=== reg_file_2r1w ===
**reg_file_2r1w: placed standard cells**

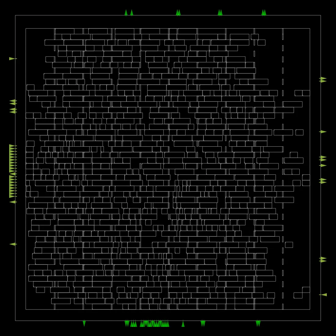
**reg_file_2r1w: I/O nets highlighted**

Bar = 50 µm.
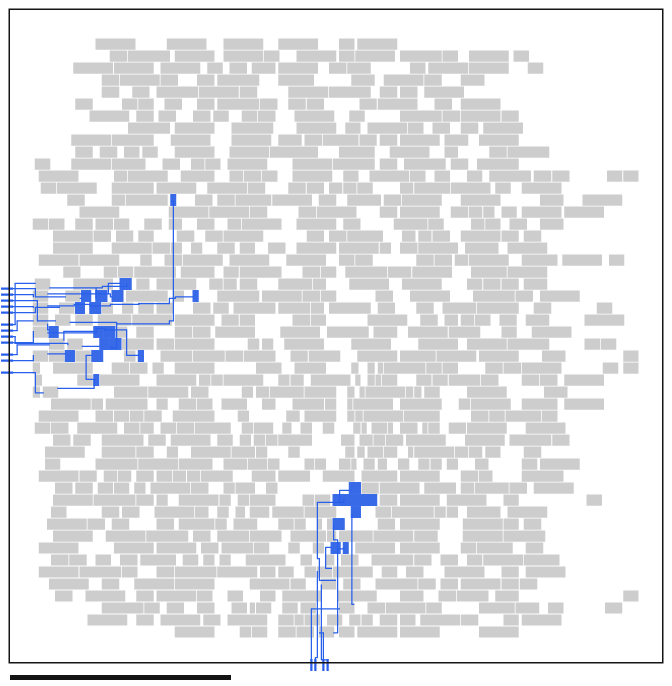
--- src/rtl/reg_file_2r1w.sv ---
// reg_file_2r1w: parametrised general-purpose register file for the CPU datapath.
// Two registered read ports, one write port with full/half-word modes, a 2-bit
// {overflow, carry} flag register, optional write-to-read bypass, optional
// hardwired zero register and a write-lock used while the core is halted.
module reg_file_2r1w #(
    parameter int unsigned DATA_W   = 16,
    parameter int unsigned ADDR_W   = 3,
    parameter bit          BYPASS   = 1'b1,
    parameter bit          ZERO_REG = 1'b0
) (
    input  logic              clk,
    input  logic              rst_n,
    input  logic              wr_en,
    input  logic [1:0]        wr_mode,
    input  logic [ADDR_W-1:0] wr_addr,
    input  logic [DATA_W-1:0] wr_data,
    input  logic [ADDR_W-1:0] rd_a_addr,
    input  logic [ADDR_W-1:0] rd_b_addr,
    output logic [DATA_W-1:0] rd_a_data,
    output logic [DATA_W-1:0] rd_b_data,
    input  logic              flag_we,
    input  logic [1:0]        flag_in,
    output logic [1:0]        flags,
    input  logic              lock,
    input  logic              unlock,
    output logic              locked,
    output logic              wr_err
);

    localparam int unsigned DEPTH  = 2 ** ADDR_W;
    localparam int unsigned HALF_W = DATA_W / 2;

    localparam logic [1:0] MODE_FULL = 2'b00;
    localparam logic [1:0] MODE_LOW  = 2'b01;
    localparam logic [1:0] MODE_HIGH = 2'b10;

    typedef enum logic {
        ST_UNLOCKED = 1'b0,
        ST_LOCKED   = 1'b1
    } lock_state_t;

    lock_state_t       state_q, state_d;

    logic [DATA_W-1:0] mem_q [DEPTH];
    logic [DATA_W-1:0] mem_d [DEPTH];
    logic [DATA_W-1:0] rd_a_q, rd_a_d;
    logic [DATA_W-1:0] rd_b_q, rd_b_d;
    logic [1:0]        flags_q, flags_d;
    logic              wr_err_q, wr_err_d;

    logic              mode_ok;
    logic              wr_accept;
    logic              wr_hit;
    logic [DATA_W-1:0] wr_old;
    logic [DATA_W-1:0] wr_new;

    // Lock state register
    always_ff @(posedge clk or negedge rst_n) begin
        if (!rst_n) begin
            state_q <= ST_UNLOCKED;
        end else begin
            state_q <= state_d;
        end
    end

    // Lock next-state: lock wins over unlock
    always_comb begin
        state_d = state_q;
        case (state_q)
            ST_UNLOCKED: if (lock) state_d = ST_LOCKED;
            ST_LOCKED:   if (unlock && !lock) state_d = ST_UNLOCKED;
            default:     state_d = ST_UNLOCKED;
        endcase
    end

    // Lock output decode
    always_comb begin
        locked = 1'b0;
        if (state_q == ST_LOCKED) locked = 1'b1;
    end

    // Write qualification and half-word merge
    always_comb begin
        mode_ok   = (wr_mode != 2'b11);
        wr_accept = wr_en && !locked && mode_ok;
        wr_hit    = wr_accept && !(ZERO_REG && (wr_addr == '0));
        wr_old    = mem_q[wr_addr];
        wr_new    = wr_data;
        case (wr_mode)
            MODE_FULL: wr_new = wr_data;
            MODE_LOW:  wr_new = {wr_old[DATA_W-1:HALF_W], wr_data[HALF_W-1:0]};
            MODE_HIGH: wr_new = {wr_data[HALF_W-1:0], wr_old[HALF_W-1:0]};
            default:   wr_new = wr_old;
        endcase
    end

    // Next register contents, flags and error pulse
    always_comb begin
        mem_d = mem_q;
        if (wr_hit) mem_d[wr_addr] = wr_new;
        flags_d = flags_q;
        if (flag_we && !locked) flags_d = flag_in;
        wr_err_d = wr_en && (locked || !mode_ok);
    end

    // Read port selection with optional same-cycle bypass
    always_comb begin
        rd_a_d = mem_q[rd_a_addr];
        rd_b_d = mem_q[rd_b_addr];
        if (BYPASS && wr_hit && (wr_addr == rd_a_addr)) rd_a_d = wr_new;
        if (BYPASS && wr_hit && (wr_addr == rd_b_addr)) rd_b_d = wr_new;
        if (ZERO_REG && (rd_a_addr == '0)) rd_a_d = '0;
        if (ZERO_REG && (rd_b_addr == '0)) rd_b_d = '0;
    end

    // Datapath registers
    always_ff @(posedge clk or negedge rst_n) begin
        if (!rst_n) begin
            for (int unsigned i = 0; i < DEPTH; i++) mem_q[i] <= '0;
            rd_a_q   <= '0;
            rd_b_q   <= '0;
            flags_q  <= '0;
            wr_err_q <= 1'b0;
        end else begin
            mem_q    <= mem_d;
            rd_a_q   <= rd_a_d;
            rd_b_q   <= rd_b_d;
            flags_q  <= flags_d;
            wr_err_q <= wr_err_d;
        end
    end

    assign rd_a_data = rd_a_q;
    assign rd_b_data = rd_b_q;
    assign flags     = flags_q;
    assign wr_err    = wr_err_q;

endmodule

--- config.mk ---
export PLATFORM = sky130hd
export DESIGN_NAME = reg_file_2r1w
export DESIGN_NICKNAME = d
export VERILOG_FILES = /design/src/rtl/reg_file_2r1w.sv
export SDC_FILE = /design/constraint.sdc
export NUM_CORES = 1
export LEC_CHECK = 0
export CAP_MARGIN = 20
export CORE_MARGIN = 5
export CORE_UTILIZATION = 53
export DETAILED_ROUTE_END_ITERATION = 8
export PLACE_DENSITY = 0.73
export SYNTH_ARGS = -nofsm -noshare
export SYNTH_HDL_FRONTEND = slang
export SYNTH_SLANG_ARGS = --single-unit
--- constraint.sdc ---
create_clock -name clk -period 2 [get_ports clk]
set_clock_uncertainty 0.05 [all_clocks]
set_input_delay 0.2 -clock clk [delete_from_list [all_inputs] [get_ports clk]]
set_output_delay 0.2 -clock clk [all_outputs]
set_load 0.01 [all_outputs]
==> results.sh <==
# physical design summary
export IMPL_outcome="complete, no violations"
export IMPL_groute_layer_met3_usage_pct=5.30
export IMPL_slew_viol_final=0
export IMPL_postSynthAreaPerCell_um2=15.5
export IMPL_seq_area_mm2=0.00410
export IMPL_vias=6628
export IMPL_slew_headroom_pct=63.1
export IMPL_worstSetupPathDepth=6
export IMPL_place_hpwl_mm=17.9
export IMPL_met2WireLength_mm=13.2
export IMPL_fp_dieH_um=148
export IMPL_numPlacedInstances=980
export IMPL_drtPass1Iterations=5
export IMPL_grt_overflow=0
export IMPL_global_route_usage_sum_pct=25.5
export IMPL_num_nonclk_inverters=1
export IMPL_netlist_area_mm2=0.0101
export IMPL_syn_to_final_growth_pct=20.3
export IMPL_clock_sinks=164
export IMPL_cts_made_buffers=17
export IMPL_crit_reg2reg_capture="mem_q[91]"
export IMPL_met1_usage_pct=35.3
export IMPL_dominant_power_group="sequential cells"
export IMPL_seq_cell_power_mw=4.77
export IMPL_netlist_top_cell_by_instances="sky130_fd_sc_hd__mux2_2"
export IMPL_cpMaxStageDelayCell="sky130_fd_sc_hd__clkdlybuf4s50_1"
export IMPL_timing_critical_path_from="wr_addr[2]"
export IMPL_drt_total_wl_mm=26.9
export IMPL_postPlaceCellArea_mm2=0.0115
export IMPL_timing_critical_path_slowest_cell_delay_ns=0.58
export IMPL_post_cts_setup_buffer_count=0
export IMPL_reg2reg_from="state_q"
export IMPL_detail_route_wl_per_cell_um=26.6
export IMPL_synth_edff_count=0
export IMPL_clock_power_share_pct=28.8
export IMPL_drt_iter0_drcs=407
export IMPL_power_per_cell_area_mw_per_mm2=944
export IMPL_ys_warn_count=0
export IMPL_ys_cells=651
export IMPL_fp_util_pct=53.8
export IMPL_final_instance_area_mm2=0.0121
export IMPL_multiInputGateArea_mm2=0.00558
export IMPL_p_clk_mw=3.30
export IMPL_largest_fanout_of_any_net_on_the_critical_path=10
export IMPL_grt_pass1_vias=7102
export IMPL_cts_root_buffer="sky130_fd_sc_hd__clkbuf_16"
export IMPL_cts_root_to_sink_buffers=2
export IMPL_comb_power_mw=3.37
Notes on 'placed standard cells' of reg_file_2r1w above:
number of rows in the core area: 50
sequential share of cell area: 33.9%
final core utilization: 64.8%
number of standard cells in the final layout excluding fillers: 1013
final-layout fill cell count: 1311

Notes on 'I/O nets highlighted' of reg_file_2r1w above:
| color | port | bits | direction | end cells | buffers | wire |
|---|---|---|---|---|---|---|
| blue | wr_data | 16 | input | 24 | 16 | 481 µm |
ports placed on the boundary: 71
number of port buffers: 70

-- cell families (layout without fill, tap and decap cells) --
| group | count (synthesis) | after routing | share of synthesized area [%] |
|---|---|---|---|
| AOI/OAI and AO/OA | 67 | 67 | 7.51 |
| xor gates and xnor gates | 6 | 6 | 0.671 |
| buffers and inverters | 53 | 181 | 3.82 |
| DFF | 164 | 164 | 40.8 |
| muxes | 311 | 311 | 43.6 |
| and+or+nand+nor | 50 | 50 | 3.62 |
-- flip-flops by register name (all words and copies together), names as in the netlist --
name       flops
mem_q        128
rd_a_data     16
rd_b_data     16
flags          2
state_q        1
wr_err         1

=== regfile_wr_arbiter ===
**src/rtl/regfile_wr_arbiter.sv**
```systemverilog
// Register-file write-port arbiter with a load scoreboard.
// NREQ requesters (ALU writeback, load return, debug) share the single
// register-file write port through round-robin valid/ready arbitration.
// The winning write is registered onto the write port. A 32-entry busy-bit
// scoreboard tracks outstanding load destinations, so the issue stage can
// stall on read-after-write hazards.
module regfile_wr_arbiter #(
    parameter int NREQ      = 3,
    parameter int LOAD_PORT = 1
) (
    input  logic                 clk,
    input  logic                 rst_n,
    input  logic [NREQ-1:0]      req_valid,
    output logic [NREQ-1:0]      req_ready,
    input  logic [5*NREQ-1:0]    req_addr,
    input  logic [32*NREQ-1:0]   req_data,
    output logic                 reg_wr,
    output logic [4:0]           reg_wr_addr,
    output logic [31:0]          reg_wr_data,
    input  logic                 sb_set,
    input  logic [4:0]           sb_addr,
    input  logic [4:0]           rs1_addr,
    input  logic [4:0]           rs2_addr,
    output logic                 rs1_busy,
    output logic                 rs2_busy,
    output logic                 err_double_set
);

    localparam int PTR_W = $clog2(NREQ);

    logic [PTR_W-1:0] rr_ptr;
    logic [PTR_W-1:0] last_src;
    logic [31:0]      sb_bits;
    logic [31:0]      sb_next;
    logic             sb_double_hit;
    logic             sb_clr_hit;

    logic             grant_vld_p0;
    logic [PTR_W-1:0] grant_idx_p0;
    logic [4:0]       grant_addr_p0;
    logic [31:0]      grant_data_p0;
    logic [PTR_W-1:0] rr_ptr_next;

    // First valid requester at or after ptr, wrapping modulo NREQ.
    function automatic logic [PTR_W-1:0] rr_pick(
        input logic [NREQ-1:0]  valid,
        input logic [PTR_W-1:0] ptr
    );
        logic [PTR_W-1:0] pick;
        logic             found;
        int               idx;
        pick  = '0;
        found = 1'b0;
        for (int k = 0; k < NREQ; k++) begin
            idx = int'(ptr) + k;
            if (idx >= NREQ) begin
                idx = idx - NREQ;
            end
            if (!found && valid[idx]) begin
                pick  = PTR_W'(idx);
                found = 1'b1;
            end
        end
        return pick;
    endfunction

    // Stage p0: combinational round-robin grant and selection of the winner's write.
    always_comb begin
        grant_vld_p0  = |req_valid;
        grant_idx_p0  = rr_pick(req_valid, rr_ptr);
        req_ready     = '0;
        if (grant_vld_p0) begin
            req_ready[grant_idx_p0] = 1'b1;
        end
        grant_addr_p0 = req_addr[int'(grant_idx_p0)*5 +: 5];
        grant_data_p0 = req_data[int'(grant_idx_p0)*32 +: 32];
        if (grant_idx_p0 == PTR_W'(NREQ - 1)) begin
            rr_ptr_next = '0;
        end else begin
            rr_ptr_next = grant_idx_p0 + PTR_W'(1);
        end
    end

    // Stage p0 -> p1: register the granted write onto the register-file port.
    // Writes to x0 still win arbitration, but the enable is suppressed.
    always_ff @(posedge clk or negedge rst_n) begin
        if (!rst_n) begin
            reg_wr      <= 1'b0;
            reg_wr_addr <= '0;
            reg_wr_data <= '0;
            last_src    <= '0;
            rr_ptr      <= '0;
        end else begin
            reg_wr <= grant_vld_p0 && (grant_addr_p0 != 5'd0);
            if (grant_vld_p0) begin
                reg_wr_addr <= grant_addr_p0;
                reg_wr_data <= grant_data_p0;
                last_src    <= grant_idx_p0;
                rr_ptr      <= rr_ptr_next;
            end
        end
    end

    // Scoreboard next state: a load-port commit clears, an issued load sets; set wins on a tie.
    always_comb begin
        sb_clr_hit    = reg_wr && (last_src == PTR_W'(LOAD_PORT));
        sb_double_hit = sb_set && (sb_addr != 5'd0) && sb_bits[sb_addr];
        sb_next       = sb_bits;
        if (sb_clr_hit) begin
            sb_next[reg_wr_addr] = 1'b0;
        end
        if (sb_set && (sb_addr != 5'd0)) begin
            sb_next[sb_addr] = 1'b1;
        end
        sb_next[0] = 1'b0;
    end

    // Scoreboard state and the sticky double-set flag.
    always_ff @(posedge clk or negedge rst_n) begin
        if (!rst_n) begin
            sb_bits        <= '0;
            err_double_set <= 1'b0;
        end else begin
            sb_bits <= sb_next;
            if (sb_double_hit) begin
                err_double_set <= 1'b1;
            end
        end
    end

    assign rs1_busy = sb_bits[rs1_addr];
    assign rs2_busy = sb_bits[rs2_addr];

endmodule

```
**config.mk**
```make
export PLATFORM = sky130hd
export DESIGN_NAME = regfile_wr_arbiter
export DESIGN_NICKNAME = d
export VERILOG_FILES = /design/src/rtl/regfile_wr_arbiter.sv
export SDC_FILE = /design/constraint.sdc
export NUM_CORES = 1
export LEC_CHECK = 0
export CAP_MARGIN = 20
export CORE_MARGIN = 1.5
export CORE_UTILIZATION = 35
export CTS_CLUSTER_DIAMETER = 30
export DETAILED_ROUTE_END_ITERATION = 12
export SETUP_SLACK_MARGIN = 0.4
export SLEW_MARGIN = 30
export SYNTH_ARGS = -nofsm -noshare
export SYNTH_HDL_FRONTEND = slang
export SYNTH_SLANG_ARGS = --single-unit
```
**constraint.sdc**
```tcl
create_clock -name clk -period 5.21 [get_ports clk]
set_input_delay 0.7815 -clock clk [delete_from_list [all_inputs] [get_ports clk]]
set_output_delay 0.7815 -clock clk [all_outputs]
set_load 0.005 [all_outputs]
```
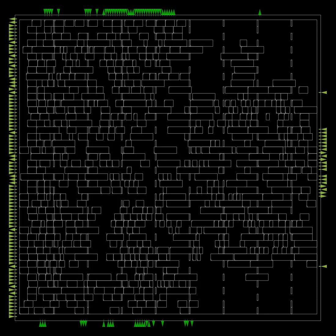
**Above:** regfile_wr_arbiter (placed standard cells).
sequential share of cell area: 25.4%
final core utilization: 50.3%
sequential cell count: 74
final-layout fill cell count: 1341
number of rows in the core area: 44

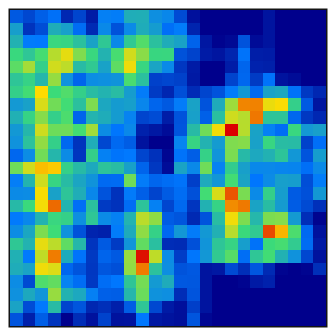
**Above:** regfile_wr_arbiter (signal metal coverage by tile).
25 x 25 tiles, from dark blue (low) to red (high), scaled to the fullest tile. Values are wire area over tile area, all layers added.
tiles over half the peak: 16%
nearly empty tiles: 13%
emptiest ninth of the die: top right
mean over tiles: 0.19
fullest tile: 0.67
total wire length: 17.9 mm
drt wl/cell: 20.9 µm
Via Count: 5125

==> results.sh <==
# physical design summary
export IMPL_outcome="complete, no violations"
export IMPL_comb_power_mw=2.21
export IMPL_drt_iter0_drcs=406
export IMPL_lay_top_cells="sky130_fd_sc_hd__clkdlybuf4s50_1 (174), sky130_fd_sc_hd__o21ai_0 (74), sky130_fd_sc_hd__dfrtp_1 (74), sky130_fd_sc_hd__nor2_1 (45), sky130_fd_sc_hd__mux2_2 (39)"
export IMPL_route_met3_wl_mm=1.79
export IMPL_placement_setup_worst_slack_ns=0.722
export IMPL_drt_vias_per_instance=5.97
export IMPL_timing_final_setup_violations=0
export IMPL_drtPass1Iterations=5
export IMPL_seq_cell_power_mw=1.10
export IMPL_leakage_nw=2.57
export IMPL_fin_ws_ns=0.724
export IMPL_clock_sinks=74
export IMPL_ant_nets=0
export IMPL_min_period_ns=4.49
export IMPL_power_share_switching_pct=40.5
export IMPL_ffs_latches_synth=74
export IMPL_async_flop_share_pct=100
export IMPL_timing_critical_path_slowest_cell_delay_ns=0.66
export IMPL_commonest_flop="sky130_fd_sc_hd__dfrtp_1"
export IMPL_timing_critical_path_from="req_valid[2]"
export IMPL_top_signal_layer_used="met4"
export IMPL_postCtsResizedCells=0
export IMPL_cpMaxStageDelayCell="sky130_fd_sc_hd__clkdlybuf4s50_1"
export IMPL_ys_sh_adder_pct=0.971
export IMPL_die_area_mm2=0.0155
export IMPL_register_ranked_first_by_flip_flop_count="reg_wr_data"
export IMPL_seq_area_mm2=0.00185
export IMPL_top_cell_area_share_pct=35.9
export IMPL_end_kind="primary output"
export IMPL_netlist_area_mm2=0.00515
export IMPL_warning_count=29
export IMPL_finalHoldWorstSlack_ns=0.460
export IMPL_cpMostUsedCell="sky130_fd_sc_hd__clkdlybuf4s50_1"
export IMPL_wl_met1_mm=7.20
export IMPL_p_switching_mw=1.60
export IMPL_place_hpwl_mm=12.9
export IMPL_place_congestion=0.910
export IMPL_crit_reg2reg_capture="reg_wr"
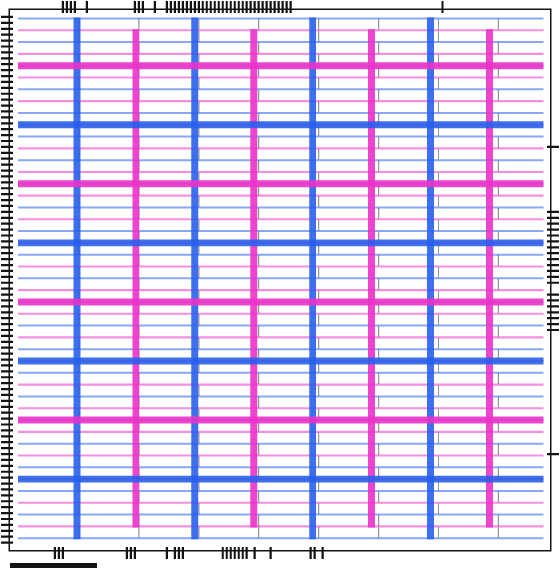
**Above:** regfile_wr_arbiter (floorplan with the power grid).
Bar = 20 µm. Pins as bars on the die edge. Tap cells in gray.
| color | net |
|---|---|
| magenta | VDD |
| blue | VSS |
met1 rails: 45
tap cells: 184
met4 straps: 8
met5 straps: 8
worst ir drop on vdd: 281 µV
die span in x: 124 µm

[cells by family (layout without fill, tap and decap cells)]
group,count (synthesis),after routing
compound gates,210,210
fa+ha+maj,4,4
buf+inv,55,202
flops,74,74
mux,68,68
simple gates,116,116
[cell type report]
| cell class | count | area share [%] |
|---|---|---|
| inverters | 5 | 0.258 |
| multi-input cells | 398 | 42.3 |
| clock buffers | 9 | 3.09 |
| repair buffers | 181 | 24.7 |
| clock inverters | 7 | 1.05 |
| well taps | 184 | 3.16 |
| flip-flops and latches | 74 | 25.4 |

=== apb_reg_bridge ===
**src/rtl/apb_reg_bridge.sv**
```systemverilog
// apb_reg_bridge: APB completer forwarding accesses to an indexed register file over a req/ack handshake with timeout.
module apb_reg_bridge #(
  parameter int ADDR_W = 12,
  parameter int DATA_W = 32,
  parameter int NUM_REGS = 5,
  parameter logic [ADDR_W-1:0] BASE_ADDR = 12'h000,
  parameter int REG_STRIDE = 4,
  parameter logic [NUM_REGS-1:0] RO_MASK = 5'b10010,
  parameter int TIMEOUT = 16,
  localparam int STRB_W = DATA_W / 8,
  localparam int IDX_W = NUM_REGS > 1 ? $clog2(NUM_REGS) : 1
) (
  input  logic              pclk,
  input  logic              preset,
  input  logic              psel,
  input  logic              penable,
  input  logic              pwrite,
  input  logic [ADDR_W-1:0] paddr,
  input  logic [STRB_W-1:0] pstrb,
  input  logic [DATA_W-1:0] pwdata,
  output logic              pready,
  output logic              pslverr,
  output logic [DATA_W-1:0] prdata,
  output logic              reg_req_o,
  output logic              reg_we_o,
  output logic [IDX_W-1:0]  reg_idx_o,
  output logic [STRB_W-1:0] reg_strb_o,
  output logic [DATA_W-1:0] reg_wdata_o,
  input  logic              reg_ack_i,
  input  logic              reg_err_i,
  input  logic [DATA_W-1:0] reg_rdata_i,
  output logic              timeout_o
);
  localparam int CNT_W = $clog2(TIMEOUT);
  localparam int SH = $clog2(REG_STRIDE);
  localparam logic [ADDR_W:0] SPAN = (ADDR_W+1)'(NUM_REGS * REG_STRIDE);
  localparam logic [ADDR_W-1:0] AMSK = ADDR_W'(REG_STRIDE - 1);
  typedef enum logic [1:0] {IDLE, REQ, ERR, RESP} state_t;
  state_t state_q, state_d;
  logic [CNT_W-1:0] cnt_q, cnt_d;
  logic pready_q, pready_d, pslverr_q, pslverr_d, tmo_q, tmo_d;
  logic req_q, req_d, we_q, we_d;
  logic [DATA_W-1:0] prdata_q, prdata_d, wdata_q, wdata_d;
  logic [IDX_W-1:0] idx_q, idx_d;
  logic [STRB_W-1:0] strb_q, strb_d;
  logic [ADDR_W-1:0] off;
  logic [IDX_W-1:0] idx;
  logic mapped, dec_err, setup, start, tmo, fin_ack, done;
  assign off = paddr - BASE_ADDR;
  assign idx = IDX_W'(off >> SH);
  assign mapped = paddr >= BASE_ADDR && {1'b0, off} < SPAN && (off & AMSK) == '0;
  assign dec_err = !mapped || (pwrite && RO_MASK[idx]);
  assign setup = psel && !penable;
  assign tmo = cnt_q == CNT_W'(TIMEOUT - 1);
  always_ff @(posedge pclk) begin
    if (preset) begin
      state_q <= IDLE;
      cnt_q <= '0;
      pready_q <= 1'b0;
      pslverr_q <= 1'b0;
      prdata_q <= '0;
      tmo_q <= 1'b0;
      req_q <= 1'b0;
      we_q <= 1'b0;
      idx_q <= '0;
      strb_q <= '0;
      wdata_q <= '0;
    end else begin
      state_q <= state_d;
      cnt_q <= cnt_d;
      pready_q <= pready_d;
      pslverr_q <= pslverr_d;
      prdata_q <= prdata_d;
      tmo_q <= tmo_d;
      req_q <= req_d;
      we_q <= we_d;
      idx_q <= idx_d;
      strb_q <= strb_d;
      wdata_q <= wdata_d;
    end
  end
  // A master that drops psel mid-request aborts the access without a response.
  always_comb begin
    state_d = state_q;
    case (state_q)
      IDLE: state_d = setup ? (dec_err ? ERR : REQ) : IDLE;
      REQ: state_d = !psel ? IDLE : (reg_ack_i || tmo) ? RESP : REQ;
      ERR: state_d = RESP;
      default: state_d = IDLE;
    endcase
  end
  always_comb begin
    start = state_q == IDLE && setup && !dec_err;
    fin_ack = state_q == REQ && psel && reg_ack_i;
    done = state_d == RESP;
    req_d = state_d == REQ;
    we_d = start ? pwrite : we_q;
    idx_d = start ? idx : idx_q;
    strb_d = start ? (pwrite ? pstrb : '0) : strb_q;
    wdata_d = start ? pwdata : wdata_q;
    cnt_d = state_q == REQ ? cnt_q + 1'b1 : '0;
    tmo_d = state_q == REQ && psel && !reg_ack_i && tmo;
    pready_d = done;
    pslverr_d = done && (fin_ack ? reg_err_i : 1'b1);
    prdata_d = fin_ack && !we_q && !reg_err_i ? reg_rdata_i : '0;
  end
  assign pready = pready_q;
  assign pslverr = pslverr_q;
  assign prdata = prdata_q;
  assign timeout_o = tmo_q;
  assign reg_req_o = req_q;
  assign reg_we_o = we_q;
  assign reg_idx_o = idx_q;
  assign reg_strb_o = strb_q;
  assign reg_wdata_o = wdata_q;
endmodule

```
**config.mk**
```make
export PLATFORM = sky130hd
export DESIGN_NAME = apb_reg_bridge
export DESIGN_NICKNAME = d
export VERILOG_FILES = /design/src/rtl/apb_reg_bridge.sv
export SDC_FILE = /design/constraint.sdc
export NUM_CORES = 1
export LEC_CHECK = 0
export CAP_MARGIN = 15
export CORE_ASPECT_RATIO = 1.75
export CORE_MARGIN = 2
export CORE_UTILIZATION = 43
export CTS_BUF_LIST = sky130_fd_sc_hd__clkbuf_8
export CTS_CLUSTER_SIZE = 12
export DETAILED_ROUTE_END_ITERATION = 12
export PLACE_DENSITY = 0.88
export SETUP_SLACK_MARGIN = 0.1
export SYNTH_ARGS = -nofsm -noshare
export SYNTH_HDL_FRONTEND = slang
export SYNTH_SLANG_ARGS = --single-unit
```
**constraint.sdc**
```tcl
create_clock -name pclk -period 3.17 [get_ports pclk]
set_input_delay 0.634 -clock pclk [delete_from_list [all_inputs] [get_ports pclk]]
set_output_delay 0.634 -clock pclk [all_outputs]
set_load 0.005 [all_outputs]
```
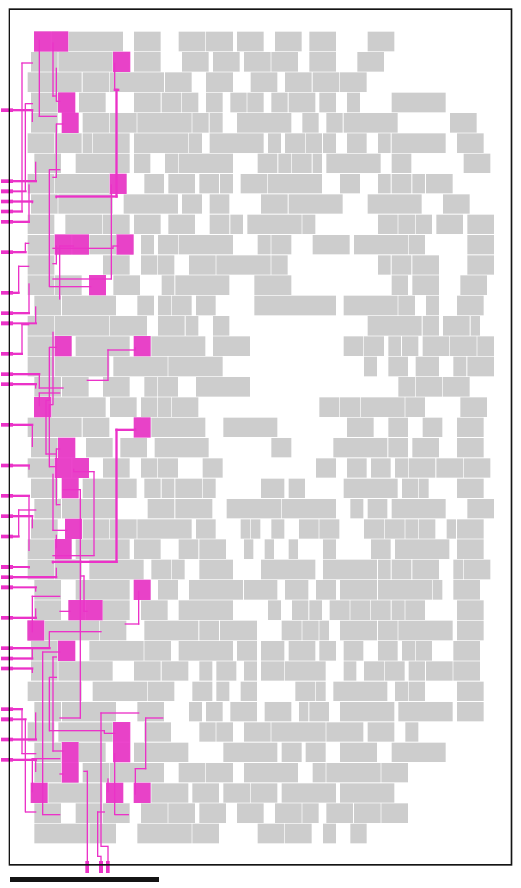
**Above:** apb_reg_bridge (I/O nets highlighted).
Bar = 20 µm.
| color | port | bits | direction | end cells | buffers | wire |
|---|---|---|---|---|---|---|
| magenta | reg_rdata_i | 32 | input | 32 | 32 | 635 µm |

==> results.sh <==
# physical design summary
export IMPL_outcome="complete, no violations"
export IMPL_cp_cell_sequence="clkdlybuf4s50_1 -> nor4_1 -> nand4_1 -> a211oi_1 -> nor3b_1"
export IMPL_synth_edff_count=0
export IMPL_cell_family_with_the_largest_share_of_critical_path_delay="simple AND/OR/NAND/NOR gates"
export IMPL_top_cell_area_share_pct=54.8
export IMPL_nets=553
export IMPL_end_kind="register"
export IMPL_p_int_mw=1.61
export IMPL_multiInputGateArea_mm2=0.00124
export IMPL_die_area_mm2=0.00767
export IMPL_die_w_um=67.1
export IMPL_timing_critical_path_buf_inv=1
export IMPL_ffs_latches_synth=82
export IMPL_comb_power_mw=0.221
export IMPL_place_congestion=0.803
export IMPL_grt_overflow=0
export IMPL_final_clk_cell_share_pct=4.39
export IMPL_hold_class="register to register"
export IMPL_netlist_top_cell_by_instances="sky130_fd_sc_hd__dfxtp_1"
export IMPL_signal_buffer_area_fraction_pct=35.0
export IMPL_ant_nets=0
export IMPL_dominant_power_group="sequential cells"
export IMPL_async_flop_share_pct=0
export IMPL_cts_root_to_sink_buffers=2
export IMPL_nFillCells=534
export IMPL_postCtsResizedCells=0
export IMPL_worstRegToRegCells=4
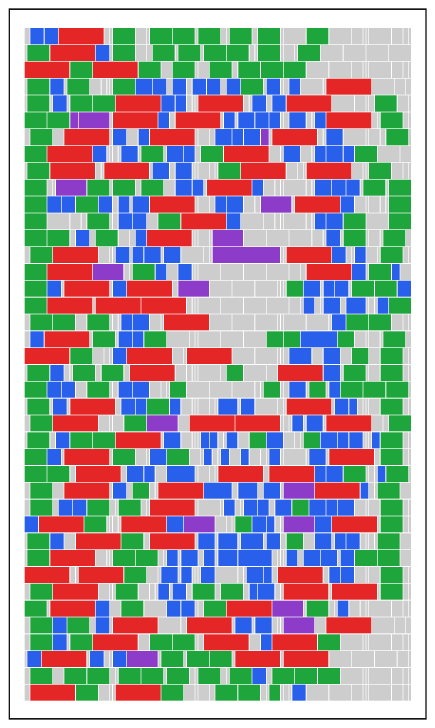
**Above:** apb_reg_bridge (cell classes on the final placement).
Fill, decap, tap and diode cells in gray.
| color | class | cells | share of their area |
|---|---|---|---|
| red | sequential cells | 82 | 34% |
| green | remaining buffers and delay cells | 177 | 36% |
| purple | clock drivers and dummy loads | 16 | 4.5% |
| blue | combinational and other logic | 195 | 26% |
core region area: 0.00681 mm²
final core utilization: 72.5%
sequential share of cell area: 33.3%
number of rows in the core area: 40
final instance area: 0.00494 mm²

## layer usage
metal / wire length [µm] / vias to the layer above / track usage, % / share of wire, %
li1: - / 1459 / - / -
met1: 3290 / 1452 / 24.3 / 34
met2: 5250 / 159 / 46.7 / 54
met3: 910 / 25 / 9.73 / 9.4
met4: 255 / 0 / 13.1 / 2.6
met5: 0 / - / 0 / 0
## sequential cells by signal (all words and copies together), names as in the netlist
signal       cells
timeout_o        1
reg_wdata_o     32
reg_idx_o        3
state_q          2
pready           1
reg_strb_o       4
prdata          32
reg_req_o        1
cnt_q            4
pslverr          1
reg_we_o         1

=== rf_wb_sched_flat ===
**rf_wb_sched_flat: placed standard cells**

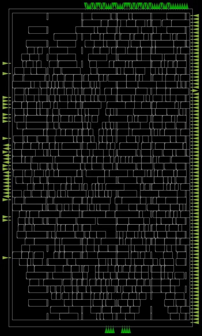
**rf_wb_sched_flat: signal metal coverage by tile**

15 x 25 tiles, from dark blue (low) to red (high), scaled to the fullest tile. Values are wire area over tile area, all layers added.
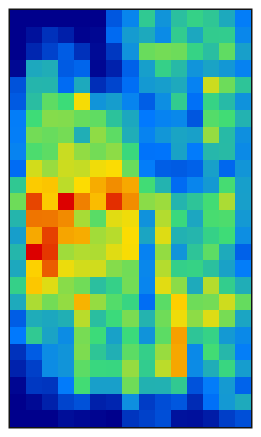
**rf_wb_sched_flat: I/O nets highlighted**

Bar = 20 µm.
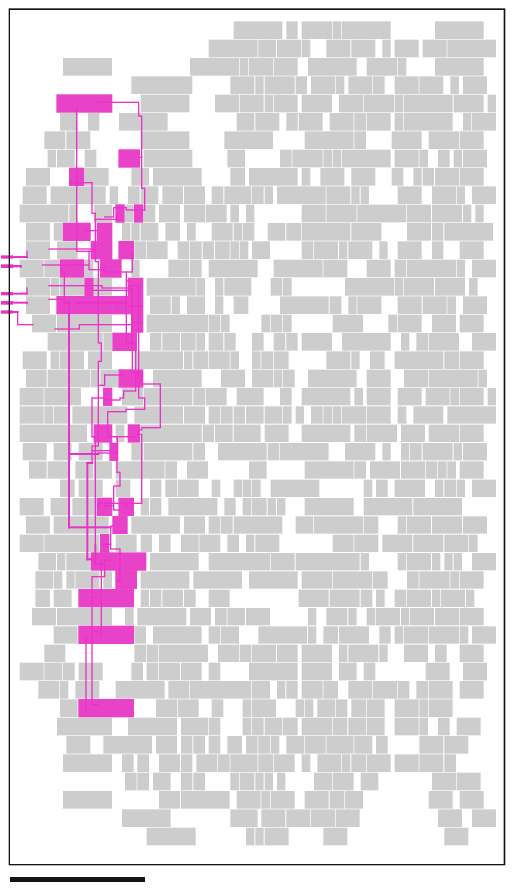
## config.mk

```make
export PLATFORM = sky130hd
export DESIGN_NAME = rf_wb_sched_flat
export DESIGN_NICKNAME = d
export VERILOG_FILES = /design/src/rtl/rf_wb_sched_if.sv /design/src/rtl/rf_wb_sched.sv /design/src/flat_wrapper.sv
export SDC_FILE = /design/constraint.sdc
export NUM_CORES = 1
export LEC_CHECK = 0
export CAP_MARGIN = 15
export CORE_ASPECT_RATIO = 1.75
export CORE_UTILIZATION = 43
export CTS_CLUSTER_DIAMETER = 30
export DETAILED_ROUTE_END_ITERATION = 6
export GPL_ROUTABILITY_DRIVEN = 0
export PLACE_DENSITY = 0.82
export SLEW_MARGIN = 0
export SYNTH_ARGS = -nofsm -noshare
export SYNTH_HDL_FRONTEND = slang
export SYNTH_SLANG_ARGS = --single-unit
```

## constraint.sdc

```tcl
create_clock -name clk -period 5.3 [get_ports clk]
set_input_delay 1.06 -clock clk [delete_from_list [all_inputs] [get_ports clk]]
set_output_delay 1.06 -clock clk [all_outputs]
set_load 0.05 [all_outputs]
```

## src/rtl/rf_wb_sched_if.sv

```systemverilog
`default_nettype none
// ============================================================================
//  Module   : rf_wb_sched_if
//  Purpose  : Writeback-request, register-file write-port and issue-stage
//             signals of the writeback scheduler (fwd_* with RF_WB_BYPASS_EN).
//  Revision : 1.0 - initial release
// ============================================================================
interface rf_wb_sched_if #(
    parameter int N    = 3,
    parameter int XLEN = 32
);
    logic [N-1:0]      req_valid;
    logic [5*N-1:0]    req_rd;
    logic [XLEN*N-1:0] req_data;
    logic [N-1:0]      req_ready;

    logic [4:0]        rf_a3;
    logic              rf_we3;
    logic [XLEN-1:0]   rf_wd;

    logic              iss_valid;
    logic [4:0]        iss_rd;
    logic [4:0]        iss_rs1;
    logic [4:0]        iss_rs2;
    logic              iss_stall;
`ifdef RF_WB_BYPASS_EN
    logic              fwd1_hit;
    logic              fwd2_hit;
    logic [XLEN-1:0]   fwd_data;
`endif

    modport master (
        output req_valid, req_rd, req_data, iss_valid, iss_rd, iss_rs1, iss_rs2,
        input  req_ready, rf_a3, rf_we3, rf_wd, iss_stall
`ifdef RF_WB_BYPASS_EN
        , input fwd1_hit, fwd2_hit, fwd_data
`endif
    );

    modport slave (
        input  req_valid, req_rd, req_data, iss_valid, iss_rd, iss_rs1, iss_rs2,
        output req_ready, rf_a3, rf_we3, rf_wd, iss_stall
`ifdef RF_WB_BYPASS_EN
        , output fwd1_hit, fwd2_hit, fwd_data
`endif
    );
endinterface
`default_nettype wire

```

## src/rtl/rf_wb_sched.sv

```systemverilog
`default_nettype none
// ============================================================================
//  Module   : rf_wb_sched
//  Purpose  : Round-robin writeback arbiter onto the single RF write port plus
//             a pending-write scoreboard that stalls issue on RAW/WAW hazards.
//             Optional macro RF_WB_BYPASS_EN forwards the write-port value.
//  Revision : 1.0 - initial release
// ============================================================================
module rf_wb_sched #(
    parameter int N    = 3,
    parameter int XLEN = 32
) (
    input  wire logic     clk,
    input  wire logic     rst,
    rf_wb_sched_if.slave  bus
);
    localparam int            PW     = (N > 1) ? $clog2(N) : 1;
    localparam logic [PW-1:0] C_LAST = PW'(N - 1);

    logic [PW-1:0]   r_rr_ptr;
    logic [31:0]     r_pend;

    logic            w_gnt;
    logic [PW-1:0]   w_gnt_idx;
    logic [N-1:0]    w_onehot;
    logic [4:0]      w_gnt_rd;
    logic [XLEN-1:0] w_gnt_data;
    int              w_best;
    logic            w_we;
    logic            w_hit1;
    logic            w_hit2;
    logic            w_hitd;
    logic            w_busy1;
    logic            w_busy2;
    logic            w_busyd;
    logic            w_stall;
    logic            w_set;
    logic [31:0]     w_pend_nxt;

    // Search distance of requester i from the round-robin pointer, wrapping mod N.
    function automatic int rr_dist(input int i, input logic [PW-1:0] p);
        int pi;
        pi = int'(p);
        return (i >= pi) ? (i - pi) : (i + N - pi);
    endfunction

    always_comb begin
        w_gnt      = 1'b0;
        w_gnt_idx  = '0;
        w_onehot   = '0;
        w_gnt_rd   = '0;
        w_gnt_data = '0;
        w_best     = 0;
        for (int i = 0; i < N; i++) begin
            if (!rst && bus.req_valid[i] && (!w_gnt || rr_dist(i, r_rr_ptr) < w_best)) begin
                w_gnt       = 1'b1;
                w_best      = rr_dist(i, r_rr_ptr);
                w_gnt_idx   = PW'(i);
                w_onehot    = '0;
                w_onehot[i] = 1'b1;
                w_gnt_rd    = bus.req_rd[i*5 +: 5];
                w_gnt_data  = bus.req_data[i*XLEN +: XLEN];
            end
        end
    end

    assign w_we = w_gnt && (w_gnt_rd != 5'd0);

`ifdef RF_WB_BYPASS_EN
    // A source being written this very cycle is satisfied by the forward path.
    assign w_hit1 = w_we && (w_gnt_rd == bus.iss_rs1);
    assign w_hit2 = w_we && (w_gnt_rd == bus.iss_rs2);
    assign w_hitd = w_we && (w_gnt_rd == bus.iss_rd);
`else
    assign w_hit1 = 1'b0;
    assign w_hit2 = 1'b0;
    assign w_hitd = 1'b0;
`endif

    // r_pend[0] is held at zero, so x0 never reads as busy.
    assign w_busy1 = r_pend[bus.iss_rs1] && !w_hit1;
    assign w_busy2 = r_pend[bus.iss_rs2] && !w_hit2;
    assign w_busyd = r_pend[bus.iss_rd]  && !w_hitd;
    assign w_stall = rst || (bus.iss_valid && (w_busy1 || w_busy2 || w_busyd));
    assign w_set   = bus.iss_valid && !w_stall && (bus.iss_rd != 5'd0);

    // Set is applied after clear so a new producer of the same register wins.
    always_comb begin
        w_pend_nxt = r_pend;
        if (w_we) begin
            w_pend_nxt[w_gnt_rd] = 1'b0;
        end
        if (w_set) begin
            w_pend_nxt[bus.iss_rd] = 1'b1;
        end
        w_pend_nxt[0] = 1'b0;
    end

    always_ff @(posedge clk) begin
        if (rst) begin
            r_rr_ptr <= '0;
            r_pend   <= '0;
        end else begin
            if (w_gnt) begin
                r_rr_ptr <= (w_gnt_idx == C_LAST) ? '0 : w_gnt_idx + 1'b1;
            end
            r_pend <= w_pend_nxt;
        end
    end

    assign bus.req_ready = w_onehot;
    assign bus.rf_a3     = w_gnt_rd;
    assign bus.rf_wd     = w_gnt_data;
    assign bus.rf_we3    = w_we;
    assign bus.iss_stall = w_stall;
`ifdef RF_WB_BYPASS_EN
    assign bus.fwd1_hit  = w_hit1;
    assign bus.fwd2_hit  = w_hit2;
    assign bus.fwd_data  = w_gnt_data;
`endif
endmodule
`default_nettype wire
```

## src/flat_wrapper.sv

```systemverilog
// flat-port wrapper written by rule: the top's interface ports become plain ports
module rf_wb_sched_flat 
#(
    parameter int N    = 3,
    parameter int XLEN = 32
)
  (clk, rst, bus_req_valid, bus_req_rd, bus_req_data, bus_iss_valid, bus_iss_rd, bus_iss_rs1, bus_iss_rs2, bus_req_ready, bus_rf_a3, bus_rf_we3, bus_rf_wd, bus_iss_stall);
  rf_wb_sched_if #(.N(N), .XLEN(XLEN)) bus_i ();
  input  wire logic clk;
  input  wire logic rst;
  input wire logic [$bits(bus_i.req_valid)-1:0] bus_req_valid;
  input wire logic [$bits(bus_i.req_rd)-1:0] bus_req_rd;
  input wire logic [$bits(bus_i.req_data)-1:0] bus_req_data;
  input wire logic [$bits(bus_i.iss_valid)-1:0] bus_iss_valid;
  input wire logic [$bits(bus_i.iss_rd)-1:0] bus_iss_rd;
  input wire logic [$bits(bus_i.iss_rs1)-1:0] bus_iss_rs1;
  input wire logic [$bits(bus_i.iss_rs2)-1:0] bus_iss_rs2;
  output wire logic [$bits(bus_i.req_ready)-1:0] bus_req_ready;
  output wire logic [$bits(bus_i.rf_a3)-1:0] bus_rf_a3;
  output wire logic [$bits(bus_i.rf_we3)-1:0] bus_rf_we3;
  output wire logic [$bits(bus_i.rf_wd)-1:0] bus_rf_wd;
  output wire logic [$bits(bus_i.iss_stall)-1:0] bus_iss_stall;
  assign bus_i.req_valid = bus_req_valid;
  assign bus_i.req_rd = bus_req_rd;
  assign bus_i.req_data = bus_req_data;
  assign bus_i.iss_valid = bus_iss_valid;
  assign bus_i.iss_rd = bus_iss_rd;
  assign bus_i.iss_rs1 = bus_iss_rs1;
  assign bus_i.iss_rs2 = bus_iss_rs2;
  assign bus_req_ready = bus_i.req_ready;
  assign bus_rf_a3 = bus_i.rf_a3;
  assign bus_rf_we3 = bus_i.rf_we3;
  assign bus_rf_wd = bus_i.rf_wd;
  assign bus_iss_stall = bus_i.iss_stall;
  rf_wb_sched #(.N(N), .XLEN(XLEN)) u_core (.clk(clk), .rst(rst), .bus(bus_i));
endmodule
```

==> results.sh <==
# physical design summary
export IMPL_slew_headroom_pct=23.8
export IMPL_muxShareOfSynthArea_pct=15.2
export IMPL_fin_ws_ns=0.196
export IMPL_netlist_top_cells_count="sky130_fd_sc_hd__nand2_1 (72), sky130_fd_sc_hd__nand3_1 (65), sky130_fd_sc_hd__nor2_1 (62)"
export IMPL_seq_cell_power_mw=0.255
export IMPL_ys_sh_xor_pct=0
export IMPL_tapcell_inserted=117
export IMPL_outcome="complete, no violations"
export IMPL_ys_warn_count=0
export IMPL_critical_path_arrival_ns=4.04
export IMPL_cts_made_buffers=5
export IMPL_drc_errors=0
export IMPL_syn_to_final_growth_pct=66.4
export IMPL_post_route_period_util_pct=96.3
export IMPL_sh_seq_area_pct=10.4
export IMPL_die_w_um=73.3
export IMPL_commonest_flop="sky130_fd_sc_hd__dfxtp_1"
export IMPL_timing_setup_tns_ns=0
Notes on 'placed standard cells' of rf_wb_sched_flat above:
final-layout fill cell count: 660
final core utilization: 73.4%
core region area: 0.00867 mm²
number of standard cells in the final layout excluding fillers: 805

Notes on 'signal metal coverage by tile' of rf_wb_sched_flat above:
fullest tile: 0.82
tiles over half the peak: 35%
nearly empty tiles: 5.3%
densest ninth of the die: left middle
mean over tiles: 0.34
drt wl/cell: 22.0 µm
Via Count: 5183
total wire length: 17.7 mm
Global Route Usage Sum: 38.5%

Notes on 'I/O nets highlighted' of rf_wb_sched_flat above:
| color | port | bits | direction | end cells | buffers | wire |
|---|---|---|---|---|---|---|
| magenta | bus_iss_rd | 5 | input | 33 | 6 | 490 µm |

worst paths after layout:
kind | depth (start not counted) | startpoint | end
worst max-delay path | 14 | bus_req_valid[0] | bus_rf_wd[1]
worst min-delay path | 2 | u_core.r_pend[29] | u_core.r_pend[29]
worst max register to register | 16 | u_core.r_rr_ptr[1] | u_core.r_pend[20]
worst min register to register | 2 | u_core.r_pend[29] | u_core.r_pend[29]
registers in the layout, summed over array words and instances, names as in the netlist:
signal	count
u_core.r_pend	31
u_core.r_rr_ptr	2

=== hex_scan_display ===
**hex_scan_display: placed standard cells**

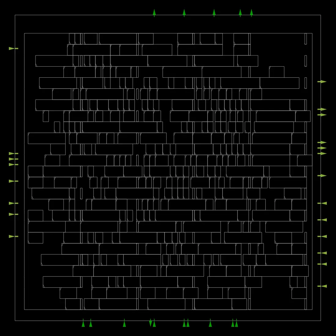
**hex_scan_display: floorplan with the power grid**

Bar = 20 µm. Pins as bars on the die edge. Tap cells in gray.
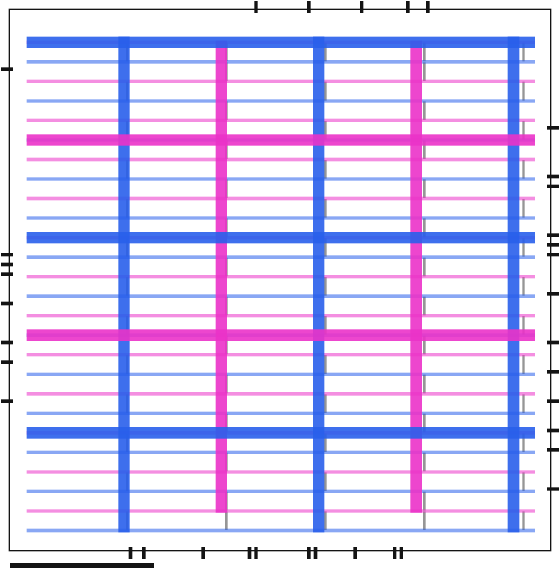
<file path="src/rtl/hex_disp_pkg.sv">
// ----------------------------------------------------------------------------
// hex_disp_pkg
// Shared constants for the scanned hexadecimal seven-segment display:
//   SEG_A..SEG_G : bit positions of each segment inside a 7-bit segment word
//   SEG_TABLE    : active-high segment pattern for each hex value 0..F
//   hex_to_seg   : nibble -> active-high segment word
// ----------------------------------------------------------------------------
package hex_disp_pkg;

   localparam int SEG_A = 0;
   localparam int SEG_B = 1;
   localparam int SEG_C = 2;
   localparam int SEG_D = 3;
   localparam int SEG_E = 4;
   localparam int SEG_F = 5;
   localparam int SEG_G = 6;

   // Entry n is the pattern for hex digit n; bit 6 = g ... bit 0 = a.
   localparam logic [6:0] SEG_TABLE [16] = '{
      7'b0111111, 7'b0000110, 7'b1011011, 7'b1001111,
      7'b1100110, 7'b1101101, 7'b1111101, 7'b0000111,
      7'b1111111, 7'b1101111, 7'b1110111, 7'b1111100,
      7'b0111001, 7'b1011110, 7'b1111001, 7'b1110001
   };

   function automatic logic [6:0] hex_to_seg(input logic [3:0] nibble);
      return SEG_TABLE[nibble];
   endfunction

endpackage

</file>
<file path="src/rtl/hex_seg_decoder.sv">
// ----------------------------------------------------------------------------
// hex_seg_decoder
// Combinational 4-bit hex value to active-high seven-segment pattern.
//   i_nibble : hex value 0..F
//   o_seg    : segment word, bit k = segment k (0 = a ... 6 = g), 1 = lit
// ----------------------------------------------------------------------------
module hex_seg_decoder
   import hex_disp_pkg::*;
(
   input  logic [3:0] i_nibble,
   output logic [6:0] o_seg
);

   assign o_seg = hex_to_seg(i_nibble);

endmodule

</file>
<file path="src/rtl/hex_scan_display.sv">
// ----------------------------------------------------------------------------
// hex_scan_display
// Time-multiplexed driver for NUM_DIGITS hex seven-segment digits. New digit
// values are captured into a shadow register by a load strobe and only move
// into the display register at a frame boundary, so a frame never shows a
// mix of old and new digits.
//   clock       : single clock
//   resetn      : asynchronous active-low reset
//   load        : one-cycle write strobe for data_in
//   data_in     : nibble k is digit k, digit 0 least significant
//   blank       : live per-digit blank mask, 1 = dark
//   seg         : registered segment drive (polarity set by ACTIVE_LOW)
//   an          : registered one-hot digit enable (polarity set by ACTIVE_LOW)
//   pending     : a load is captured but not yet committed
//   frame_start : registered pulse in the cycle digit 0 of a frame is shown
// ----------------------------------------------------------------------------
module hex_scan_display
   import hex_disp_pkg::*;
#(
   parameter int NUM_DIGITS  = 4,
   parameter int SCAN_DIV    = 1000,
   parameter int ACTIVE_LOW  = 1,
   parameter int LZ_SUPPRESS = 0
) (
   input  logic                    clock,
   input  logic                    resetn,
   input  logic                    load,
   input  logic [4*NUM_DIGITS-1:0] data_in,
   input  logic [NUM_DIGITS-1:0]   blank,
   output logic [6:0]              seg,
   output logic [NUM_DIGITS-1:0]   an,
   output logic                    pending,
   output logic                    frame_start
);

   localparam int CW = (SCAN_DIV > 1)   ? $clog2(SCAN_DIV)   : 1;
   localparam int IW = (NUM_DIGITS > 1) ? $clog2(NUM_DIGITS) : 1;
   localparam int DW = 4 * NUM_DIGITS;

   localparam logic [CW-1:0] CNT_LAST = CW'(SCAN_DIV - 1);
   localparam logic [CW-1:0] CNT_ZERO = CW'(0);
   localparam logic [CW-1:0] CNT_ONE  = CW'(1);
   localparam logic [IW-1:0] IDX_LAST = IW'(NUM_DIGITS - 1);
   localparam logic [IW-1:0] IDX_ZERO = IW'(0);
   localparam logic [IW-1:0] IDX_ONE  = IW'(1);
   localparam logic          POL_LOW  = (ACTIVE_LOW != 0);
   localparam logic          LZ_ON    = (LZ_SUPPRESS != 0);

   logic [CW-1:0]         r_cnt;
   logic [IW-1:0]         r_idx;
   logic [DW-1:0]         r_display;
   logic [DW-1:0]         r_shadow;
   logic                  r_pending;
   logic [6:0]            r_seg;
   logic [NUM_DIGITS-1:0] r_an;
   logic                  r_frame_start;

   logic [CW-1:0]         w_cnt_nxt;
   logic [IW-1:0]         w_idx_nxt;
   logic                  w_cnt_last;
   logic                  w_boundary;
   logic [3:0]            w_nibble;
   logic                  w_blank_sel;
   logic                  w_upper_nz;
   logic                  w_dark;
   logic [NUM_DIGITS-1:0] w_an_hot;
   logic [6:0]            w_seg_dec;
   logic [6:0]            w_seg_hi;
   logic [NUM_DIGITS-1:0] w_an_hi;
   logic [6:0]            w_seg_pin;
   logic [NUM_DIGITS-1:0] w_an_pin;
   logic                  w_frame_start_nxt;

   // Scan position: next counter/idx values and the frame-boundary flag.
   always_comb begin
      w_cnt_nxt  = r_cnt;
      w_idx_nxt  = r_idx;
      w_cnt_last = (r_cnt == CNT_LAST);
      w_boundary = w_cnt_last && (r_idx == IDX_LAST);
      if (w_cnt_last) begin
         w_cnt_nxt = CNT_ZERO;
         if (r_idx == IDX_LAST) begin
            w_idx_nxt = IDX_ZERO;
         end else begin
            w_idx_nxt = r_idx + IDX_ONE;
         end
      end else begin
         w_cnt_nxt = r_cnt + CNT_ONE;
      end
   end

   // Select the active digit's nibble, blank bit and enable, and detect
   // whether any nibble at or above the active index is non-zero.
   always_comb begin
      w_nibble    = 4'd0;
      w_blank_sel = 1'b0;
      w_an_hot    = {NUM_DIGITS{1'b0}};
      w_upper_nz  = 1'b0;
      for (int k = 0; k < NUM_DIGITS; k++) begin
         if (r_idx == IW'(k)) begin
            w_nibble    = r_display[4*k +: 4];
            w_blank_sel = blank[k];
            w_an_hot[k] = 1'b1;
         end else begin
            w_an_hot[k] = 1'b0;
         end
         if ((IW'(k) >= r_idx) && (r_display[4*k +: 4] != 4'd0)) begin
            w_upper_nz = 1'b1;
         end else begin
            w_upper_nz = w_upper_nz;
         end
      end
   end

   hex_seg_decoder u_dec (
      .i_nibble (w_nibble),
      .o_seg    (w_seg_dec)
   );

   // Dark handling and pin polarity for the next registered output.
   always_comb begin
      // Digit 0 is never leading-zero suppressed, so a zero value still shows.
      w_dark            = w_blank_sel || (LZ_ON && (r_idx != IDX_ZERO) && !w_upper_nz);
      w_frame_start_nxt = (r_cnt == CNT_ZERO) && (r_idx == IDX_ZERO);
      if (w_dark) begin
         w_seg_hi = 7'd0;
         w_an_hi  = {NUM_DIGITS{1'b0}};
      end else begin
         w_seg_hi = w_seg_dec;
         w_an_hi  = w_an_hot;
      end
      if (POL_LOW) begin
         w_seg_pin = ~w_seg_hi;
         w_an_pin  = ~w_an_hi;
      end else begin
         w_seg_pin = w_seg_hi;
         w_an_pin  = w_an_hi;
      end
   end

   // Scan counter and digit index.
   always_ff @(posedge clock or negedge resetn) begin
      if (!resetn) begin
         r_cnt <= CNT_ZERO;
         r_idx <= IDX_ZERO;
      end else begin
         r_cnt <= w_cnt_nxt;
         r_idx <= w_idx_nxt;
      end
   end

   // Shadow capture, pending flag and frame-boundary commit.
   always_ff @(posedge clock or negedge resetn) begin
      if (!resetn) begin
         r_shadow  <= {DW{1'b0}};
         r_display <= {DW{1'b0}};
         r_pending <= 1'b0;
      end else if (load && w_boundary) begin
         // A load on the boundary itself bypasses the shadow wait.
         r_shadow  <= data_in;
         r_display <= data_in;
         r_pending <= 1'b0;
      end else if (load) begin
         r_shadow  <= data_in;
         r_pending <= 1'b1;
      end else if (w_boundary && r_pending) begin
         r_display <= r_shadow;
         r_pending <= 1'b0;
      end else begin
         r_pending <= r_pending;
      end
   end

   // Registered pin outputs; reset drives the inactive level.
   always_ff @(posedge clock or negedge resetn) begin
      if (!resetn) begin
         r_seg         <= {7{POL_LOW}};
         r_an          <= {NUM_DIGITS{POL_LOW}};
         r_frame_start <= 1'b0;
      end else begin
         r_seg         <= w_seg_pin;
         r_an          <= w_an_pin;
         r_frame_start <= w_frame_start_nxt;
      end
   end

   assign seg         = r_seg;
   assign an          = r_an;
   assign pending     = r_pending;
   assign frame_start = r_frame_start;

endmodule

</file>
<file path="config.mk">
export PLATFORM = sky130hd
export DESIGN_NAME = hex_scan_display
export DESIGN_NICKNAME = d
export VERILOG_FILES = /design/src/rtl/hex_disp_pkg.sv /design/src/rtl/hex_seg_decoder.sv /design/src/rtl/hex_scan_display.sv
export SDC_FILE = /design/constraint.sdc
export NUM_CORES = 1
export LEC_CHECK = 0
export ABC_AREA = 1
export CORE_MARGIN = 2
export CORE_UTILIZATION = 55
export DETAILED_ROUTE_END_ITERATION = 10
export PLACE_DENSITY = 0.89
export SLEW_MARGIN = 20
export SYNTH_ARGS = -nofsm -noshare
export SYNTH_HDL_FRONTEND = slang
export SYNTH_SLANG_ARGS = --single-unit
</file>
<file path="constraint.sdc">
create_clock -name clock -period 2.9 [get_ports clock]
set_input_delay 0.725 -clock clock [delete_from_list [all_inputs] [get_ports clock]]
set_output_delay 0.725 -clock clock [all_outputs]
set_load 0.005 [all_outputs]
</file>
==> results.sh <==
# physical design summary
export IMPL_cp_cell_sequence="inv_1 -> ha_1 -> a21oi_1 -> a21boi_0 -> ha_1 -> inv_1 -> nand2_1 -> nand3_1 -> nand3_1"
export IMPL_hold_class="input port to async pin"
export IMPL_port_buffers=35
export IMPL_number_of_standard_cells_in_the_final_layout_excluding_fillers=407
export IMPL_final_common_cell="sky130_fd_sc_hd__nand2_1"
export IMPL_top_cell_area_share_pct=41.3
export IMPL_outcome="complete, no violations"
export IMPL_netlist_top_cells_count="sky130_fd_sc_hd__nand2_1 (76), sky130_fd_sc_hd__dfrtp_1 (46), sky130_fd_sc_hd__inv_1 (28)"
export IMPL_timing_critical_path_from_type="register"
export IMPL_clock_power_share_pct=42.1
export IMPL_timing_final_setup_violations=0
export IMPL_place_hpwl_mm=3.87
export IMPL_vias=2105
export IMPL_flop_count=57
export IMPL_comb_power_mw=0.145
export IMPL_ys_sh_adder_pct=5.38
export IMPL_seq_cell_power_mw=0.854
export IMPL_leakage_nw=1.65
export IMPL_cts_root_buffer="sky130_fd_sc_hd__clkbuf_8"
export IMPL_synth_edff_count=0
export IMPL_grt_antenna_before_repair=0
Notes on 'placed standard cells' of hex_scan_display above:
number of rows in the core area: 25
final-layout fill cell count: 407
sequential share of cell area: 42.5%
core region area: 0.00482 mm²
tapcells inserted: 67

Notes on 'floorplan with the power grid' of hex_scan_display above:
| color | net |
|---|---|
| magenta | VDD |
| blue | VSS |
met4 straps: 5
signal pins: 36
met1 rails: 26

## layer usage
metal | global-route usage [%] | wire [µm] | vias up
met2 | 37.2 | 2600 | 49
met1 | 30.0 | 2430 | 1017
met3 | 5.76 | 245 | 8
met4 | 9.55 | 82 | 0
li1 | - | - | 1031
met5 | 0 | 0 | -
## worst paths after layout
kind,slack [ns],end,depth (start not counted)
max reg2reg,0.63,seg[3],9
max in group asynchronous,1.70,an[3],2
max,0.63,seg[3],9
min in group clock,0.50,r_shadow[12],1
min reg2reg,0.50,r_shadow[12],1
min,0.34,r_display[11],1

=== ascon_hash_sequencer ===
**ascon_hash_sequencer: I/O nets highlighted**

Bar = 20 µm.
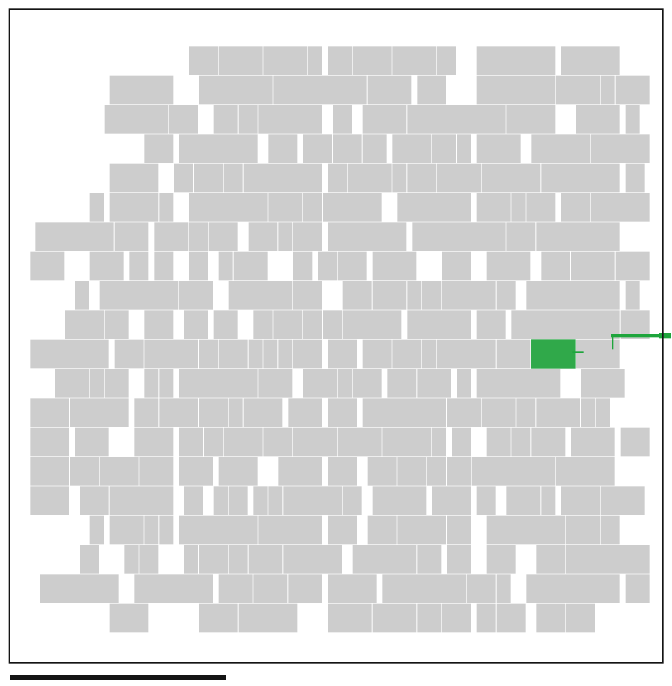
**ascon_hash_sequencer: placed standard cells**

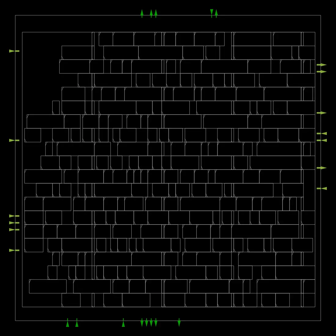
<file path="src/rtl/ascon_hash_sequencer.sv">
// Control sequencer for the Ascon-Hash datapath: IV load, initial permutation,
// length-driven absorb with padding, and NSQ-block tag squeeze.
module ascon_hash_sequencer #(
  parameter int BW    = 64,
  parameter int LEN_W = 8,
  parameter int NSQ   = 4
) (
  input  logic             clk,
  input  logic             rst,
  input  logic             start,
  input  logic [LEN_W-1:0] m_length,
  input  logic             blk_valid,
  output logic             blk_ready,
  output logic             perm_start,
  input  logic             perm_done,
  output logic             dp_load_iv,
  output logic             dp_absorb,
  output logic [3:0]       dp_absorb_bytes,
  output logic             dp_squeeze,
  output logic [1:0]       dp_sq_idx,
  output logic             busy,
  output logic             done
);

  // Word/absorb counters reach 2^(LEN_W-3), hence LEN_W-2 bits.
  localparam int CW = LEN_W - 2;
  localparam logic [3:0] FULL_BYTES = 4'(BW / 8);
  localparam logic [1:0] SQ_LAST    = 2'(NSQ - 1);

  typedef enum logic [2:0] {
    S_IDLE, S_LOADIV, S_PSTART, S_PWAIT, S_ABS, S_SQ, S_FIN
  } state_t;

  typedef enum logic [1:0] {
    PH_INIT, PH_ABS, PH_SQ
  } phase_t;

  state_t        state_reg, state_next;
  phase_t        phase_reg, phase_next;
  logic [CW-1:0] words_left_reg, words_left_next;
  logic [CW-1:0] abs_left_reg, abs_left_next;
  logic [2:0]    rem_reg, rem_next;
  logic [1:0]    sq_idx_reg, sq_idx_next;

  logic [LEN_W:0] len_plus7;
  logic [CW-1:0]  words_calc;
  logic [CW-1:0]  abs_calc;

  assign len_plus7  = {1'b0, m_length} + (LEN_W+1)'(7);
  assign words_calc = len_plus7[LEN_W:3];
  assign abs_calc   = {1'b0, m_length[LEN_W-1:3]} + CW'(1);

  always_ff @(posedge clk) begin
    if (rst) begin
      state_reg      <= S_IDLE;
      phase_reg      <= PH_INIT;
      words_left_reg <= '0;
      abs_left_reg   <= '0;
      rem_reg        <= '0;
      sq_idx_reg     <= '0;
    end else begin
      state_reg      <= state_next;
      phase_reg      <= phase_next;
      words_left_reg <= words_left_next;
      abs_left_reg   <= abs_left_next;
      rem_reg        <= rem_next;
      sq_idx_reg     <= sq_idx_next;
    end
  end

  always_comb begin
    state_next      = state_reg;
    phase_next      = phase_reg;
    words_left_next = words_left_reg;
    abs_left_next   = abs_left_reg;
    rem_next        = rem_reg;
    sq_idx_next     = sq_idx_reg;
    blk_ready       = 1'b0;
    perm_start      = 1'b0;
    dp_load_iv      = 1'b0;
    dp_absorb       = 1'b0;
    dp_absorb_bytes = 4'd0;
    dp_squeeze      = 1'b0;
    dp_sq_idx       = 2'd0;
    busy            = 1'b1;
    done            = 1'b0;

    case (state_reg)
      S_IDLE: begin
        busy = 1'b0;
        if (start) begin
          words_left_next = words_calc;
          abs_left_next   = abs_calc;
          rem_next        = m_length[2:0];
          sq_idx_next     = 2'd0;
          state_next      = S_LOADIV;
        end
      end

      S_LOADIV: begin
        dp_load_iv = 1'b1;
        phase_next = PH_INIT;
        state_next = S_PSTART;
      end

      S_PSTART: begin
        perm_start = 1'b1;
        state_next = S_PWAIT;
      end

      S_PWAIT: begin
        if (perm_done) begin
          case (phase_reg)
            PH_INIT: state_next = S_ABS;
            PH_ABS: begin
              if (abs_left_reg == '0) begin
                sq_idx_next = 2'd0;
                state_next  = S_SQ;
              end else begin
                state_next  = S_ABS;
              end
            end
            default: state_next = S_SQ;
          endcase
        end
      end

      S_ABS: begin
        phase_next = PH_ABS;
        if (words_left_reg != '0) begin
          blk_ready = 1'b1;
          if (blk_valid) begin
            dp_absorb       = 1'b1;
            dp_absorb_bytes = (words_left_reg == CW'(1) && rem_reg != 3'd0) ?
                              {1'b0, rem_reg} : FULL_BYTES;
            words_left_next = words_left_reg - CW'(1);
            abs_left_next   = abs_left_reg - CW'(1);
            state_next      = S_PSTART;
          end
        end else begin
          // Length was a multiple of 8: an extra block carrying only the pad.
          dp_absorb     = 1'b1;
          abs_left_next = abs_left_reg - CW'(1);
          state_next    = S_PSTART;
        end
      end

      S_SQ: begin
        dp_squeeze = 1'b1;
        dp_sq_idx  = sq_idx_reg;
        phase_next = PH_SQ;
        if (sq_idx_reg != SQ_LAST) begin
          sq_idx_next = sq_idx_reg + 2'd1;
          state_next  = S_PSTART;
        end else begin
          state_next  = S_FIN;
        end
      end

      S_FIN: begin
        done       = 1'b1;
        busy       = 1'b0;
        state_next = S_IDLE;
      end

      default: begin
        busy       = 1'b0;
        state_next = S_IDLE;
      end
    endcase
  end

endmodule

</file>
<file path="config.mk">
export PLATFORM = sky130hd
export DESIGN_NAME = ascon_hash_sequencer
export DESIGN_NICKNAME = d
export VERILOG_FILES = /design/src/rtl/ascon_hash_sequencer.sv
export SDC_FILE = /design/constraint.sdc
export NUM_CORES = 1
export LEC_CHECK = 0
export ABC_CLOCK_PERIOD_IN_PS = 1900
export CORE_MARGIN = 1
export CORE_UTILIZATION = 48
export DETAILED_ROUTE_END_ITERATION = 16
export GPL_ROUTABILITY_DRIVEN = 0
export GPL_TIMING_DRIVEN = 0
export PLACE_DENSITY = 0.84
export RECOVER_POWER = 25
export SETUP_SLACK_MARGIN = 0.02
export SLEW_MARGIN = 20
export SYNTH_ARGS = -nofsm -noshare
export SYNTH_HDL_FRONTEND = slang
export SYNTH_SLANG_ARGS = --single-unit
</file>
<file path="constraint.sdc">
create_clock -name clk -period 1.9 [get_ports clk]
set_clock_uncertainty 0.1 [all_clocks]
set_input_delay 0.57 -clock clk [delete_from_list [all_inputs] [get_ports clk]]
set_output_delay 0.57 -clock clk [all_outputs]
set_load 0.05 [all_outputs]
</file>
==> results.sh <==
# physical design summary
export IMPL_outcome="finished, violations left"
export IMPL_failed_checks="setup timing"
export IMPL_cp_cell_sequence="nor4_4 -> nand2_2 -> nor3_4 -> and2_4 -> buf_8"
export IMPL_clock_fmax_mhz=420
export IMPL_grt_start_max_net_pins=13
export IMPL_slew_headroom_pct=60.6
export IMPL_top_cell_area_share_pct=26.8
export IMPL_netlist_area_mm2=0.00164
export IMPL_required_ns=1.23
export IMPL_timing_critical_path_from="words_left_reg[5]"
export IMPL_fin_ws_ns=-0.484
export IMPL_slew_viol_final=0
export IMPL_timing_critical_path_from_type="register"
export IMPL_fp_util_pct=52.0
export IMPL_rsz0062_at_grt="true"
export IMPL_min_period_ns=2.38
export IMPL_origin_of_the_worst_min_delay_path="rem_reg[0]"
export IMPL_ys_warn_count=0
export IMPL_drv_max_cap_violation_count=0
export IMPL_groute_layer_met3_usage_pct=6.61
export IMPL_worstSetupPathDepth=5
export IMPL_power_per_cell_area_mw_per_mm2=546
export IMPL_global_route_usage_sum_pct=32.4
export IMPL_placement_setup_worst_slack_ns=-1.43
export IMPL_cts_hold_buffers_added=0
export IMPL_grt_overflow=0
export IMPL_grtUsageMet2_pct=53.7
export IMPL_cell_family_with_the_largest_share_of_critical_path_delay="simple AND/OR/NAND/NOR gates"
export IMPL_die_w_um=60.5
export IMPL_async_flop_share_pct=0
export IMPL_ffs_latches_synth=22
export IMPL_timing_final_setup_violations=29
export IMPL_critical_path_arrival_ns=1.71
export IMPL_p_clk_mw=0.290
export IMPL_aoi_share_pct=26.1
export IMPL_dominant_power_group="combinational logic"
export IMPL_timing_critical_path_slowest_cell_delay_ns=0.37
export IMPL_synth_logic_top_family="simple AND/OR/NAND/NOR gates"
export IMPL_vias=2123
export IMPL_worstRegToRegCells=4
Notes on 'I/O nets highlighted' of ascon_hash_sequencer above:
| color | port | bits | direction | end cells | buffers | wire |
|---|---|---|---|---|---|---|
| green | dp_absorb | 1 | output | 1 | 1 | 6.50 µm |

Notes on 'placed standard cells' of ascon_hash_sequencer above:
final core utilization: 82.7%
sequential share of cell area: 17.6%
number of standard cells in the final layout excluding fillers: 312

per-layer routing:
layer	part of all wire, %	vias to the layer above	wire length [µm]
li1	-	905	-
met1	39	988	2600
met2	45	181	3020
met3	10	49	671
met4	6.2	0	418
met5	0	-	0
cell type report:
cell class / instances / area, µm²
plain buffers: 11 / 133
clock buffers: 4 / 36.3
fillers: 177 / 546
inverters: 8 / 37.5
multi-input cells: 163 / 1300
flip-flops and latches: 22 / 458
well taps: 44 / 55.1
repair buffers: 60 / 592

=== pwm_ramp_ctrl ===
<file path="src/rtl/pwm_ramp_ctrl.sv">
// Soft-start/soft-stop sequencer for a 3-bit-speed, 32-clock-period PWM generator.
// Ramps the generator speed one step per STEP_PERIODS periods and holds it off at speed 0.
module pwm_ramp_ctrl #(
    parameter int unsigned STEP_PERIODS = 4
) (
    input  logic       clock,
    input  logic       reset,
    input  logic       cmd_valid,
    input  logic [2:0] cmd_speed,
    output logic       cmd_ready,
    input  logic       stop,
    output logic       pwm_hold,
    output logic [2:0] speed,
    output logic       busy,
    output logic       at_target
);

    typedef enum logic [1:0] {IDLE, RAMP_UP, RAMP_DOWN, HOLD} state_t;

    localparam logic [7:0] STEP_LAST = 8'(STEP_PERIODS - 1);

    state_t     state;
    logic [2:0] target;
    logic [4:0] phase;
    logic [7:0] step_cnt;

    logic       accept;
    logic       terminal;
    logic       step_due;
    logic [2:0] speed_up;
    logic [2:0] speed_dn;

    assign cmd_ready = ((state == IDLE) || (state == HOLD)) && !stop;
    assign busy      = (state == RAMP_UP) || (state == RAMP_DOWN);
    assign at_target = !busy && (speed == target);

    // Terminal cycle mirrors the generator's last count before its period restarts.
    assign accept   = cmd_valid && cmd_ready;
    assign terminal = (phase == 5'd31) && !pwm_hold;
    assign step_due = terminal && (step_cnt == STEP_LAST);
    assign speed_up = speed + 3'd1;
    assign speed_dn = speed - 3'd1;

    always_ff @(posedge clock or posedge reset) begin
        if (reset) begin
            state    <= IDLE;
            speed    <= 3'd0;
            target   <= 3'd0;
            pwm_hold <= 1'b1;
            phase    <= 5'd0;
            step_cnt <= 8'd0;
        end else if (stop) begin
            state    <= IDLE;
            speed    <= 3'd0;
            target   <= 3'd0;
            pwm_hold <= 1'b1;
            phase    <= 5'd0;
            step_cnt <= 8'd0;
        end else begin
            if (!pwm_hold)
                phase <= phase + 5'd1;

            case (state)
                IDLE: begin
                    if (accept) begin
                        target <= cmd_speed;
                        if (cmd_speed != 3'd0) begin
                            pwm_hold <= 1'b0;
                            phase    <= 5'd0;
                            step_cnt <= 8'd0;
                            state    <= RAMP_UP;
                        end
                    end
                end
                HOLD: begin
                    // Phase keeps running so the generator never sees a truncated period.
                    if (accept) begin
                        target   <= cmd_speed;
                        step_cnt <= 8'd0;
                        if (cmd_speed > speed)
                            state <= RAMP_UP;
                        else if (cmd_speed < speed)
                            state <= RAMP_DOWN;
                    end
                end
                RAMP_UP: begin
                    if (step_due) begin
                        step_cnt <= 8'd0;
                        speed    <= speed_up;
                        if (speed_up == target)
                            state <= HOLD;
                    end else if (terminal) begin
                        step_cnt <= step_cnt + 8'd1;
                    end
                end
                RAMP_DOWN: begin
                    if (step_due) begin
                        step_cnt <= 8'd0;
                        speed    <= speed_dn;
                        if (speed_dn == target) begin
                            // Reaching zero parks the generator on the same edge.
                            if (target == 3'd0) begin
                                state    <= IDLE;
                                pwm_hold <= 1'b1;
                                phase    <= 5'd0;
                            end else begin
                                state <= HOLD;
                            end
                        end
                    end else if (terminal) begin
                        step_cnt <= step_cnt + 8'd1;
                    end
                end
                default: state <= IDLE;
            endcase
        end
    end

endmodule

</file>
<file path="config.mk">
export PLATFORM = sky130hd
export DESIGN_NAME = pwm_ramp_ctrl
export DESIGN_NICKNAME = d
export VERILOG_FILES = /design/src/rtl/pwm_ramp_ctrl.sv
export SDC_FILE = /design/constraint.sdc
export NUM_CORES = 1
export LEC_CHECK = 0
export CORE_ASPECT_RATIO = 1.75
export CORE_MARGIN = 2
export CORE_UTILIZATION = 45
export DETAILED_ROUTE_END_ITERATION = 7
export PLACE_DENSITY = 0.73
export SLEW_MARGIN = 20
export SYNTH_ARGS = -nofsm -noshare
export SYNTH_HDL_FRONTEND = slang
export SYNTH_SLANG_ARGS = --single-unit
</file>
<file path="constraint.sdc">
create_clock -name clock -period 3.2 [get_ports clock]
set_clock_uncertainty 0.15 [all_clocks]
set_input_delay 0.64 -clock clock [delete_from_list [all_inputs] [get_ports clock]]
set_output_delay 0.64 -clock clock [all_outputs]
set_load 0.02 [all_outputs]
</file>
==> results.sh <==
# physical design summary
export IMPL_cell_family_with_the_largest_share_of_critical_path_delay="buffers and inverters"
export IMPL_warning_count=30
export IMPL_outcome="complete, no violations"
export IMPL_seq_cell_power_mw=0.359
export IMPL_end_kind="primary output"
export IMPL_drt_iter0_drcs=34
export IMPL_cts_hold_buffers_added=0
export IMPL_clk_insertion_delay_late_ns=0.26
export IMPL_post_cts_setup_buffer_count=0
export IMPL_power_combinational_fraction_pct=49.9
export IMPL_worst_setup_path_endpoint="at_target"
export IMPL_postPlaceCellArea_mm2=0.00169
export IMPL_worstRegToRegCells=8
export IMPL_global_route_usage_sum_pct=20.7
export IMPL_die_w_um=48.2
export IMPL_syn_to_final_growth_pct=13.8
export IMPL_slew_headroom_pct=43.2
export IMPL_fin_ws_ns=0.292
export IMPL_design_core_area_mm2=0.00333
export IMPL_power_ir_vdd_worst_uv=295
export IMPL_critical_path_arrival_ns=2.12
export IMPL_flip_flop_count_of_the_largest_register_all_copies_and_words_added=8
export IMPL_timing_critical_path_from_type="register"
==> metal layers <==
metal / vias up / global-route usage [%]
li1: 612 / -
met1: 634 / 18.3
met2: 18 / 40.5
met3: 10 / 2.44
met4: 0 / 10.0
met5: - / 0
==> cells by family after synthesis <==
| group | count (synthesis) | share of synthesized area [%] |
|---|---|---|
| mux | 7 | 4.72 |
| xor+xnor | 12 | 6.84 |
| fa+ha+maj | 12 | 9.77 |
| flops | 22 | 35.9 |
| buf+inv | 14 | 4.89 |
| compound gates | 38 | 16.2 |
| simple gates | 63 | 21.7 |
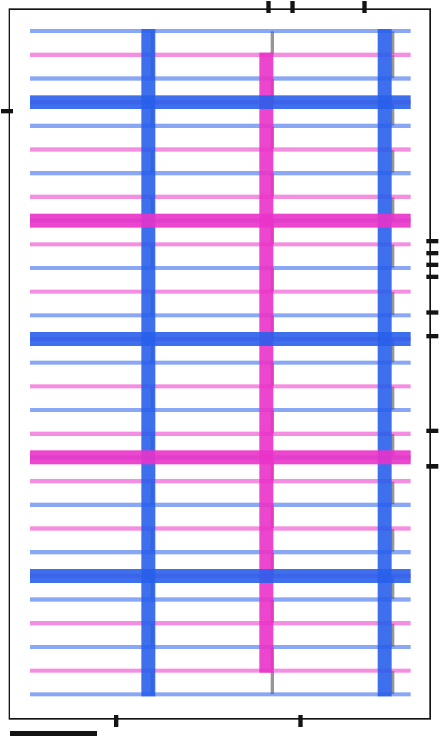
**Above:** pwm_ramp_ctrl (floorplan with the power grid).
Bar = 10 µm. Pins as bars on the die edge. Tap cells in gray.
| color | net |
|---|---|
| blue | VSS |
| magenta | VDD |
signal pins: 14
tap cells: 45
met5 straps: 5


=== serial_adder_ctrl ===
==> src/rtl/serial_adder_pkg.sv <==
// Shared definitions for the bit-serial adder controller: FSM state encoding,
// default operand width and the bit-counter width helper.
package serial_adder_pkg;

    localparam int DEF_WIDTH = 8;

    typedef enum logic [1:0] {
        ST_IDLE = 2'd0,
        ST_RUN  = 2'd1,
        ST_DONE = 2'd2
    } state_t;

    // One extra bit so the counter can reach WIDTH without wrapping.
    function automatic int cnt_width(input int w);
        return $clog2(w) + 1;
    endfunction

endpackage

==> src/rtl/serial_adder_ctrl_full_adder.sv <==
// The team's 1-bit full_adder cell, sequenced by serial_adder_ctrl.
module full_adder (
    input  logic a,
    input  logic b,
    input  logic c_in,
    output logic sum,
    output logic carry_out
);

    assign sum       = a ^ b ^ c_in;
    assign carry_out = (a & b) | (c_in & (a ^ b));

endmodule

==> src/rtl/serial_adder_ctrl.sv <==
// Bit-serial adder controller: adds two WIDTH-bit operands LSB first through
// one full_adder over WIDTH cycles. Define SERIAL_ADDER_SUB_EN to add the sub port.
module serial_adder_ctrl
    import serial_adder_pkg::*;
#(
    parameter int WIDTH = DEF_WIDTH
) (
    input  logic             clk,
    input  logic             rst,
    input  logic             start,
    input  logic [WIDTH-1:0] op_a,
    input  logic [WIDTH-1:0] op_b,
    input  logic             cin,
`ifdef SERIAL_ADDER_SUB_EN
    input  logic             sub,
`endif
    output logic [WIDTH-1:0] sum,
    output logic             cout,
    output logic             busy,
    output logic             done
);

    localparam int CW = cnt_width(WIDTH);

    state_t           r_state;
    state_t           w_next_state;
    logic [WIDTH-1:0] r_a_sh;
    logic [WIDTH-1:0] r_b_sh;
    logic             r_carry;
    logic [CW-1:0]    r_cnt;
    logic [WIDTH-1:0] r_sum;
    logic             r_cout;

    logic             w_fa_sum;
    logic             w_fa_co;
    logic             w_last;
    logic [WIDTH-1:0] w_sum_next;
    logic [WIDTH-1:0] w_b_load;
    logic             w_c_load;

    full_adder u_fa (
        .a         (r_a_sh[0]),
        .b         (r_b_sh[0]),
        .c_in      (r_carry),
        .sum       (w_fa_sum),
        .carry_out (w_fa_co)
    );

`ifdef SERIAL_ADDER_SUB_EN
    // Subtraction is A + ~B + 1; the requester's cin is ignored in that mode.
    assign w_b_load = sub ? ~op_b : op_b;
    assign w_c_load = sub ? 1'b1  : cin;
`else
    assign w_b_load = op_b;
    assign w_c_load = cin;
`endif

    assign w_last = (r_state == ST_RUN) && (r_cnt == CW'(WIDTH - 1));

    always_comb begin
        w_sum_next            = r_sum >> 1;
        w_sum_next[WIDTH-1]   = w_fa_sum;
    end

    always_ff @(posedge clk or posedge rst) begin
        if (rst) begin
            r_state <= ST_IDLE;
        end else begin
            r_state <= w_next_state;
        end
    end

    always_comb begin
        w_next_state = r_state;
        busy         = 1'b0;
        done         = 1'b0;
        case (r_state)
            ST_IDLE: begin
                if (start) begin
                    w_next_state = ST_RUN;
                end
            end
            ST_RUN: begin
                busy = 1'b1;
                if (w_last) begin
                    w_next_state = ST_DONE;
                end
            end
            ST_DONE: begin
                done         = 1'b1;
                w_next_state = ST_IDLE;
            end
            default: begin
                w_next_state = ST_IDLE;
            end
        endcase
    end

    always_ff @(posedge clk or posedge rst) begin
        if (rst) begin
            r_a_sh  <= '0;
            r_b_sh  <= '0;
            r_carry <= 1'b0;
            r_cnt   <= '0;
            r_sum   <= '0;
            r_cout  <= 1'b0;
        end else begin
            case (r_state)
                ST_IDLE: begin
                    if (start) begin
                        r_a_sh  <= op_a;
                        r_b_sh  <= w_b_load;
                        r_carry <= w_c_load;
                        r_cnt   <= '0;
                        r_sum   <= '0;
                        r_cout  <= 1'b0;
                    end
                end
                ST_RUN: begin
                    r_sum   <= w_sum_next;
                    r_carry <= w_fa_co;
                    r_a_sh  <= r_a_sh >> 1;
                    r_b_sh  <= r_b_sh >> 1;
                    r_cnt   <= r_cnt + CW'(1);
                    if (w_last) begin
                        r_cout <= w_fa_co;
                    end
                end
                default: begin
                end
            endcase
        end
    end

    assign sum  = r_sum;
    assign cout = r_cout;

endmodule
==> config.mk <==
export PLATFORM = sky130hd
export DESIGN_NAME = serial_adder_ctrl
export DESIGN_NICKNAME = d
export VERILOG_FILES = /design/src/rtl/serial_adder_pkg.sv /design/src/rtl/serial_adder_ctrl_full_adder.sv /design/src/rtl/serial_adder_ctrl.sv
export SDC_FILE = /design/constraint.sdc
export NUM_CORES = 1
export LEC_CHECK = 0
export CORE_MARGIN = 1.5
export CORE_UTILIZATION = 40
export CTS_CLUSTER_DIAMETER = 50
export DETAILED_ROUTE_END_ITERATION = 8
export PLACE_DENSITY = 0.64
export SLEW_MARGIN = 0
export SYNTH_ARGS = -nofsm -noshare
export SYNTH_HDL_FRONTEND = slang
export SYNTH_SLANG_ARGS = --single-unit
==> constraint.sdc <==
create_clock -name clk -period 2.9 [get_ports clk]
set_input_delay 0.435 -clock clk [delete_from_list [all_inputs] [get_ports clk]]
set_output_delay 0.435 -clock clk [all_outputs]
set_load 0.05 [all_outputs]
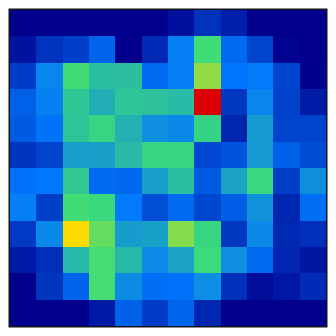
**Above:** serial_adder_ctrl (signal metal coverage by tile).
12 x 12 tiles, from dark blue (low) to red (high), scaled to the fullest tile. Values are wire area over tile area, all layers added.
mean over tiles: 0.11
tiles over half the peak: 6.9%
emptiest ninth of the die: bottom right
fullest tile: 0.49
nearly empty tiles: 15%
Global Route Usage Sum: 16.4%
total wire length: 2.73 mm
Via Count: 1110
drt wl/cell: 13.3 µm

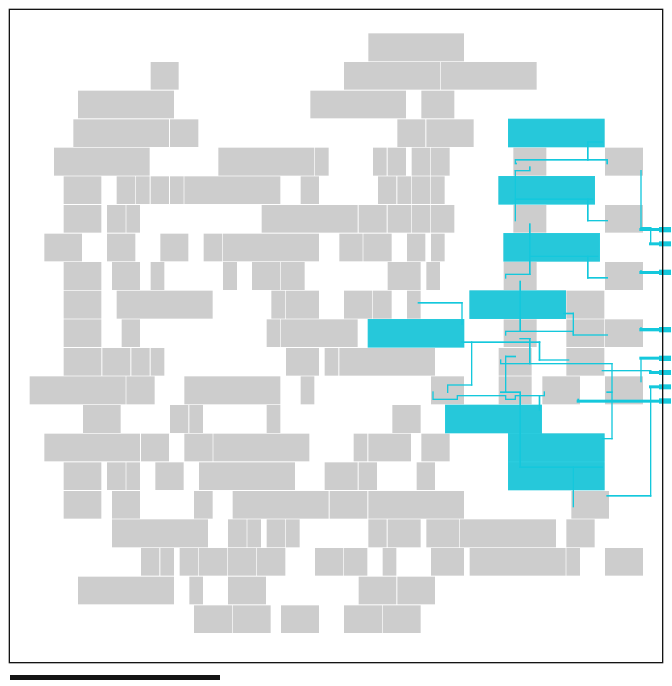
**Above:** serial_adder_ctrl (I/O nets highlighted).
Bar = 20 µm.
| color | port | bits | direction | end cells | buffers | wire |
|---|---|---|---|---|---|---|
| cyan | sum | 8 | output | 8 | 8 | 199 µm |

==> results.sh <==
# physical design summary
export IMPL_clk_insertion_delay_late_ns=0.32
export IMPL_clock_fmax_mhz=419
export IMPL_final_core_util_pct=52.9
export IMPL_postCtsResizedCells=0
export IMPL_syn_to_final_growth_pct=26.6
export IMPL_drt_iter0_drcs=44
export IMPL_syn_num_nets=152
export IMPL_finalHoldWorstSlack_ns=0.494
export IMPL_signal_buffer_area_fraction_pct=18.7
export IMPL_grt_overflow=0
export IMPL_aoi_share_pct=24.1
export IMPL_fp_util_pct=41.8
export IMPL_final_common_cell="sky130_fd_sc_hd__dfrtp_1"
export IMPL_tightest_slew_ns=0.502
export IMPL_power_mw=1.79
export IMPL_slew_viol_final=0
export IMPL_cell_family_with_the_largest_share_of_critical_path_delay="buffers and inverters"
export IMPL_hold_class="register to register"
export IMPL_timing_critical_path_slowest_cell_delay_ns=0.83
export IMPL_ys_sh_adder_pct=2.33
export IMPL_outcome="complete, no violations"
export IMPL_netlist_area_mm2=0.00139
export IMPL_synth_logic_top_family="AND-OR/OR-AND gates"
export IMPL_post_route_period_util_pct=82.4
export IMPL_largest_cells_by_area="sky130_fd_sc_hd__dfrtp_1 (57%), sky130_fd_sc_hd__a22oi_1 (7.0%), sky130_fd_sc_hd__a22o_1 (6.3%)"
export IMPL_warning_count=26
export IMPL_grt_most_used_layer="met2"
## final timing paths
path / from / to / cells past startpoint
setup / recovery: r_state[1] / busy / 3
hold / removal: r_a_sh[1] / r_a_sh[1] / 2
setup reg to reg: r_state[1] / r_carry / 5
hold reg to reg: r_a_sh[1] / r_a_sh[1] / 2
max in group asynchronous: rst / r_a_sh[2] / 3
min in group asynchronous: rst / r_b_sh[4] / 3
## registers in the layout, indices dropped and copies added, names as in the netlist
signal   count
cout         1
r_a_sh       8
r_b_sh       8
r_carry      1
r_cnt        4
r_state      2
sum          8

=== axi_lite_reg_bank ===
==> src/rtl/serial_soc_pkg.sv <==
// Shared AXI-Lite response codes and channel FSM state types for the serial
// interface control-bus slaves.
package serial_soc_pkg;

   localparam logic [1:0] RESP_OKAY   = 2'b00;
   localparam logic [1:0] RESP_SLVERR = 2'b10;
   localparam logic [1:0] RESP_DECERR = 2'b11;

   typedef enum logic {
      W_IDLE = 1'b0,
      W_RESP = 1'b1
   } w_state_t;

   typedef enum logic {
      R_IDLE = 1'b0,
      R_RESP = 1'b1
   } r_state_t;

endpackage

==> src/rtl/reg_addr_decode.sv <==
// Combinational byte-address to register-index decode for the register bank;
// the two low address bits are ignored.
module reg_addr_decode
   import serial_soc_pkg::*;
#(
   parameter int          ADDR_WIDTH = 32,
   parameter int          NUM_REGS   = 16,
   parameter logic [31:0] BASE_ADDR  = 32'h0000_0000,
   parameter int          IDX_W      = 4
) (
   input  logic [ADDR_WIDTH-1:0] addr,
   output logic [IDX_W-1:0]      idx,
   output logic                  hit
);

   localparam logic [ADDR_WIDTH-1:0] BASE  = ADDR_WIDTH'(BASE_ADDR);
   localparam logic [ADDR_WIDTH-3:0] NUM_W = (ADDR_WIDTH-2)'(NUM_REGS);

   logic [ADDR_WIDTH-3:0] word;

   // BASE is word aligned, so subtracting word addresses equals (addr - BASE) >> 2.
   always_comb begin
      word = addr[ADDR_WIDTH-1:2] - BASE[ADDR_WIDTH-1:2];
      hit  = (addr >= BASE) && (word < NUM_W);
      idx  = word[IDX_W-1:0];
   end

endmodule

==> src/rtl/axi_lite_reg_bank.sv <==
// AXI-Lite slave holding NUM_REGS read/write registers with per-register write pulses.
// Define AXI_REG_DECERR_EN to answer unmapped accesses with DECERR instead of OKAY.
//
// state  | meaning
// W_IDLE | collecting AW and W into holding registers; commit once both held
// W_RESP | write response presented, waiting for bready
// R_IDLE | arready high, waiting for an AR handshake
// R_RESP | read data presented, waiting for rready
module axi_lite_reg_bank
   import serial_soc_pkg::*;
#(
   parameter int          ADDR_WIDTH = 32,
   parameter int          NUM_REGS   = 16,
   parameter logic [31:0] BASE_ADDR  = 32'h0000_0000
) (
   input  logic                     clk,
   input  logic                     reset,
   output logic                     s_axi_awready,
   input  logic                     s_axi_awvalid,
   input  logic [ADDR_WIDTH-1:0]    s_axi_awaddr,
   output logic                     s_axi_wready,
   input  logic                     s_axi_wvalid,
   input  logic [3:0]               s_axi_wstrb,
   input  logic [31:0]              s_axi_wdata,
   input  logic                     s_axi_bready,
   output logic                     s_axi_bvalid,
   output logic [1:0]               s_axi_bresp,
   output logic                     s_axi_arready,
   input  logic                     s_axi_arvalid,
   input  logic [ADDR_WIDTH-1:0]    s_axi_araddr,
   input  logic                     s_axi_rready,
   output logic                     s_axi_rvalid,
   output logic [31:0]              s_axi_rdata,
   output logic [1:0]               s_axi_rresp,
   output logic [NUM_REGS*32-1:0]   reg_q,
   output logic [NUM_REGS-1:0]      reg_wr_pulse
);

   localparam int IDX_W = (NUM_REGS > 1) ? $clog2(NUM_REGS) : 1;

`ifdef AXI_REG_DECERR_EN
   localparam logic [1:0] MISS_RESP = RESP_DECERR;
`else
   localparam logic [1:0] MISS_RESP = RESP_OKAY;
`endif

   w_state_t w_state, w_state_nxt;
   r_state_t r_state, r_state_nxt;

   logic [31:0]           regs [NUM_REGS];
   logic                  aw_held, w_held;
   logic [ADDR_WIDTH-1:0] aw_addr_q;
   logic [31:0]           wdata_q;
   logic [3:0]            wstrb_q;
   logic                  aw_hs, w_hs, ar_hs, w_commit;
   logic [IDX_W-1:0]      w_idx, r_idx;
   logic                  w_hit, r_hit;

   reg_addr_decode #(
      .ADDR_WIDTH (ADDR_WIDTH),
      .NUM_REGS   (NUM_REGS),
      .BASE_ADDR  (BASE_ADDR),
      .IDX_W      (IDX_W)
   ) u_wr_decode (
      .addr (aw_addr_q),
      .idx  (w_idx),
      .hit  (w_hit)
   );

   reg_addr_decode #(
      .ADDR_WIDTH (ADDR_WIDTH),
      .NUM_REGS   (NUM_REGS),
      .BASE_ADDR  (BASE_ADDR),
      .IDX_W      (IDX_W)
   ) u_rd_decode (
      .addr (s_axi_araddr),
      .idx  (r_idx),
      .hit  (r_hit)
   );

   assign aw_hs    = s_axi_awvalid && s_axi_awready;
   assign w_hs     = s_axi_wvalid && s_axi_wready;
   assign ar_hs    = s_axi_arvalid && s_axi_arready;
   assign w_commit = (w_state == W_IDLE) && aw_held && w_held;

   for (genvar i = 0; i < NUM_REGS; i++) begin : g_reg_q
      assign reg_q[32*i +: 32] = regs[i];
   end

   // Write FSM
   always_ff @(posedge clk or posedge reset) begin
      if (reset) w_state <= W_IDLE;
      else       w_state <= w_state_nxt;
   end

   always_comb begin
      w_state_nxt = w_state;
      case (w_state)
         W_IDLE:  if (w_commit) w_state_nxt = W_RESP;
         W_RESP:  if (s_axi_bready) w_state_nxt = W_IDLE;
         default: w_state_nxt = W_IDLE;
      endcase
   end

   always_comb begin
      s_axi_awready = (w_state == W_IDLE) && !aw_held;
      s_axi_wready  = (w_state == W_IDLE) && !w_held;
      s_axi_bvalid  = (w_state == W_RESP);
   end

   // Read FSM
   always_ff @(posedge clk or posedge reset) begin
      if (reset) r_state <= R_IDLE;
      else       r_state <= r_state_nxt;
   end

   always_comb begin
      r_state_nxt = r_state;
      case (r_state)
         R_IDLE:  if (s_axi_arvalid) r_state_nxt = R_RESP;
         R_RESP:  if (s_axi_rready) r_state_nxt = R_IDLE;
         default: r_state_nxt = R_IDLE;
      endcase
   end

   always_comb begin
      s_axi_arready = (r_state == R_IDLE);
      s_axi_rvalid  = (r_state == R_RESP);
   end

   // AW/W holding registers and write response
   always_ff @(posedge clk or posedge reset) begin
      if (reset) begin
         aw_held     <= 1'b0;
         w_held      <= 1'b0;
         aw_addr_q   <= '0;
         wdata_q     <= '0;
         wstrb_q     <= '0;
         s_axi_bresp <= RESP_OKAY;
      end else if (w_commit) begin
         aw_held     <= 1'b0;
         w_held      <= 1'b0;
         s_axi_bresp <= w_hit ? RESP_OKAY : MISS_RESP;
      end else begin
         if (aw_hs) begin
            aw_held   <= 1'b1;
            aw_addr_q <= s_axi_awaddr;
         end
         if (w_hs) begin
            w_held  <= 1'b1;
            wdata_q <= s_axi_wdata;
            wstrb_q <= s_axi_wstrb;
         end
      end
   end

   // Register storage; a read sampling on the commit edge sees the old value.
   always_ff @(posedge clk or posedge reset) begin
      if (reset) begin
         for (int i = 0; i < NUM_REGS; i++) regs[i] <= '0;
         reg_wr_pulse <= '0;
      end else begin
         reg_wr_pulse <= '0;
         if (w_commit && w_hit) begin
            for (int b = 0; b < 4; b++) begin
               if (wstrb_q[b]) regs[w_idx][8*b +: 8] <= wdata_q[8*b +: 8];
            end
            if (|wstrb_q) reg_wr_pulse[w_idx] <= 1'b1;
         end
      end
   end

   always_ff @(posedge clk or posedge reset) begin
      if (reset) begin
         s_axi_rdata <= '0;
         s_axi_rresp <= RESP_OKAY;
      end else if (ar_hs) begin
         s_axi_rdata <= r_hit ? regs[r_idx] : '0;
         s_axi_rresp <= r_hit ? RESP_OKAY : MISS_RESP;
      end
   end

endmodule

==> config.mk <==
export PLATFORM = sky130hd
export DESIGN_NAME = axi_lite_reg_bank
export DESIGN_NICKNAME = d
export VERILOG_FILES = /design/src/rtl/serial_soc_pkg.sv /design/src/rtl/reg_addr_decode.sv /design/src/rtl/axi_lite_reg_bank.sv
export SDC_FILE = /design/constraint.sdc
export NUM_CORES = 1
export LEC_CHECK = 0
export CAP_MARGIN = 20
export CORE_AREA = 2 2 264 266
export CTS_BUF_LIST = sky130_fd_sc_hd__clkbuf_8
export DETAILED_ROUTE_END_ITERATION = 8
export DIE_AREA = 0 0 266 268
export PLACE_DENSITY = 0.68
export SLEW_MARGIN = 20
export SYNTH_ARGS = -nofsm -noshare
export SYNTH_HDL_FRONTEND = slang
export SYNTH_HIERARCHICAL = 1
export SYNTH_SLANG_ARGS = --single-unit
==> constraint.sdc <==
create_clock -name clk -period 32.8 [get_ports clk]
set_clock_uncertainty 0.1 [all_clocks]
set_input_delay 9.84 -clock clk [delete_from_list [all_inputs] [get_ports clk]]
set_output_delay 9.84 -clock clk [all_outputs]
set_load 0.02 [all_outputs]
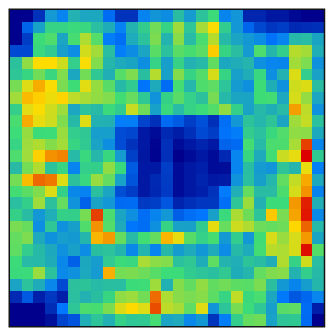
**Above:** axi_lite_reg_bank (signal metal coverage by tile).
27 x 27 tiles, from dark blue (low) to red (high), scaled to the fullest tile. Values are wire area over tile area, all layers added.
fullest tile: 0.57
nearly empty tiles: 2.3%
emptiest ninth of the die: middle
tiles over half the peak: 33%
mean over tiles: 0.24

==> results.sh <==
# physical design summary
export IMPL_post_route_period_util_pct=39.1
export IMPL_cell_family_with_the_largest_share_of_critical_path_delay="buffers and inverters"
export IMPL_category_of_the_critical_setup_timing_path="input port to register"
export IMPL_outcome="complete, no violations"
export IMPL_cpMaxStageDelayCell="sky130_fd_sc_hd__buf_4"
export IMPL_area_share_combinational_pct=30.3
export IMPL_wl_met1_mm=40.1
export IMPL_leakage_nw=17.5
export IMPL_cts_root_to_sink_buffers=3
export IMPL_timing_final_setup_violations=0
export IMPL_clk_insertion_delay_late_ns=0.74
export IMPL_timing_setup_tns_ns=0
export IMPL_nets=2599
export IMPL_flop_count=630
export IMPL_grt_pass1_wl_mm=147
export IMPL_drc_errors=0
export IMPL_fp_dieH_um=268
export IMPL_holdPathEnd="aw_addr_q[23]"
export IMPL_rsz0062_at_grt="false"
export IMPL_multiInputGateArea_mm2=0.0114
export IMPL_critical_path_arrival_ns=13.28
export IMPL_route_met3_wl_mm=8.87
export IMPL_p_clk_mw=0.785
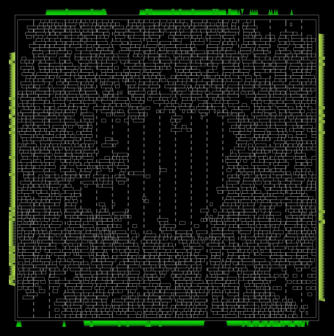
**Above:** axi_lite_reg_bank (placed standard cells).
final core utilization: 55.1%
core region area: 0.0682 mm²
number of rows in the core area: 96
tapcells inserted: 882

==> through the flow <==
step | std cells | instance area (µm²)
floorplan | 1820 | 27800
global placement | 3262 | 35100
detailed placement | 3263 | 35100
CTS | 3460 | 37600
global route | 3463 | 37600
finish | 3463 | 37600
==> registers in the layout, indices dropped and copies added, names as in the netlist <==
signal	cells
reg_q	512
s_axi_rdata	32
wdata_q	32
aw_addr_q	30
reg_wr_pulse	16
wstrb_q	4
aw_held	1
s_axi_bvalid	1
s_axi_rvalid	1
w_held	1

=== xif_mem_obi_bridge ===
**xif_mem_obi_bridge: I/O nets highlighted**

Bar = 50 µm.
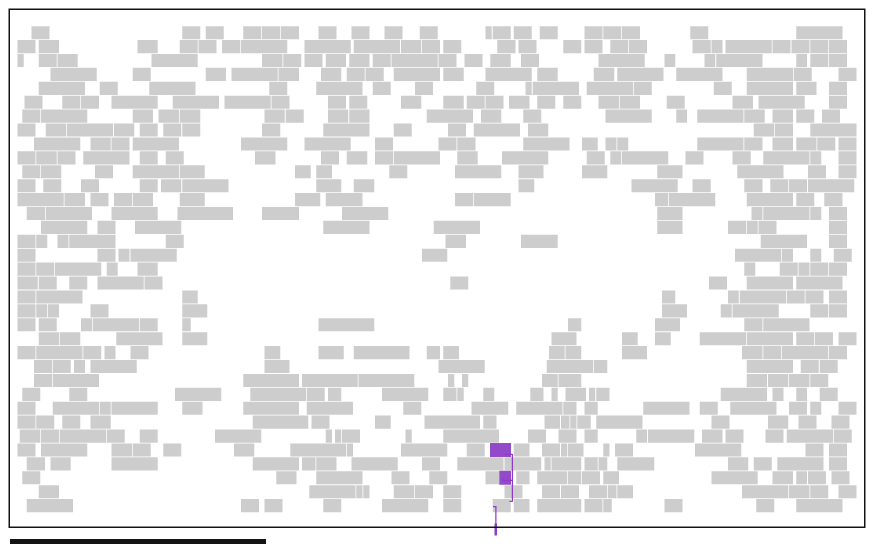
**xif_mem_obi_bridge: floorplan with the power grid**

Bar = 50 µm. Pins as bars on the die edge. Tap cells in gray.
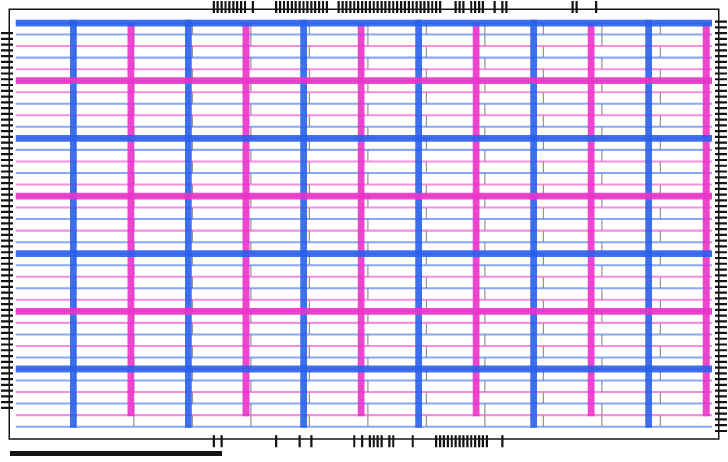
**xif_mem_obi_bridge: cell classes on the final placement**

Fill, decap, tap and diode cells in gray.
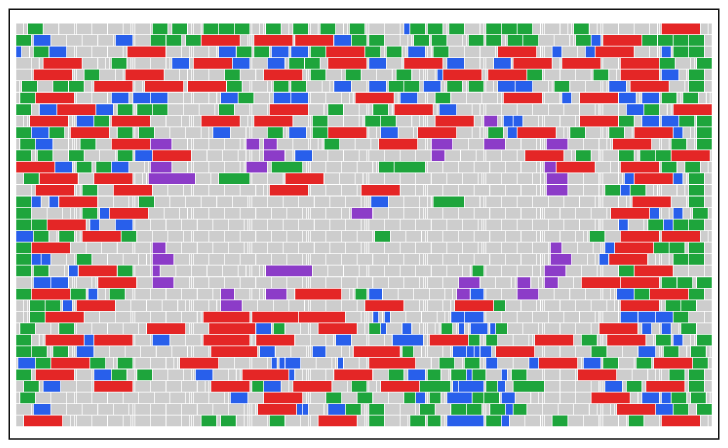
`src/rtl/xif_mem_pkg.sv`:
```
// rtl/xif_mem_pkg.sv - shared types and exception codes for the XIF memory/OBI bridge
package xif_mem_pkg;

    localparam int unsigned XIF_ID_W = 4;

    typedef enum logic {
        ST_IDLE = 1'b0,
        ST_REQ  = 1'b1
    } bridge_state_e;

    localparam logic [5:0] EXC_LD_MISALIGN = 6'd4;
    localparam logic [5:0] EXC_LD_FAULT    = 6'd5;
    localparam logic [5:0] EXC_ST_MISALIGN = 6'd6;
    localparam logic [5:0] EXC_ST_FAULT    = 6'd7;

    typedef struct packed {
        logic [XIF_ID_W-1:0] id;
        logic                we;
    } outstanding_t;

endpackage

```
`src/rtl/xif_id_fifo.sv`:
```
// rtl/xif_id_fifo.sv - synchronous FIFO with occupancy counter tracking outstanding bus transactions
module xif_id_fifo #(
    parameter int unsigned WIDTH = 5,
    parameter int unsigned DEPTH = 2
) (
    input  logic             clk_i,
    input  logic             rst_ni,
    input  logic             i_push,
    input  logic [WIDTH-1:0] i_wdata,
    input  logic             i_pop,
    output logic [WIDTH-1:0] o_rdata,
    output logic             o_full,
    output logic             o_empty
);

    localparam int unsigned PTR_W = (DEPTH > 1) ? $clog2(DEPTH) : 1;
    localparam int unsigned CNT_W = $clog2(DEPTH + 1);

    logic [WIDTH-1:0] r_mem [DEPTH];
    logic [PTR_W-1:0] r_wptr;
    logic [PTR_W-1:0] r_rptr;
    logic [CNT_W-1:0] r_count;
    logic             w_push;
    logic             w_pop;

    function automatic logic [PTR_W-1:0] ptr_inc(input logic [PTR_W-1:0] p);
        return (p == PTR_W'(DEPTH - 1)) ? '0 : p + PTR_W'(1);
    endfunction

    assign o_empty = (r_count == '0);
    assign o_full  = (r_count == CNT_W'(DEPTH));
    assign w_pop   = i_pop && !o_empty;
    // a pop in the same cycle frees the slot the push needs
    assign w_push  = i_push && (!o_full || w_pop);
    assign o_rdata = r_mem[r_rptr];

    always_ff @(posedge clk_i) begin
        if (w_push) begin
            r_mem[r_wptr] <= i_wdata;
        end
    end

    always_ff @(posedge clk_i or negedge rst_ni) begin
        if (!rst_ni) begin
            r_wptr  <= '0;
            r_rptr  <= '0;
            r_count <= '0;
        end else begin
            if (w_push) begin
                r_wptr <= ptr_inc(r_wptr);
            end
            if (w_pop) begin
                r_rptr <= ptr_inc(r_rptr);
            end
            case ({w_push, w_pop})
                2'b10:   r_count <= r_count + CNT_W'(1);
                2'b01:   r_count <= r_count - CNT_W'(1);
                default: r_count <= r_count;
            endcase
        end
    end

endmodule

```
`src/rtl/xif_mem_obi_bridge.sv`:
```
// rtl/xif_mem_obi_bridge.sv - XIF memory request/result channel to OBI data bus bridge
module xif_mem_obi_bridge
    import xif_mem_pkg::*;
#(
    parameter int unsigned X_ID_WIDTH      = XIF_ID_W,
    parameter int unsigned X_MEM_WIDTH     = 32,
    parameter int unsigned MAX_OUTSTANDING = 2
) (
    input  logic                  clk_i,
    input  logic                  rst_ni,
    input  logic                  mem_valid_i,
    output logic                  mem_ready_o,
    input  logic [X_ID_WIDTH-1:0] mem_id_i,
    input  logic [31:0]           mem_addr_i,
    input  logic                  mem_we_i,
    input  logic [2:0]            mem_size_i,
    input  logic [3:0]            mem_be_i,
    input  logic [31:0]           mem_wdata_i,
    output logic                  mem_resp_exc_o,
    output logic [5:0]            mem_resp_exccode_o,
    output logic                  mem_result_valid_o,
    output logic [X_ID_WIDTH-1:0] mem_result_id_o,
    output logic [31:0]           mem_result_rdata_o,
    output logic                  mem_result_err_o,
    output logic                  mem_result_dbg_o,
    output logic                  obi_req_o,
    input  logic                  obi_gnt_i,
    output logic [31:0]           obi_addr_o,
    output logic                  obi_we_o,
    output logic [3:0]            obi_be_o,
    output logic [31:0]           obi_wdata_o,
    input  logic                  obi_rvalid_i,
    input  logic [31:0]           obi_rdata_i,
    input  logic                  obi_err_i
);

    bridge_state_e         r_state;
    bridge_state_e         w_state_next;
    logic [31:0]           r_addr;
    logic                  r_we;
    logic [3:0]            r_be;
    logic [31:0]           r_wdata;
    logic [X_ID_WIDTH-1:0] r_id;
    logic                  r_res_valid;
    logic [X_ID_WIDTH-1:0] r_res_id;
    logic [31:0]           r_res_rdata;
    logic                  r_res_err;
    logic                  w_hs;
    logic                  w_misalign;
    logic                  w_fault;
    logic                  w_accept;
    logic                  w_push;
    logic                  w_pop;
    logic                  w_fifo_full;
    logic                  w_fifo_empty;
    outstanding_t          w_push_data;
    outstanding_t          w_head;

    assign mem_ready_o = rst_ni && (r_state == ST_IDLE) && !w_fifo_full;
    assign w_hs        = mem_valid_i && mem_ready_o;
    assign w_misalign  = ((mem_size_i == 3'd1) && mem_addr_i[0]) ||
                         ((mem_size_i == 3'd2) && (mem_addr_i[1:0] != 2'b00));
    assign w_fault     = (mem_size_i > 3'd2);

    always_comb begin
        mem_resp_exc_o     = w_hs && (w_misalign || w_fault);
        mem_resp_exccode_o = 6'd0;
        if (mem_resp_exc_o) begin
            if (w_fault) begin
                mem_resp_exccode_o = mem_we_i ? EXC_ST_FAULT : EXC_LD_FAULT;
            end else begin
                mem_resp_exccode_o = mem_we_i ? EXC_ST_MISALIGN : EXC_LD_MISALIGN;
            end
        end
    end

    assign w_accept = w_hs && !mem_resp_exc_o;
    assign w_push   = obi_req_o && obi_gnt_i;
    assign w_pop    = obi_rvalid_i && !w_fifo_empty;

    always_comb begin
        w_state_next = r_state;
        case (r_state)
            ST_IDLE: if (w_accept) w_state_next = ST_REQ;
            ST_REQ:  if (obi_gnt_i) w_state_next = ST_IDLE;
            default: w_state_next = ST_IDLE;
        endcase
    end

    always_ff @(posedge clk_i or negedge rst_ni) begin
        if (!rst_ni) begin
            r_state <= ST_IDLE;
            r_addr  <= '0;
            r_we    <= 1'b0;
            r_be    <= '0;
            r_wdata <= '0;
            r_id    <= '0;
        end else begin
            r_state <= w_state_next;
            if (w_accept) begin
                r_addr  <= {mem_addr_i[31:2], 2'b00};
                r_we    <= mem_we_i;
                r_be    <= mem_be_i;
                r_wdata <= mem_wdata_i;
                r_id    <= mem_id_i;
            end
        end
    end

    assign obi_req_o   = (r_state == ST_REQ);
    assign obi_addr_o  = r_addr;
    assign obi_we_o    = r_we;
    assign obi_be_o    = r_be;
    assign obi_wdata_o = r_wdata;

    assign w_push_data.id = XIF_ID_W'(r_id);
    assign w_push_data.we = r_we;

    xif_id_fifo #(
        .WIDTH ($bits(outstanding_t)),
        .DEPTH (MAX_OUTSTANDING)
    ) u_id_fifo (
        .clk_i   (clk_i),
        .rst_ni  (rst_ni),
        .i_push  (w_push),
        .i_wdata (w_push_data),
        .i_pop   (w_pop),
        .o_rdata (w_head),
        .o_full  (w_fifo_full),
        .o_empty (w_fifo_empty)
    );

    // stray rvalid with nothing outstanding is swallowed without a result
    always_ff @(posedge clk_i or negedge rst_ni) begin
        if (!rst_ni) begin
            r_res_valid <= 1'b0;
            r_res_id    <= '0;
            r_res_rdata <= '0;
            r_res_err   <= 1'b0;
        end else begin
            r_res_valid <= w_pop;
            r_res_id    <= w_pop ? X_ID_WIDTH'(w_head.id) : '0;
            r_res_rdata <= (w_pop && !w_head.we) ? obi_rdata_i : 32'h0;
            r_res_err   <= w_pop && obi_err_i;
        end
    end

    assign mem_result_valid_o = r_res_valid;
    assign mem_result_id_o    = r_res_id;
    assign mem_result_rdata_o = r_res_rdata;
    assign mem_result_err_o   = r_res_err;
    assign mem_result_dbg_o   = 1'b0;

endmodule
```
`config.mk`:
```
export PLATFORM = sky130hd
export DESIGN_NAME = xif_mem_obi_bridge
export DESIGN_NICKNAME = d
export VERILOG_FILES = /design/src/rtl/xif_mem_pkg.sv /design/src/rtl/xif_id_fifo.sv /design/src/rtl/xif_mem_obi_bridge.sv
export SDC_FILE = /design/constraint.sdc
export NUM_CORES = 1
export LEC_CHECK = 0
export CAP_MARGIN = 10
export CORE_ASPECT_RATIO = 0.6
export CORE_UTILIZATION = 28
export CTS_BUF_LIST = sky130_fd_sc_hd__clkbuf_8
export DETAILED_ROUTE_END_ITERATION = 16
export HOLD_SLACK_MARGIN = 0.03
export PLACE_DENSITY = 0.66
export SYNTH_ARGS = -nofsm -noshare
export SYNTH_HDL_FRONTEND = slang
export SYNTH_SLANG_ARGS = --single-unit
```
`constraint.sdc`:
```
create_clock -name clk_i -period 2.1 [get_ports clk_i]
set_input_delay 0.315 -clock clk_i [delete_from_list [all_inputs] [get_ports clk_i]]
set_output_delay 0.315 -clock clk_i [all_outputs]
set_load 0.005 [all_outputs]
```
==> results.sh <==
# physical design summary
export IMPL_timing_critical_path_from_type="register"
export IMPL_timing_setup_tns_ns=0
export IMPL_nFillCells=1344
export IMPL_largest_cells_by_area="sky130_fd_sc_hd__dfrtp_1 (62%), sky130_fd_sc_hd__mux2_2 (16%), sky130_fd_sc_hd__edfxtp_1 (6.6%)"
export IMPL_finalHoldViolCount=11
export IMPL_drc_errors=0
export IMPL_outcome="finished, violations left"
export IMPL_tightest_slew_ns=0.676
export IMPL_multiInputGateArea_mm2=0.00130
export IMPL_clkTransAtPathRegs_ns=0.08
export IMPL_htree_num_levels=4
export IMPL_placement_setup_worst_slack_ns=-0.0964
export IMPL_netlist_top_cell_by_area="sky130_fd_sc_hd__dfrtp_1"
export IMPL_finalHoldWorstSlack_ns=-0.0143
export IMPL_failed_checks="hold timing"
export IMPL_ys_cells=283
## Picture notes: 'I/O nets highlighted' of xif_mem_obi_bridge
| color | port | bits | direction | end cells | buffers | wire |
|---|---|---|---|---|---|---|
| purple | mem_we_i | 1 | input | 2 | 1 | 17.2 µm |
number of port buffers: 224
ports placed on the boundary: 231

## Picture notes: 'floorplan with the power grid' of xif_mem_obi_bridge
| color | net |
|---|---|
| blue | VSS |
| magenta | VDD |
signal pins: 231
tap cells: 203
rows: 35
met1 rails: 36
met5 straps: 7

## Picture notes: 'cell classes on the final placement' of xif_mem_obi_bridge
| color | class | cells | share of their area |
|---|---|---|---|
| purple | clock drivers and dummy loads | 32 | 5.5% |
| blue | combinational and other logic | 146 | 18% |
| green | remaining buffers and delay cells | 244 | 34% |
| red | sequential cells | 124 | 43% |
number of rows in the core area: 35
final instance area: 0.00759 mm²
sequential share of cell area: 41.6%
core region area: 0.0156 mm²

metrics by stage:
step / power (mW) / utilization [%] / instances / hold slack, ns / cell area [µm²]
6_report: 9.13 / 48.5 / 749 / -0.0143 / 7590
3_5_place_dp: 7.01 / 45.7 / 713 / 0.460 / 7150
5_1_grt: 9.69 / 48.5 / 749 / 0.0430 / 7590
3_3_place_gp: 6.92 / 45.7 / 713 / 0.453 / 7150
2_1_floorplan: 4.78 / - / 288 / 0.0194 / 4590
4_1_cts: 9.27 / 48.5 / 748 / 0.0373 / 7580

=== instr_fetch_unit ===
**instr_fetch_unit: placed standard cells**

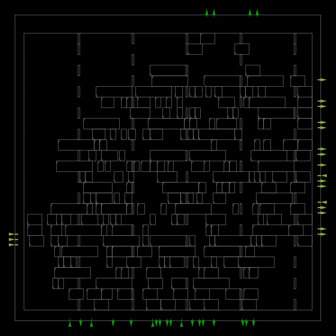
**instr_fetch_unit: signal metal coverage by tile**

16 x 16 tiles, from dark blue (low) to red (high), scaled to the fullest tile. Values are wire area over tile area, all layers added.
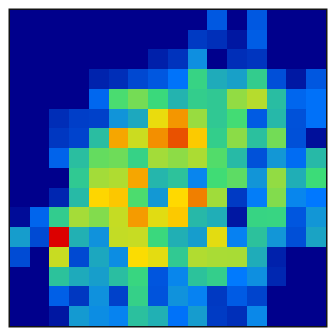
File: src/rtl/instr_fetch_unit_pkg.sv
// Shared fetch-stage definitions: cycle indices, two-word opcode codes and fetch state.
package instr_fetch_unit_pkg;

    localparam logic [2:0] DEF_CYCLE_M1 = 3'd3;
    localparam logic [2:0] DEF_CYCLE_M2 = 3'd4;
    localparam logic [2:0] DEF_CYCLE_X3 = 3'd7;

    localparam logic [3:0] OPR_JCN = 4'h1;
    localparam logic [3:0] OPR_FIM = 4'h2;
    localparam logic [3:0] OPR_FIN = 4'h3;
    localparam logic [3:0] OPR_JUN = 4'h4;
    localparam logic [3:0] OPR_JMS = 4'h5;
    localparam logic [3:0] OPR_ISZ = 4'h7;

    typedef enum logic [1:0] {
        FETCH1,
        FETCH2,
        FINDATA
    } fetch_state_e;

    typedef struct packed {
        logic [3:0] opr;
        logic [3:0] opa;
    } instr_word_t;

endpackage

File: src/rtl/instr_len_decode.sv
// Instruction length classifier: flags 4004 opcodes that need a second ROM word or a FIN data cycle.
module instr_len_decode
    import instr_fetch_unit_pkg::*;
(
    input  logic [3:0] opr_i,
    input  logic [3:0] opa_i,
    output logic       is_two_word_o,
    output logic       is_fin_o
);

    // NOTE: every output gets a default first so no path through the case infers a latch.
    always_comb begin
        is_two_word_o = 1'b0;
        is_fin_o      = 1'b0;
        case (opr_i)
            OPR_JCN, OPR_JUN, OPR_JMS, OPR_ISZ: is_two_word_o = 1'b1;
            OPR_FIM:                            is_two_word_o = ~opa_i[0];
            OPR_FIN:                            is_fin_o      = ~opa_i[0];
            default: ;
        endcase
    end

endmodule

File: src/rtl/instr_fetch_unit.sv
// Fetch stage: assembles one- and two-word 4004 instructions from the ROM nibble stream
// and presents them, stable, for the X1..X3 phase of the instruction's final word.
module instr_fetch_unit
    import instr_fetch_unit_pkg::*;
#(
    parameter logic [2:0] CYCLE_M1 = DEF_CYCLE_M1,
    parameter logic [2:0] CYCLE_M2 = DEF_CYCLE_M2,
    parameter logic [2:0] CYCLE_X3 = DEF_CYCLE_X3
) (
    input  logic        clk,
    input  logic        rstN,
    input  logic [2:0]  cycle,
    input  logic [3:0]  romNibble,
    output logic [3:0]  opr,
    output logic [3:0]  opa,
    output logic [7:0]  operand2,
    output logic [11:0] jumpAddr,
    output logic        twoWord,
    output logic        instrValid,
    output logic        secondFetch,
    output logic        finFetch
);

    fetch_state_e state_q, state_d;
    instr_word_t  w1_q, w1_d;
    logic [3:0]   m1_hold_q, m1_hold_d;

    logic [3:0]   opr_q, opr_d;
    logic [3:0]   opa_q, opa_d;
    logic [7:0]   operand2_q, operand2_d;
    logic         two_word_q, two_word_d;
    logic         instr_valid_q, instr_valid_d;
    logic         second_fetch_q, second_fetch_d;
    logic         fin_fetch_q, fin_fetch_d;

    logic         is_m1, is_m2, is_x3;
    logic         is_two_word, is_fin;

    assign is_m1 = (cycle == CYCLE_M1);
    assign is_m2 = (cycle == CYCLE_M2);
    assign is_x3 = (cycle == CYCLE_X3);

    // Word 1 is always formed from the held M1 nibble and the live M2 nibble.
    instr_len_decode u_len_decode (
        .opr_i         (m1_hold_q),
        .opa_i         (romNibble),
        .is_two_word_o (is_two_word),
        .is_fin_o      (is_fin)
    );

    // NOTE: registers use non-blocking assignments so every flop samples pre-edge values.
    always_ff @(posedge clk or negedge rstN) begin
        if (!rstN) begin
            state_q   <= FETCH1;
            w1_q      <= '0;
            m1_hold_q <= '0;
        end else begin
            state_q   <= state_d;
            w1_q      <= w1_d;
            m1_hold_q <= m1_hold_d;
        end
    end

    always_comb begin
        state_d   = state_q;
        w1_d      = w1_q;
        m1_hold_d = m1_hold_q;
        if (is_m1) begin
            m1_hold_d = romNibble;
        end
        if (is_m2) begin
            case (state_q)
                FETCH1: begin
                    if (is_two_word) begin
                        state_d = FETCH2;
                        w1_d    = '{opr: m1_hold_q, opa: romNibble};
                    end else if (is_fin) begin
                        state_d = FINDATA;
                        w1_d    = '{opr: m1_hold_q, opa: romNibble};
                    end
                end
                default: state_d = FETCH1;
            endcase
        end
    end

    // Word-2 and FIN data bytes are committed as operands only, never re-decoded.
    always_comb begin
        opr_d          = opr_q;
        opa_d          = opa_q;
        operand2_d     = operand2_q;
        two_word_d     = two_word_q;
        instr_valid_d  = instr_valid_q;
        second_fetch_d = second_fetch_q;
        fin_fetch_d    = fin_fetch_q;
        if (is_m2) begin
            if (state_q == FETCH1) begin
                if (!is_two_word && !is_fin) begin
                    opr_d         = m1_hold_q;
                    opa_d         = romNibble;
                    operand2_d    = '0;
                    two_word_d    = 1'b0;
                    instr_valid_d = 1'b1;
                end
            end else begin
                opr_d         = w1_q.opr;
                opa_d         = w1_q.opa;
                operand2_d    = {m1_hold_q, romNibble};
                two_word_d    = 1'b1;
                instr_valid_d = 1'b1;
            end
        end
        if (is_x3) begin
            instr_valid_d  = 1'b0;
            second_fetch_d = (state_d == FETCH2);
            fin_fetch_d    = (state_d == FINDATA);
        end
    end

    always_ff @(posedge clk or negedge rstN) begin
        if (!rstN) begin
            opr_q          <= '0;
            opa_q          <= '0;
            operand2_q     <= '0;
            two_word_q     <= 1'b0;
            instr_valid_q  <= 1'b0;
            second_fetch_q <= 1'b0;
            fin_fetch_q    <= 1'b0;
        end else begin
            opr_q          <= opr_d;
            opa_q          <= opa_d;
            operand2_q     <= operand2_d;
            two_word_q     <= two_word_d;
            instr_valid_q  <= instr_valid_d;
            second_fetch_q <= second_fetch_d;
            fin_fetch_q    <= fin_fetch_d;
        end
    end

    assign opr         = opr_q;
    assign opa         = opa_q;
    assign operand2    = operand2_q;
    assign jumpAddr    = {opa_q, operand2_q};
    assign twoWord     = two_word_q;
    assign instrValid  = instr_valid_q;
    assign secondFetch = second_fetch_q;
    assign finFetch    = fin_fetch_q;

endmodule

File: config.mk
export PLATFORM = sky130hd
export DESIGN_NAME = instr_fetch_unit
export DESIGN_NICKNAME = d
export VERILOG_FILES = /design/src/rtl/instr_fetch_unit_pkg.sv /design/src/rtl/instr_len_decode.sv /design/src/rtl/instr_fetch_unit.sv
export SDC_FILE = /design/constraint.sdc
export NUM_CORES = 1
export LEC_CHECK = 0
export ABC_AREA = 1
export ABC_CLOCK_PERIOD_IN_PS = 3200
export CAP_MARGIN = 20
export CELL_PAD_IN_SITES_DETAIL_PLACEMENT = 0
export CELL_PAD_IN_SITES_GLOBAL_PLACEMENT = 2
export CORE_MARGIN = 2
export CORE_UTILIZATION = 31
export CTS_CLUSTER_DIAMETER = 60
export DETAILED_ROUTE_END_ITERATION = 10
export HOLD_SLACK_MARGIN = 0.02
export PLACE_DENSITY = 0.91
export SLEW_MARGIN = 20
export SYNTH_ARGS = -nofsm -noshare
export SYNTH_HDL_FRONTEND = slang
export SYNTH_SLANG_ARGS = --single-unit
File: constraint.sdc
create_clock -name clk -period 3.2 [get_ports clk]
set_input_delay 0.64 -clock clk [delete_from_list [all_inputs] [get_ports clk]]
set_output_delay 0.64 -clock clk [all_outputs]
set_load 0.02 [all_outputs]
==> results.sh <==
# physical design summary
export IMPL_grt_overflow=0
export IMPL_yosys_stat_chipArea_mm2=0.00170
export IMPL_grt_pass1_wl_mm=5.75
export IMPL_clkTransAtPathRegs_ns=0.06
export IMPL_vias=1283
export IMPL_largest_cells_by_area="sky130_fd_sc_hd__dfrtp_1 (50%), sky130_fd_sc_hd__nand2_1 (15%), sky130_fd_sc_hd__buf_4 (5.7%)"
export IMPL_seq_area_frac_synth_pct=50.0
export IMPL_tightest_slew_ns=0.427
export IMPL_power_share_switching_pct=36.5
export IMPL_ys_warn_count=0
export IMPL_cp_cell_sequence="clkdlybuf4s50_1"
export IMPL_netlist_area_mm2=0.00170
export IMPL_largest_fanout_of_any_net_on_the_critical_path=3
export IMPL_global_route_usage_sum_pct=12.0
export IMPL_cts_made_buffers=5
export IMPL_syn_num_nets=197
export IMPL_dominant_power_group="combinational logic"
export IMPL_drt_iter0_drcs=64
export IMPL_min_delay_path_depth=2
export IMPL_die_area_mm2=0.00610
export IMPL_reg2reg_from="m1_hold_q[3]"
export IMPL_ys_sh_adder_pct=0
export IMPL_simple_gate_area_share_of_the_yosys_netlist_pct=30.7
export IMPL_htree_num_levels=2
export IMPL_wl_met1_mm=1.55
export IMPL_timing_final_setup_violations=0
export IMPL_top_cell_area_share_pct=50.0
export IMPL_layout_non_clock_buffers=41
export IMPL_grt_most_used_layer="met2"
export IMPL_fp_dieH_um=78.1
export IMPL_cts_root_buffer="sky130_fd_sc_hd__clkbuf_8"
export IMPL_netlist_top_cells_count="sky130_fd_sc_hd__nand2_1 (66), sky130_fd_sc_hd__dfrtp_1 (34), sky130_fd_sc_hd__buf_4 (13)"
export IMPL_postPlaceCellArea_mm2=0.00207
export IMPL_clock_sinks=34
export IMPL_timing_critical_path_from_type="register"
export IMPL_cts_root_to_sink_buffers=2
export IMPL_synthesis_instances=188
export IMPL_final_clkbuf_count=6
export IMPL_timing_setup_tns_ns=0
export IMPL_drv_max_cap_violation_count=0
export IMPL_drt_total_wl_mm=3.24
export IMPL_muxShareOfSynthArea_pct=0
export IMPL_detail_route_wl_per_cell_um=11.2
export IMPL_outcome="complete, no violations"
export IMPL_p_switching_mw=0.616
export IMPL_met1_usage_pct=15.8
export IMPL_fin_ws_ns=1.28
export IMPL_origin_of_the_worst_min_delay_path="w1_q[5]"
export IMPL_yosys_cell_types_count=23
About 'placed standard cells' of instr_fetch_unit:
number of standard cells in the final layout excluding fillers: 289
sequential share of cell area: 39.6%
number of rows in the core area: 26
final core utilization: 41.3%
sequential cell count: 34

About 'signal metal coverage by tile' of instr_fetch_unit:
densest ninth of the die: middle
mean over tiles: 0.083
nearly empty tiles: 28%
emptiest ninth of the die: top left
fullest tile: 0.30

-- flip-flops by register name, summed over array words and instances (netlist names) --
signal	cells
w1_q	8
opr	4
opa	4
instrValid	1
m1_hold_q	4
operand2	8
secondFetch	1
state_q	2
twoWord	1
finFetch	1
-- through the flow --
step           utilization (%)  hold slack [ns]  cells
3_3_place_gp              39.7            0.465    283
3_5_place_dp              39.7            0.469    283
4_1_cts                   41.3            0.485    289
5_1_grt                   41.3            0.499    289
2_1_floorplan                -            0.344    188
6_report                  41.3            0.481    289

=== can_tx_bit_stuffer ===
**can_tx_bit_stuffer: signal metal coverage by tile**

12 x 12 tiles, from dark blue (low) to red (high), scaled to the fullest tile. Values are wire area over tile area, all layers added.
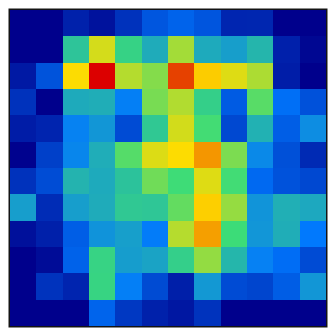
**src/rtl/can_pkg.sv**
```systemverilog
// Shared definitions for the CAN transmit back end: FSM encoding and bus levels.
package can_pkg;

    typedef enum logic [1:0] {
        ST_IDLE  = 2'd0,
        ST_DATA  = 2'd1,
        ST_STUFF = 2'd2
    } can_state_t;

    localparam logic CAN_RECESSIVE = 1'b1;
    localparam logic CAN_DOMINANT  = 1'b0;

    localparam int CAN_STUFF_LEN = 5;

endpackage

```
**src/rtl/can_bit_timer.sv**
```systemverilog
// Bit-time counter: counts 0..brp while a bit is on the bus, flags the last
// cycle of the bit and the readback sample point.
module can_bit_timer #(
    parameter int BRP_W = 8
) (
    input  logic             clk,
    input  logic             rst,
    input  logic             active,
    input  logic             restart,
    input  logic [BRP_W-1:0] brp,
    input  logic [BRP_W-1:0] sample_pt,
    output logic             bit_end,
    output logic             sample_tick
);

    logic [BRP_W-1:0] cnt;

    // Counter restarts at every new bit and holds at zero while idle.
    always_ff @(posedge clk or posedge rst) begin
        if (rst) begin
            cnt <= '0;
        end else if (restart) begin
            cnt <= '0;
        end else if (active && (cnt != brp)) begin
            cnt <= cnt + BRP_W'(1);
        end
    end

    assign bit_end     = (cnt == brp);
    assign sample_tick = (cnt == sample_pt);

endmodule

```
**src/rtl/can_tx_bit_stuffer.sv**
```systemverilog
// CAN transmit serializer: takes unstuffed frame bits over valid/ready, inserts
// stuff bits, times each bit on tx_bus and checks the readback at the sample point.
//
// state    | meaning
// ---------+------------------------------------------------------------
// ST_IDLE  | no frame in progress, bus recessive, next bit accepted at once
// ST_DATA  | an upstream frame bit is on the bus
// ST_STUFF | an inserted stuff bit is on the bus, upstream is stalled
module can_tx_bit_stuffer
    import can_pkg::*;
#(
    parameter int BRP_W     = 8,
    parameter int STUFF_LEN = CAN_STUFF_LEN
) (
    input  logic             clk,
    input  logic             rst,
    input  logic [BRP_W-1:0] brp,
    input  logic [BRP_W-1:0] sample_pt,
    input  logic             abort,
    input  logic             in_valid,
    input  logic             in_bit,
    input  logic             in_stuff_en,
    input  logic             in_chk_en,
    input  logic             in_last,
    output logic             in_ready,
    input  logic             rx_bus,
    output logic             tx_bus,
    output logic             stuff_active,
    output logic             bit_error,
    output logic             underrun,
    output logic             busy
);

    localparam int RUN_W = $clog2(STUFF_LEN + 1);

    can_state_t       state, state_n;
    logic [BRP_W-1:0] brp_q;
    logic [RUN_W-1:0] run, run_n, run_inc;
    logic             last_bit, last_bit_n;
    logic             stuff_pend, stuff_pend_n;
    logic             last_sent, last_sent_n;
    logic             chk, chk_n;
    logic             tx_n, bit_error_n, underrun_n;
    logic             active, bnd, bit_end, sample_tick, restart, xfer;

    // Bit timer runs on the bit time captured when the frame started.
    can_bit_timer #(.BRP_W(BRP_W)) u_timer (
        .clk         (clk),
        .rst         (rst),
        .active      (active),
        .restart     (restart),
        .brp         (brp_q),
        .sample_pt   (sample_pt),
        .bit_end     (bit_end),
        .sample_tick (sample_tick)
    );

    assign active       = (state != ST_IDLE);
    assign bnd          = !active || bit_end;
    assign in_ready     = bnd && !stuff_pend && !last_sent;
    assign xfer         = in_valid && in_ready;
    assign busy         = active;
    assign stuff_active = (state == ST_STUFF);

    // Next-state decode: abort, then upstream transfer, then stuff insertion, then frame end.
    always_comb begin
        state_n      = state;
        tx_n         = tx_bus;
        chk_n        = chk;
        last_sent_n  = last_sent;
        run_n        = run;
        run_inc      = '0;
        last_bit_n   = last_bit;
        stuff_pend_n = stuff_pend;
        restart      = 1'b0;
        underrun_n   = 1'b0;
        bit_error_n  = active && sample_tick && chk && (rx_bus != tx_bus);

        if (abort) begin
            state_n      = ST_IDLE;
            tx_n         = CAN_RECESSIVE;
            chk_n        = 1'b0;
            last_sent_n  = 1'b0;
            run_n        = '0;
            last_bit_n   = 1'b0;
            stuff_pend_n = 1'b0;
            restart      = 1'b1;
            bit_error_n  = 1'b0;
        end else if (xfer) begin
            state_n     = ST_DATA;
            tx_n        = in_bit;
            chk_n       = in_chk_en;
            last_sent_n = in_last;
            restart     = 1'b1;
            if (in_stuff_en) begin
                run_inc      = ((in_bit == last_bit) && (run != '0)) ? run + RUN_W'(1) : RUN_W'(1);
                run_n        = run_inc;
                last_bit_n   = in_bit;
                stuff_pend_n = (run_inc == RUN_W'(STUFF_LEN));
            end else begin
                run_n = '0;
            end
        end else if (bnd && stuff_pend) begin
            // The stuff bit itself starts a new run of its own polarity.
            state_n      = ST_STUFF;
            tx_n         = ~last_bit;
            last_bit_n   = ~last_bit;
            run_n        = RUN_W'(1);
            stuff_pend_n = 1'b0;
            chk_n        = 1'b1;
            restart      = 1'b1;
        end else if (bnd && active) begin
            state_n     = ST_IDLE;
            tx_n        = CAN_RECESSIVE;
            chk_n       = 1'b0;
            run_n       = '0;
            last_bit_n  = 1'b0;
            last_sent_n = 1'b0;
            restart     = 1'b1;
            underrun_n  = !last_sent;
        end
    end

    // State and bus registers; bus returns to recessive asynchronously on reset.
    always_ff @(posedge clk or posedge rst) begin
        if (rst) begin
            state      <= ST_IDLE;
            brp_q      <= '0;
            tx_bus     <= CAN_RECESSIVE;
            chk        <= 1'b0;
            last_sent  <= 1'b0;
            run        <= '0;
            last_bit   <= 1'b0;
            stuff_pend <= 1'b0;
            bit_error  <= 1'b0;
            underrun   <= 1'b0;
        end else begin
            state      <= state_n;
            if (state == ST_IDLE) begin
                brp_q <= brp;
            end
            tx_bus     <= tx_n;
            chk        <= chk_n;
            last_sent  <= last_sent_n;
            run        <= run_n;
            last_bit   <= last_bit_n;
            stuff_pend <= stuff_pend_n;
            bit_error  <= bit_error_n;
            underrun   <= underrun_n;
        end
    end

endmodule

```
**config.mk**
```make
export PLATFORM = sky130hd
export DESIGN_NAME = can_tx_bit_stuffer
export DESIGN_NICKNAME = d
export VERILOG_FILES = /design/src/rtl/can_pkg.sv /design/src/rtl/can_bit_timer.sv /design/src/rtl/can_tx_bit_stuffer.sv
export SDC_FILE = /design/constraint.sdc
export NUM_CORES = 1
export LEC_CHECK = 0
export CAP_MARGIN = 20
export CORE_UTILIZATION = 47
export CTS_CLUSTER_DIAMETER = 40
export CTS_CLUSTER_SIZE = 30
export DETAILED_ROUTE_END_ITERATION = 10
export HOLD_SLACK_MARGIN = 0.1
export PLACE_DENSITY = 0.76
export SKIP_LAST_GASP = 1
export SLEW_MARGIN = 5
export SYNTH_ARGS = -nofsm -noshare
export SYNTH_HDL_FRONTEND = slang
export SYNTH_HIERARCHICAL = 1
export SYNTH_SLANG_ARGS = --single-unit
export TNS_END_PERCENT = 5
```
**constraint.sdc**
```tcl
create_clock -name clk -period 2.4 [get_ports clk]
set_input_delay 0.48 -clock clk [delete_from_list [all_inputs] [get_ports clk]]
set_output_delay 0.48 -clock clk [all_outputs]
set_load 0.02 [all_outputs]
```
==> results.sh <==
# physical design summary
export IMPL_outcome="complete, no violations"
export IMPL_cpMaxStageDelayCell="sky130_fd_sc_hd__dfrtp_1"
export IMPL_timing_final_setup_violations=0
export IMPL_top_cell_area_share_pct=40.5
export IMPL_fp_util_pct=49.6
export IMPL_crit_reg2reg_capture="u_timer/cnt[5]"
export IMPL_final_common_cell="sky130_fd_sc_hd__clkdlybuf4s50_1"
export IMPL_htree_num_levels=1
export IMPL_slew_viol_final=0
export IMPL_global_route_usage_sum_pct=21.4
export IMPL_post_cts_setup_buffer_count=0
export IMPL_sh_seq_area_pct=32.7
export IMPL_grt_antenna_before_repair=0
export IMPL_synthesis_instances=158
export IMPL_rows=21
export IMPL_syn_to_final_growth_pct=28.7
export IMPL_cell_family_with_the_largest_share_of_critical_path_delay="simple AND/OR/NAND/NOR gates"
export IMPL_place_congestion=0.802
export IMPL_clock_fmax_mhz=430
export IMPL_drtPass1Iterations=4
export IMPL_power_mw=1.00
export IMPL_number_of_standard_cells_in_the_final_layout_excluding_fillers=248
export IMPL_cts_root_to_sink_buffers=2
Notes on 'signal metal coverage by tile' of can_tx_bit_stuffer above:
densest ninth of the die: middle
fullest tile: 0.51
nearly empty tiles: 13%

## registers in the layout, summed over array words and instances (netlist names)
register and count:
chk 1, brp_q 8, tx_bus 1, underrun 1, last_bit 1, u_timer/cnt 8
bit_error 1, run 3, last_sent 1, state 2, stuff_pend 1
## metal layers
metal  part of all wire [%]  GRT usage, %  routed length (µm)
met4                   0.33          3.49                  12
met2                     48          35.2                1750
met1                     45          29.8                1630
met3                    6.6          4.41                 239
met5                      0             0                   0
## report_power, final
part	internal, mW	leakage (nW)	switching, mW
Sequential	0.503	0.365	0.0268
Clock	0.0649	0.0150	0.135
Combinational	0.142	0.571	0.129

=== fir_stim_source_flat ===
$ cat src/rtl/fir_stim_pkg.sv
// Shared definitions for the FIR stimulus source: mode codes, FSM states
// and the default Galois LFSR tap mask.
package fir_stim_pkg;

  typedef enum logic [1:0] {
    MODE_CONST   = 2'd0,
    MODE_IMPULSE = 2'd1,
    MODE_RAMP    = 2'd2,
    MODE_LFSR    = 2'd3
  } mode_e;

  typedef enum logic [1:0] {
    ST_IDLE = 2'd0,
    ST_RUN  = 2'd1,
    ST_DONE = 2'd2
  } state_e;

  // x^8 + x^6 + x^5 + x^4 + 1 in right-shifting Galois form
  localparam logic [7:0] LFSR_TAPS_W8 = 8'hB8;

endpackage

$ cat src/rtl/fir_stim_if.sv
// Sample stream between the stimulus source (master) and the FIR input (slave).
interface fir_stim_if #(
  parameter int WIDTH_DATA = 8
);
  logic [WIDTH_DATA-1:0] dout;
  logic                  dout_valid;
  logic                  dout_ready;

  modport master (output dout, output dout_valid, input dout_ready);
  modport slave  (input dout, input dout_valid, output dout_ready);
endinterface

$ cat src/rtl/fir_stim_lfsr.sv
// Galois LFSR that runs one step ahead: load captures step(seed), so state
// always holds the sample following the one currently on dout.
module fir_stim_lfsr
  import fir_stim_pkg::*;
#(
  parameter int               WIDTH = 8,
  parameter logic [WIDTH-1:0] TAPS  = WIDTH'(LFSR_TAPS_W8)
) (
  input  logic             clk,
  input  logic             rst,
  input  logic             load,
  input  logic [WIDTH-1:0] seed,
  input  logic             advance,
  output logic [WIDTH-1:0] state
);

  logic [WIDTH-1:0] state_r;

  function automatic logic [WIDTH-1:0] lfsr_step(input logic [WIDTH-1:0] s);
    if (s[0]) begin
      return (s >> 1) ^ TAPS;
    end else begin
      return s >> 1;
    end
  endfunction

  // LFSR state register
  always_ff @(posedge clk) begin
    if (!rst) begin
      state_r <= {WIDTH{1'b0}};
    end else if (load) begin
      state_r <= lfsr_step(seed);
    end else if (advance) begin
      state_r <= lfsr_step(state_r);
    end else begin
      state_r <= state_r;
    end
  end

  assign state = state_r;

endmodule

$ cat src/rtl/fir_stim_source.sv
// Burst sample generator feeding the FIR input. Define FIR_STIM_LFSR_EN to
// build the pseudo-random mode; without it mode 3 emits zeros.
module fir_stim_source
  import fir_stim_pkg::*;
#(
  parameter int WIDTH_DATA = 8,
  parameter int LOG2_LEN   = 8
) (
  input  logic                  clk,
  input  logic                  rst,
  input  logic                  start,
  input  logic [1:0]            mode,
  input  logic [WIDTH_DATA-1:0] amplitude,
  input  logic [LOG2_LEN-1:0]   length,
  output logic                  busy,
  output logic                  done,
  fir_stim_if.master            sif
);

  state_e                state_r;
  mode_e                 mode_r;
  logic [WIDTH_DATA-1:0] amp_r;
  logic [WIDTH_DATA-1:0] dout_r;
  logic [LOG2_LEN-1:0]   len_r;
  logic [LOG2_LEN-1:0]   cnt_r;
  logic                  valid_r;
  logic                  busy_r;
  logic                  done_r;

  logic                  xfer_s;
  logic [LOG2_LEN-1:0]   cnt_inc_s;
  logic [WIDTH_DATA-1:0] lfsr_next_s;
  logic [WIDTH_DATA-1:0] lfsr_first_s;
  logic [WIDTH_DATA-1:0] first_sample_s;
  logic [WIDTH_DATA-1:0] next_sample_s;

  assign xfer_s    = (state_r == ST_RUN) && valid_r && sif.dout_ready;
  assign cnt_inc_s = cnt_r + LOG2_LEN'(1);

`ifdef FIR_STIM_LFSR_EN
  logic [WIDTH_DATA-1:0] seed_s;
  logic                  lfsr_load_s;

  // an all-zero seed would lock the LFSR, so it is replaced by 1
  assign seed_s       = (amplitude == {WIDTH_DATA{1'b0}}) ? WIDTH_DATA'(1) : amplitude;
  assign lfsr_load_s  = (state_r == ST_IDLE) && start;
  assign lfsr_first_s = seed_s;

  fir_stim_lfsr #(
    .WIDTH (WIDTH_DATA)
  ) u_lfsr (
    .clk     (clk),
    .rst     (rst),
    .load    (lfsr_load_s),
    .seed    (seed_s),
    .advance (xfer_s),
    .state   (lfsr_next_s)
  );
`else
  assign lfsr_first_s = {WIDTH_DATA{1'b0}};
  assign lfsr_next_s  = {WIDTH_DATA{1'b0}};
`endif

  // sample 0 chosen from the live inputs at start
  always_comb begin
    first_sample_s = {WIDTH_DATA{1'b0}};
    case (mode)
      MODE_CONST:   first_sample_s = amplitude;
      MODE_IMPULSE: first_sample_s = amplitude;
      MODE_RAMP:    first_sample_s = {WIDTH_DATA{1'b0}};
      MODE_LFSR:    first_sample_s = lfsr_first_s;
      default:      first_sample_s = {WIDTH_DATA{1'b0}};
    endcase
  end

  // sample k+1 from the latched mode; the ramp accumulates on dout itself
  always_comb begin
    next_sample_s = {WIDTH_DATA{1'b0}};
    case (mode_r)
      MODE_CONST:   next_sample_s = amp_r;
      MODE_IMPULSE: next_sample_s = {WIDTH_DATA{1'b0}};
      MODE_RAMP:    next_sample_s = dout_r + amp_r;
      MODE_LFSR:    next_sample_s = lfsr_next_s;
      default:      next_sample_s = {WIDTH_DATA{1'b0}};
    endcase
  end

  // burst FSM with registered stream and status outputs
  always_ff @(posedge clk) begin
    if (!rst) begin
      state_r <= ST_IDLE;
      mode_r  <= MODE_CONST;
      amp_r   <= {WIDTH_DATA{1'b0}};
      dout_r  <= {WIDTH_DATA{1'b0}};
      len_r   <= {LOG2_LEN{1'b0}};
      cnt_r   <= {LOG2_LEN{1'b0}};
      valid_r <= 1'b0;
      busy_r  <= 1'b0;
      done_r  <= 1'b0;
    end else begin
      case (state_r)
        ST_IDLE: begin
          done_r <= 1'b0;
          if (start) begin
            mode_r <= mode_e'(mode);
            amp_r  <= amplitude;
            len_r  <= length;
            cnt_r  <= {LOG2_LEN{1'b0}};
            dout_r <= first_sample_s;
            busy_r <= 1'b1;
            if (length != {LOG2_LEN{1'b0}}) begin
              state_r <= ST_RUN;
              valid_r <= 1'b1;
            end else begin
              state_r <= ST_DONE;
              done_r  <= 1'b1;
            end
          end
        end
        ST_RUN: begin
          if (xfer_s) begin
            cnt_r  <= cnt_inc_s;
            dout_r <= next_sample_s;
            if (cnt_inc_s == len_r) begin
              state_r <= ST_DONE;
              valid_r <= 1'b0;
              done_r  <= 1'b1;
            end
          end
        end
        ST_DONE: begin
          done_r  <= 1'b0;
          busy_r  <= 1'b0;
          state_r <= ST_IDLE;
        end
        default: begin
          state_r <= ST_IDLE;
          valid_r <= 1'b0;
          busy_r  <= 1'b0;
          done_r  <= 1'b0;
        end
      endcase
    end
  end

  assign sif.dout       = dout_r;
  assign sif.dout_valid = valid_r;
  assign busy           = busy_r;
  assign done           = done_r;

endmodule

$ cat src/flat_wrapper.sv
// flat-port wrapper written by rule: the top's interface ports become plain ports
module fir_stim_source_flat import fir_stim_pkg::*;
#(
  parameter int WIDTH_DATA = 8,
  parameter int LOG2_LEN   = 8
)
  (clk, rst, start, mode, amplitude, length, busy, done, sif_dout, sif_dout_valid, sif_dout_ready);
  fir_stim_if #(.WIDTH_DATA(WIDTH_DATA)) sif_i ();
  input  logic clk;
  input  logic rst;
  input  logic start;
  input  logic [1:0] mode;
  input  logic [WIDTH_DATA-1:0] amplitude;
  input  logic [LOG2_LEN-1:0] length;
  output logic busy;
  output logic done;
  output wire logic [$bits(sif_i.dout)-1:0] sif_dout;
  output wire logic [$bits(sif_i.dout_valid)-1:0] sif_dout_valid;
  input wire logic [$bits(sif_i.dout_ready)-1:0] sif_dout_ready;
  assign sif_dout = sif_i.dout;
  assign sif_dout_valid = sif_i.dout_valid;
  assign sif_i.dout_ready = sif_dout_ready;
  fir_stim_source #(.WIDTH_DATA(WIDTH_DATA), .LOG2_LEN(LOG2_LEN)) u_core (.clk(clk), .rst(rst), .start(start), .mode(mode), .amplitude(amplitude), .length(length), .busy(busy), .done(done), .sif(sif_i));
endmodule
$ cat config.mk
export PLATFORM = sky130hd
export DESIGN_NAME = fir_stim_source_flat
export DESIGN_NICKNAME = d
export VERILOG_FILES = /design/src/rtl/fir_stim_pkg.sv /design/src/rtl/fir_stim_if.sv /design/src/rtl/fir_stim_lfsr.sv /design/src/rtl/fir_stim_source.sv /design/src/flat_wrapper.sv
export SDC_FILE = /design/constraint.sdc
export NUM_CORES = 1
export LEC_CHECK = 0
export ABC_AREA = 1
export ABC_CLOCK_PERIOD_IN_PS = 2200
export CAP_MARGIN = 40
export CORE_UTILIZATION = 30
export DETAILED_ROUTE_END_ITERATION = 16
export GPL_ROUTABILITY_DRIVEN = 0
export GPL_TIMING_DRIVEN = 0
export PLACE_DENSITY_LB_ADDON = 0.25
export SYNTH_ARGS = -nofsm -noshare
export SYNTH_HDL_FRONTEND = slang
export SYNTH_SLANG_ARGS = --single-unit
$ cat constraint.sdc
create_clock -name clk -period 2.2 [get_ports clk]
set_input_delay 0.44 -clock clk [delete_from_list [all_inputs] [get_ports clk]]
set_output_delay 0.44 -clock clk [all_outputs]
set_load 0.01 [all_outputs]
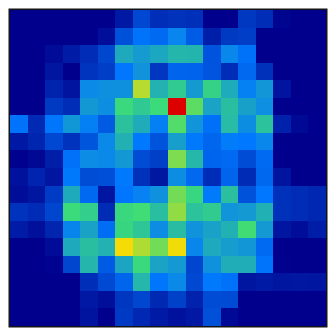
**Above:** fir_stim_source_flat (signal metal coverage by tile).
18 x 18 tiles, from dark blue (low) to red (high), scaled to the fullest tile. Values are wire area over tile area, all layers added.
nearly empty tiles: 27%
mean over tiles: 0.12
fullest tile: 0.66

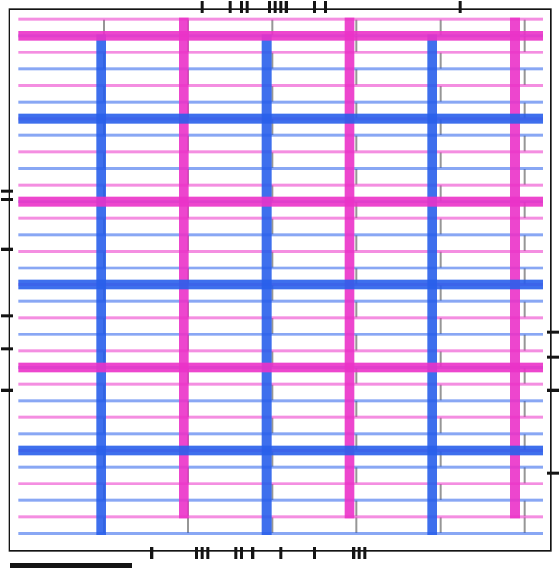
**Above:** fir_stim_source_flat (floorplan with the power grid).
Bar = 20 µm. Pins as bars on the die edge. Tap cells in gray.
| color | net |
|---|---|
| blue | VSS |
| magenta | VDD |
tap cells: 99
rows: 31
met4 straps: 6
signal pins: 33
met1 rails: 32

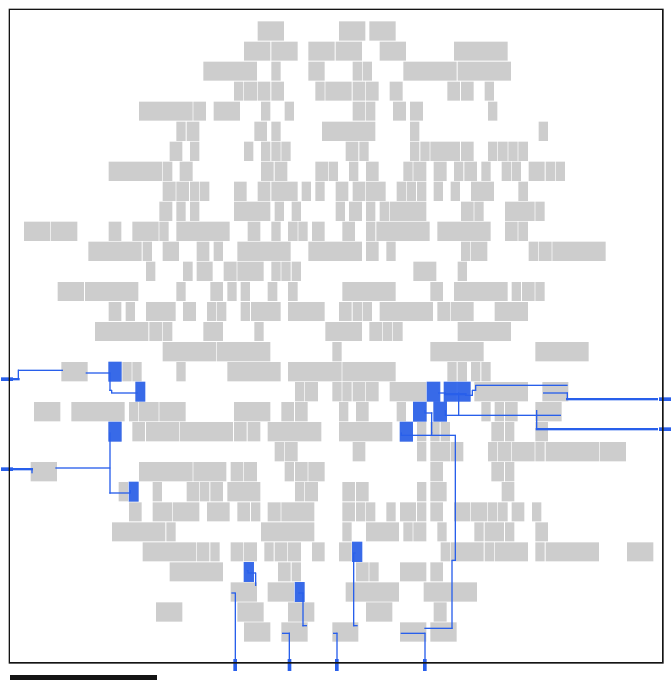
**Above:** fir_stim_source_flat (I/O nets highlighted).
Bar = 20 µm.
| color | port | bits | direction | end cells | buffers | wire |
|---|---|---|---|---|---|---|
| blue | amplitude | 8 | input | 13 | 8 | 199 µm |

## cells by family (layout without fill, tap and decap cells)
kind of cell             Yosys count  after routing  share of synthesized area (%)
AND/OR/NAND/NOR                  144            144                           29.5
AND-OR/OR-AND                     85             85                           20.0
buffers and inverters             48             88                           8.85
flip-flops                        39             39                           34.7
adder cells (fa/ha/maj)            9              9                           5.35
XOR/XNOR                           4              4                           1.56
## worst reg2reg max path, delay by kind of cell, from the launching register on
kind                     cells  cell delay [ns]
AND-OR/OR-AND                1             0.11
adder cells (fa/ha/maj)      1             0.26
buffers and inverters        2             0.09
AND/OR/NAND/NOR              9             0.91
flip-flops                   1             0.37
==> results.sh <==
# physical design summary
export IMPL_timing_critical_path_from="u_core.cnt_r[0]"
export IMPL_clk_insertion_delay_late_ns=0.29
export IMPL_seq_area_frac_synth_pct=34.7
export IMPL_end_kind="register"
export IMPL_final_instance_area_mm2=0.00277
export IMPL_lay_top_cells="sky130_fd_sc_hd__nand2_1 (64), sky130_fd_sc_hd__a21oi_1 (44), sky130_fd_sc_hd__dfxtp_1 (39), sky130_fd_sc_hd__inv_1 (36), sky130_fd_sc_hd__nor2_1 (35)"
export IMPL_tightest_slew_ns=0.645
export IMPL_netlist_top_cell_by_area="sky130_fd_sc_hd__dfxtp_1"
export IMPL_post_route_period_util_pct=84.3
export IMPL_commonest_flop="sky130_fd_sc_hd__dfxtp_1"
export IMPL_slew_headroom_pct=56.9
export IMPL_layout_non_clock_buffers=40
export IMPL_numPlacedInstances=460
export IMPL_clock_sinks=39
export IMPL_holdPathEnd="u_core.done"
export IMPL_outcome="complete, no violations"
export IMPL_seq_cell_power_mw=0.940
export IMPL_dominant_cells="combinational gates"
export IMPL_reg2reg_slack_ns=0.35
export IMPL_timing_final_setup_violations=0
export IMPL_cts_root_to_sink_buffers=2
export IMPL_async_flop_share_pct=0

=== ceres_ram_arbiter ===
**ceres_ram_arbiter: placed standard cells**

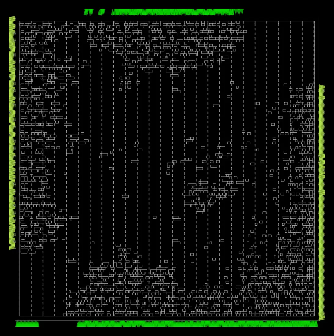
**ceres_ram_arbiter: signal metal coverage by tile**

36 x 36 tiles, from dark blue (low) to red (high), scaled to the fullest tile. Values are wire area over tile area, all layers added.
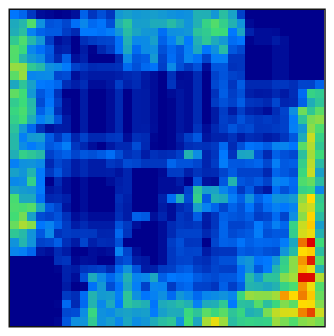
**ceres_ram_arbiter: floorplan with the power grid**

Bar = 100 µm. Pins as bars on the die edge. Tap cells in gray.
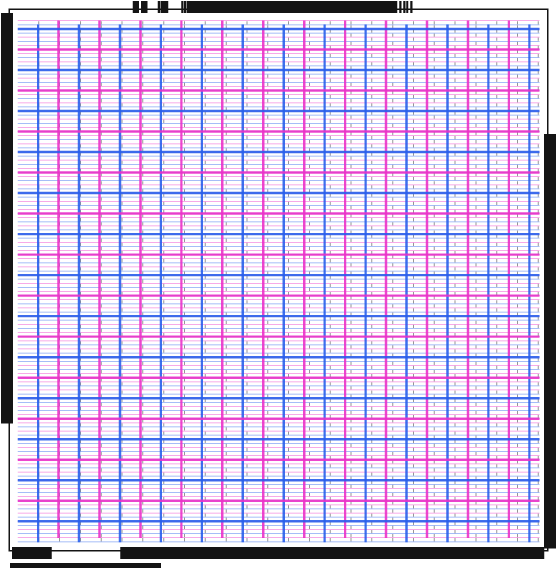
===== src/rtl/ceres_ram_arbiter.sv =====
`default_nettype none
// ============================================================================
// Module   : ceres_ram_arbiter
// Purpose  : Round-robin two-master sequencer sharing a single RAM port.
//            Optional macro RAM_ARB_STATS_EN adds grant/wait counters.
// Revision : 1.0
// ============================================================================
module ceres_ram_arbiter #(
    parameter  int LINE_W      = 128,
    parameter  int RAM_DEPTH   = 262144,
    parameter  int RAM_LATENCY = 16,
    localparam int STRB_W      = LINE_W / 8,
    localparam int AW          = $clog2(RAM_DEPTH)
) (
    input  logic              clk_i,
    input  logic              rst_i,
    input  logic              m0_valid_i,
    input  logic [31:0]       m0_addr_i,
    input  logic [LINE_W-1:0] m0_wdata_i,
    input  logic [STRB_W-1:0] m0_wstrb_i,
    output logic              m0_res_valid_o,
    output logic [LINE_W-1:0] m0_res_data_o,
    input  logic              m1_valid_i,
    input  logic [31:0]       m1_addr_i,
    input  logic [LINE_W-1:0] m1_wdata_i,
    input  logic [STRB_W-1:0] m1_wstrb_i,
    output logic              m1_res_valid_o,
    output logic [LINE_W-1:0] m1_res_data_o,
    output logic [AW-1:0]     ram_addr_o,
    output logic [LINE_W-1:0] ram_wdata_o,
    output logic [STRB_W-1:0] ram_wstrb_o,
    output logic              ram_rd_en_o,
    input  logic [LINE_W-1:0] ram_rdata_i,
`ifdef RAM_ARB_STATS_EN
    output logic [31:0]       m0_grants_o,
    output logic [31:0]       m1_grants_o,
    output logic [31:0]       wait_cycles_o,
`endif
    output logic              busy_o
);

    typedef enum logic [1:0] {
        S_IDLE  = 2'd0,
        S_ISSUE = 2'd1,
        S_WAIT  = 2'd2,
        S_RESP  = 2'd3
    } state_t;

    state_t              state_q, state_d;
    logic                gnt_q, gnt_d;
    logic                last_grant_q, last_grant_d;
    logic [AW-1:0]       addr_q, addr_d;
    logic [LINE_W-1:0]   wdata_q, wdata_d;
    logic [STRB_W-1:0]   wstrb_q, wstrb_d;
    logic [7:0]          cnt_q, cnt_d;

    // Byte-lane and above-range address bits carry no meaning for the RAM.
    logic w_unused;
    assign w_unused = &{1'b0, m0_addr_i[31:AW+2], m0_addr_i[1:0],
                        m1_addr_i[31:AW+2], m1_addr_i[1:0]};

    always_ff @(posedge clk_i) begin
        if (rst_i) begin
            state_q      <= S_IDLE;
            gnt_q        <= 1'b0;
            last_grant_q <= 1'b1;
            addr_q       <= '0;
            wdata_q      <= '0;
            wstrb_q      <= '0;
            cnt_q        <= '0;
        end else begin
            state_q      <= state_d;
            gnt_q        <= gnt_d;
            last_grant_q <= last_grant_d;
            addr_q       <= addr_d;
            wdata_q      <= wdata_d;
            wstrb_q      <= wstrb_d;
            cnt_q        <= cnt_d;
        end
    end

    always_comb begin
        state_d        = state_q;
        gnt_d          = gnt_q;
        last_grant_d   = last_grant_q;
        addr_d         = addr_q;
        wdata_d        = wdata_q;
        wstrb_d        = wstrb_q;
        cnt_d          = cnt_q;
        ram_wstrb_o    = '0;
        ram_rd_en_o    = 1'b0;
        m0_res_valid_o = 1'b0;
        m0_res_data_o  = '0;
        m1_res_valid_o = 1'b0;
        m1_res_data_o  = '0;
        case (state_q)
            S_IDLE: begin
                if (m0_valid_i || m1_valid_i) begin
                    // On a tie the port that did not win last time is served.
                    gnt_d        = (m0_valid_i && m1_valid_i) ? ~last_grant_q : m1_valid_i;
                    last_grant_d = gnt_d;
                    addr_d       = gnt_d ? m1_addr_i[AW+1:2] : m0_addr_i[AW+1:2];
                    wdata_d      = gnt_d ? m1_wdata_i : m0_wdata_i;
                    wstrb_d      = gnt_d ? m1_wstrb_i : m0_wstrb_i;
                    state_d      = S_ISSUE;
                end
            end
            S_ISSUE: begin
                ram_wstrb_o = wstrb_q;
                ram_rd_en_o = ~|wstrb_q;
                cnt_d       = 8'(RAM_LATENCY - 1);
                state_d     = (RAM_LATENCY == 1) ? S_RESP : S_WAIT;
            end
            S_WAIT: begin
                cnt_d = cnt_q - 8'd1;
                if (cnt_q == 8'd1) begin
                    state_d = S_RESP;
                end
            end
            S_RESP: begin
                if (gnt_q) begin
                    m1_res_valid_o = 1'b1;
                    m1_res_data_o  = ram_rdata_i;
                end else begin
                    m0_res_valid_o = 1'b1;
                    m0_res_data_o  = ram_rdata_i;
                end
                state_d = S_IDLE;
            end
            default: state_d = S_IDLE;
        endcase
    end

    assign ram_addr_o  = addr_q;
    assign ram_wdata_o = wdata_q;
    assign busy_o      = (state_q != S_IDLE);

`ifdef RAM_ARB_STATS_EN
    logic [31:0] m0_grants_q, m1_grants_q, wait_cycles_q;
    logic        w_wait_inc;
    logic        w_grant;

    assign w_grant    = (state_q == S_IDLE) && (state_d == S_ISSUE);
    // Idle: a tie leaves one requester waiting; busy: the other port waits.
    assign w_wait_inc = (state_q == S_IDLE) ? (m0_valid_i && m1_valid_i)
                                            : (gnt_q ? m0_valid_i : m1_valid_i);

    always_ff @(posedge clk_i) begin
        if (rst_i) begin
            m0_grants_q   <= '0;
            m1_grants_q   <= '0;
            wait_cycles_q <= '0;
        end else begin
            if (w_grant && !gnt_d) m0_grants_q <= m0_grants_q + 32'd1;
            if (w_grant &&  gnt_d) m1_grants_q <= m1_grants_q + 32'd1;
            if (w_wait_inc)        wait_cycles_q <= wait_cycles_q + 32'd1;
        end
    end

    assign m0_grants_o   = m0_grants_q;
    assign m1_grants_o   = m1_grants_q;
    assign wait_cycles_o = wait_cycles_q;
`endif

endmodule
`default_nettype wire


===== config.mk =====
export PLATFORM = sky130hd
export DESIGN_NAME = ceres_ram_arbiter
export DESIGN_NICKNAME = d
export VERILOG_FILES = /design/src/rtl/ceres_ram_arbiter.sv
export SDC_FILE = /design/constraint.sdc
export NUM_CORES = 1
export LEC_CHECK = 0
export CAP_MARGIN = 0
export CORE_AREA = 5 5 351 353
export CTS_CLUSTER_SIZE = 24
export DETAILED_ROUTE_END_ITERATION = 8
export DIE_AREA = 0 0 356 358
export PLACE_DENSITY_LB_ADDON = 0.25
export SETUP_SLACK_MARGIN = 0.1
export SYNTH_ARGS = -nofsm -noshare
export SYNTH_HDL_FRONTEND = slang
export SYNTH_SLANG_ARGS = --single-unit

===== constraint.sdc =====
create_clock -name clk_i -period 5.4 [get_ports clk_i]
set_clock_uncertainty 0.05 [all_clocks]
set_input_delay 1.62 -clock clk_i [delete_from_list [all_inputs] [get_ports clk_i]]
set_output_delay 1.62 -clock clk_i [all_outputs]
set_load 0.01 [all_outputs]

==> results.sh <==
# physical design summary
export IMPL_cp_cell_sequence="clkdlybuf4s50_1 -> and3_1 -> clkdlybuf4s50_1"
export IMPL_top_cell_area_share_pct=36.2
export IMPL_syn_num_nets=1617
export IMPL_p_int_mw=4.13
export IMPL_cts_made_buffers=17
export IMPL_cts_root_buffer="sky130_fd_sc_hd__clkbuf_16"
export IMPL_cpMaxStageDelayCell="sky130_fd_sc_hd__clkdlybuf4s50_1"
export IMPL_netlist_top_cell_by_area="sky130_fd_sc_hd__dfxtp_1"
export IMPL_die_area_mm2=0.127
export IMPL_outcome="complete, no violations"
export IMPL_fin_ws_ns=0.516
export IMPL_warning_count=67
export IMPL_reg2reg_slack_ns=3.03
export IMPL_critical_path_arrival_ns=3.21
export IMPL_min_delay_path_depth=2
export IMPL_timing_setup_tns_ns=0
export IMPL_worstRegToRegCells=5
export IMPL_clk_insertion_delay_late_ns=0.49
export IMPL_slew_viol_final=0
export IMPL_power_mw=7.04
export IMPL_leakage_nw=7.73
export IMPL_nets=2420
export IMPL_ys_cells=1126
export IMPL_ant_nets=0
export IMPL_timing_critical_path_from_type="input port"
export IMPL_clkTransAtPathRegs_ns=0.09
export IMPL_drc_errors=0
export IMPL_cpMostUsedCell="sky130_fd_sc_hd__clkdlybuf4s50_1"
export IMPL_fp_util_pct=8.06
export IMPL_drt_iter0_drcs=401
## Picture notes: 'placed standard cells' of ceres_ram_arbiter
number of rows in the core area: 127
sequential share of cell area: 16.7%
final-layout fill cell count: 13500

## Picture notes: 'signal metal coverage by tile' of ceres_ram_arbiter
densest ninth of the die: bottom right
mean over tiles: 0.10
nearly empty tiles: 16%
tiles over half the peak: 7.8%

## Picture notes: 'floorplan with the power grid' of ceres_ram_arbiter
| color | net |
|---|---|
| magenta | VDD |
| blue | VSS |
signal pins: 906
met4 straps: 25
met1 rails: 128
met5 straps: 25
height of the die: 358 µm
core region area: 0.119 mm²
worst ir drop on vdd: 228 µV
die span in x: 356 µm

## logic make-up (layout without fill, tap and decap cells)
group | after synthesis | after routing | synth area share (%)
compound gates | 187 | 187 | 14.4
mux | 162 | 162 | 16.8
other cells | 0 | 6 | 0
buf+inv | 126 | 942 | 5.43
fa+ha+maj | 7 | 7 | 0.909
flops | 174 | 174 | 36.2
simple gates | 470 | 470 | 26.3
## area by class of cell
class                   count  area, µm²
diodes                      6       15.0
clock buffers              17        425
clock inverters            15        184
fillers                 13500      98600
inverters                   7       26.3
multi-input cells         826       5670
flip-flops and latches    174       3490
well taps                1612       2020
repair buffers            903       9060

=== multi_nch_disp_scan ===
**multi_nch_disp_scan: cell classes on the final placement**

Fill, decap, tap and diode cells in gray.
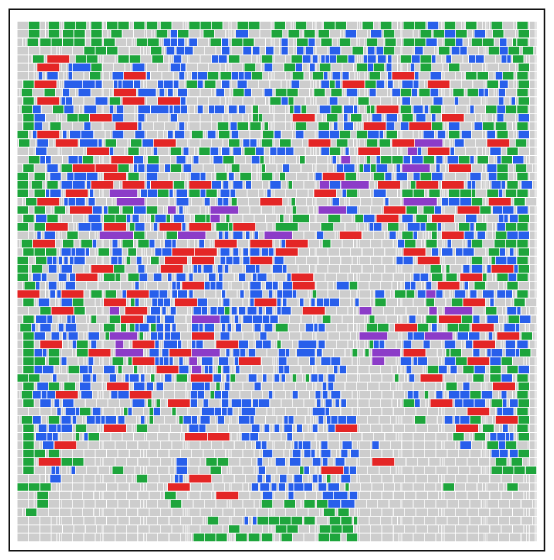
**multi_nch_disp_scan: signal metal coverage by tile**

35 x 35 tiles, from dark blue (low) to red (high), scaled to the fullest tile. Values are wire area over tile area, all layers added.
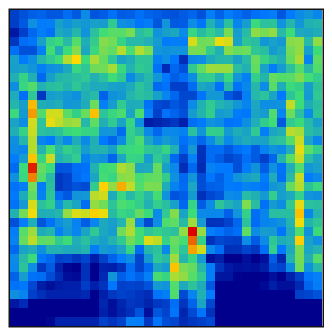
**multi_nch_disp_scan: floorplan with the power grid**

Bar = 50 µm. Pins as bars on the die edge. Tap cells in gray.
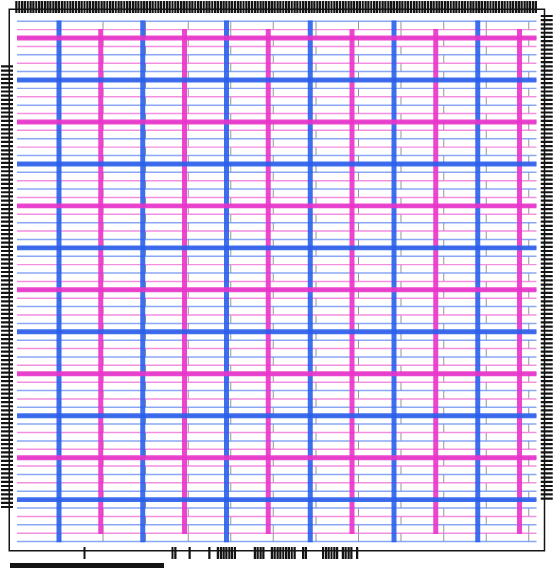
[config.mk]
export PLATFORM = sky130hd
export DESIGN_NAME = multi_nch_disp_scan
export DESIGN_NICKNAME = d
export VERILOG_FILES = /design/src/rtl/multi_nch_disp_scan.sv
export SDC_FILE = /design/constraint.sdc
export NUM_CORES = 1
export LEC_CHECK = 0
export CORE_AREA = 2 2 171 173
export CTS_CLUSTER_DIAMETER = 30
export DETAILED_ROUTE_END_ITERATION = 8
export DIE_AREA = 0 0 173 175
export GPL_TIMING_DRIVEN = 0
export PLACE_DENSITY = 0.7
export SYNTH_ARGS = -nofsm -noshare
export SYNTH_HDL_FRONTEND = slang
export SYNTH_SLANG_ARGS = --single-unit
[constraint.sdc]
create_clock -name clk -period 8.1 [get_ports clk]
set_input_delay 1.215 -clock clk [delete_from_list [all_inputs] [get_ports clk]]
set_output_delay 1.215 -clock clk [all_outputs]
set_load 0.02 [all_outputs]
[src/rtl/multi_nch_disp_scan.sv]
// multi_nch_disp_scan: N-channel display-source multiplexer feeding the
// seven-segment driver. Channel 0 is a CPU-loaded register; channels 1..CH-1
// are live test inputs. The channel is chosen manually or by a round-robin
// scan. Data, blink mask and point mask are all registered at the outputs.
module multi_nch_disp_scan #(
  parameter int              CH       = 8,
  parameter int              DW       = 32,
  parameter int              MW       = 8,
  parameter int              SW       = 3,
  parameter int              SCAN_DIV = 50000000,
  parameter logic [DW-1:0]   RST_DATA = 32'hAA5555AA
) (
  input  logic                 clk,
  input  logic                 rst,
  input  logic                 EN,
  input  logic                 auto,
  input  logic                 freeze,
  input  logic [SW-1:0]        Test,
  input  logic [DW-1:0]        Data0,
  input  logic [(CH-1)*DW-1:0] Test_data,
  input  logic [CH*MW-1:0]     LES,
  input  logic [CH*MW-1:0]     point_in,
  output logic [DW-1:0]        Disp_num,
  output logic [MW-1:0]        blink_out,
  output logic [MW-1:0]        point_out,
  output logic [SW-1:0]        cur_ch,
  output logic                 ch_tick
);

  // Scan counter width; a divider of 1 still needs a 1-bit counter.
  localparam int            CW       = (SCAN_DIV > 1) ? $clog2(SCAN_DIV) : 1;
  localparam logic [CW-1:0] CNT_LAST = CW'(SCAN_DIV - 1);
  localparam logic [SW-1:0] CH_LAST  = SW'(CH - 1);

  typedef enum logic {MANUAL, AUTO} state_t;

  state_t          state, state_nxt;
  logic [CW-1:0]   cnt, cnt_nxt;
  logic [SW-1:0]   sel_nxt;
  logic [SW-1:0]   test_sel;
  logic            tick_nxt;

  logic [DW-1:0]   ch0_data;
  logic [MW-1:0]   ch0_blink;
  logic [MW-1:0]   ch0_point;

  logic [DW-1:0]   src_data  [CH];
  logic [MW-1:0]   src_blink [CH];
  logic [MW-1:0]   src_point [CH];
  logic [DW-1:0]   mux_data;
  logic [MW-1:0]   mux_blink;
  logic [MW-1:0]   mux_point;

  // Channel-0 capture runs regardless of mode or freeze.
  always_ff @(posedge clk) begin
    // NOTE: sequential state always uses non-blocking assignments so every
    // register samples the pre-edge value of every other register.
    if (!rst) begin
      ch0_data  <= RST_DATA;
      ch0_blink <= '1;
      ch0_point <= '0;
    end else if (EN) begin
      ch0_data  <= Data0;
      ch0_blink <= LES[MW-1:0];
      ch0_point <= point_in[MW-1:0];
    end
  end

  // Manual selector with out-of-range values folded onto channel 0.
  assign test_sel = (32'(Test) < CH) ? Test : '0;

  // Scan FSM state register.
  always_ff @(posedge clk) begin
    if (!rst) state <= MANUAL;
    else      state <= state_nxt;
  end

  // Next-state, next-channel, counter and tick decode.
  always_comb begin
    // NOTE: every variable gets a default before any branch so no path
    // leaves it unassigned, which would otherwise infer a latch.
    state_nxt = state;
    sel_nxt   = cur_ch;
    cnt_nxt   = cnt;
    tick_nxt  = 1'b0;
    if (!freeze) begin
      case (state)
        MANUAL: begin
          if (auto) begin
            // Scan resumes from whatever channel is already on display.
            state_nxt = AUTO;
            cnt_nxt   = '0;
          end else begin
            sel_nxt   = test_sel;
          end
        end
        AUTO: begin
          if (!auto) begin
            // Leaving auto wins over a coincident terminal count.
            state_nxt = MANUAL;
            sel_nxt   = test_sel;
            cnt_nxt   = '0;
          end else if (cnt == CNT_LAST) begin
            cnt_nxt   = '0;
            sel_nxt   = (cur_ch == CH_LAST) ? '0 : cur_ch + SW'(1);
            tick_nxt  = 1'b1;
          end else begin
            cnt_nxt   = cnt + CW'(1);
          end
        end
        default: state_nxt = MANUAL;
      endcase
    end
  end

  // Per-channel source tables and the selector mux for the next channel.
  always_comb begin
    src_data[0]  = ch0_data;
    src_blink[0] = ch0_blink;
    src_point[0] = ch0_point;
    for (int k = 1; k < CH; k++) begin
      src_data[k]  = Test_data[(k-1)*DW +: DW];
      src_blink[k] = LES[k*MW +: MW];
      src_point[k] = point_in[k*MW +: MW];
    end
    mux_data  = '0;
    mux_blink = '0;
    mux_point = '0;
    for (int k = 0; k < CH; k++) begin
      if (sel_nxt == SW'(k)) begin
        mux_data  = src_data[k];
        mux_blink = src_blink[k];
        mux_point = src_point[k];
      end
    end
  end

  // Scan counter and output registers; freeze holds everything but the tick.
  always_ff @(posedge clk) begin
    if (!rst) begin
      cnt       <= '0;
      cur_ch    <= '0;
      Disp_num  <= RST_DATA;
      blink_out <= '1;
      point_out <= '0;
      ch_tick   <= 1'b0;
    end else begin
      cnt     <= cnt_nxt;
      ch_tick <= tick_nxt;
      if (!freeze) begin
        cur_ch    <= sel_nxt;
        Disp_num  <= mux_data;
        blink_out <= mux_blink;
        point_out <= mux_point;
      end
    end
  end

endmodule

==> results.sh <==
# physical design summary
export IMPL_clk_insertion_delay_late_ns=0.43
export IMPL_synthesis_instances=1065
export IMPL_p_clk_mw=0.809
export IMPL_dominant_power_group="clock"
export IMPL_fin_ws_ns=3.31
export IMPL_p_switching_mw=0.680
export IMPL_outcome="complete, no violations"
export IMPL_route_met3_wl_mm=4.34
export IMPL_grt_pass1_wl_mm=71.0
export IMPL_final_clkbuf_count=17
export IMPL_cts_root_buffer="sky130_fd_sc_hd__clkbuf_16"
export IMPL_die_area_mm2=0.0303
export IMPL_origin_of_the_worst_min_delay_path="point_out[5]"
export IMPL_ys_sh_xor_pct=2.31
export IMPL_clock_fmax_mhz=209
export IMPL_drv_max_cap_violation_count=0
export IMPL_met1_usage_pct=39.7
export IMPL_timing_setup_tns_ns=0
export IMPL_async_flop_share_pct=0
export IMPL_drtPass1Iterations=5
export IMPL_groute_layer_met3_usage_pct=7.38
export IMPL_grt_overflow=0
export IMPL_ffs_latches_synth=127
export IMPL_rsz0062_at_grt="false"
export IMPL_synth_logic_top_family="AND-OR/OR-AND gates"
export IMPL_netlist_top_cell_by_area="sky130_fd_sc_hd__dfxtp_1"
export IMPL_netlist_area_mm2=0.00870
export IMPL_ys_cells=1065
export IMPL_min_period_ns=4.79
export IMPL_multi_input_comb_cells=834
export IMPL_drt_vias_per_instance=5.71
export IMPL_grt_antenna_before_repair=5
export IMPL_top_signal_layer_used="met5"
export IMPL_pin_count=444
export IMPL_netlist_top_cells_count="sky130_fd_sc_hd__dfxtp_1 (127), sky130_fd_sc_hd__nand2_1 (115), sky130_fd_sc_hd__mux2i_1 (81)"
export IMPL_min_delay_path_depth=1
export IMPL_reg2reg_from="cnt[0]"
export IMPL_power_mw=2.15
export IMPL_number_of_standard_cells_in_the_final_layout_excluding_fillers=1925
export IMPL_htree_num_levels=4
export IMPL_power_per_cell_area_mw_per_mm2=151
export IMPL_signal_buffer_area_fraction_pct=34.3
export IMPL_layout_non_clock_buffers=532
export IMPL_timing_critical_path_from="freeze"
export IMPL_multiInputGateArea_mm2=0.00565
export IMPL_postCtsResizedCells=0
export IMPL_seq_cell_power_mw=0.689
export IMPL_nFillCells=2791
export IMPL_comb_power_mw=0.650
export IMPL_cts_root_to_sink_buffers=2
export IMPL_netlist_top_cell_by_instances="sky130_fd_sc_hd__dfxtp_1"
export IMPL_yosys_cell_types_count=78
export IMPL_timing_final_setup_violations=0
export IMPL_area_share_combinational_pct=39.8
export IMPL_dominant_cells="combinational gates"
export IMPL_ys_warn_count=0
export IMPL_diodes=3
export IMPL_holdPathEnd="point_out[5]"
export IMPL_final_common_cell="sky130_fd_sc_hd__clkdlybuf4s50_1"
export IMPL_nets=1920
export IMPL_finalHoldWorstSlack_ns=0.466
export IMPL_largest_fanout_of_any_net_on_the_critical_path=10
export IMPL_top_cell_area_share_pct=29.2
export IMPL_fp_dieH_um=175
export IMPL_worstRegToRegCells=9
export IMPL_lay_top_cells="sky130_fd_sc_hd__clkdlybuf4s50_1 (441), sky130_fd_sc_hd__dfxtp_1 (127), sky130_fd_sc_hd__nand2_1 (115), sky130_fd_sc_hd__mux2i_1 (81), sky130_fd_sc_hd__o21ai_0 (72)"
export IMPL_finalHoldViolCount=0
export IMPL_port_buffers=441
export IMPL_wl_met1_mm=20.4
About 'cell classes on the final placement' of multi_nch_disp_scan:
| color | class | cells | share of their area |
|---|---|---|---|
| purple | clock drivers and dummy loads | 32 | 4.4% |
| blue | combinational and other logic | 847 | 42% |
| red | sequential cells | 127 | 19% |
| green | remaining buffers and delay cells | 532 | 36% |
final core utilization: 50.0%
number of rows in the core area: 62
sequential share of cell area: 17.9%
core region area: 0.0284 mm²

About 'signal metal coverage by tile' of multi_nch_disp_scan:
fullest tile: 0.84
emptiest ninth of the die: bottom right
mean over tiles: 0.27
drt wl/cell: 25.9 µm
total wire length: 49.9 mm
Global Route Usage Sum: 31.6%

About 'floorplan with the power grid' of multi_nch_disp_scan:
| color | net |
|---|---|
| magenta | VDD |
| blue | VSS |
rows: 62
met5 straps: 12
tap cells: 384
signal pins: 444
met4 straps: 12

-- critical path, stage by stage --
cell and delay, ns:
sky130_fd_sc_hd__clkdlybuf4s50_1 0.51, sky130_fd_sc_hd__clkbuf_1 0.34, sky130_fd_sc_hd__clkbuf_1 0.47, sky130_fd_sc_hd__o31a_1 0.42, sky130_fd_sc_hd__nor3_1 0.21, sky130_fd_sc_hd__nor2_1 0.24
sky130_fd_sc_hd__buf_1 0.83, sky130_fd_sc_hd__mux2i_1 0.54, sky130_fd_sc_hd__a2bb2oi_1 0.22, sky130_fd_sc_hd__a21oi_1 0.09

=== audio_tone_scheduler ===
**audio_tone_scheduler: I/O nets highlighted**

Bar = 20 µm.
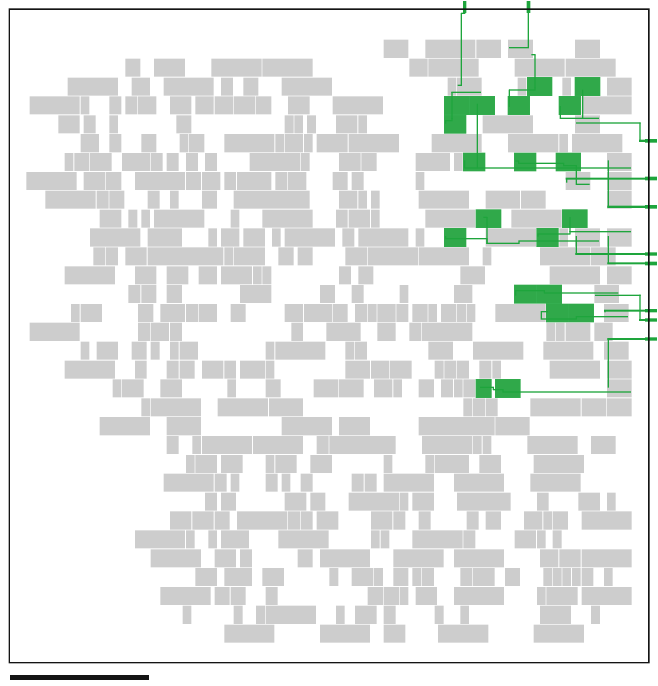
==> src/rtl/audio_pkg.sv <==
// Shared types and constants for the audio tone scheduler and its tone generator.
package audio_pkg;

  typedef enum logic [2:0] {
    ST_IDLE  = 3'd0,
    ST_WAKE  = 3'd1,
    ST_BEEP  = 3'd2,
    ST_ALARM = 3'd3,
    ST_PASS  = 3'd4
  } state_t;

  localparam int DUTY_W = 10;
  localparam int CNT_W  = 24;
  localparam logic [DUTY_W-1:0] BEEP_LEVEL_DEF = 10'd512;

  // Target selection once the amplifier is awake: alarm beats beep beats passthrough.
  function automatic state_t pick_target(input logic alarm, input logic beat, input logic pass);
    if (alarm) return ST_ALARM;
    if (beat)  return ST_BEEP;
    if (pass)  return ST_PASS;
    return ST_IDLE;
  endfunction

endpackage

==> src/rtl/audio_tone_scheduler_tone_gen.sv <==
// Square-wave phase generator: level toggles every half_period cycles while enabled,
// restarting in the high phase whenever enable rises.
module tone_gen
  import audio_pkg::*;
(
  input  logic             clk,
  input  logic             reset,
  input  logic             enable,
  input  logic [CNT_W-1:0] half_period,
  output logic             level,
  output logic             phase_end
);

  localparam logic [CNT_W-1:0] CNT_ONE = CNT_W'(1);

  logic             enable_d_reg;
  logic             level_reg;
  logic [CNT_W-1:0] cnt_reg;

  always_ff @(posedge clk) begin
    if (reset) begin
      enable_d_reg <= 1'b0;
      level_reg    <= 1'b0;
      cnt_reg      <= '0;
    end else begin
      enable_d_reg <= enable;
      if (!enable) begin
        level_reg <= 1'b0;
        cnt_reg   <= '0;
      end else if (!enable_d_reg) begin
        level_reg <= 1'b1;
        cnt_reg   <= half_period;
      end else if (cnt_reg == CNT_ONE) begin
        // half_period is sampled only here, so a new period starts on a phase boundary
        level_reg <= ~level_reg;
        cnt_reg   <= half_period;
      end else begin
        cnt_reg <= cnt_reg - CNT_ONE;
      end
    end
  end

  assign level     = level_reg;
  assign phase_end = (cnt_reg == CNT_ONE);

endmodule

==> src/rtl/audio_tone_scheduler.sv <==
// Arbitrates heartbeat beeps, alarm tone and ADC passthrough onto one PWM stage + amplifier.
// The alarm tone path is built only when AUDIO_ALARM_EN is defined.
module audio_tone_scheduler
  import audio_pkg::*;
#(
  parameter int unsigned       TONE_HALF    = 50000,
  parameter int unsigned       BEEP_LEN     = 5000000,
  parameter int unsigned       WAKE_LEN     = 1000,
  parameter int unsigned       ALARM_HALF_A = 25000,
  parameter int unsigned       ALARM_HALF_B = 40000,
  parameter int unsigned       ALARM_SWITCH = 10000000,
  parameter logic [DUTY_W-1:0] BEEP_LEVEL   = BEEP_LEVEL_DEF
) (
  input  logic              clk,
  input  logic              reset,
  input  logic              beat_pulse,
  input  logic              alarm_req,
  input  logic              pass_en,
  input  logic [DUTY_W-1:0] adc_measure,
  input  logic              adc_valid,
  output logic [DUTY_W-1:0] duty_cycle,
  output logic              output_enable,
  output logic              pwm_sd,
  output logic              busy
);

  localparam logic [CNT_W-1:0] CNT_ONE     = CNT_W'(1);
  localparam logic [CNT_W-1:0] TONE_HALF_C = CNT_W'(TONE_HALF);
  localparam logic [CNT_W-1:0] BEEP_LEN_C  = CNT_W'(BEEP_LEN);
  localparam logic [CNT_W-1:0] WAKE_LEN_C  = CNT_W'(WAKE_LEN);

  state_t            state_reg, state_next;
  logic [CNT_W-1:0]  cnt_reg;
  logic              pend_beat_reg;
  logic [DUTY_W-1:0] pass_sample_reg;
  logic [DUTY_W-1:0] duty_cycle_reg;
  logic              output_enable_reg, pwm_sd_reg, busy_reg;

  logic              alarm_act;
  logic              tone_en, tone_level, tone_phase_end;
  logic [CNT_W-1:0]  tone_half;

`ifdef AUDIO_ALARM_EN
  localparam logic [CNT_W-1:0] HALF_A_C = CNT_W'(ALARM_HALF_A);
  localparam logic [CNT_W-1:0] HALF_B_C = CNT_W'(ALARM_HALF_B);
  localparam logic [CNT_W-1:0] SWITCH_C = CNT_W'(ALARM_SWITCH);

  logic             alarm_b_reg;
  logic [CNT_W-1:0] alarm_sw_cnt_reg;

  assign alarm_act = alarm_req;
  assign tone_half = (state_next == ST_ALARM) ? (alarm_b_reg ? HALF_B_C : HALF_A_C) : TONE_HALF_C;

  // Counting starts on the entry edge so the A/B swap lands on a tone reload boundary.
  always_ff @(posedge clk) begin
    if (reset || state_next != ST_ALARM) begin
      alarm_b_reg      <= 1'b0;
      alarm_sw_cnt_reg <= SWITCH_C;
    end else if (alarm_sw_cnt_reg == CNT_ONE) begin
      alarm_b_reg      <= ~alarm_b_reg;
      alarm_sw_cnt_reg <= SWITCH_C;
    end else begin
      alarm_sw_cnt_reg <= alarm_sw_cnt_reg - CNT_ONE;
    end
  end
`else
  logic unused_alarm;
  assign unused_alarm = alarm_req ^ tone_phase_end ^ (ALARM_HALF_A == 0)
                      ^ (ALARM_HALF_B == 0) ^ (ALARM_SWITCH == 0);
  assign alarm_act = 1'b0;
  assign tone_half = TONE_HALF_C;
`endif

  // The generator follows the next state so its phase is aligned with the registered outputs.
  assign tone_en = (state_next == ST_BEEP) || (state_next == ST_ALARM);

  tone_gen u_tone_gen (
    .clk         (clk),
    .reset       (reset),
    .enable      (tone_en),
    .half_period (tone_half),
    .level       (tone_level),
    .phase_end   (tone_phase_end)
  );

  always_comb begin
    state_next = state_reg;
    case (state_reg)
      ST_IDLE: begin
        if (alarm_act || beat_pulse || pass_en) state_next = ST_WAKE;
      end
      ST_WAKE: begin
        if (cnt_reg == CNT_ONE)
          state_next = pick_target(alarm_act, pend_beat_reg | beat_pulse, pass_en);
      end
      ST_BEEP: begin
        if (!beat_pulse && cnt_reg == CNT_ONE)
          state_next = pick_target(alarm_act, 1'b0, pass_en);
      end
`ifdef AUDIO_ALARM_EN
      ST_ALARM: begin
        if (!alarm_act && tone_phase_end) state_next = pass_en ? ST_PASS : ST_IDLE;
      end
`endif
      ST_PASS: begin
        if (alarm_act)       state_next = ST_ALARM;
        else if (beat_pulse) state_next = ST_BEEP;
        else if (!pass_en)   state_next = ST_IDLE;
      end
      default: state_next = ST_IDLE;
    endcase
  end

  always_ff @(posedge clk) begin
    if (reset) begin
      state_reg         <= ST_IDLE;
      cnt_reg           <= '0;
      pend_beat_reg     <= 1'b0;
      pass_sample_reg   <= '0;
      duty_cycle_reg    <= '0;
      output_enable_reg <= 1'b0;
      pwm_sd_reg        <= 1'b0;
      busy_reg          <= 1'b0;
    end else begin
      state_reg <= state_next;

      if (state_next == ST_WAKE && state_reg != ST_WAKE)
        cnt_reg <= WAKE_LEN_C;
      else if (state_next == ST_BEEP && (state_reg != ST_BEEP || beat_pulse))
        cnt_reg <= BEEP_LEN_C;
      else if (cnt_reg != '0)
        cnt_reg <= cnt_reg - CNT_ONE;

      // A beat coinciding with an alarm request is dropped.
      if (state_next == ST_WAKE) pend_beat_reg <= pend_beat_reg | (beat_pulse & ~alarm_act);
      else                       pend_beat_reg <= 1'b0;

      if (state_reg == ST_PASS && adc_valid) pass_sample_reg <= adc_measure;
      else if (state_reg == ST_IDLE)         pass_sample_reg <= '0;

      busy_reg <= (state_reg != ST_IDLE);
      case (state_reg)
        ST_WAKE: begin
          pwm_sd_reg        <= 1'b1;
          output_enable_reg <= 1'b0;
          duty_cycle_reg    <= '0;
        end
        ST_BEEP, ST_ALARM: begin
          pwm_sd_reg        <= 1'b1;
          output_enable_reg <= 1'b1;
          duty_cycle_reg    <= tone_level ? BEEP_LEVEL : '0;
        end
        ST_PASS: begin
          pwm_sd_reg        <= 1'b1;
          output_enable_reg <= 1'b1;
          duty_cycle_reg    <= adc_valid ? adc_measure : pass_sample_reg;
        end
        default: begin
          pwm_sd_reg        <= 1'b0;
          output_enable_reg <= 1'b0;
          duty_cycle_reg    <= '0;
        end
      endcase
    end
  end

  assign duty_cycle    = duty_cycle_reg;
  assign output_enable = output_enable_reg;
  assign pwm_sd        = pwm_sd_reg;
  assign busy          = busy_reg;

endmodule

==> config.mk <==
export PLATFORM = sky130hd
export DESIGN_NAME = audio_tone_scheduler
export DESIGN_NICKNAME = d
export VERILOG_FILES = /design/src/rtl/audio_pkg.sv /design/src/rtl/audio_tone_scheduler_tone_gen.sv /design/src/rtl/audio_tone_scheduler.sv
export SDC_FILE = /design/constraint.sdc
export NUM_CORES = 1
export LEC_CHECK = 0
export ABC_CLOCK_PERIOD_IN_PS = 3700
export CAP_MARGIN = 20
export CORE_AREA = 2 2 90 92
export CTS_CLUSTER_DIAMETER = 60
export DETAILED_ROUTE_END_ITERATION = 10
export DIE_AREA = 0 0 92 94
export SLEW_MARGIN = 20
export SYNTH_ARGS = -nofsm -noshare
export SYNTH_HDL_FRONTEND = slang
export SYNTH_SLANG_ARGS = --single-unit
==> constraint.sdc <==
create_clock -name clk -period 3.7 [get_ports clk]
set_input_delay 0.555 -clock clk [delete_from_list [all_inputs] [get_ports clk]]
set_output_delay 0.555 -clock clk [all_outputs]
set_load 0.01 [all_outputs]
==> results.sh <==
# physical design summary
export IMPL_outcome="complete, no violations"
export IMPL_power_mw=1.87
export IMPL_grt_antenna_before_repair=0
export IMPL_design_core_area_mm2=0.00761
export IMPL_hold_class="register to register"
export IMPL_slew_viol_final=0
export IMPL_timing_critical_path_slowest_cell_delay_ns=0.72
export IMPL_final_common_cell="sky130_fd_sc_hd__dfxtp_1"
export IMPL_leakage_nw=1.60
export IMPL_power_combinational_fraction_pct=13.6
export IMPL_route_met3_wl_um=323
export IMPL_grt_overflow=0
export IMPL_fin_ws_ns=1.04
export IMPL_drt_total_wl_mm=6.93
export IMPL_p_switching_mw=0.459
export IMPL_skew_ns=0.00933
export IMPL_top_cell_area_share_pct=45.3
export IMPL_timing_critical_path_from_type="register"
export IMPL_netlist_top_cell_by_instances="sky130_fd_sc_hd__dfxtp_1"
export IMPL_grt_most_used_layer="met2"
export IMPL_htree_num_levels=3
export IMPL_postPlaceCellArea_mm2=0.00379
export IMPL_tritoncts_clock_tree="built"
export IMPL_placement_setup_worst_slack_ns=0.797
export IMPL_vias=2740
export IMPL_detail_route_wl_per_cell_um=13.5
export IMPL_grt_start_max_net_pins=19
export IMPL_timing_critical_path_buf_inv=1
export IMPL_rows=32
export IMPL_diodes=0
export IMPL_die_w_um=92
export IMPL_worst_setup_path_endpoint="u_tone_gen.cnt_reg[12]"
export IMPL_clock_power_share_pct=39.0
export IMPL_final_instance_area_mm2=0.00402
export IMPL_clkTransAtPathRegs_ns=0.07
export IMPL_commonest_flop="sky130_fd_sc_hd__dfxtp_1"
export IMPL_cts_hold_buffers_added=0
export IMPL_critical_path_arrival_ns=2.85
export IMPL_grt_pass1_wl_mm=12.0
export IMPL_syn_to_final_growth_pct=18.1
export IMPL_power_per_cell_area_mw_per_mm2=464
export IMPL_ys_cells=374
export IMPL_cts_root_to_sink_buffers=2
export IMPL_drv_max_cap_violation_count=0
export IMPL_clock_sinks=77
export IMPL_global_route_usage_sum_pct=17.4
## Picture notes: 'I/O nets highlighted' of audio_tone_scheduler
| color | port | bits | direction | end cells | buffers | wire |
|---|---|---|---|---|---|---|
| green | adc_measure | 10 | input | 20 | 10 | 283 µm |

kinds of logic after synthesis:
kind of cell             count (synthesis)  synth area share (%)
AND-OR/OR-AND                           62                  13.2
XOR/XNOR                                39                  10.0
adder cells (fa/ha/maj)                  5                  1.84
buffers and inverters                   21                  2.68
flip-flops                              77                  45.3
multiplexers                            10                  2.94
AND/OR/NAND/NOR                        160                  24.1
final cells by class:
cell class,count,area (µm²)
clock inverter,5,100
fill,712,3580
multi-input combinational,276,1770
sequential,77,1540
inverter,10,37.5
tap,102,128
clock buffer,10,128
timing repair buffer,33,315

=== mdl_pageseq ===
**mdl_pageseq: placed standard cells**

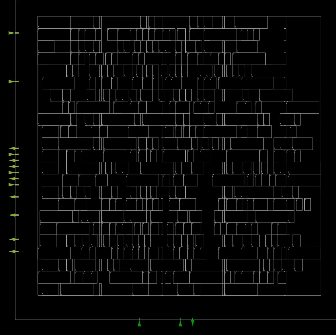
**mdl_pageseq: I/O nets highlighted**

Bar = 20 µm.
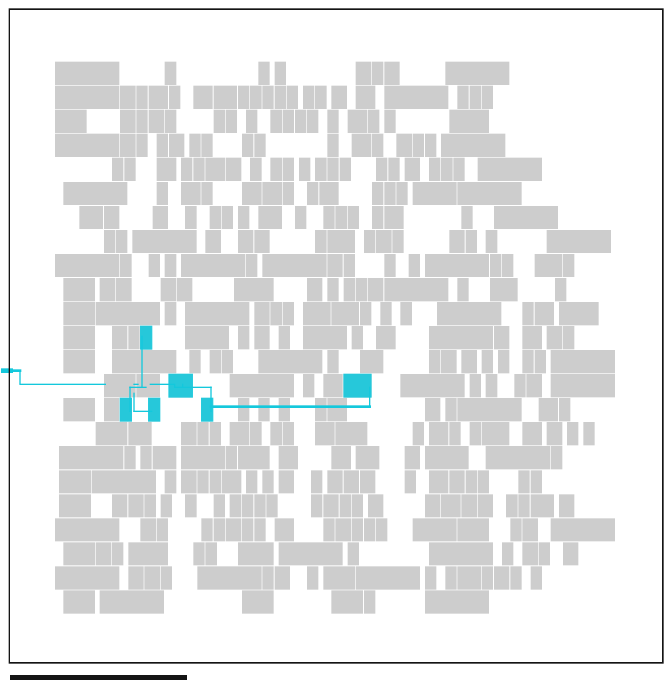
**mdl_pageseq: cell classes on the final placement**

Fill, decap, tap and diode cells in gray.
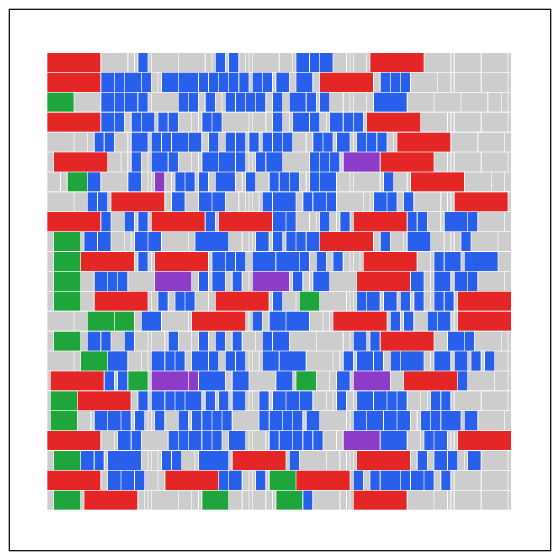
File: src/rtl/mdl_pageseq.sv
// mdl_pageseq: bubble page-read sequencer; arms the sync detector, hunts for the
//   sync tip under a timeout with bounded retries, then frames PAGE_BITS data bits.
// Latency: start->busy/shift-enable 1 tick, sync tip->first data bit 1 tick, last bit->done 1 tick.
// Backpressure: none; the page streams at one bit per enabled 2 MHz tick and abort is the only throttle.
//
// Ports:
//   i_MCLK          master clock
//   i_RST           synchronous active-high reset; acts on every i_MCLK edge, even when the enable is high
//   i_CLK2M_PCEN_n  2 MHz clock enable, active-low; all state and outputs advance only when low
//   i_START         page-read request level, honoured only in IDLE
//   i_ABORT         cancel the current operation (back to IDLE on the next enabled tick)
//   i_SYNCTIP_n     sync tip from the detector, active-low
//   i_BDI           raw bubble data bit
//   o_BSEN_n        detector shift enable, active-low
//   o_GLCNT_RD      detector good-loop count/advance
//   o_BUSY          high whenever the sequencer is not idle
//   o_DATA          page bit, qualified by o_DATA_VALID
//   o_DATA_VALID    one-tick strobe per page bit
//   o_DONE          one-tick pulse at page end
//   o_ERR           sticky failure flag, cleared by the next accepted start
//   o_RETRY_CNT     hunt attempts used for the current or last page
//
// Build option: define PAGESEQ_CRC_EN to check a CRC-16-CCITT (0x1021, init 0xFFFF,
//   MSB-first) over the whole page; the last 16 page bits carry the CRC, and a nonzero
//   residue at page end raises o_ERR together with o_DONE.
//
// Output timing: each registered output reflects the state the sequencer occupied at
// the enabled edge that loaded it, so e.g. the ARM tick's shift enable appears one tick
// after the start was accepted, and the DONE pulse one tick after the last data bit.

module mdl_pageseq #(
  parameter int PAGE_BITS = 512,
  parameter int TIMEOUT   = 4096,
  parameter int RETRY_MAX = 3
) (
  input  logic       i_MCLK,
  input  logic       i_RST,
  input  logic       i_CLK2M_PCEN_n,
  input  logic       i_START,
  input  logic       i_ABORT,
  input  logic       i_SYNCTIP_n,
  input  logic       i_BDI,
  output logic       o_BSEN_n,
  output logic       o_GLCNT_RD,
  output logic       o_BUSY,
  output logic       o_DATA,
  output logic       o_DATA_VALID,
  output logic       o_DONE,
  output logic       o_ERR,
  output logic [1:0] o_RETRY_CNT
);

  // Timeout counter is sized to hold TIMEOUT-1; a TIMEOUT of 1 still needs one bit.
  localparam int              TO_W      = (TIMEOUT > 1) ? $clog2(TIMEOUT) : 1;
  localparam logic [TO_W-1:0] TO_LAST   = TO_W'(TIMEOUT - 1);
  localparam logic [15:0]     BIT_LAST  = 16'(PAGE_BITS - 1);
  localparam logic [1:0]      RETRY_LIM = 2'(RETRY_MAX);

  typedef enum logic [2:0] {
    S_IDLE,
    S_ARM,
    S_HUNT,
    S_REARM,
    S_XFER,
    S_DONE
  } state_t;

  state_t          state;
  state_t          state_nxt;
  logic [TO_W-1:0] to_cnt;
  logic [TO_W-1:0] to_cnt_nxt;
  logic [15:0]     bit_cnt;
  logic [15:0]     bit_cnt_nxt;
  logic [1:0]      retry_nxt;
  logic            bsen_n_nxt;
  logic            glcnt_nxt;
  logic            busy_nxt;
  logic            data_nxt;
  logic            valid_nxt;
  logic            done_nxt;
  logic            err_nxt;
  logic            tick;
  logic            crc_bad;

  assign tick = ~i_CLK2M_PCEN_n;

`ifdef PAGESEQ_CRC_EN
  logic [15:0] crc;
  logic [15:0] crc_nxt;

  // One MSB-first CRC-16-CCITT step: feedback is the outgoing MSB xor the new bit.
  function automatic logic [15:0] crc_step(input logic [15:0] c, input logic b);
    logic fb;
    fb = c[15] ^ b;
    return {c[14:0], 1'b0} ^ (fb ? 16'h1021 : 16'h0000);
  endfunction

  // Running the CRC over data plus its own appended CRC leaves a zero residue.
  always_comb begin
    crc_nxt = crc;
    if (state == S_ARM) begin
      crc_nxt = 16'hFFFF;
    end else if (state == S_XFER) begin
      crc_nxt = crc_step(crc, i_BDI);
    end
  end

  always_ff @(posedge i_MCLK) begin
    if (i_RST) begin
      crc <= 16'hFFFF;
    end else if (tick) begin
      crc <= crc_nxt;
    end
  end

  assign crc_bad = (crc != 16'h0000);
`else
  assign crc_bad = 1'b0;
`endif

  // Next-state and next-output logic.
  always_comb begin
    state_nxt   = state;
    to_cnt_nxt  = to_cnt;
    bit_cnt_nxt = bit_cnt;
    retry_nxt   = o_RETRY_CNT;
    bsen_n_nxt  = 1'b1;
    glcnt_nxt   = 1'b0;
    busy_nxt    = (state != S_IDLE);
    data_nxt    = o_DATA;
    valid_nxt   = 1'b0;
    done_nxt    = 1'b0;
    err_nxt     = o_ERR;

    case (state)
      S_IDLE: begin
        if (i_START) begin
          state_nxt  = S_ARM;
          err_nxt    = 1'b0;
          retry_nxt  = 2'd0;
          to_cnt_nxt = '0;
        end
      end

      S_ARM: begin
        bsen_n_nxt = 1'b0;
        retry_nxt  = o_RETRY_CNT + 2'd1;
        state_nxt  = S_HUNT;
      end

      S_HUNT: begin
        bsen_n_nxt = 1'b0;
        glcnt_nxt  = 1'b1;
        to_cnt_nxt = to_cnt + 1'b1;
        // Sync tip is tested first so it wins over a coincident timeout.
        if (!i_SYNCTIP_n) begin
          state_nxt   = S_XFER;
          bit_cnt_nxt = '0;
        end else if (to_cnt == TO_LAST) begin
          to_cnt_nxt = '0;
          if (o_RETRY_CNT < RETRY_LIM) begin
            state_nxt = S_REARM;
          end else begin
            state_nxt = S_IDLE;
            err_nxt   = 1'b1;
          end
        end
      end

      // Shift enable goes high for one tick so the detector drops its zero-bit count.
      S_REARM: begin
        to_cnt_nxt = '0;
        state_nxt  = S_ARM;
      end

      S_XFER: begin
        bsen_n_nxt  = 1'b0;
        glcnt_nxt   = 1'b1;
        data_nxt    = i_BDI;
        valid_nxt   = 1'b1;
        bit_cnt_nxt = bit_cnt + 16'd1;
        if (bit_cnt == BIT_LAST) begin
          state_nxt = S_DONE;
        end
      end

      S_DONE: begin
        done_nxt  = 1'b1;
        err_nxt   = o_ERR | crc_bad;
        state_nxt = S_IDLE;
      end

      default: begin
        state_nxt = S_IDLE;
      end
    endcase

    // Abort overrides sync tip, timeout and page end; outputs drop straight to idle
    // values and the error flag is left untouched.
    if (i_ABORT && (state != S_IDLE)) begin
      state_nxt  = S_IDLE;
      bsen_n_nxt = 1'b1;
      glcnt_nxt  = 1'b0;
      busy_nxt   = 1'b0;
      data_nxt   = o_DATA;
      valid_nxt  = 1'b0;
      done_nxt   = 1'b0;
      err_nxt    = o_ERR;
    end
  end

  // State, counters and registered outputs.
  always_ff @(posedge i_MCLK) begin
    if (i_RST) begin
      state        <= S_IDLE;
      to_cnt       <= '0;
      bit_cnt      <= '0;
      o_BSEN_n     <= 1'b1;
      o_GLCNT_RD   <= 1'b0;
      o_BUSY       <= 1'b0;
      o_DATA       <= 1'b0;
      o_DATA_VALID <= 1'b0;
      o_DONE       <= 1'b0;
      o_ERR        <= 1'b0;
      o_RETRY_CNT  <= 2'd0;
    end else if (tick) begin
      state        <= state_nxt;
      to_cnt       <= to_cnt_nxt;
      bit_cnt      <= bit_cnt_nxt;
      o_BSEN_n     <= bsen_n_nxt;
      o_GLCNT_RD   <= glcnt_nxt;
      o_BUSY       <= busy_nxt;
      o_DATA       <= data_nxt;
      o_DATA_VALID <= valid_nxt;
      o_DONE       <= done_nxt;
      o_ERR        <= err_nxt;
      o_RETRY_CNT  <= retry_nxt;
    end
  end

endmodule
File: config.mk
export PLATFORM = sky130hd
export DESIGN_NAME = mdl_pageseq
export DESIGN_NICKNAME = d
export VERILOG_FILES = /design/src/rtl/mdl_pageseq.sv
export SDC_FILE = /design/constraint.sdc
export NUM_CORES = 1
export LEC_CHECK = 0
export ABC_AREA = 1
export CORE_MARGIN = 5
export CORE_UTILIZATION = 55
export CTS_CLUSTER_SIZE = 10
export DETAILED_ROUTE_END_ITERATION = 6
export PLACE_DENSITY = 0.75
export SLEW_MARGIN = 20
export SYNTH_ARGS = -nofsm -noshare
export SYNTH_HDL_FRONTEND = slang
export SYNTH_SLANG_ARGS = --single-unit
File: constraint.sdc
create_clock -name i_MCLK -period 1.95 [get_ports i_MCLK]
set_input_delay 0.195 -clock i_MCLK [delete_from_list [all_inputs] [get_ports i_MCLK]]
set_output_delay 0.195 -clock i_MCLK [all_outputs]
set_load 0.02 [all_outputs]
==> results.sh <==
# physical design summary
export IMPL_detail_route_wl_per_cell_um=11.5
export IMPL_timing_critical_path_from="to_cnt[1]"
export IMPL_holdPathEnd="o_ERR"
export IMPL_layout_non_clock_buffers=20
export IMPL_slew_headroom_pct=72.1
export IMPL_vias=2161
export IMPL_drc_errors=0
export IMPL_postSynthAreaPerCell_um2=6.45
export IMPL_place_hpwl_mm=3.66
export IMPL_tritoncts_clock_tree="built"
export IMPL_final_core_util_pct=63.9
export IMPL_finalHoldWorstSlack_ns=0.454
export IMPL_final_clk_cell_share_pct=3.55
export IMPL_final_clkbuf_count=8
export IMPL_grt_antenna_before_repair=0
export IMPL_cell_family_with_the_largest_share_of_critical_path_delay="simple AND/OR/NAND/NOR gates"
export IMPL_cp_cell_sequence="ha_1 -> nand2_1 -> nor2_1 -> nand3_1 -> o21ai_1 -> nand2_1 -> nand2_2 -> nor2_1"
export IMPL_ys_sh_adder_pct=1.68
export IMPL_p_switching_mw=0.534
export IMPL_reg2reg_from="to_cnt[1]"
export IMPL_slew_viol_final=0
export IMPL_critical_path_arrival_ns=1.85
export IMPL_origin_of_the_worst_min_delay_path="o_ERR"
export IMPL_cts_hold_buffers_added=0
export IMPL_final_instance_area_mm2=0.00254
export IMPL_placement_setup_worst_slack_ns=0.252
export IMPL_cts_root_buffer="sky130_fd_sc_hd__clkbuf_8"
export IMPL_worstSetupPathDepth=8
export IMPL_leakage_nw=1.03
export IMPL_seq_cell_power_mw=0.878
export IMPL_layout_drive_gt1_share_pct=8.94
export IMPL_numPlacedInstances=411
export IMPL_worst_setup_path_endpoint="to_cnt[9]"
export IMPL_finalHoldViolCount=0
export IMPL_power_combinational_fraction_pct=20.4
export IMPL_timing_critical_path_from_type="register"
export IMPL_clock_sinks=40
export IMPL_min_period_ns=1.67
export IMPL_comb_power_mw=0.367
export IMPL_netlist_area_mm2=0.00224
export IMPL_dominant_cells="combinational gates"
export IMPL_timing_setup_tns_ns=0
export IMPL_syn_num_nets=357
export IMPL_drv_max_cap_violation_count=0
export IMPL_place_congestion=0.853
export IMPL_reg2reg_slack_ns=0.28
export IMPL_largest_cells_by_area="sky130_fd_sc_hd__dfxtp_1 (36%), sky130_fd_sc_hd__nand2_1 (16%), sky130_fd_sc_hd__nor2_1 (8.9%)"
export IMPL_synth_logic_top_family="simple AND/OR/NAND/NOR gates"
export IMPL_multi_input_comb_cells=258
export IMPL_fin_ws_ns=0.283
export IMPL_worstRegToRegCells=8
export IMPL_min_delay_path_depth=2
export IMPL_die_w_um=73.8
export IMPL_signal_buffer_area_fraction_pct=7.39
export IMPL_largest_fanout_of_any_net_on_the_critical_path=8
export IMPL_area_share_combinational_pct=48.7
export IMPL_outcome="complete, no violations"
export IMPL_htree_num_levels=2
export IMPL_category_of_the_critical_setup_timing_path="register to register"
## Picture notes: 'placed standard cells' of mdl_pageseq
core region area: 0.00397 mm²
final-layout fill cell count: 394
tapcells inserted: 50
number of standard cells in the final layout excluding fillers: 419

## Picture notes: 'I/O nets highlighted' of mdl_pageseq
| color | port | bits | direction | end cells | buffers | wire |
|---|---|---|---|---|---|---|
| cyan | i_CLK2M_PCEN_n | 1 | input | 6 | 2 | 57.2 µm |
ports placed on the boundary: 16
number of port buffers: 15

## Picture notes: 'cell classes on the final placement' of mdl_pageseq
| color | class | cells | share of their area |
|---|---|---|---|
| green | remaining buffers and delay cells | 20 | 7.6% |
| blue | combinational and other logic | 301 | 56% |
| red | sequential cells | 40 | 32% |
| purple | clock drivers and dummy loads | 8 | 3.6% |

## sequential cells by signal, indices dropped and copies added (netlist names)
| signal | cells |
|---|---|
| to_cnt | 12 |
| o_GLCNT_RD | 1 |
| bit_cnt | 16 |
| state | 3 |
| o_RETRY_CNT | 2 |
| o_DONE | 1 |
| o_DATA_VALID | 1 |
| o_BSEN_n | 1 |
| o_ERR | 1 |
| o_BUSY | 1 |
| o_DATA | 1 |
## worst register-to-register path, delay by kind of cell (launching register included)
family                     cells  cell delay, ns
adders and majority gates      1            0.19
and+or+nand+nor                6            0.82
AOI/OAI and AO/OA              1            0.20
DFF                            1            0.36

=== mem_access_seq_flat ===
**mem_access_seq_flat: placed standard cells**

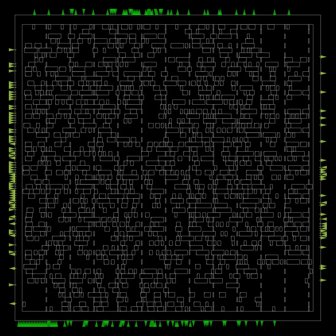
**mem_access_seq_flat: cell classes on the final placement**

Fill, decap, tap and diode cells in gray.
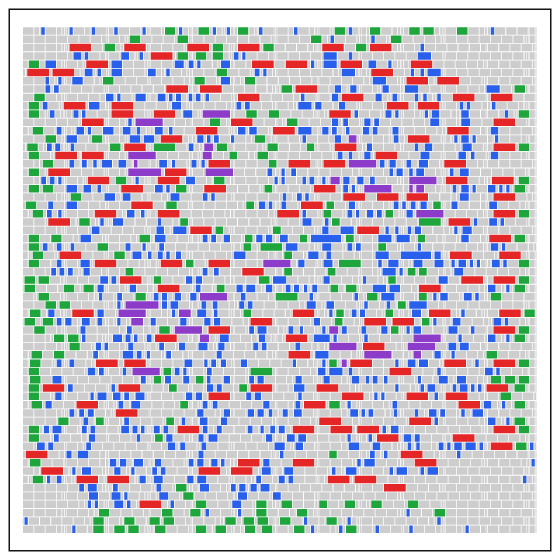
$ cat src/rtl/mem_access_seq_if.sv
// Core-side request/response and byte-memory signals of the load/store sequencer.
// The master modport is the environment (core + data memory); slave is the sequencer.
interface mem_access_seq_if #(
    parameter int DATA_WIDTH = 32
);
    logic                  req_valid_i;
    logic                  req_ready_o;
    logic                  req_we_i;
    logic [2:0]            req_funct3_i;
    logic [DATA_WIDTH-1:0] req_addr_i;
    logic [DATA_WIDTH-1:0] req_wdata_i;
    logic                  done_o;
    logic                  err_o;
    logic [DATA_WIDTH-1:0] rdata_o;
    logic [DATA_WIDTH-1:0] mem_addr_o;
    logic [DATA_WIDTH-1:0] mem_wdata_o;
    logic                  mem_we_o;
    logic [2:0]            mem_funct3_o;
    logic [DATA_WIDTH-1:0] mem_rdata_i;

    modport master (
        output req_valid_i, req_we_i, req_funct3_i, req_addr_i, req_wdata_i, mem_rdata_i,
        input  req_ready_o, done_o, err_o, rdata_o,
        input  mem_addr_o, mem_wdata_o, mem_we_o, mem_funct3_o
    );

    modport slave (
        input  req_valid_i, req_we_i, req_funct3_i, req_addr_i, req_wdata_i, mem_rdata_i,
        output req_ready_o, done_o, err_o, rdata_o,
        output mem_addr_o, mem_wdata_o, mem_we_o, mem_funct3_o
    );
endinterface

$ cat src/rtl/mem_access_seq.sv
// Splits RV32 loads/stores into single-byte beats (SB writes / LBU reads) on a byte-only
// data memory, assembles and extends load data, and handshakes with the core.
module mem_access_seq #(
    parameter int DATA_WIDTH = 32
) (
    input logic             clk,
    input logic             rst,
    mem_access_seq_if.slave bus
);
    localparam logic [2:0] F3_SB  = 3'b000;
    localparam logic [2:0] F3_LBU = 3'b100;

    typedef enum logic [1:0] {S_IDLE, S_ACCESS, S_ERR} state_e;

    state_e                state_q, state_d;
    logic [1:0]            beat_q, beat_d;
    logic                  we_q, we_d;
    logic [2:0]            funct3_q, funct3_d;
    logic [DATA_WIDTH-1:0] wdata_q, wdata_d;
    logic [DATA_WIDTH-1:0] result_q, result_d;
    logic [DATA_WIDTH-1:0] rdata_q, rdata_d;
    logic [DATA_WIDTH-1:0] mem_addr_q, mem_addr_d;
    logic [7:0]            mem_wbyte_q, mem_wbyte_d;
    logic                  mem_we_q, mem_we_d;
    logic [2:0]            mem_funct3_q, mem_funct3_d;
    logic                  ready_q, ready_d;
    logic                  done_q, done_d;
    logic                  err_q, err_d;

    logic                  legal;
    logic [1:0]            last_beat;
    logic                  sign_bit;
    logic [DATA_WIDTH-1:0] assembled;
    logic [DATA_WIDTH-1:0] extended;
    logic                  unused_rdata_hi;

    assign unused_rdata_hi = |bus.mem_rdata_i[DATA_WIDTH-1:8];

    // Stores have no unsigned variants, so funct3[2] set on a store is illegal too.
    assign legal = (bus.req_funct3_i[1:0] != 2'b11) && (bus.req_funct3_i != 3'b110)
                && !(bus.req_we_i && bus.req_funct3_i[2]);

    // Index of the final beat: 0, 1 or 3 for byte, half and word.
    assign last_beat = {funct3_q[1], funct3_q[1] | funct3_q[0]};

    always_comb begin
        assembled = result_q;
        assembled[{beat_q, 3'b000} +: 8] = bus.mem_rdata_i[7:0];
    end

    always_comb begin
        sign_bit = 1'b0;
        extended = assembled;
        case (funct3_q[1:0])
            2'b00: begin
                sign_bit = ~funct3_q[2] & assembled[7];
                extended = {{(DATA_WIDTH-8){sign_bit}}, assembled[7:0]};
            end
            2'b01: begin
                sign_bit = ~funct3_q[2] & assembled[15];
                extended = {{(DATA_WIDTH-16){sign_bit}}, assembled[15:0]};
            end
            default: extended = assembled;
        endcase
    end

    always_comb begin
        // NOTE: every _d starts from a default so no path through the case can infer a latch.
        state_d      = state_q;
        beat_d       = beat_q;
        we_d         = we_q;
        funct3_d     = funct3_q;
        wdata_d      = wdata_q;
        result_d     = result_q;
        rdata_d      = rdata_q;
        mem_addr_d   = mem_addr_q;
        mem_wbyte_d  = mem_wbyte_q;
        mem_we_d     = mem_we_q;
        mem_funct3_d = mem_funct3_q;
        ready_d      = ready_q;
        done_d       = 1'b0;
        err_d        = 1'b0;

        case (state_q)
            S_IDLE: begin
                if (bus.req_valid_i && ready_q) begin
                    we_d     = bus.req_we_i;
                    funct3_d = bus.req_funct3_i;
                    beat_d   = 2'd0;
                    result_d = '0;
                    ready_d  = 1'b0;
                    if (legal) begin
                        state_d      = S_ACCESS;
                        mem_addr_d   = bus.req_addr_i;
                        mem_we_d     = bus.req_we_i;
                        mem_funct3_d = bus.req_we_i ? F3_SB : F3_LBU;
                        mem_wbyte_d  = bus.req_we_i ? bus.req_wdata_i[7:0] : 8'h00;
                        wdata_d      = bus.req_wdata_i >> 8;
                    end else begin
                        state_d = S_ERR;
                    end
                end
            end
            S_ACCESS: begin
                result_d = assembled;
                if (beat_q == last_beat) begin
                    state_d      = S_IDLE;
                    ready_d      = 1'b1;
                    done_d       = 1'b1;
                    mem_we_d     = 1'b0;
                    mem_funct3_d = F3_LBU;
                    mem_wbyte_d  = 8'h00;
                    if (!we_q) rdata_d = extended;
                end else begin
                    beat_d      = beat_q + 2'd1;
                    mem_addr_d  = mem_addr_q + DATA_WIDTH'(1);
                    mem_wbyte_d = wdata_q[7:0];
                    wdata_d     = wdata_q >> 8;
                end
            end
            S_ERR: begin
                state_d = S_IDLE;
                ready_d = 1'b1;
                done_d  = 1'b1;
                err_d   = 1'b1;
            end
            default: begin
                state_d = S_IDLE;
                ready_d = 1'b1;
            end
        endcase
    end

    // NOTE: state is updated only with non-blocking assignments so all flops sample together.
    always_ff @(posedge clk) begin
        if (rst) begin
            state_q      <= S_IDLE;
            beat_q       <= 2'd0;
            we_q         <= 1'b0;
            funct3_q     <= 3'b000;
            wdata_q      <= '0;
            result_q     <= '0;
            rdata_q      <= '0;
            mem_addr_q   <= '0;
            mem_wbyte_q  <= 8'h00;
            mem_we_q     <= 1'b0;
            mem_funct3_q <= F3_LBU;
            ready_q      <= 1'b1;
            done_q       <= 1'b0;
            err_q        <= 1'b0;
        end else begin
            state_q      <= state_d;
            beat_q       <= beat_d;
            we_q         <= we_d;
            funct3_q     <= funct3_d;
            wdata_q      <= wdata_d;
            result_q     <= result_d;
            rdata_q      <= rdata_d;
            mem_addr_q   <= mem_addr_d;
            mem_wbyte_q  <= mem_wbyte_d;
            mem_we_q     <= mem_we_d;
            mem_funct3_q <= mem_funct3_d;
            ready_q      <= ready_d;
            done_q       <= done_d;
            err_q        <= err_d;
        end
    end

    assign bus.req_ready_o  = ready_q;
    assign bus.done_o       = done_q;
    assign bus.err_o        = err_q;
    assign bus.rdata_o      = rdata_q;
    assign bus.mem_addr_o   = mem_addr_q;
    assign bus.mem_wdata_o  = {{(DATA_WIDTH-8){1'b0}}, mem_wbyte_q};
    assign bus.mem_we_o     = mem_we_q;
    assign bus.mem_funct3_o = mem_funct3_q;
endmodule

$ cat src/flat_wrapper.sv
// flat-port wrapper written by rule: the top's interface ports become plain ports
module mem_access_seq_flat 
#(
    parameter int DATA_WIDTH = 32
)
  (clk, rst, bus_req_valid_i, bus_req_we_i, bus_req_funct3_i, bus_req_addr_i, bus_req_wdata_i, bus_mem_rdata_i, bus_req_ready_o, bus_done_o, bus_err_o, bus_rdata_o, bus_mem_addr_o, bus_mem_wdata_o, bus_mem_we_o, bus_mem_funct3_o);
  mem_access_seq_if #(.DATA_WIDTH(DATA_WIDTH)) bus_i ();
  input logic clk;
  input logic rst;
  input wire logic [$bits(bus_i.req_valid_i)-1:0] bus_req_valid_i;
  input wire logic [$bits(bus_i.req_we_i)-1:0] bus_req_we_i;
  input wire logic [$bits(bus_i.req_funct3_i)-1:0] bus_req_funct3_i;
  input wire logic [$bits(bus_i.req_addr_i)-1:0] bus_req_addr_i;
  input wire logic [$bits(bus_i.req_wdata_i)-1:0] bus_req_wdata_i;
  input wire logic [$bits(bus_i.mem_rdata_i)-1:0] bus_mem_rdata_i;
  output wire logic [$bits(bus_i.req_ready_o)-1:0] bus_req_ready_o;
  output wire logic [$bits(bus_i.done_o)-1:0] bus_done_o;
  output wire logic [$bits(bus_i.err_o)-1:0] bus_err_o;
  output wire logic [$bits(bus_i.rdata_o)-1:0] bus_rdata_o;
  output wire logic [$bits(bus_i.mem_addr_o)-1:0] bus_mem_addr_o;
  output wire logic [$bits(bus_i.mem_wdata_o)-1:0] bus_mem_wdata_o;
  output wire logic [$bits(bus_i.mem_we_o)-1:0] bus_mem_we_o;
  output wire logic [$bits(bus_i.mem_funct3_o)-1:0] bus_mem_funct3_o;
  assign bus_i.req_valid_i = bus_req_valid_i;
  assign bus_i.req_we_i = bus_req_we_i;
  assign bus_i.req_funct3_i = bus_req_funct3_i;
  assign bus_i.req_addr_i = bus_req_addr_i;
  assign bus_i.req_wdata_i = bus_req_wdata_i;
  assign bus_i.mem_rdata_i = bus_mem_rdata_i;
  assign bus_req_ready_o = bus_i.req_ready_o;
  assign bus_done_o = bus_i.done_o;
  assign bus_err_o = bus_i.err_o;
  assign bus_rdata_o = bus_i.rdata_o;
  assign bus_mem_addr_o = bus_i.mem_addr_o;
  assign bus_mem_wdata_o = bus_i.mem_wdata_o;
  assign bus_mem_we_o = bus_i.mem_we_o;
  assign bus_mem_funct3_o = bus_i.mem_funct3_o;
  mem_access_seq #(.DATA_WIDTH(DATA_WIDTH)) u_core (.clk(clk), .rst(rst), .bus(bus_i));
endmodule
$ cat config.mk
export PLATFORM = sky130hd
export DESIGN_NAME = mem_access_seq_flat
export DESIGN_NICKNAME = d
export VERILOG_FILES = /design/src/rtl/mem_access_seq_if.sv /design/src/rtl/mem_access_seq.sv /design/src/flat_wrapper.sv
export SDC_FILE = /design/constraint.sdc
export NUM_CORES = 1
export LEC_CHECK = 0
export CAP_MARGIN = 0
export CELL_PAD_IN_SITES_DETAIL_PLACEMENT = 1
export CELL_PAD_IN_SITES_GLOBAL_PLACEMENT = 2
export CORE_MARGIN = 4
export CORE_UTILIZATION = 25
export CTS_CLUSTER_SIZE = 10
export DETAILED_ROUTE_END_ITERATION = 16
export PLACE_DENSITY_LB_ADDON = 0.1
export SYNTH_ARGS = -nofsm -noshare
export SYNTH_HDL_FRONTEND = slang
export SYNTH_SLANG_ARGS = --single-unit
$ cat constraint.sdc
create_clock -name clk -period 2.4 [get_ports clk]
set_input_delay 0.48 -clock clk [delete_from_list [all_inputs] [get_ports clk]]
set_output_delay 0.48 -clock clk [all_outputs]
set_load 0.01 [all_outputs]
==> results.sh <==
# physical design summary
export IMPL_drt_iter0_drcs=289
export IMPL_slew_viol_final=0
export IMPL_timing_final_setup_violations=0
export IMPL_outcome="complete, no violations"
export IMPL_cts_root_to_sink_buffers=2
export IMPL_placement_setup_worst_slack_ns=-0.0404
export IMPL_timing_critical_path_from_type="register"
export IMPL_top_signal_layer_used="met5"
export IMPL_p_switching_mw=1.89
export IMPL_seq_area_mm2=0.00282
export IMPL_skew_ns=0.0132
export IMPL_lay_top_cells="sky130_fd_sc_hd__clkdlybuf4s50_1 (154), sky130_fd_sc_hd__dfxtp_1 (141), sky130_fd_sc_hd__nor2_1 (95), sky130_fd_sc_hd__nand2_1 (77), sky130_fd_sc_hd__a21oi_1 (71)"
export IMPL_syn_to_final_growth_pct=38.1
export IMPL_finalHoldViolCount=0
export IMPL_min_period_ns=2.18
export IMPL_grt_overflow=0
export IMPL_fp_dieH_um=177
export IMPL_clock_sinks=141
export IMPL_tapcell_inserted=378
export IMPL_ant_nets=0
export IMPL_post_cts_setup_buffer_count=0
export IMPL_p_int_mw=4.62
export IMPL_worstRegToRegCells=9
export IMPL_critical_path_arrival_ns=2.53
export IMPL_route_met3_wl_mm=1.28
export IMPL_synth_edff_count=0
export IMPL_groute_layer_met3_usage_pct=4.36
export IMPL_largest_fanout_of_any_net_on_the_critical_path=16
export IMPL_postSynthAreaPerCell_um2=8.23
export IMPL_cts_made_buffers=17
export IMPL_place_congestion=0.733
export IMPL_comb_power_mw=1.19
export IMPL_drc_errors=0
export IMPL_synthesis_instances=866
export IMPL_final_clk_cell_share_pct=5.96
export IMPL_power_mw=6.50
export IMPL_cts_hold_buffers_added=0
export IMPL_detail_route_wl_per_cell_um=17.6
export IMPL_signal_buffer_area_fraction_pct=20.7
export IMPL_die_area_mm2=0.0313
export IMPL_timing_critical_path_buf_inv=3
export IMPL_p_clk_mw=2.71
export IMPL_nets=1139
export IMPL_leakage_nw=3.31
export IMPL_wl_met1_mm=11.7
export IMPL_clk_insertion_delay_late_ns=0.43
export IMPL_pwr_share_seq_pct=40.1
export IMPL_global_route_usage_sum_pct=16.2
export IMPL_pin_count=206
export IMPL_timing_setup_tns_ns=0
export IMPL_netlist_area_mm2=0.00713
export IMPL_diodes=0
export IMPL_power_share_switching_pct=29.0
export IMPL_numPlacedInstances=1385
export IMPL_fp_util_pct=25.5
export IMPL_reg2reg_from="u_core.beat_q[0]"
export IMPL_tritoncts_clock_tree="built"
export IMPL_drt_total_wl_mm=25.0
export IMPL_layout_non_clock_buffers=210
export IMPL_cts_root_buffer="sky130_fd_sc_hd__clkbuf_16"
export IMPL_worst_setup_path_endpoint="u_core.bus.rdata_o[30]"
## Picture notes: 'placed standard cells' of mem_access_seq_flat
core region area: 0.0279 mm²
sequential share of cell area: 28.7%
final-layout fill cell count: 3333

## Picture notes: 'cell classes on the final placement' of mem_access_seq_flat
| color | class | cells | share of their area |
|---|---|---|---|
| blue | combinational and other logic | 657 | 42% |
| purple | clock drivers and dummy loads | 32 | 6.3% |
| red | sequential cells | 141 | 30% |
| green | remaining buffers and delay cells | 210 | 22% |
final core utilization: 35.3%
number of rows in the core area: 61
final instance area: 0.00985 mm²

-- kinds of logic (layout without fill, tap and decap cells) --
family | Yosys count | after routing | share of synthesized area, %
XOR/XNOR | 1 | 1 | 0.123
AND-OR/OR-AND | 251 | 251 | 25.1
other | 1 | 26 | 0.0526
flip-flops | 141 | 141 | 39.6
buffers and inverters | 113 | 262 | 8.02
multiplexers | 24 | 24 | 3.37
AND/OR/NAND/NOR | 326 | 326 | 22.1
adder cells (fa/ha/maj) | 9 | 9 | 1.58

=== result_fifo_flat ===
**result_fifo_flat: placed standard cells**

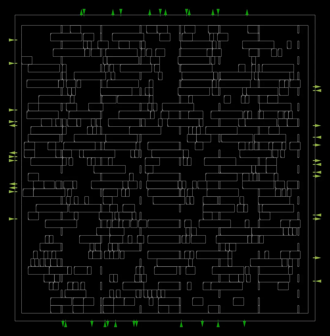
## src/rtl/result_fifo_pkg.sv

```systemverilog
// Shared sizing for the result FIFO: default data width and depth, derived
// pointer/count widths, and the width of the optional dropped-offer counter.
package result_fifo_pkg;

  // Pointer width for a power-of-two depth (at least one bit).
  function automatic int unsigned ptr_w(input int unsigned depth);
    return (depth > 1) ? $clog2(depth) : 1;
  endfunction

  // Occupancy width able to represent 0..depth inclusive.
  function automatic int unsigned cnt_w(input int unsigned depth);
    return $clog2(depth + 1);
  endfunction

  localparam int unsigned DATA_W_DEFAULT = 20;
  localparam int unsigned DEPTH_DEFAULT  = 4;
  localparam int unsigned PTR_W_DEFAULT  = ptr_w(DEPTH_DEFAULT);
  localparam int unsigned CNT_W_DEFAULT  = cnt_w(DEPTH_DEFAULT);
  localparam int unsigned DROP_CNT_W     = 8;
  localparam int unsigned DROP_CNT_MAX   = (1 << DROP_CNT_W) - 1;

endpackage

```

## src/rtl/result_fifo_if.sv

```systemverilog
// Handshake bundle between the upstream producer, the result FIFO and its
// consumer.
//   io_in_valid/io_in_bits/io_in_ready    : offer side (no retry on full)
//   io_out_valid/io_out_bits/io_out_ready : head-of-queue side
//   io_count                              : occupancy 0..DEPTH
//   io_drop_count                         : dropped offers, only when
//                                           RESULT_FIFO_STATS_EN is defined
// Modports: slave = the FIFO, master = the surrounding logic.
interface result_fifo_if
  import result_fifo_pkg::*;
#(
  parameter int unsigned DATA_W = DATA_W_DEFAULT,
  parameter int unsigned DEPTH  = DEPTH_DEFAULT
);
  localparam int unsigned CNT_W = cnt_w(DEPTH);

  logic              io_in_valid;
  logic [DATA_W-1:0] io_in_bits;
  logic              io_in_ready;
  logic              io_out_valid;
  logic [DATA_W-1:0] io_out_bits;
  logic              io_out_ready;
  logic [CNT_W-1:0]  io_count;
`ifdef RESULT_FIFO_STATS_EN
  logic [DROP_CNT_W-1:0] io_drop_count;
`endif

  modport slave (
    input  io_in_valid, io_in_bits, io_out_ready,
    output io_in_ready, io_out_valid, io_out_bits, io_count
`ifdef RESULT_FIFO_STATS_EN
    , output io_drop_count
`endif
  );

  modport master (
    output io_in_valid, io_in_bits, io_out_ready,
    input  io_in_ready, io_out_valid, io_out_bits, io_count
`ifdef RESULT_FIFO_STATS_EN
    , input io_drop_count
`endif
  );

endinterface

```

## src/rtl/result_fifo_mem.sv

```systemverilog
// DEPTH x DATA_W register array: one synchronous write port, one
// asynchronous read port. Contents are deliberately not reset.
//   clk   : clock
//   we    : write enable
//   waddr : write index
//   wdata : write word
//   raddr : read index
//   rdata : word at raddr (combinational)
module result_fifo_mem
  import result_fifo_pkg::*;
#(
  parameter  int unsigned DATA_W = DATA_W_DEFAULT,
  parameter  int unsigned DEPTH  = DEPTH_DEFAULT,
  localparam int unsigned PTR_W  = ptr_w(DEPTH)
) (
  input  logic              clk,
  input  logic              we,
  input  logic [PTR_W-1:0]  waddr,
  input  logic [DATA_W-1:0] wdata,
  input  logic [PTR_W-1:0]  raddr,
  output logic [DATA_W-1:0] rdata
);

  logic [DATA_W-1:0] mem_q [DEPTH];

  // Write port.
  always_ff @(posedge clk) begin
    if (we) begin
      mem_q[waddr] <= wdata;
    end
  end

  // Asynchronous read port.
  assign rdata = mem_q[raddr];

endmodule

```

## src/rtl/result_fifo.sv

```systemverilog
// Result FIFO: buffers words from the upstream incrementer for a consumer.
// Offers made while full are dropped (the producer does not retry).
// Ready/valid are decoded from registered occupancy only, so there is no
// combinational path from io_out_ready to io_in_ready, and no bypass from
// input to output.
//   clock : sole clock, rising edge
//   reset : synchronous, active-high; clears pointers, count and drop count
//   io    : result_fifo_if.slave handshake bundle
// Build option: RESULT_FIFO_STATS_EN adds the saturating io_drop_count.
module result_fifo
  import result_fifo_pkg::*;
#(
  parameter int unsigned DATA_W = DATA_W_DEFAULT,
  parameter int unsigned DEPTH  = DEPTH_DEFAULT
) (
  input  logic          clock,
  input  logic          reset,
  result_fifo_if.slave  io
);

  localparam int unsigned PTR_W = ptr_w(DEPTH);
  localparam int unsigned CNT_W = cnt_w(DEPTH);

  logic [PTR_W-1:0]  head_q, head_d;
  logic [PTR_W-1:0]  tail_q, tail_d;
  logic [CNT_W-1:0]  count_q, count_d;
  logic              in_ready;
  logic              out_valid;
  logic              enq;
  logic              deq;
  logic [DATA_W-1:0] head_data;

  assign in_ready  = (count_q != CNT_W'(DEPTH));
  assign out_valid = (count_q != CNT_W'(0));
  assign enq       = io.io_in_valid & in_ready;
  assign deq       = out_valid & io.io_out_ready;

  // Pointer and occupancy next-state; pointers wrap naturally (power-of-two depth).
  always_comb begin
    head_d  = head_q;
    tail_d  = tail_q;
    count_d = count_q;
    if (enq) begin
      tail_d = tail_q + PTR_W'(1);
    end
    if (deq) begin
      head_d = head_q + PTR_W'(1);
    end
    unique case ({enq, deq})
      2'b10:   count_d = count_q + CNT_W'(1);
      2'b01:   count_d = count_q - CNT_W'(1);
      default: count_d = count_q;
    endcase
  end

  always_ff @(posedge clock) begin
    if (reset) begin
      head_q  <= '0;
      tail_q  <= '0;
      count_q <= '0;
    end else begin
      head_q  <= head_d;
      tail_q  <= tail_d;
      count_q <= count_d;
    end
  end

  result_fifo_mem #(
    .DATA_W (DATA_W),
    .DEPTH  (DEPTH)
  ) u_mem (
    .clk   (clock),
    .we    (enq & ~reset),
    .waddr (tail_q),
    .wdata (io.io_in_bits),
    .raddr (head_q),
    .rdata (head_data)
  );

  assign io.io_in_ready  = in_ready;
  assign io.io_out_valid = out_valid;
  assign io.io_out_bits  = out_valid ? head_data : '0;
  assign io.io_count     = count_q;

`ifdef RESULT_FIFO_STATS_EN
  logic [DROP_CNT_W-1:0] drop_q, drop_d;

  // Count offers discarded while full, saturating at the counter maximum.
  always_comb begin
    drop_d = drop_q;
    if (io.io_in_valid && !in_ready && (drop_q != DROP_CNT_W'(DROP_CNT_MAX))) begin
      drop_d = drop_q + DROP_CNT_W'(1);
    end
  end

  always_ff @(posedge clock) begin
    if (reset) begin
      drop_q <= '0;
    end else begin
      drop_q <= drop_d;
    end
  end

  assign io.io_drop_count = drop_q;
`endif

endmodule

```

## src/flat_wrapper.sv

```systemverilog
// flat-port wrapper written by rule: the top's interface ports become plain ports
module result_fifo_flat import result_fifo_pkg::*;
#(
  parameter int unsigned DATA_W = DATA_W_DEFAULT,
  parameter int unsigned DEPTH  = DEPTH_DEFAULT
)
  (clock, reset, io_io_in_valid, io_io_in_bits, io_io_out_ready, io_io_in_ready, io_io_out_valid, io_io_out_bits, io_io_count);
  result_fifo_if #(.DATA_W(DATA_W), .DEPTH(DEPTH)) io_i ();
  input  logic clock;
  input  logic reset;
  input wire logic [$bits(io_i.io_in_valid)-1:0] io_io_in_valid;
  input wire logic [$bits(io_i.io_in_bits)-1:0] io_io_in_bits;
  input wire logic [$bits(io_i.io_out_ready)-1:0] io_io_out_ready;
  output wire logic [$bits(io_i.io_in_ready)-1:0] io_io_in_ready;
  output wire logic [$bits(io_i.io_out_valid)-1:0] io_io_out_valid;
  output wire logic [$bits(io_i.io_out_bits)-1:0] io_io_out_bits;
  output wire logic [$bits(io_i.io_count)-1:0] io_io_count;
  assign io_i.io_in_valid = io_io_in_valid;
  assign io_i.io_in_bits = io_io_in_bits;
  assign io_i.io_out_ready = io_io_out_ready;
  assign io_io_in_ready = io_i.io_in_ready;
  assign io_io_out_valid = io_i.io_out_valid;
  assign io_io_out_bits = io_i.io_out_bits;
  assign io_io_count = io_i.io_count;
  result_fifo #(.DATA_W(DATA_W), .DEPTH(DEPTH)) u_core (.clock(clock), .reset(reset), .io(io_i));
endmodule
```

## config.mk

```make
export PLATFORM = sky130hd
export DESIGN_NAME = result_fifo_flat
export DESIGN_NICKNAME = d
export VERILOG_FILES = /design/src/rtl/result_fifo_pkg.sv /design/src/rtl/result_fifo_if.sv /design/src/rtl/result_fifo_mem.sv /design/src/rtl/result_fifo.sv /design/src/flat_wrapper.sv
export SDC_FILE = /design/constraint.sdc
export NUM_CORES = 1
export LEC_CHECK = 0
export ABC_AREA = 1
export CELL_PAD_IN_SITES_DETAIL_PLACEMENT = 0
export CELL_PAD_IN_SITES_GLOBAL_PLACEMENT = 2
export CORE_AREA = 2 2 103 105
export CTS_CLUSTER_SIZE = 30
export DETAILED_ROUTE_END_ITERATION = 8
export DIE_AREA = 0 0 105 107
export PLACE_DENSITY_LB_ADDON = 0.1
export SLEW_MARGIN = 15
export SYNTH_ARGS = -nofsm -noshare
export SYNTH_HDL_FRONTEND = slang
export SYNTH_SLANG_ARGS = --single-unit
```

## constraint.sdc

```tcl
create_clock -name clock -period 5.6 [get_ports clock]
set_input_delay 1.12 -clock clock [delete_from_list [all_inputs] [get_ports clock]]
set_output_delay 1.12 -clock clock [all_outputs]
set_load 0.02 [all_outputs]
```

==> results.sh <==
# physical design summary
export IMPL_outcome="complete, no violations"
export IMPL_multi_input_comb_cells=204
export IMPL_diodes=0
export IMPL_finalHoldViolCount=0
export IMPL_skew_ns=0.0101
export IMPL_tightest_slew_ns=0.914
export IMPL_netlist_area_mm2=0.00384
export IMPL_fp_util_pct=38.0
export IMPL_timing_critical_path_slowest_cell_delay_ns=0.94
export IMPL_yosys_cell_types_count=24
export IMPL_cpMaxStageDelayCell="sky130_fd_sc_hd__dfxtp_2"
export IMPL_required_ns=4.48
export IMPL_layout_drive_gt1_share_pct=16.0
export IMPL_final_core_util_pct=45.1
export IMPL_slew_headroom_pct=39.1
export IMPL_crit_reg2reg_capture="u_core.io.io_count[1]"
export IMPL_met2WireLength_mm=3.49
export IMPL_grt_most_used_layer="met2"
export IMPL_grtUsageMet2_pct=22.7
export IMPL_drt_total_wl_mm=7.42
export IMPL_netlist_top_cell_by_area="sky130_fd_sc_hd__edfxtp_1"
export IMPL_yosys_stat_chipArea_mm2=0.00384
export IMPL_nFillCells=1014
export IMPL_worstSetupPathDepth=6
export IMPL_signal_buffer_area_fraction_pct=11.4
export IMPL_die_area_mm2=0.0112
export IMPL_syn_to_final_growth_pct=18.5
export IMPL_layout_non_clock_buffers=53
export IMPL_worst_setup_path_endpoint="io_io_out_bits[5]"
export IMPL_clock_fmax_mhz=278
export IMPL_ant_nets=0
export IMPL_min_period_ns=3.59
export IMPL_postCtsResizedCells=0
export IMPL_power_combinational_fraction_pct=38.6
export IMPL_worstRegToRegCells=8
export IMPL_postSynthAreaPerCell_um2=11.7
export IMPL_largest_fanout_of_any_net_on_the_critical_path=41
export IMPL_grt_antenna_before_repair=0
export IMPL_rows=37
export IMPL_num_nonclk_inverters=19
export IMPL_holdPathEnd="u_core.head_q[0]"
export IMPL_power_mw=1.98
export IMPL_top_signal_layer_used="met4"
export IMPL_drt_iter0_drcs=83
export IMPL_post_route_period_util_pct=64.1
export IMPL_finalHoldWorstSlack_ns=0.495
export IMPL_route_met3_wl_um=295
export IMPL_synthesis_instances=327
export IMPL_cp_cell_sequence="inv_8 -> nand2_1 -> nand2_1 -> nand2_1 -> a21oi_2 -> clkdlybuf4s50_1"
export IMPL_vias=2325
export IMPL_postPlaceCellArea_mm2=0.00438
export IMPL_fin_ws_ns=2.01
export IMPL_ys_warn_count=0
export IMPL_fp_dieH_um=107
export IMPL_htree_num_levels=3
export IMPL_clock_power_share_pct=19.7
export IMPL_largest_cells_by_area="sky130_fd_sc_hd__edfxtp_1 (63%), sky130_fd_sc_hd__nand2_1 (7.9%), sky130_fd_sc_hd__nor2_1 (5.0%)"
export IMPL_drv_max_cap_violation_count=0
export IMPL_syn_num_nets=357
export IMPL_ys_cells=327
export IMPL_numPlacedInstances=501
export IMPL_end_kind="primary output"
export IMPL_commonest_flop="sky130_fd_sc_hd__edfxtp_1"
export IMPL_top_cell_area_share_pct=62.6
export IMPL_leakage_nw=1.65
export IMPL_grt_pass1_vias=2319
export IMPL_grt_overflow=0
export IMPL_cts_made_buffers=9
Notes on 'placed standard cells' of result_fifo_flat above:
sequential share of cell area: 56.8%
core region area: 0.0101 mm²

-- flip-flops by register name, indices dropped and copies added (netlist names), named ones only --
register / cells
u_core.head_q: 2
u_core.u_mem.mem_q: 80
u_core.io.io_count: 3
u_core.tail_q: 2
-- cells by family (layout without fill, tap and decap cells) --
family                     count (synthesis)  after routing  share of synthesized area (%)
and+or+nand+nor                          150            150                           16.1
DFF                                       89             89                           67.3
AOI/OAI and AO/OA                         48             48                           8.21
buffers and inverters                     34             88                           6.23
adders and majority gates                  6              6                           2.15

=== srl_fifo_fwft ===
**srl_fifo_fwft: floorplan with the power grid**

Bar = 50 µm. Pins as bars on the die edge. Tap cells in gray.
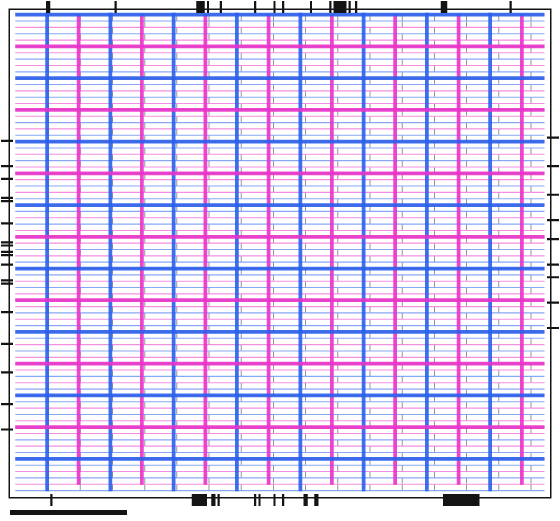
**srl_fifo_fwft: I/O nets highlighted**

Bar = 50 µm.
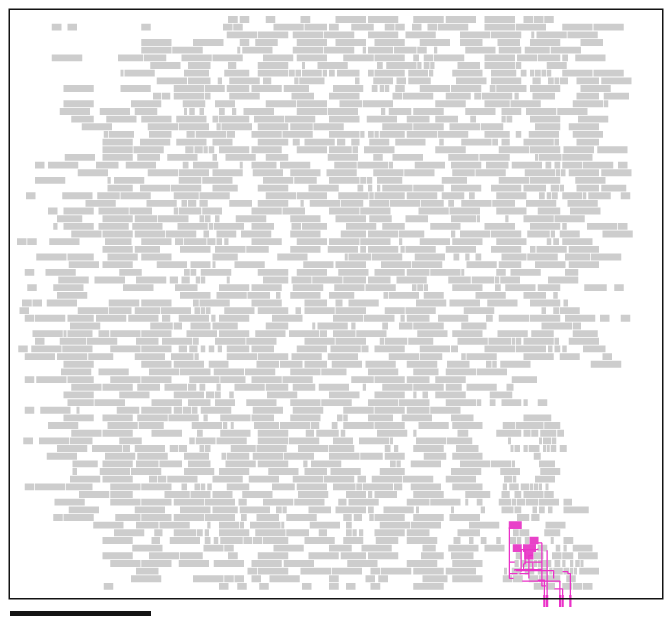
**srl_fifo_fwft: cell classes on the final placement**

Fill, decap, tap and diode cells in gray.
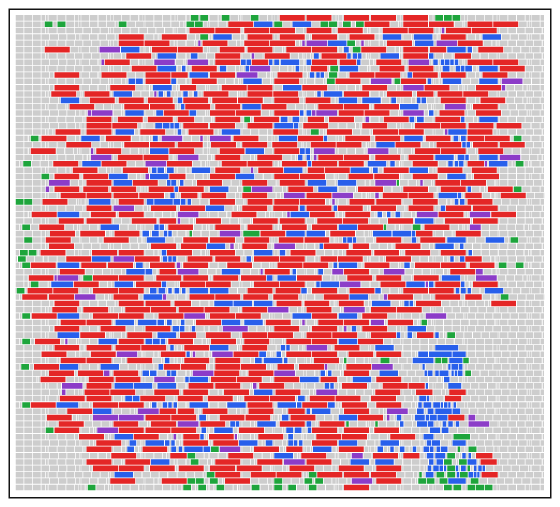
**config.mk**
```make
export PLATFORM = sky130hd
export DESIGN_NAME = srl_fifo_fwft
export DESIGN_NICKNAME = d
export VERILOG_FILES = /design/src/rtl/srl_fifo_fwft_pkg.sv /design/src/rtl/srl_fifo_fwft_shift_mem.sv /design/src/rtl/srl_fifo_fwft.sv
export SDC_FILE = /design/constraint.sdc
export NUM_CORES = 1
export LEC_CHECK = 0
export CORE_ASPECT_RATIO = 0.9
export CORE_MARGIN = 2
export CORE_UTILIZATION = 51
export DETAILED_ROUTE_END_ITERATION = 8
export HOLD_SLACK_MARGIN = 0.08
export PLACE_DENSITY_LB_ADDON = 0.3
export RECOVER_POWER = 100
export SLEW_MARGIN = 40
export SYNTH_ARGS = -nofsm -noshare
export SYNTH_HDL_FRONTEND = slang
export SYNTH_SLANG_ARGS = --single-unit
```
**constraint.sdc**
```tcl
create_clock -name clk -period 44.7 [get_ports clk]
set_clock_uncertainty 0.15 [all_clocks]
set_input_delay 13.41 -clock clk [delete_from_list [all_inputs] [get_ports clk]]
set_output_delay 13.41 -clock clk [all_outputs]
set_load 0.01 [all_outputs]
```
**src/rtl/srl_fifo_fwft_pkg.sv**
```systemverilog
// -----------------------------------------------------------------------------
// srl_fifo_fwft_pkg
// Shared definitions for the shift-register FWFT FIFO:
//   - SRL_DEPTH_16 / SRL_DEPTH_32 : the two depths the SRL primitives map onto
//   - clog2()                     : constant ceiling-log2 for address widths
//   - depth_supported()           : elaboration-time depth legality check
// No ports (package).
// -----------------------------------------------------------------------------
package srl_fifo_fwft_pkg;

    localparam int SRL_DEPTH_16 = 16;
    localparam int SRL_DEPTH_32 = 32;

    // Ceiling log2; clog2(1) = 0, clog2(16) = 4, clog2(17) = 5.
    function automatic int clog2(input int value);
        int r;
        int v;
        r = 0;
        v = value - 1;
        while (v > 0) begin
            r = r + 1;
            v = v >>> 1;
        end
        return r;
    endfunction

    // Only depths that map 1:1 onto a single SRL16E or SRLC32E per bit.
    function automatic bit depth_supported(input int depth);
        return (depth == SRL_DEPTH_16) || (depth == SRL_DEPTH_32);
    endfunction

endpackage

```
**src/rtl/srl_fifo_fwft_shift_mem.sv**
```systemverilog
// -----------------------------------------------------------------------------
// srl_shift_mem
// WIDTH x DEPTH shift-register memory, one DEPTH-long shift chain per data bit
// so that each bit maps onto a single SRL16E / SRLC32E.
// Ports:
//   clk   in  1      rising-edge clock
//   ce    in  1      shift enable: din enters index 0, all words move up one
//   din   in  WIDTH  word shifted in at index 0
//   addr  in  AW     asynchronous read address (0 = newest word)
//   dout  out WIDTH  word at index addr, combinational from current contents
// Contents are deliberately not reset; the owning FIFO tracks what is valid.
// -----------------------------------------------------------------------------
module srl_shift_mem
    import srl_fifo_fwft_pkg::*;
#(
    parameter int WIDTH = 36,
    parameter int DEPTH = SRL_DEPTH_16,
    parameter int AW    = 4
) (
    input  logic             clk,
    input  logic             ce,
    input  logic [WIDTH-1:0] din,
    input  logic [AW-1:0]    addr,
    output logic [WIDTH-1:0] dout
);

    for (genvar b = 0; b < WIDTH; b++) begin : g_bit
        logic [DEPTH-1:0] sr_q;
        logic [DEPTH-1:0] sr_d;

        always_comb begin
            sr_d = sr_q;
            if (ce) begin
                sr_d = {sr_q[DEPTH-2:0], din[b]};
            end
        end

        always_ff @(posedge clk) begin
            sr_q <= sr_d;
        end

        assign dout[b] = sr_q[addr];
    end

endmodule

```
**src/rtl/srl_fifo_fwft.sv**
```systemverilog
// -----------------------------------------------------------------------------
// srl_fifo_fwft
// Parametrised shift-register FIFO with a registered first-word-fall-through
// output stage. Capacity is DEPTH+1 words: DEPTH in the SRL plus one in the
// output register, which also hides the asynchronous SRL read path.
// Ports:
//   clk    in  1      rising-edge clock
//   rst    in  1      synchronous active-high reset (clears everything)
//   clr    in  1      synchronous flush; like rst but ovf/udf are kept
//   din    in  WIDTH  write data
//   iv     in  1      input valid; accepted when iv & rfd
//   rfd    out 1      ready for data (= ~full)
//   dout   out WIDTH  head-of-FIFO word, valid while ov
//   ov     out 1      output valid
//   oe     in  1      consumer accepts dout; pop when ov & oe
//   level  out AW+1   words held (SRL count + ov)
//   empty  out 1      level == 0
//   full   out 1      level == DEPTH+1
//   afull  out 1      level >= AFULL_LVL
//   ovf    out 1      sticky: iv seen while full
//   udf    out 1      sticky: oe seen while ~ov
// -----------------------------------------------------------------------------
module srl_fifo_fwft
    import srl_fifo_fwft_pkg::*;
#(
    parameter  int WIDTH     = 36,
    parameter  int DEPTH     = SRL_DEPTH_16,
    parameter  int AFULL_LVL = DEPTH - 1,
    localparam int AW        = clog2(DEPTH)
) (
    input  logic             clk,
    input  logic             rst,
    input  logic             clr,
    input  logic [WIDTH-1:0] din,
    input  logic             iv,
    output logic             rfd,
    output logic [WIDTH-1:0] dout,
    output logic             ov,
    input  logic             oe,
    output logic [AW:0]      level,
    output logic             empty,
    output logic             full,
    output logic             afull,
    output logic             ovf,
    output logic             udf
);

    localparam int          LW       = AW + 1;
    localparam logic [AW:0] FULL_LVL = LW'(DEPTH + 1);
    localparam logic [AW:0] AF_LVL   = LW'(AFULL_LVL);

    if (!depth_supported(DEPTH)) begin : g_depth_check
        $error("srl_fifo_fwft: DEPTH must be 16 or 32");
    end

    logic [AW:0]      srl_cnt_q, srl_cnt_d;
    logic             ov_q, ov_d;
    logic [WIDTH-1:0] dout_q, dout_d;
    logic             ovf_q, ovf_d;
    logic             udf_q, udf_d;

    logic [AW:0]      level_w;
    logic             full_w;
    logic             we;
    logic             ld;
    logic             pop;
    logic             srl_ce;
    logic [AW-1:0]    rd_addr;
    logic [WIDTH-1:0] srl_rd;

    // Occupancy and flags come only from registered state, so there is no
    // combinational path from iv/oe to rfd or any other flag.
    assign level_w = srl_cnt_q + {{AW{1'b0}}, ov_q};
    assign full_w  = (level_w == FULL_LVL);

    assign we  = iv & ~full_w;
    assign ld  = (srl_cnt_q != '0) & (~ov_q | oe);
    assign pop = ov_q & oe;

    // Flush/reset cycles must not disturb the SRL even if iv is high.
    assign srl_ce = we & ~rst & ~clr;

    // Oldest word sits at index srl_cnt-1. At srl_cnt == DEPTH the low AW bits
    // wrap to 0 and the subtraction lands on DEPTH-1, as required. The read
    // uses pre-edge contents, so a simultaneous shift cannot reorder data.
    assign rd_addr = srl_cnt_q[AW-1:0] - AW'(1);

    srl_shift_mem #(
        .WIDTH (WIDTH),
        .DEPTH (DEPTH),
        .AW    (AW)
    ) u_mem (
        .clk  (clk),
        .ce   (srl_ce),
        .din  (din),
        .addr (rd_addr),
        .dout (srl_rd)
    );

    always_comb begin
        srl_cnt_d = srl_cnt_q;
        ov_d      = ov_q;
        dout_d    = dout_q;
        ovf_d     = ovf_q;
        udf_d     = udf_q;

        if (rst) begin
            srl_cnt_d = '0;
            ov_d      = 1'b0;
            dout_d    = '0;
            ovf_d     = 1'b0;
            udf_d     = 1'b0;
        end else if (clr) begin
            srl_cnt_d = '0;
            ov_d      = 1'b0;
            dout_d    = '0;
        end else begin
            // Write and load together leave the SRL count unchanged.
            unique case ({we, ld})
                2'b10:   srl_cnt_d = srl_cnt_q + LW'(1);
                2'b01:   srl_cnt_d = srl_cnt_q - LW'(1);
                default: srl_cnt_d = srl_cnt_q;
            endcase

            // A pop with nothing to refill drops ov; dout keeps its last word.
            if (ld) begin
                dout_d = srl_rd;
                ov_d   = 1'b1;
            end else if (pop) begin
                ov_d   = 1'b0;
            end

            if (iv & full_w) begin
                ovf_d = 1'b1;
            end
            if (oe & ~ov_q) begin
                udf_d = 1'b1;
            end
        end
    end

    always_ff @(posedge clk) begin
        srl_cnt_q <= srl_cnt_d;
        ov_q      <= ov_d;
        dout_q    <= dout_d;
        ovf_q     <= ovf_d;
        udf_q     <= udf_d;
    end

    assign level = level_w;
    assign full  = full_w;
    assign rfd   = ~full_w;
    assign empty = (level_w == '0);
    assign afull = (level_w >= AF_LVL);
    assign ov    = ov_q;
    assign dout  = dout_q;
    assign ovf   = ovf_q;
    assign udf   = udf_q;

endmodule

```
==> results.sh <==
# physical design summary
export IMPL_largest_cells_by_area="sky130_fd_sc_hd__edfxtp_1 (73%), sky130_fd_sc_hd__mux4_2 (13%), sky130_fd_sc_hd__dfxtp_1 (3.7%)"
export IMPL_finalHoldViolCount=0
export IMPL_met1_usage_pct=25.6
export IMPL_grt_start_max_net_pins=118
export IMPL_timing_critical_path_slowest_cell_delay_ns=4.35
export IMPL_drc_errors=0
export IMPL_synth_logic_top_family="multiplexers"
export IMPL_top_signal_layer_used="met4"
export IMPL_timing_final_setup_violations=0
export IMPL_async_flop_share_pct=0
export IMPL_postCtsResizedCells=0
export IMPL_timing_critical_path_from="rst"
export IMPL_htree_num_levels=2
export IMPL_post_route_period_util_pct=64.4
export IMPL_place_hpwl_mm=21.9
export IMPL_p_int_mw=1.04
export IMPL_hold_class="register to register"
export IMPL_clock_power_share_pct=35.0
export IMPL_clock_fmax_mhz=34.8
export IMPL_ys_sh_adder_pct=0.506
export IMPL_pwr_share_seq_pct=48.4
export IMPL_rsz0062_at_grt="false"
export IMPL_slew_viol_final=689
export IMPL_slew_headroom_pct=-293
export IMPL_dominant_power_group="sequential cells"
export IMPL_seq_cell_power_mw=0.670
export IMPL_yosys_stat_chipArea_mm2=0.0238
export IMPL_drtPass1Iterations=5
export IMPL_comb_power_mw=0.230
export IMPL_finalHoldWorstSlack_ns=0.288
export IMPL_clk_insertion_delay_late_ns=0.62
export IMPL_worstRegToRegCells=9
export IMPL_top_cell_area_share_pct=72.8
export IMPL_route_met3_wl_mm=1.58
export IMPL_postPlaceCellArea_mm2=0.0253
export IMPL_end_kind="register"
export IMPL_synth_edff_count=576
export IMPL_number_of_standard_cells_in_the_final_layout_excluding_fillers=1892
export IMPL_met2WireLength_mm=18.8
export IMPL_reg2reg_slack_ns=28.92
export IMPL_commonest_flop="sky130_fd_sc_hd__edfxtp_1"
export IMPL_outcome="finished, violations left"
export IMPL_power_mw=1.38
export IMPL_ys_sh_xor_pct=0.258
export IMPL_grt_overflow=0
export IMPL_p_switching_mw=0.346
export IMPL_worst_setup_path_endpoint="u_mem.g_bit[16].sr_q[12]"
export IMPL_lay_top_cells="sky130_fd_sc_hd__edfxtp_1 (576), sky130_fd_sc_hd__mux4_2 (137), sky130_fd_sc_hd__dlygate4sd3_1 (85), sky130_fd_sc_hd__clkbuf_16 (62), sky130_fd_sc_hd__a21oi_1 (54)"
export IMPL_muxShareOfSynthArea_pct=13.8
export IMPL_timing_critical_path_from_type="input port"
export IMPL_worstSetupPathDepth=9
export IMPL_fp_util_pct=51.3
export IMPL_place_congestion=0.746
export IMPL_ys_warn_count=0
export IMPL_power_per_cell_area_mw_per_mm2=51.0
export IMPL_min_delay_path_depth=0
export IMPL_drv_max_cap_violation_count=10
export IMPL_ant_nets=0
export IMPL_nets=1274
export IMPL_seq_area_frac_synth_pct=76.5
export IMPL_grt_pass1_wl_mm=63.6
export IMPL_rows=75
export IMPL_reg2reg_from="srl_cnt_q[0]"
export IMPL_ys_cells=1114
export IMPL_failed_checks="capacitance limit, slew limit"
Notes on 'floorplan with the power grid' of srl_fifo_fwft above:
| color | net |
|---|---|
| blue | VSS |
| magenta | VDD |
met1 rails: 76
tap cells: 616
met5 straps: 15
met4 straps: 16
die span in x: 231 µm
height of the die: 209 µm
core region area: 0.0463 mm²
worst ir drop on vdd: 30.4 µV

Notes on 'I/O nets highlighted' of srl_fifo_fwft above:
| color | port | bits | direction | end cells | buffers | wire |
|---|---|---|---|---|---|---|
| magenta | level | 5 | output | 5 | 5 | 173 µm |
ports placed on the boundary: 89
number of port buffers: 88

Notes on 'cell classes on the final placement' of srl_fifo_fwft above:
| color | class | cells | share of their area |
|---|---|---|---|
| red | sequential cells | 620 | 69% |
| blue | combinational and other logic | 434 | 20% |
| purple | clock drivers and dummy loads | 113 | 7.2% |
| green | remaining buffers and delay cells | 108 | 3.9% |
final instance area: 0.0271 mm²
sequential share of cell area: 67.0%
final core utilization: 58.7%

[sequential cells by signal (all words and copies together) (netlist names)]
name              cells
dout                 36
ov                    1
ovf                   1
srl_cnt_q             5
u_mem.g_bit.sr_q    576
udf                   1
[area by class of cell]
cell class / count / area, µm² / area share [%]
Clock inverter: 32 / 241 / 0.890
Timing Repair Buffer: 108 / 1030 / 3.79
Clock buffer: 81 / 1650 / 6.09
Sequential cell: 620 / 18200 / 67.0
Inverter: 6 / 22.5 / 0.0830
Tap cell: 616 / 771 / 2.84
Multi-Input combinational cell: 428 / 5240 / 19.3
Antenna cell: 1 / 2.50 / 0.00922

=== interrupt_request_unit ===
--- src/rtl/interrupt_request_unit.sv ---
// IRR stage of an 8259-style PIC: synchronises and glitch-filters the IR pins,
// detects edges and keeps the per-channel request, deferred and overrun state.
module interrupt_request_unit #(
    parameter int NUM_IRQ     = 8,
    parameter int SYNC_STAGES = 2,
    parameter int FILTER_LEN  = 2
) (
    input  logic               clock,
    input  logic               reset,
    input  logic               write_initial_command_word_1,
    input  logic [NUM_IRQ-1:0] trigger_mode,
    input  logic               freeze,
    input  logic [NUM_IRQ-1:0] clear_interrupt_request,
    input  logic [NUM_IRQ-1:0] clear_overrun,
    input  logic [NUM_IRQ-1:0] interrupt_request_pin,
    output logic [NUM_IRQ-1:0] interrupt_request_register,
    output logic [NUM_IRQ-1:0] overrun_flag,
    output logic               any_request
);

    logic [NUM_IRQ-1:0] sync_q [SYNC_STAGES];
    logic [NUM_IRQ-1:0] sync;
    logic [NUM_IRQ-1:0] filtered;
    logic [NUM_IRQ-1:0] prev_q;
    logic [NUM_IRQ-1:0] rise;
    logic [NUM_IRQ-1:0] irr_q;
    logic [NUM_IRQ-1:0] irr_d;
    logic [NUM_IRQ-1:0] deferred_q;
    logic [NUM_IRQ-1:0] deferred_d;
    logic [NUM_IRQ-1:0] overrun_q;
    logic [NUM_IRQ-1:0] overrun_d;
    logic [NUM_IRQ-1:0] edge_set;
    logic [NUM_IRQ-1:0] overrun_set;

    // Plain flop chain; the first stage is the only one that sees the raw pin.
    always_ff @(posedge clock) begin
        if (reset) begin
            for (int s = 0; s < SYNC_STAGES; s++) begin
                sync_q[s] <= '0;
            end
        end else begin
            sync_q[0] <= interrupt_request_pin;
            for (int s = 1; s < SYNC_STAGES; s++) begin
                sync_q[s] <= sync_q[s-1];
            end
        end
    end

    assign sync = sync_q[SYNC_STAGES-1];

    generate
        if (FILTER_LEN > 0) begin : g_filter
            localparam int CNT_W = $clog2(FILTER_LEN + 1);
            localparam logic [CNT_W-1:0] CNT_LAST = CNT_W'(FILTER_LEN - 1);

            for (genvar i = 0; i < NUM_IRQ; i++) begin : g_ch
                logic [CNT_W-1:0] cnt_q;
                logic             level_q;

                // A new level is accepted only after FILTER_LEN consecutive mismatches.
                always_ff @(posedge clock) begin
                    if (reset) begin
                        cnt_q   <= '0;
                        level_q <= 1'b0;
                    end else if (sync[i] == level_q) begin
                        cnt_q <= '0;
                    end else if (cnt_q == CNT_LAST) begin
                        level_q <= sync[i];
                        cnt_q   <= '0;
                    end else begin
                        cnt_q <= cnt_q + 1'b1;
                    end
                end

                assign filtered[i] = level_q;
            end
        end else begin : g_bypass
            assign filtered = sync;
        end
    endgenerate

    assign rise = filtered & ~prev_q;

    always_comb begin
        irr_d       = irr_q;
        deferred_d  = deferred_q;
        edge_set    = rise | deferred_q;
        if (!freeze) begin
            // A set in the same cycle as a clear wins, so no edge is ever dropped.
            irr_d = (trigger_mode & filtered & ~clear_interrupt_request)
                  | (~trigger_mode & ((irr_q & ~clear_interrupt_request) | edge_set));
            deferred_d = '0;
        end else begin
            irr_d      = irr_q & ~clear_interrupt_request;
            deferred_d = deferred_q | (rise & ~trigger_mode);
        end
        overrun_set = ~trigger_mode & rise
                    & ((irr_q & ~clear_interrupt_request) | deferred_q);
        overrun_d   = (overrun_q & ~clear_overrun) | overrun_set;
    end

    always_ff @(posedge clock) begin
        if (reset) begin
            prev_q     <= '0;
            irr_q      <= '0;
            deferred_q <= '0;
            overrun_q  <= '0;
        end else if (write_initial_command_word_1) begin
            // prev all ones forces a fresh low-to-high before the next edge request.
            prev_q     <= '1;
            irr_q      <= '0;
            deferred_q <= '0;
            overrun_q  <= '0;
        end else begin
            prev_q     <= filtered;
            irr_q      <= irr_d;
            deferred_q <= deferred_d;
            overrun_q  <= overrun_d;
        end
    end

    assign interrupt_request_register = irr_q;
    assign overrun_flag               = overrun_q;
    assign any_request                = |irr_q;

endmodule

--- config.mk ---
export PLATFORM = sky130hd
export DESIGN_NAME = interrupt_request_unit
export DESIGN_NICKNAME = d
export VERILOG_FILES = /design/src/rtl/interrupt_request_unit.sv
export SDC_FILE = /design/constraint.sdc
export NUM_CORES = 1
export LEC_CHECK = 0
export CORE_MARGIN = 2
export CORE_UTILIZATION = 35
export DETAILED_ROUTE_END_ITERATION = 6
export SLEW_MARGIN = 20
export SYNTH_ARGS = -nofsm -noshare
export SYNTH_HDL_FRONTEND = slang
export SYNTH_SLANG_ARGS = --single-unit
--- constraint.sdc ---
create_clock -name clock -period 3.29 [get_ports clock]
set_input_delay 0.4935 -clock clock [delete_from_list [all_inputs] [get_ports clock]]
set_output_delay 0.4935 -clock clock [all_outputs]
set_load 0.02 [all_outputs]
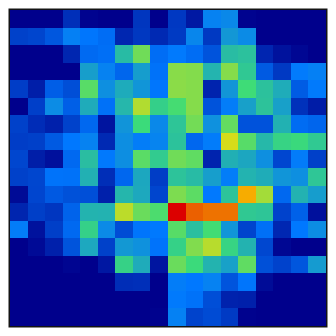
**Above:** interrupt_request_unit (signal metal coverage by tile).
18 x 18 tiles, from dark blue (low) to red (high), scaled to the fullest tile. Values are wire area over tile area, all layers added.
emptiest ninth of the die: bottom left
fullest tile: 0.41
mean over tiles: 0.094
tiles over half the peak: 11%
nearly empty tiles: 22%
densest ninth of the die: middle
Global Route Usage Sum: 12.7%
total wire length: 4.97 mm
drt wl/cell: 11.4 µm

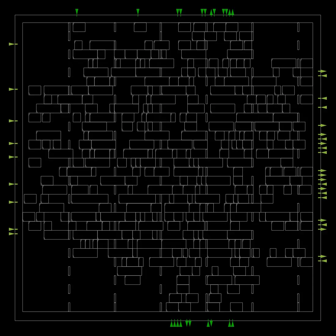
**Above:** interrupt_request_unit (placed standard cells).
number of standard cells in the final layout excluding fillers: 438
sequential cell count: 72

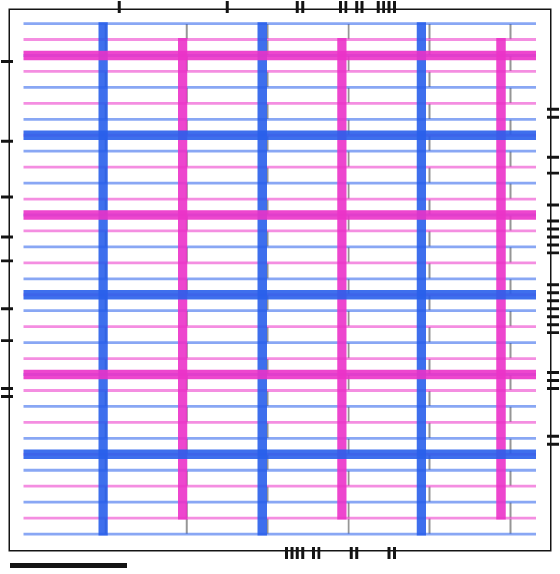
**Above:** interrupt_request_unit (floorplan with the power grid).
Bar = 20 µm. Pins as bars on the die edge. Tap cells in gray.
| color | net |
|---|---|
| blue | VSS |
| magenta | VDD |
met4 straps: 6
met1 rails: 33
met5 straps: 6

[per-stage QoR]
stage,std cells,instance area [µm²],total power [mW],utilization [%],hold WS [ns]
after floorplan,273,2720,0.979,-,0.397
after global placement,422,3330,1.04,43.8,0.405
after detailed placement,422,3330,1.04,43.8,0.411
after CTS,438,3580,1.88,47.0,0.423
after global routing,438,3580,1.93,47.0,0.435
final,438,3580,1.85,47.0,0.419
[cell type report]
class / instances / area share (%)
inverter: 10 / 1.05
timing repair buffer: 54 / 15.0
clock inverter: 7 / 3.36
sequential: 72 / 40.3
tap: 102 / 3.57
clock buffer: 9 / 3.46
multi-input combinational: 184 / 33.3
==> results.sh <==
# physical design summary
export IMPL_final_common_cell="sky130_fd_sc_hd__dfxtp_1"
export IMPL_critical_path_arrival_ns=1.69
export IMPL_cts_hold_buffers_added=0
export IMPL_muxShareOfSynthArea_pct=4.79
export IMPL_layout_drive_gt1_share_pct=7.74
export IMPL_nFillCells=746
export IMPL_cts_made_buffers=9
export IMPL_synth_edff_count=0
export IMPL_outcome="complete, no violations"
export IMPL_power_combinational_fraction_pct=6.4
export IMPL_placement_setup_worst_slack_ns=1.21
export IMPL_p_int_mw=1.46
export IMPL_power_share_switching_pct=20.9
export IMPL_pin_count=53
export IMPL_postSynthAreaPerCell_um2=9.95
export IMPL_cell_family_with_the_largest_share_of_critical_path_delay="buffers and inverters"
export IMPL_htree_num_levels=3
export IMPL_drtPass1Iterations=4
export IMPL_netlist_area_mm2=0.00272
export IMPL_end_kind="primary output"
export IMPL_grt_overflow=0
export IMPL_category_of_the_critical_setup_timing_path="register to primary output"
export IMPL_drv_max_cap_violation_count=0

=== key_command_encoder ===
**key_command_encoder: floorplan with the power grid**

Bar = 20 µm. Pins as bars on the die edge. Tap cells in gray.
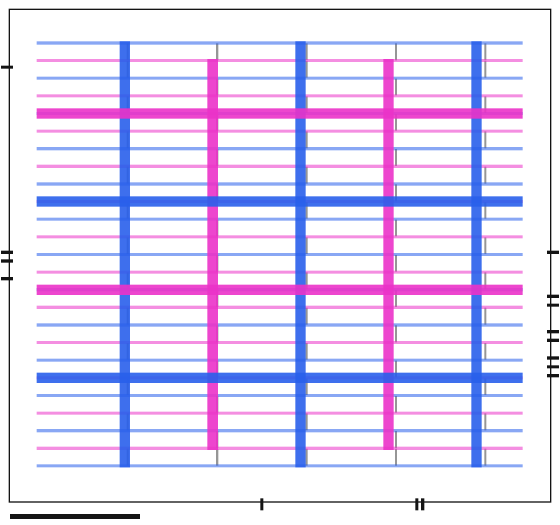
**config.mk**
```make
export PLATFORM = sky130hd
export DESIGN_NAME = key_command_encoder
export DESIGN_NICKNAME = d
export VERILOG_FILES = /design/src/rtl/key_command_encoder.sv
export SDC_FILE = /design/constraint.sdc
export NUM_CORES = 1
export LEC_CHECK = 0
export CAP_MARGIN = 20
export CORE_ASPECT_RATIO = 0.9
export CORE_MARGIN = 4
export CORE_UTILIZATION = 55
export CTS_BUF_LIST = sky130_fd_sc_hd__clkbuf_4 sky130_fd_sc_hd__clkbuf_8
export DETAILED_ROUTE_END_ITERATION = 10
export PLACE_DENSITY = 0.82
export SLEW_MARGIN = 10
export SYNTH_ARGS = -nofsm -noshare
export SYNTH_HDL_FRONTEND = slang
export SYNTH_SLANG_ARGS = --single-unit
```
**constraint.sdc**
```tcl
create_clock -name clk -period 7.4 [get_ports clk]
set_input_delay 1.11 -clock clk [delete_from_list [all_inputs] [get_ports clk]]
set_output_delay 1.11 -clock clk [all_outputs]
set_load 0.01 [all_outputs]
```
**src/rtl/key_command_encoder.sv**
```systemverilog
// key_command_encoder: turns key presses into prioritised command codes with auto-repeat,
// queued in a small FIFO behind a valid/ready handshake.  Rev 1.0
`default_nettype none

module key_command_encoder #(
  parameter int                N_KEYS        = 4,
  parameter int                CMD_W         = 3,
  parameter int                REPEAT_DELAY  = 25_000_000,
  parameter int                REPEAT_PERIOD = 5_000_000,
  parameter logic [N_KEYS-1:0] REPEAT_MASK   = 4'b0111,
  parameter int                FIFO_DEPTH    = 4
) (
  input  logic                               clk,
  input  logic                               rst,
  input  logic [N_KEYS-1:0]                  key,
  output logic                               cmd_valid,
  input  logic                               cmd_ready,
  output logic [CMD_W-1:0]                   cmd,
  output logic                               dropped,
  output logic [$clog2(FIFO_DEPTH+1)-1:0]    fifo_count
);

  localparam int AW      = (N_KEYS > 1) ? $clog2(N_KEYS) : 1;
  localparam int CNT_MAX = (REPEAT_DELAY > REPEAT_PERIOD) ? REPEAT_DELAY : REPEAT_PERIOD;
  localparam int CNT_W   = $clog2(CNT_MAX);
  localparam int PW      = $clog2(FIFO_DEPTH);
  localparam int CW      = $clog2(FIFO_DEPTH+1);

  typedef enum logic [1:0] {IDLE = 2'd0, DELAY = 2'd1, REPEAT = 2'd2, HOLD = 2'd3} state_t;

  state_t            state_q;
  logic [AW-1:0]     act_q;
  logic [CNT_W-1:0]  cnt_q;
  logic [N_KEYS-1:0] key_q;

  logic [N_KEYS-1:0] rise;
  logic [AW-1:0]     sel;
  logic              held;
  logic              delay_done;
  logic              period_done;
  logic              emit;
  logic [CMD_W-1:0]  emit_code;

  assign rise        = key & ~key_q;
  assign held        = key[act_q];
  assign delay_done  = (cnt_q == CNT_W'(REPEAT_DELAY - 1));
  assign period_done = (cnt_q == CNT_W'(REPEAT_PERIOD - 1));

  // Scanning downward leaves the lowest-index rising key selected.
  always_comb begin
    sel = '0;
    for (int i = N_KEYS - 1; i >= 0; i--) begin
      if (rise[i]) sel = AW'(i);
    end
    emit      = 1'b0;
    emit_code = CMD_W'(act_q) + CMD_W'(1);
    if (|rise) begin
      emit      = 1'b1;
      emit_code = CMD_W'(sel) + CMD_W'(1);
    end else if (state_q == DELAY && held && delay_done) begin
      emit = 1'b1;
    end else if (state_q == REPEAT && held && period_done) begin
      emit = 1'b1;
    end
  end

  always_ff @(posedge clk or posedge rst) begin
    if (rst) begin
      state_q <= IDLE;
      act_q   <= '0;
      cnt_q   <= '0;
      key_q   <= '0;
    end else begin
      key_q <= key;
      if (|rise) begin
        act_q   <= sel;
        cnt_q   <= '0;
        state_q <= REPEAT_MASK[sel] ? DELAY : HOLD;
      end else begin
        case (state_q)
          IDLE: state_q <= IDLE;
          DELAY: begin
            if (!held) begin
              state_q <= IDLE;
            end else if (delay_done) begin
              cnt_q   <= '0;
              state_q <= REPEAT;
            end else begin
              cnt_q <= cnt_q + CNT_W'(1);
            end
          end
          REPEAT: begin
            if (!held) begin
              state_q <= IDLE;
            end else if (period_done) begin
              cnt_q <= '0;
            end else begin
              cnt_q <= cnt_q + CNT_W'(1);
            end
          end
          HOLD: if (!held) state_q <= IDLE;
          default: state_q <= IDLE;
        endcase
      end
    end
  end

  logic [CMD_W-1:0] mem_q [FIFO_DEPTH];
  logic [PW-1:0]    wr_q, wr_d;
  logic [PW-1:0]    rd_q, rd_d;
  logic [CW-1:0]    count_q, count_d;
  logic [CMD_W-1:0] cmd_q, cmd_d;
  logic             valid_q;
  logic             dropped_q;
  logic             full;
  logic             pop;
  logic             push;

  assign full = (count_q == CW'(FIFO_DEPTH));
  assign pop  = valid_q & cmd_ready;
  assign push = emit & (~full | pop);

  // The head register is fed from the incoming code when that code becomes the sole entry.
  always_comb begin
    wr_d    = push ? wr_q + PW'(1) : wr_q;
    rd_d    = pop  ? rd_q + PW'(1) : rd_q;
    count_d = count_q;
    if (push && !pop) count_d = count_q + CW'(1);
    if (pop && !push) count_d = count_q - CW'(1);
    if (count_d == '0) begin
      cmd_d = '0;
    end else if (push && count_d == CW'(1)) begin
      cmd_d = emit_code;
    end else begin
      cmd_d = mem_q[rd_d];
    end
  end

  always_ff @(posedge clk) begin
    if (push) mem_q[wr_q] <= emit_code;
  end

  always_ff @(posedge clk or posedge rst) begin
    if (rst) begin
      wr_q      <= '0;
      rd_q      <= '0;
      count_q   <= '0;
      cmd_q     <= '0;
      valid_q   <= 1'b0;
      dropped_q <= 1'b0;
    end else begin
      wr_q      <= wr_d;
      rd_q      <= rd_d;
      count_q   <= count_d;
      cmd_q     <= cmd_d;
      valid_q   <= (count_d != '0);
      dropped_q <= emit & full & ~pop;
    end
  end

  assign cmd_valid  = valid_q;
  assign cmd        = cmd_q;
  assign dropped    = dropped_q;
  assign fifo_count = count_q;

endmodule

`default_nettype wire

```
==> results.sh <==
# physical design summary
export IMPL_clock_power_share_pct=25.5
export IMPL_ffs_latches_synth=57
export IMPL_timing_final_setup_violations=0
export IMPL_nFillCells=382
export IMPL_num_nonclk_inverters=9
export IMPL_dominant_cells="flip-flops and latches"
export IMPL_skew_ns=0.00454
export IMPL_min_period_ns=3.64
export IMPL_warning_count=31
export IMPL_final_instance_area_mm2=0.00319
export IMPL_drt_total_wl_mm=5.14
export IMPL_grt_pass1_wl_mm=9.14
export IMPL_grt_most_used_layer="met2"
export IMPL_sh_seq_area_pct=46.6
export IMPL_ys_warn_count=0
export IMPL_dominant_power_group="sequential cells"
export IMPL_pin_count=15
export IMPL_seq_cell_power_mw=0.413
export IMPL_ys_sh_adder_pct=4.01
export IMPL_detail_route_wl_per_cell_um=14.7
export IMPL_fp_util_pct=57.4
export IMPL_largest_fanout_of_any_net_on_the_critical_path=27
export IMPL_aoi_share_pct=10.4
export IMPL_htree_num_levels=3
export IMPL_simple_gate_area_share_of_the_yosys_netlist_pct=20.6
export IMPL_final_common_cell="sky130_fd_sc_hd__dfrtp_1"
export IMPL_power_mw=0.940
export IMPL_nets=295
export IMPL_flop_count=57
export IMPL_worst_setup_path_endpoint="cmd[1]"
export IMPL_power_ir_vdd_worst_uv=170
export IMPL_synthesis_instances=256
export IMPL_netlist_top_cells_count="sky130_fd_sc_hd__dfrtp_1 (45), sky130_fd_sc_hd__nand2_1 (28), sky130_fd_sc_hd__nor2_1 (27)"
export IMPL_ys_cells=256
export IMPL_clkTransAtPathRegs_ns=0.06
export IMPL_hold_class="register to register"
export IMPL_drt_vias_per_instance=5.68
export IMPL_syn_num_nets=272
export IMPL_cts_root_to_sink_buffers=2
export IMPL_slew_headroom_pct=40.6
export IMPL_end_kind="register"
export IMPL_postPlaceCellArea_mm2=0.00303
export IMPL_number_of_standard_cells_in_the_final_layout_excluding_fillers=349
export IMPL_place_congestion=0.861
export IMPL_min_delay_path_depth=1
export IMPL_drt_iter0_drcs=165
export IMPL_timing_critical_path_slowest_cell_delay_ns=0.53
export IMPL_holdPathEnd="cnt_q[3]"
export IMPL_syn_to_final_growth_pct=13.5
export IMPL_commonest_flop="sky130_fd_sc_hd__dfrtp_1"
export IMPL_final_clk_cell_share_pct=5.06
export IMPL_lay_top_cells="sky130_fd_sc_hd__dfrtp_1 (45), sky130_fd_sc_hd__nand2_1 (28), sky130_fd_sc_hd__nor2_1 (27), sky130_fd_sc_hd__xor2_1 (15), sky130_fd_sc_hd__clkdlybuf4s50_1 (14)"
export IMPL_drc_errors=0
export IMPL_cts_root_buffer="sky130_fd_sc_hd__clkbuf_8"
export IMPL_outcome="complete, no violations"
export IMPL_worstRegToRegCells=10
export IMPL_yosys_cell_types_count=46
export IMPL_postCtsResizedCells=0
export IMPL_ant_nets=0
export IMPL_yosys_stat_chipArea_mm2=0.00281
export IMPL_netlist_top_cell_by_area="sky130_fd_sc_hd__dfrtp_1"
export IMPL_finalHoldViolCount=0
Notes on 'floorplan with the power grid' of key_command_encoder above:
| color | net |
|---|---|
| magenta | VDD |
| blue | VSS |
met1 rails: 25
tap cells: 65

-- state kept, by name (all words and copies together), names as in the netlist --
signal / flops
dropped: 1
mem_q: 12
cmd: 3
cnt_q: 25
rd_q: 2
cmd_valid: 1
fifo_count: 3
key_q: 4
state_q: 2
act_q: 2
wr_q: 2
-- per-layer routing --
| metal | up-vias | routed length (µm) |
|---|---|---|
| met5 | - | 0 |
| met4 | 0 | 108 |
| met3 | 8 | 280 |
| met2 | 58 | 2310 |
| met1 | 942 | 2440 |
| li1 | 975 | - |


==> screenshots <==
Signal metal coverage by tile.
(a)
17 x 15 tiles, from dark blue (low) to red (high), scaled to the fullest tile. Values are wire area over tile area, all layers added.
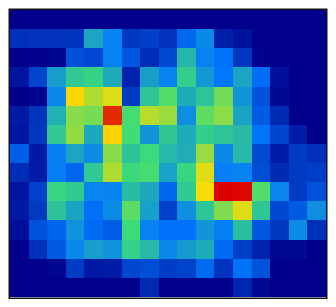
(b)
30 x 30 tiles, from dark blue (low) to red (high), scaled to the fullest tile. Values are wire area over tile area, all layers added.
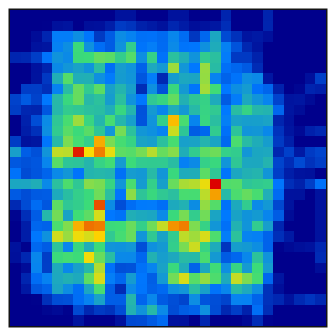
(c)
21 x 21 tiles, from dark blue (low) to red (high), scaled to the fullest tile. Values are wire area over tile area, all layers added.
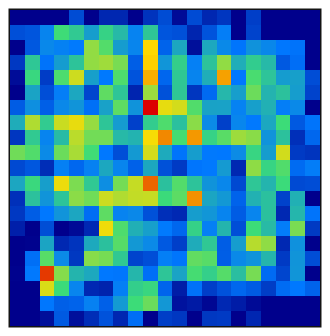
(d)
13 x 23 tiles, from dark blue (low) to red (high), scaled to the fullest tile. Values are wire area over tile area, all layers added.
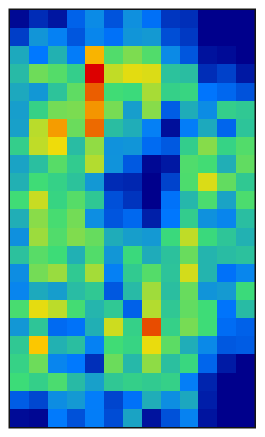
(e)
18 x 19 tiles, from dark blue (low) to red (high), scaled to the fullest tile. Values are wire area over tile area, all layers added.
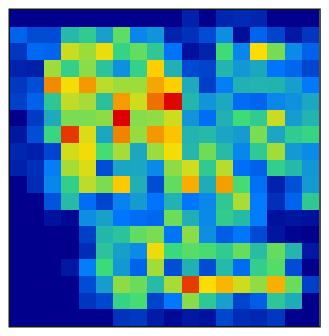
(f)
23 x 21 tiles, from dark blue (low) to red (high), scaled to the fullest tile. Values are wire area over tile area, all layers added.
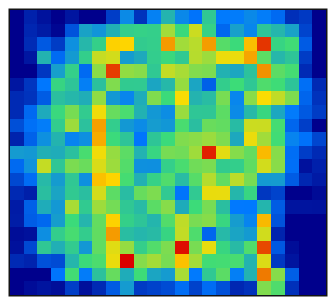
(e) -> audio_tone_scheduler
(a) -> key_command_encoder
(d) -> apb_reg_bridge
(f) -> srl_fifo_fwft
(b) -> reg_file_2r1w
(c) -> result_fifo_flat

Key to (f):
mean over tiles: 0.13
fullest tile: 0.34
tiles over half the peak: 32%
nearly empty tiles: 7.5%


==> screenshots <==
Signal metal coverage by tile.
panel A
10 x 16 tiles, from dark blue (low) to red (high), scaled to the fullest tile. Values are wire area over tile area, all layers added.
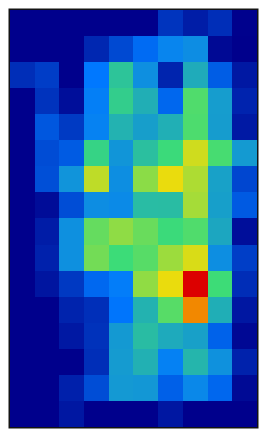
panel B
12 x 12 tiles, from dark blue (low) to red (high), scaled to the fullest tile. Values are wire area over tile area, all layers added.
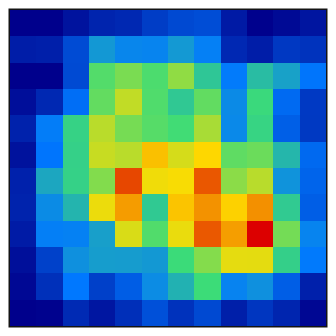
panel C
15 x 15 tiles, from dark blue (low) to red (high), scaled to the fullest tile. Values are wire area over tile area, all layers added.
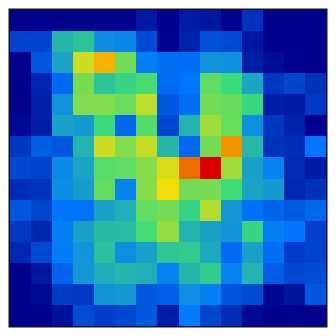
panel D
33 x 20 tiles, from dark blue (low) to red (high), scaled to the fullest tile. Values are wire area over tile area, all layers added.
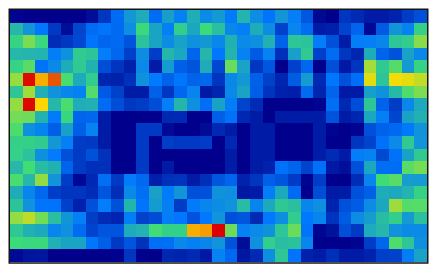
panel E
15 x 15 tiles, from dark blue (low) to red (high), scaled to the fullest tile. Values are wire area over tile area, all layers added.
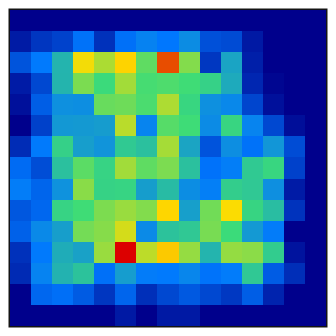
panel F
35 x 35 tiles, from dark blue (low) to red (high), scaled to the fullest tile. Values are wire area over tile area, all layers added.
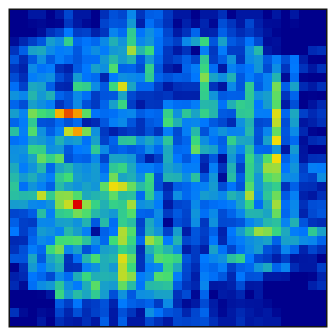
| from | picture |
|---|---|
| mdl_pageseq | panel E |
| xif_mem_obi_bridge | panel D |
| hex_scan_display | panel C |
| mem_access_seq_flat | panel F |
| ascon_hash_sequencer | panel B |
| pwm_ramp_ctrl | panel A |

Power is estimated from default activity; no workload was simulated.
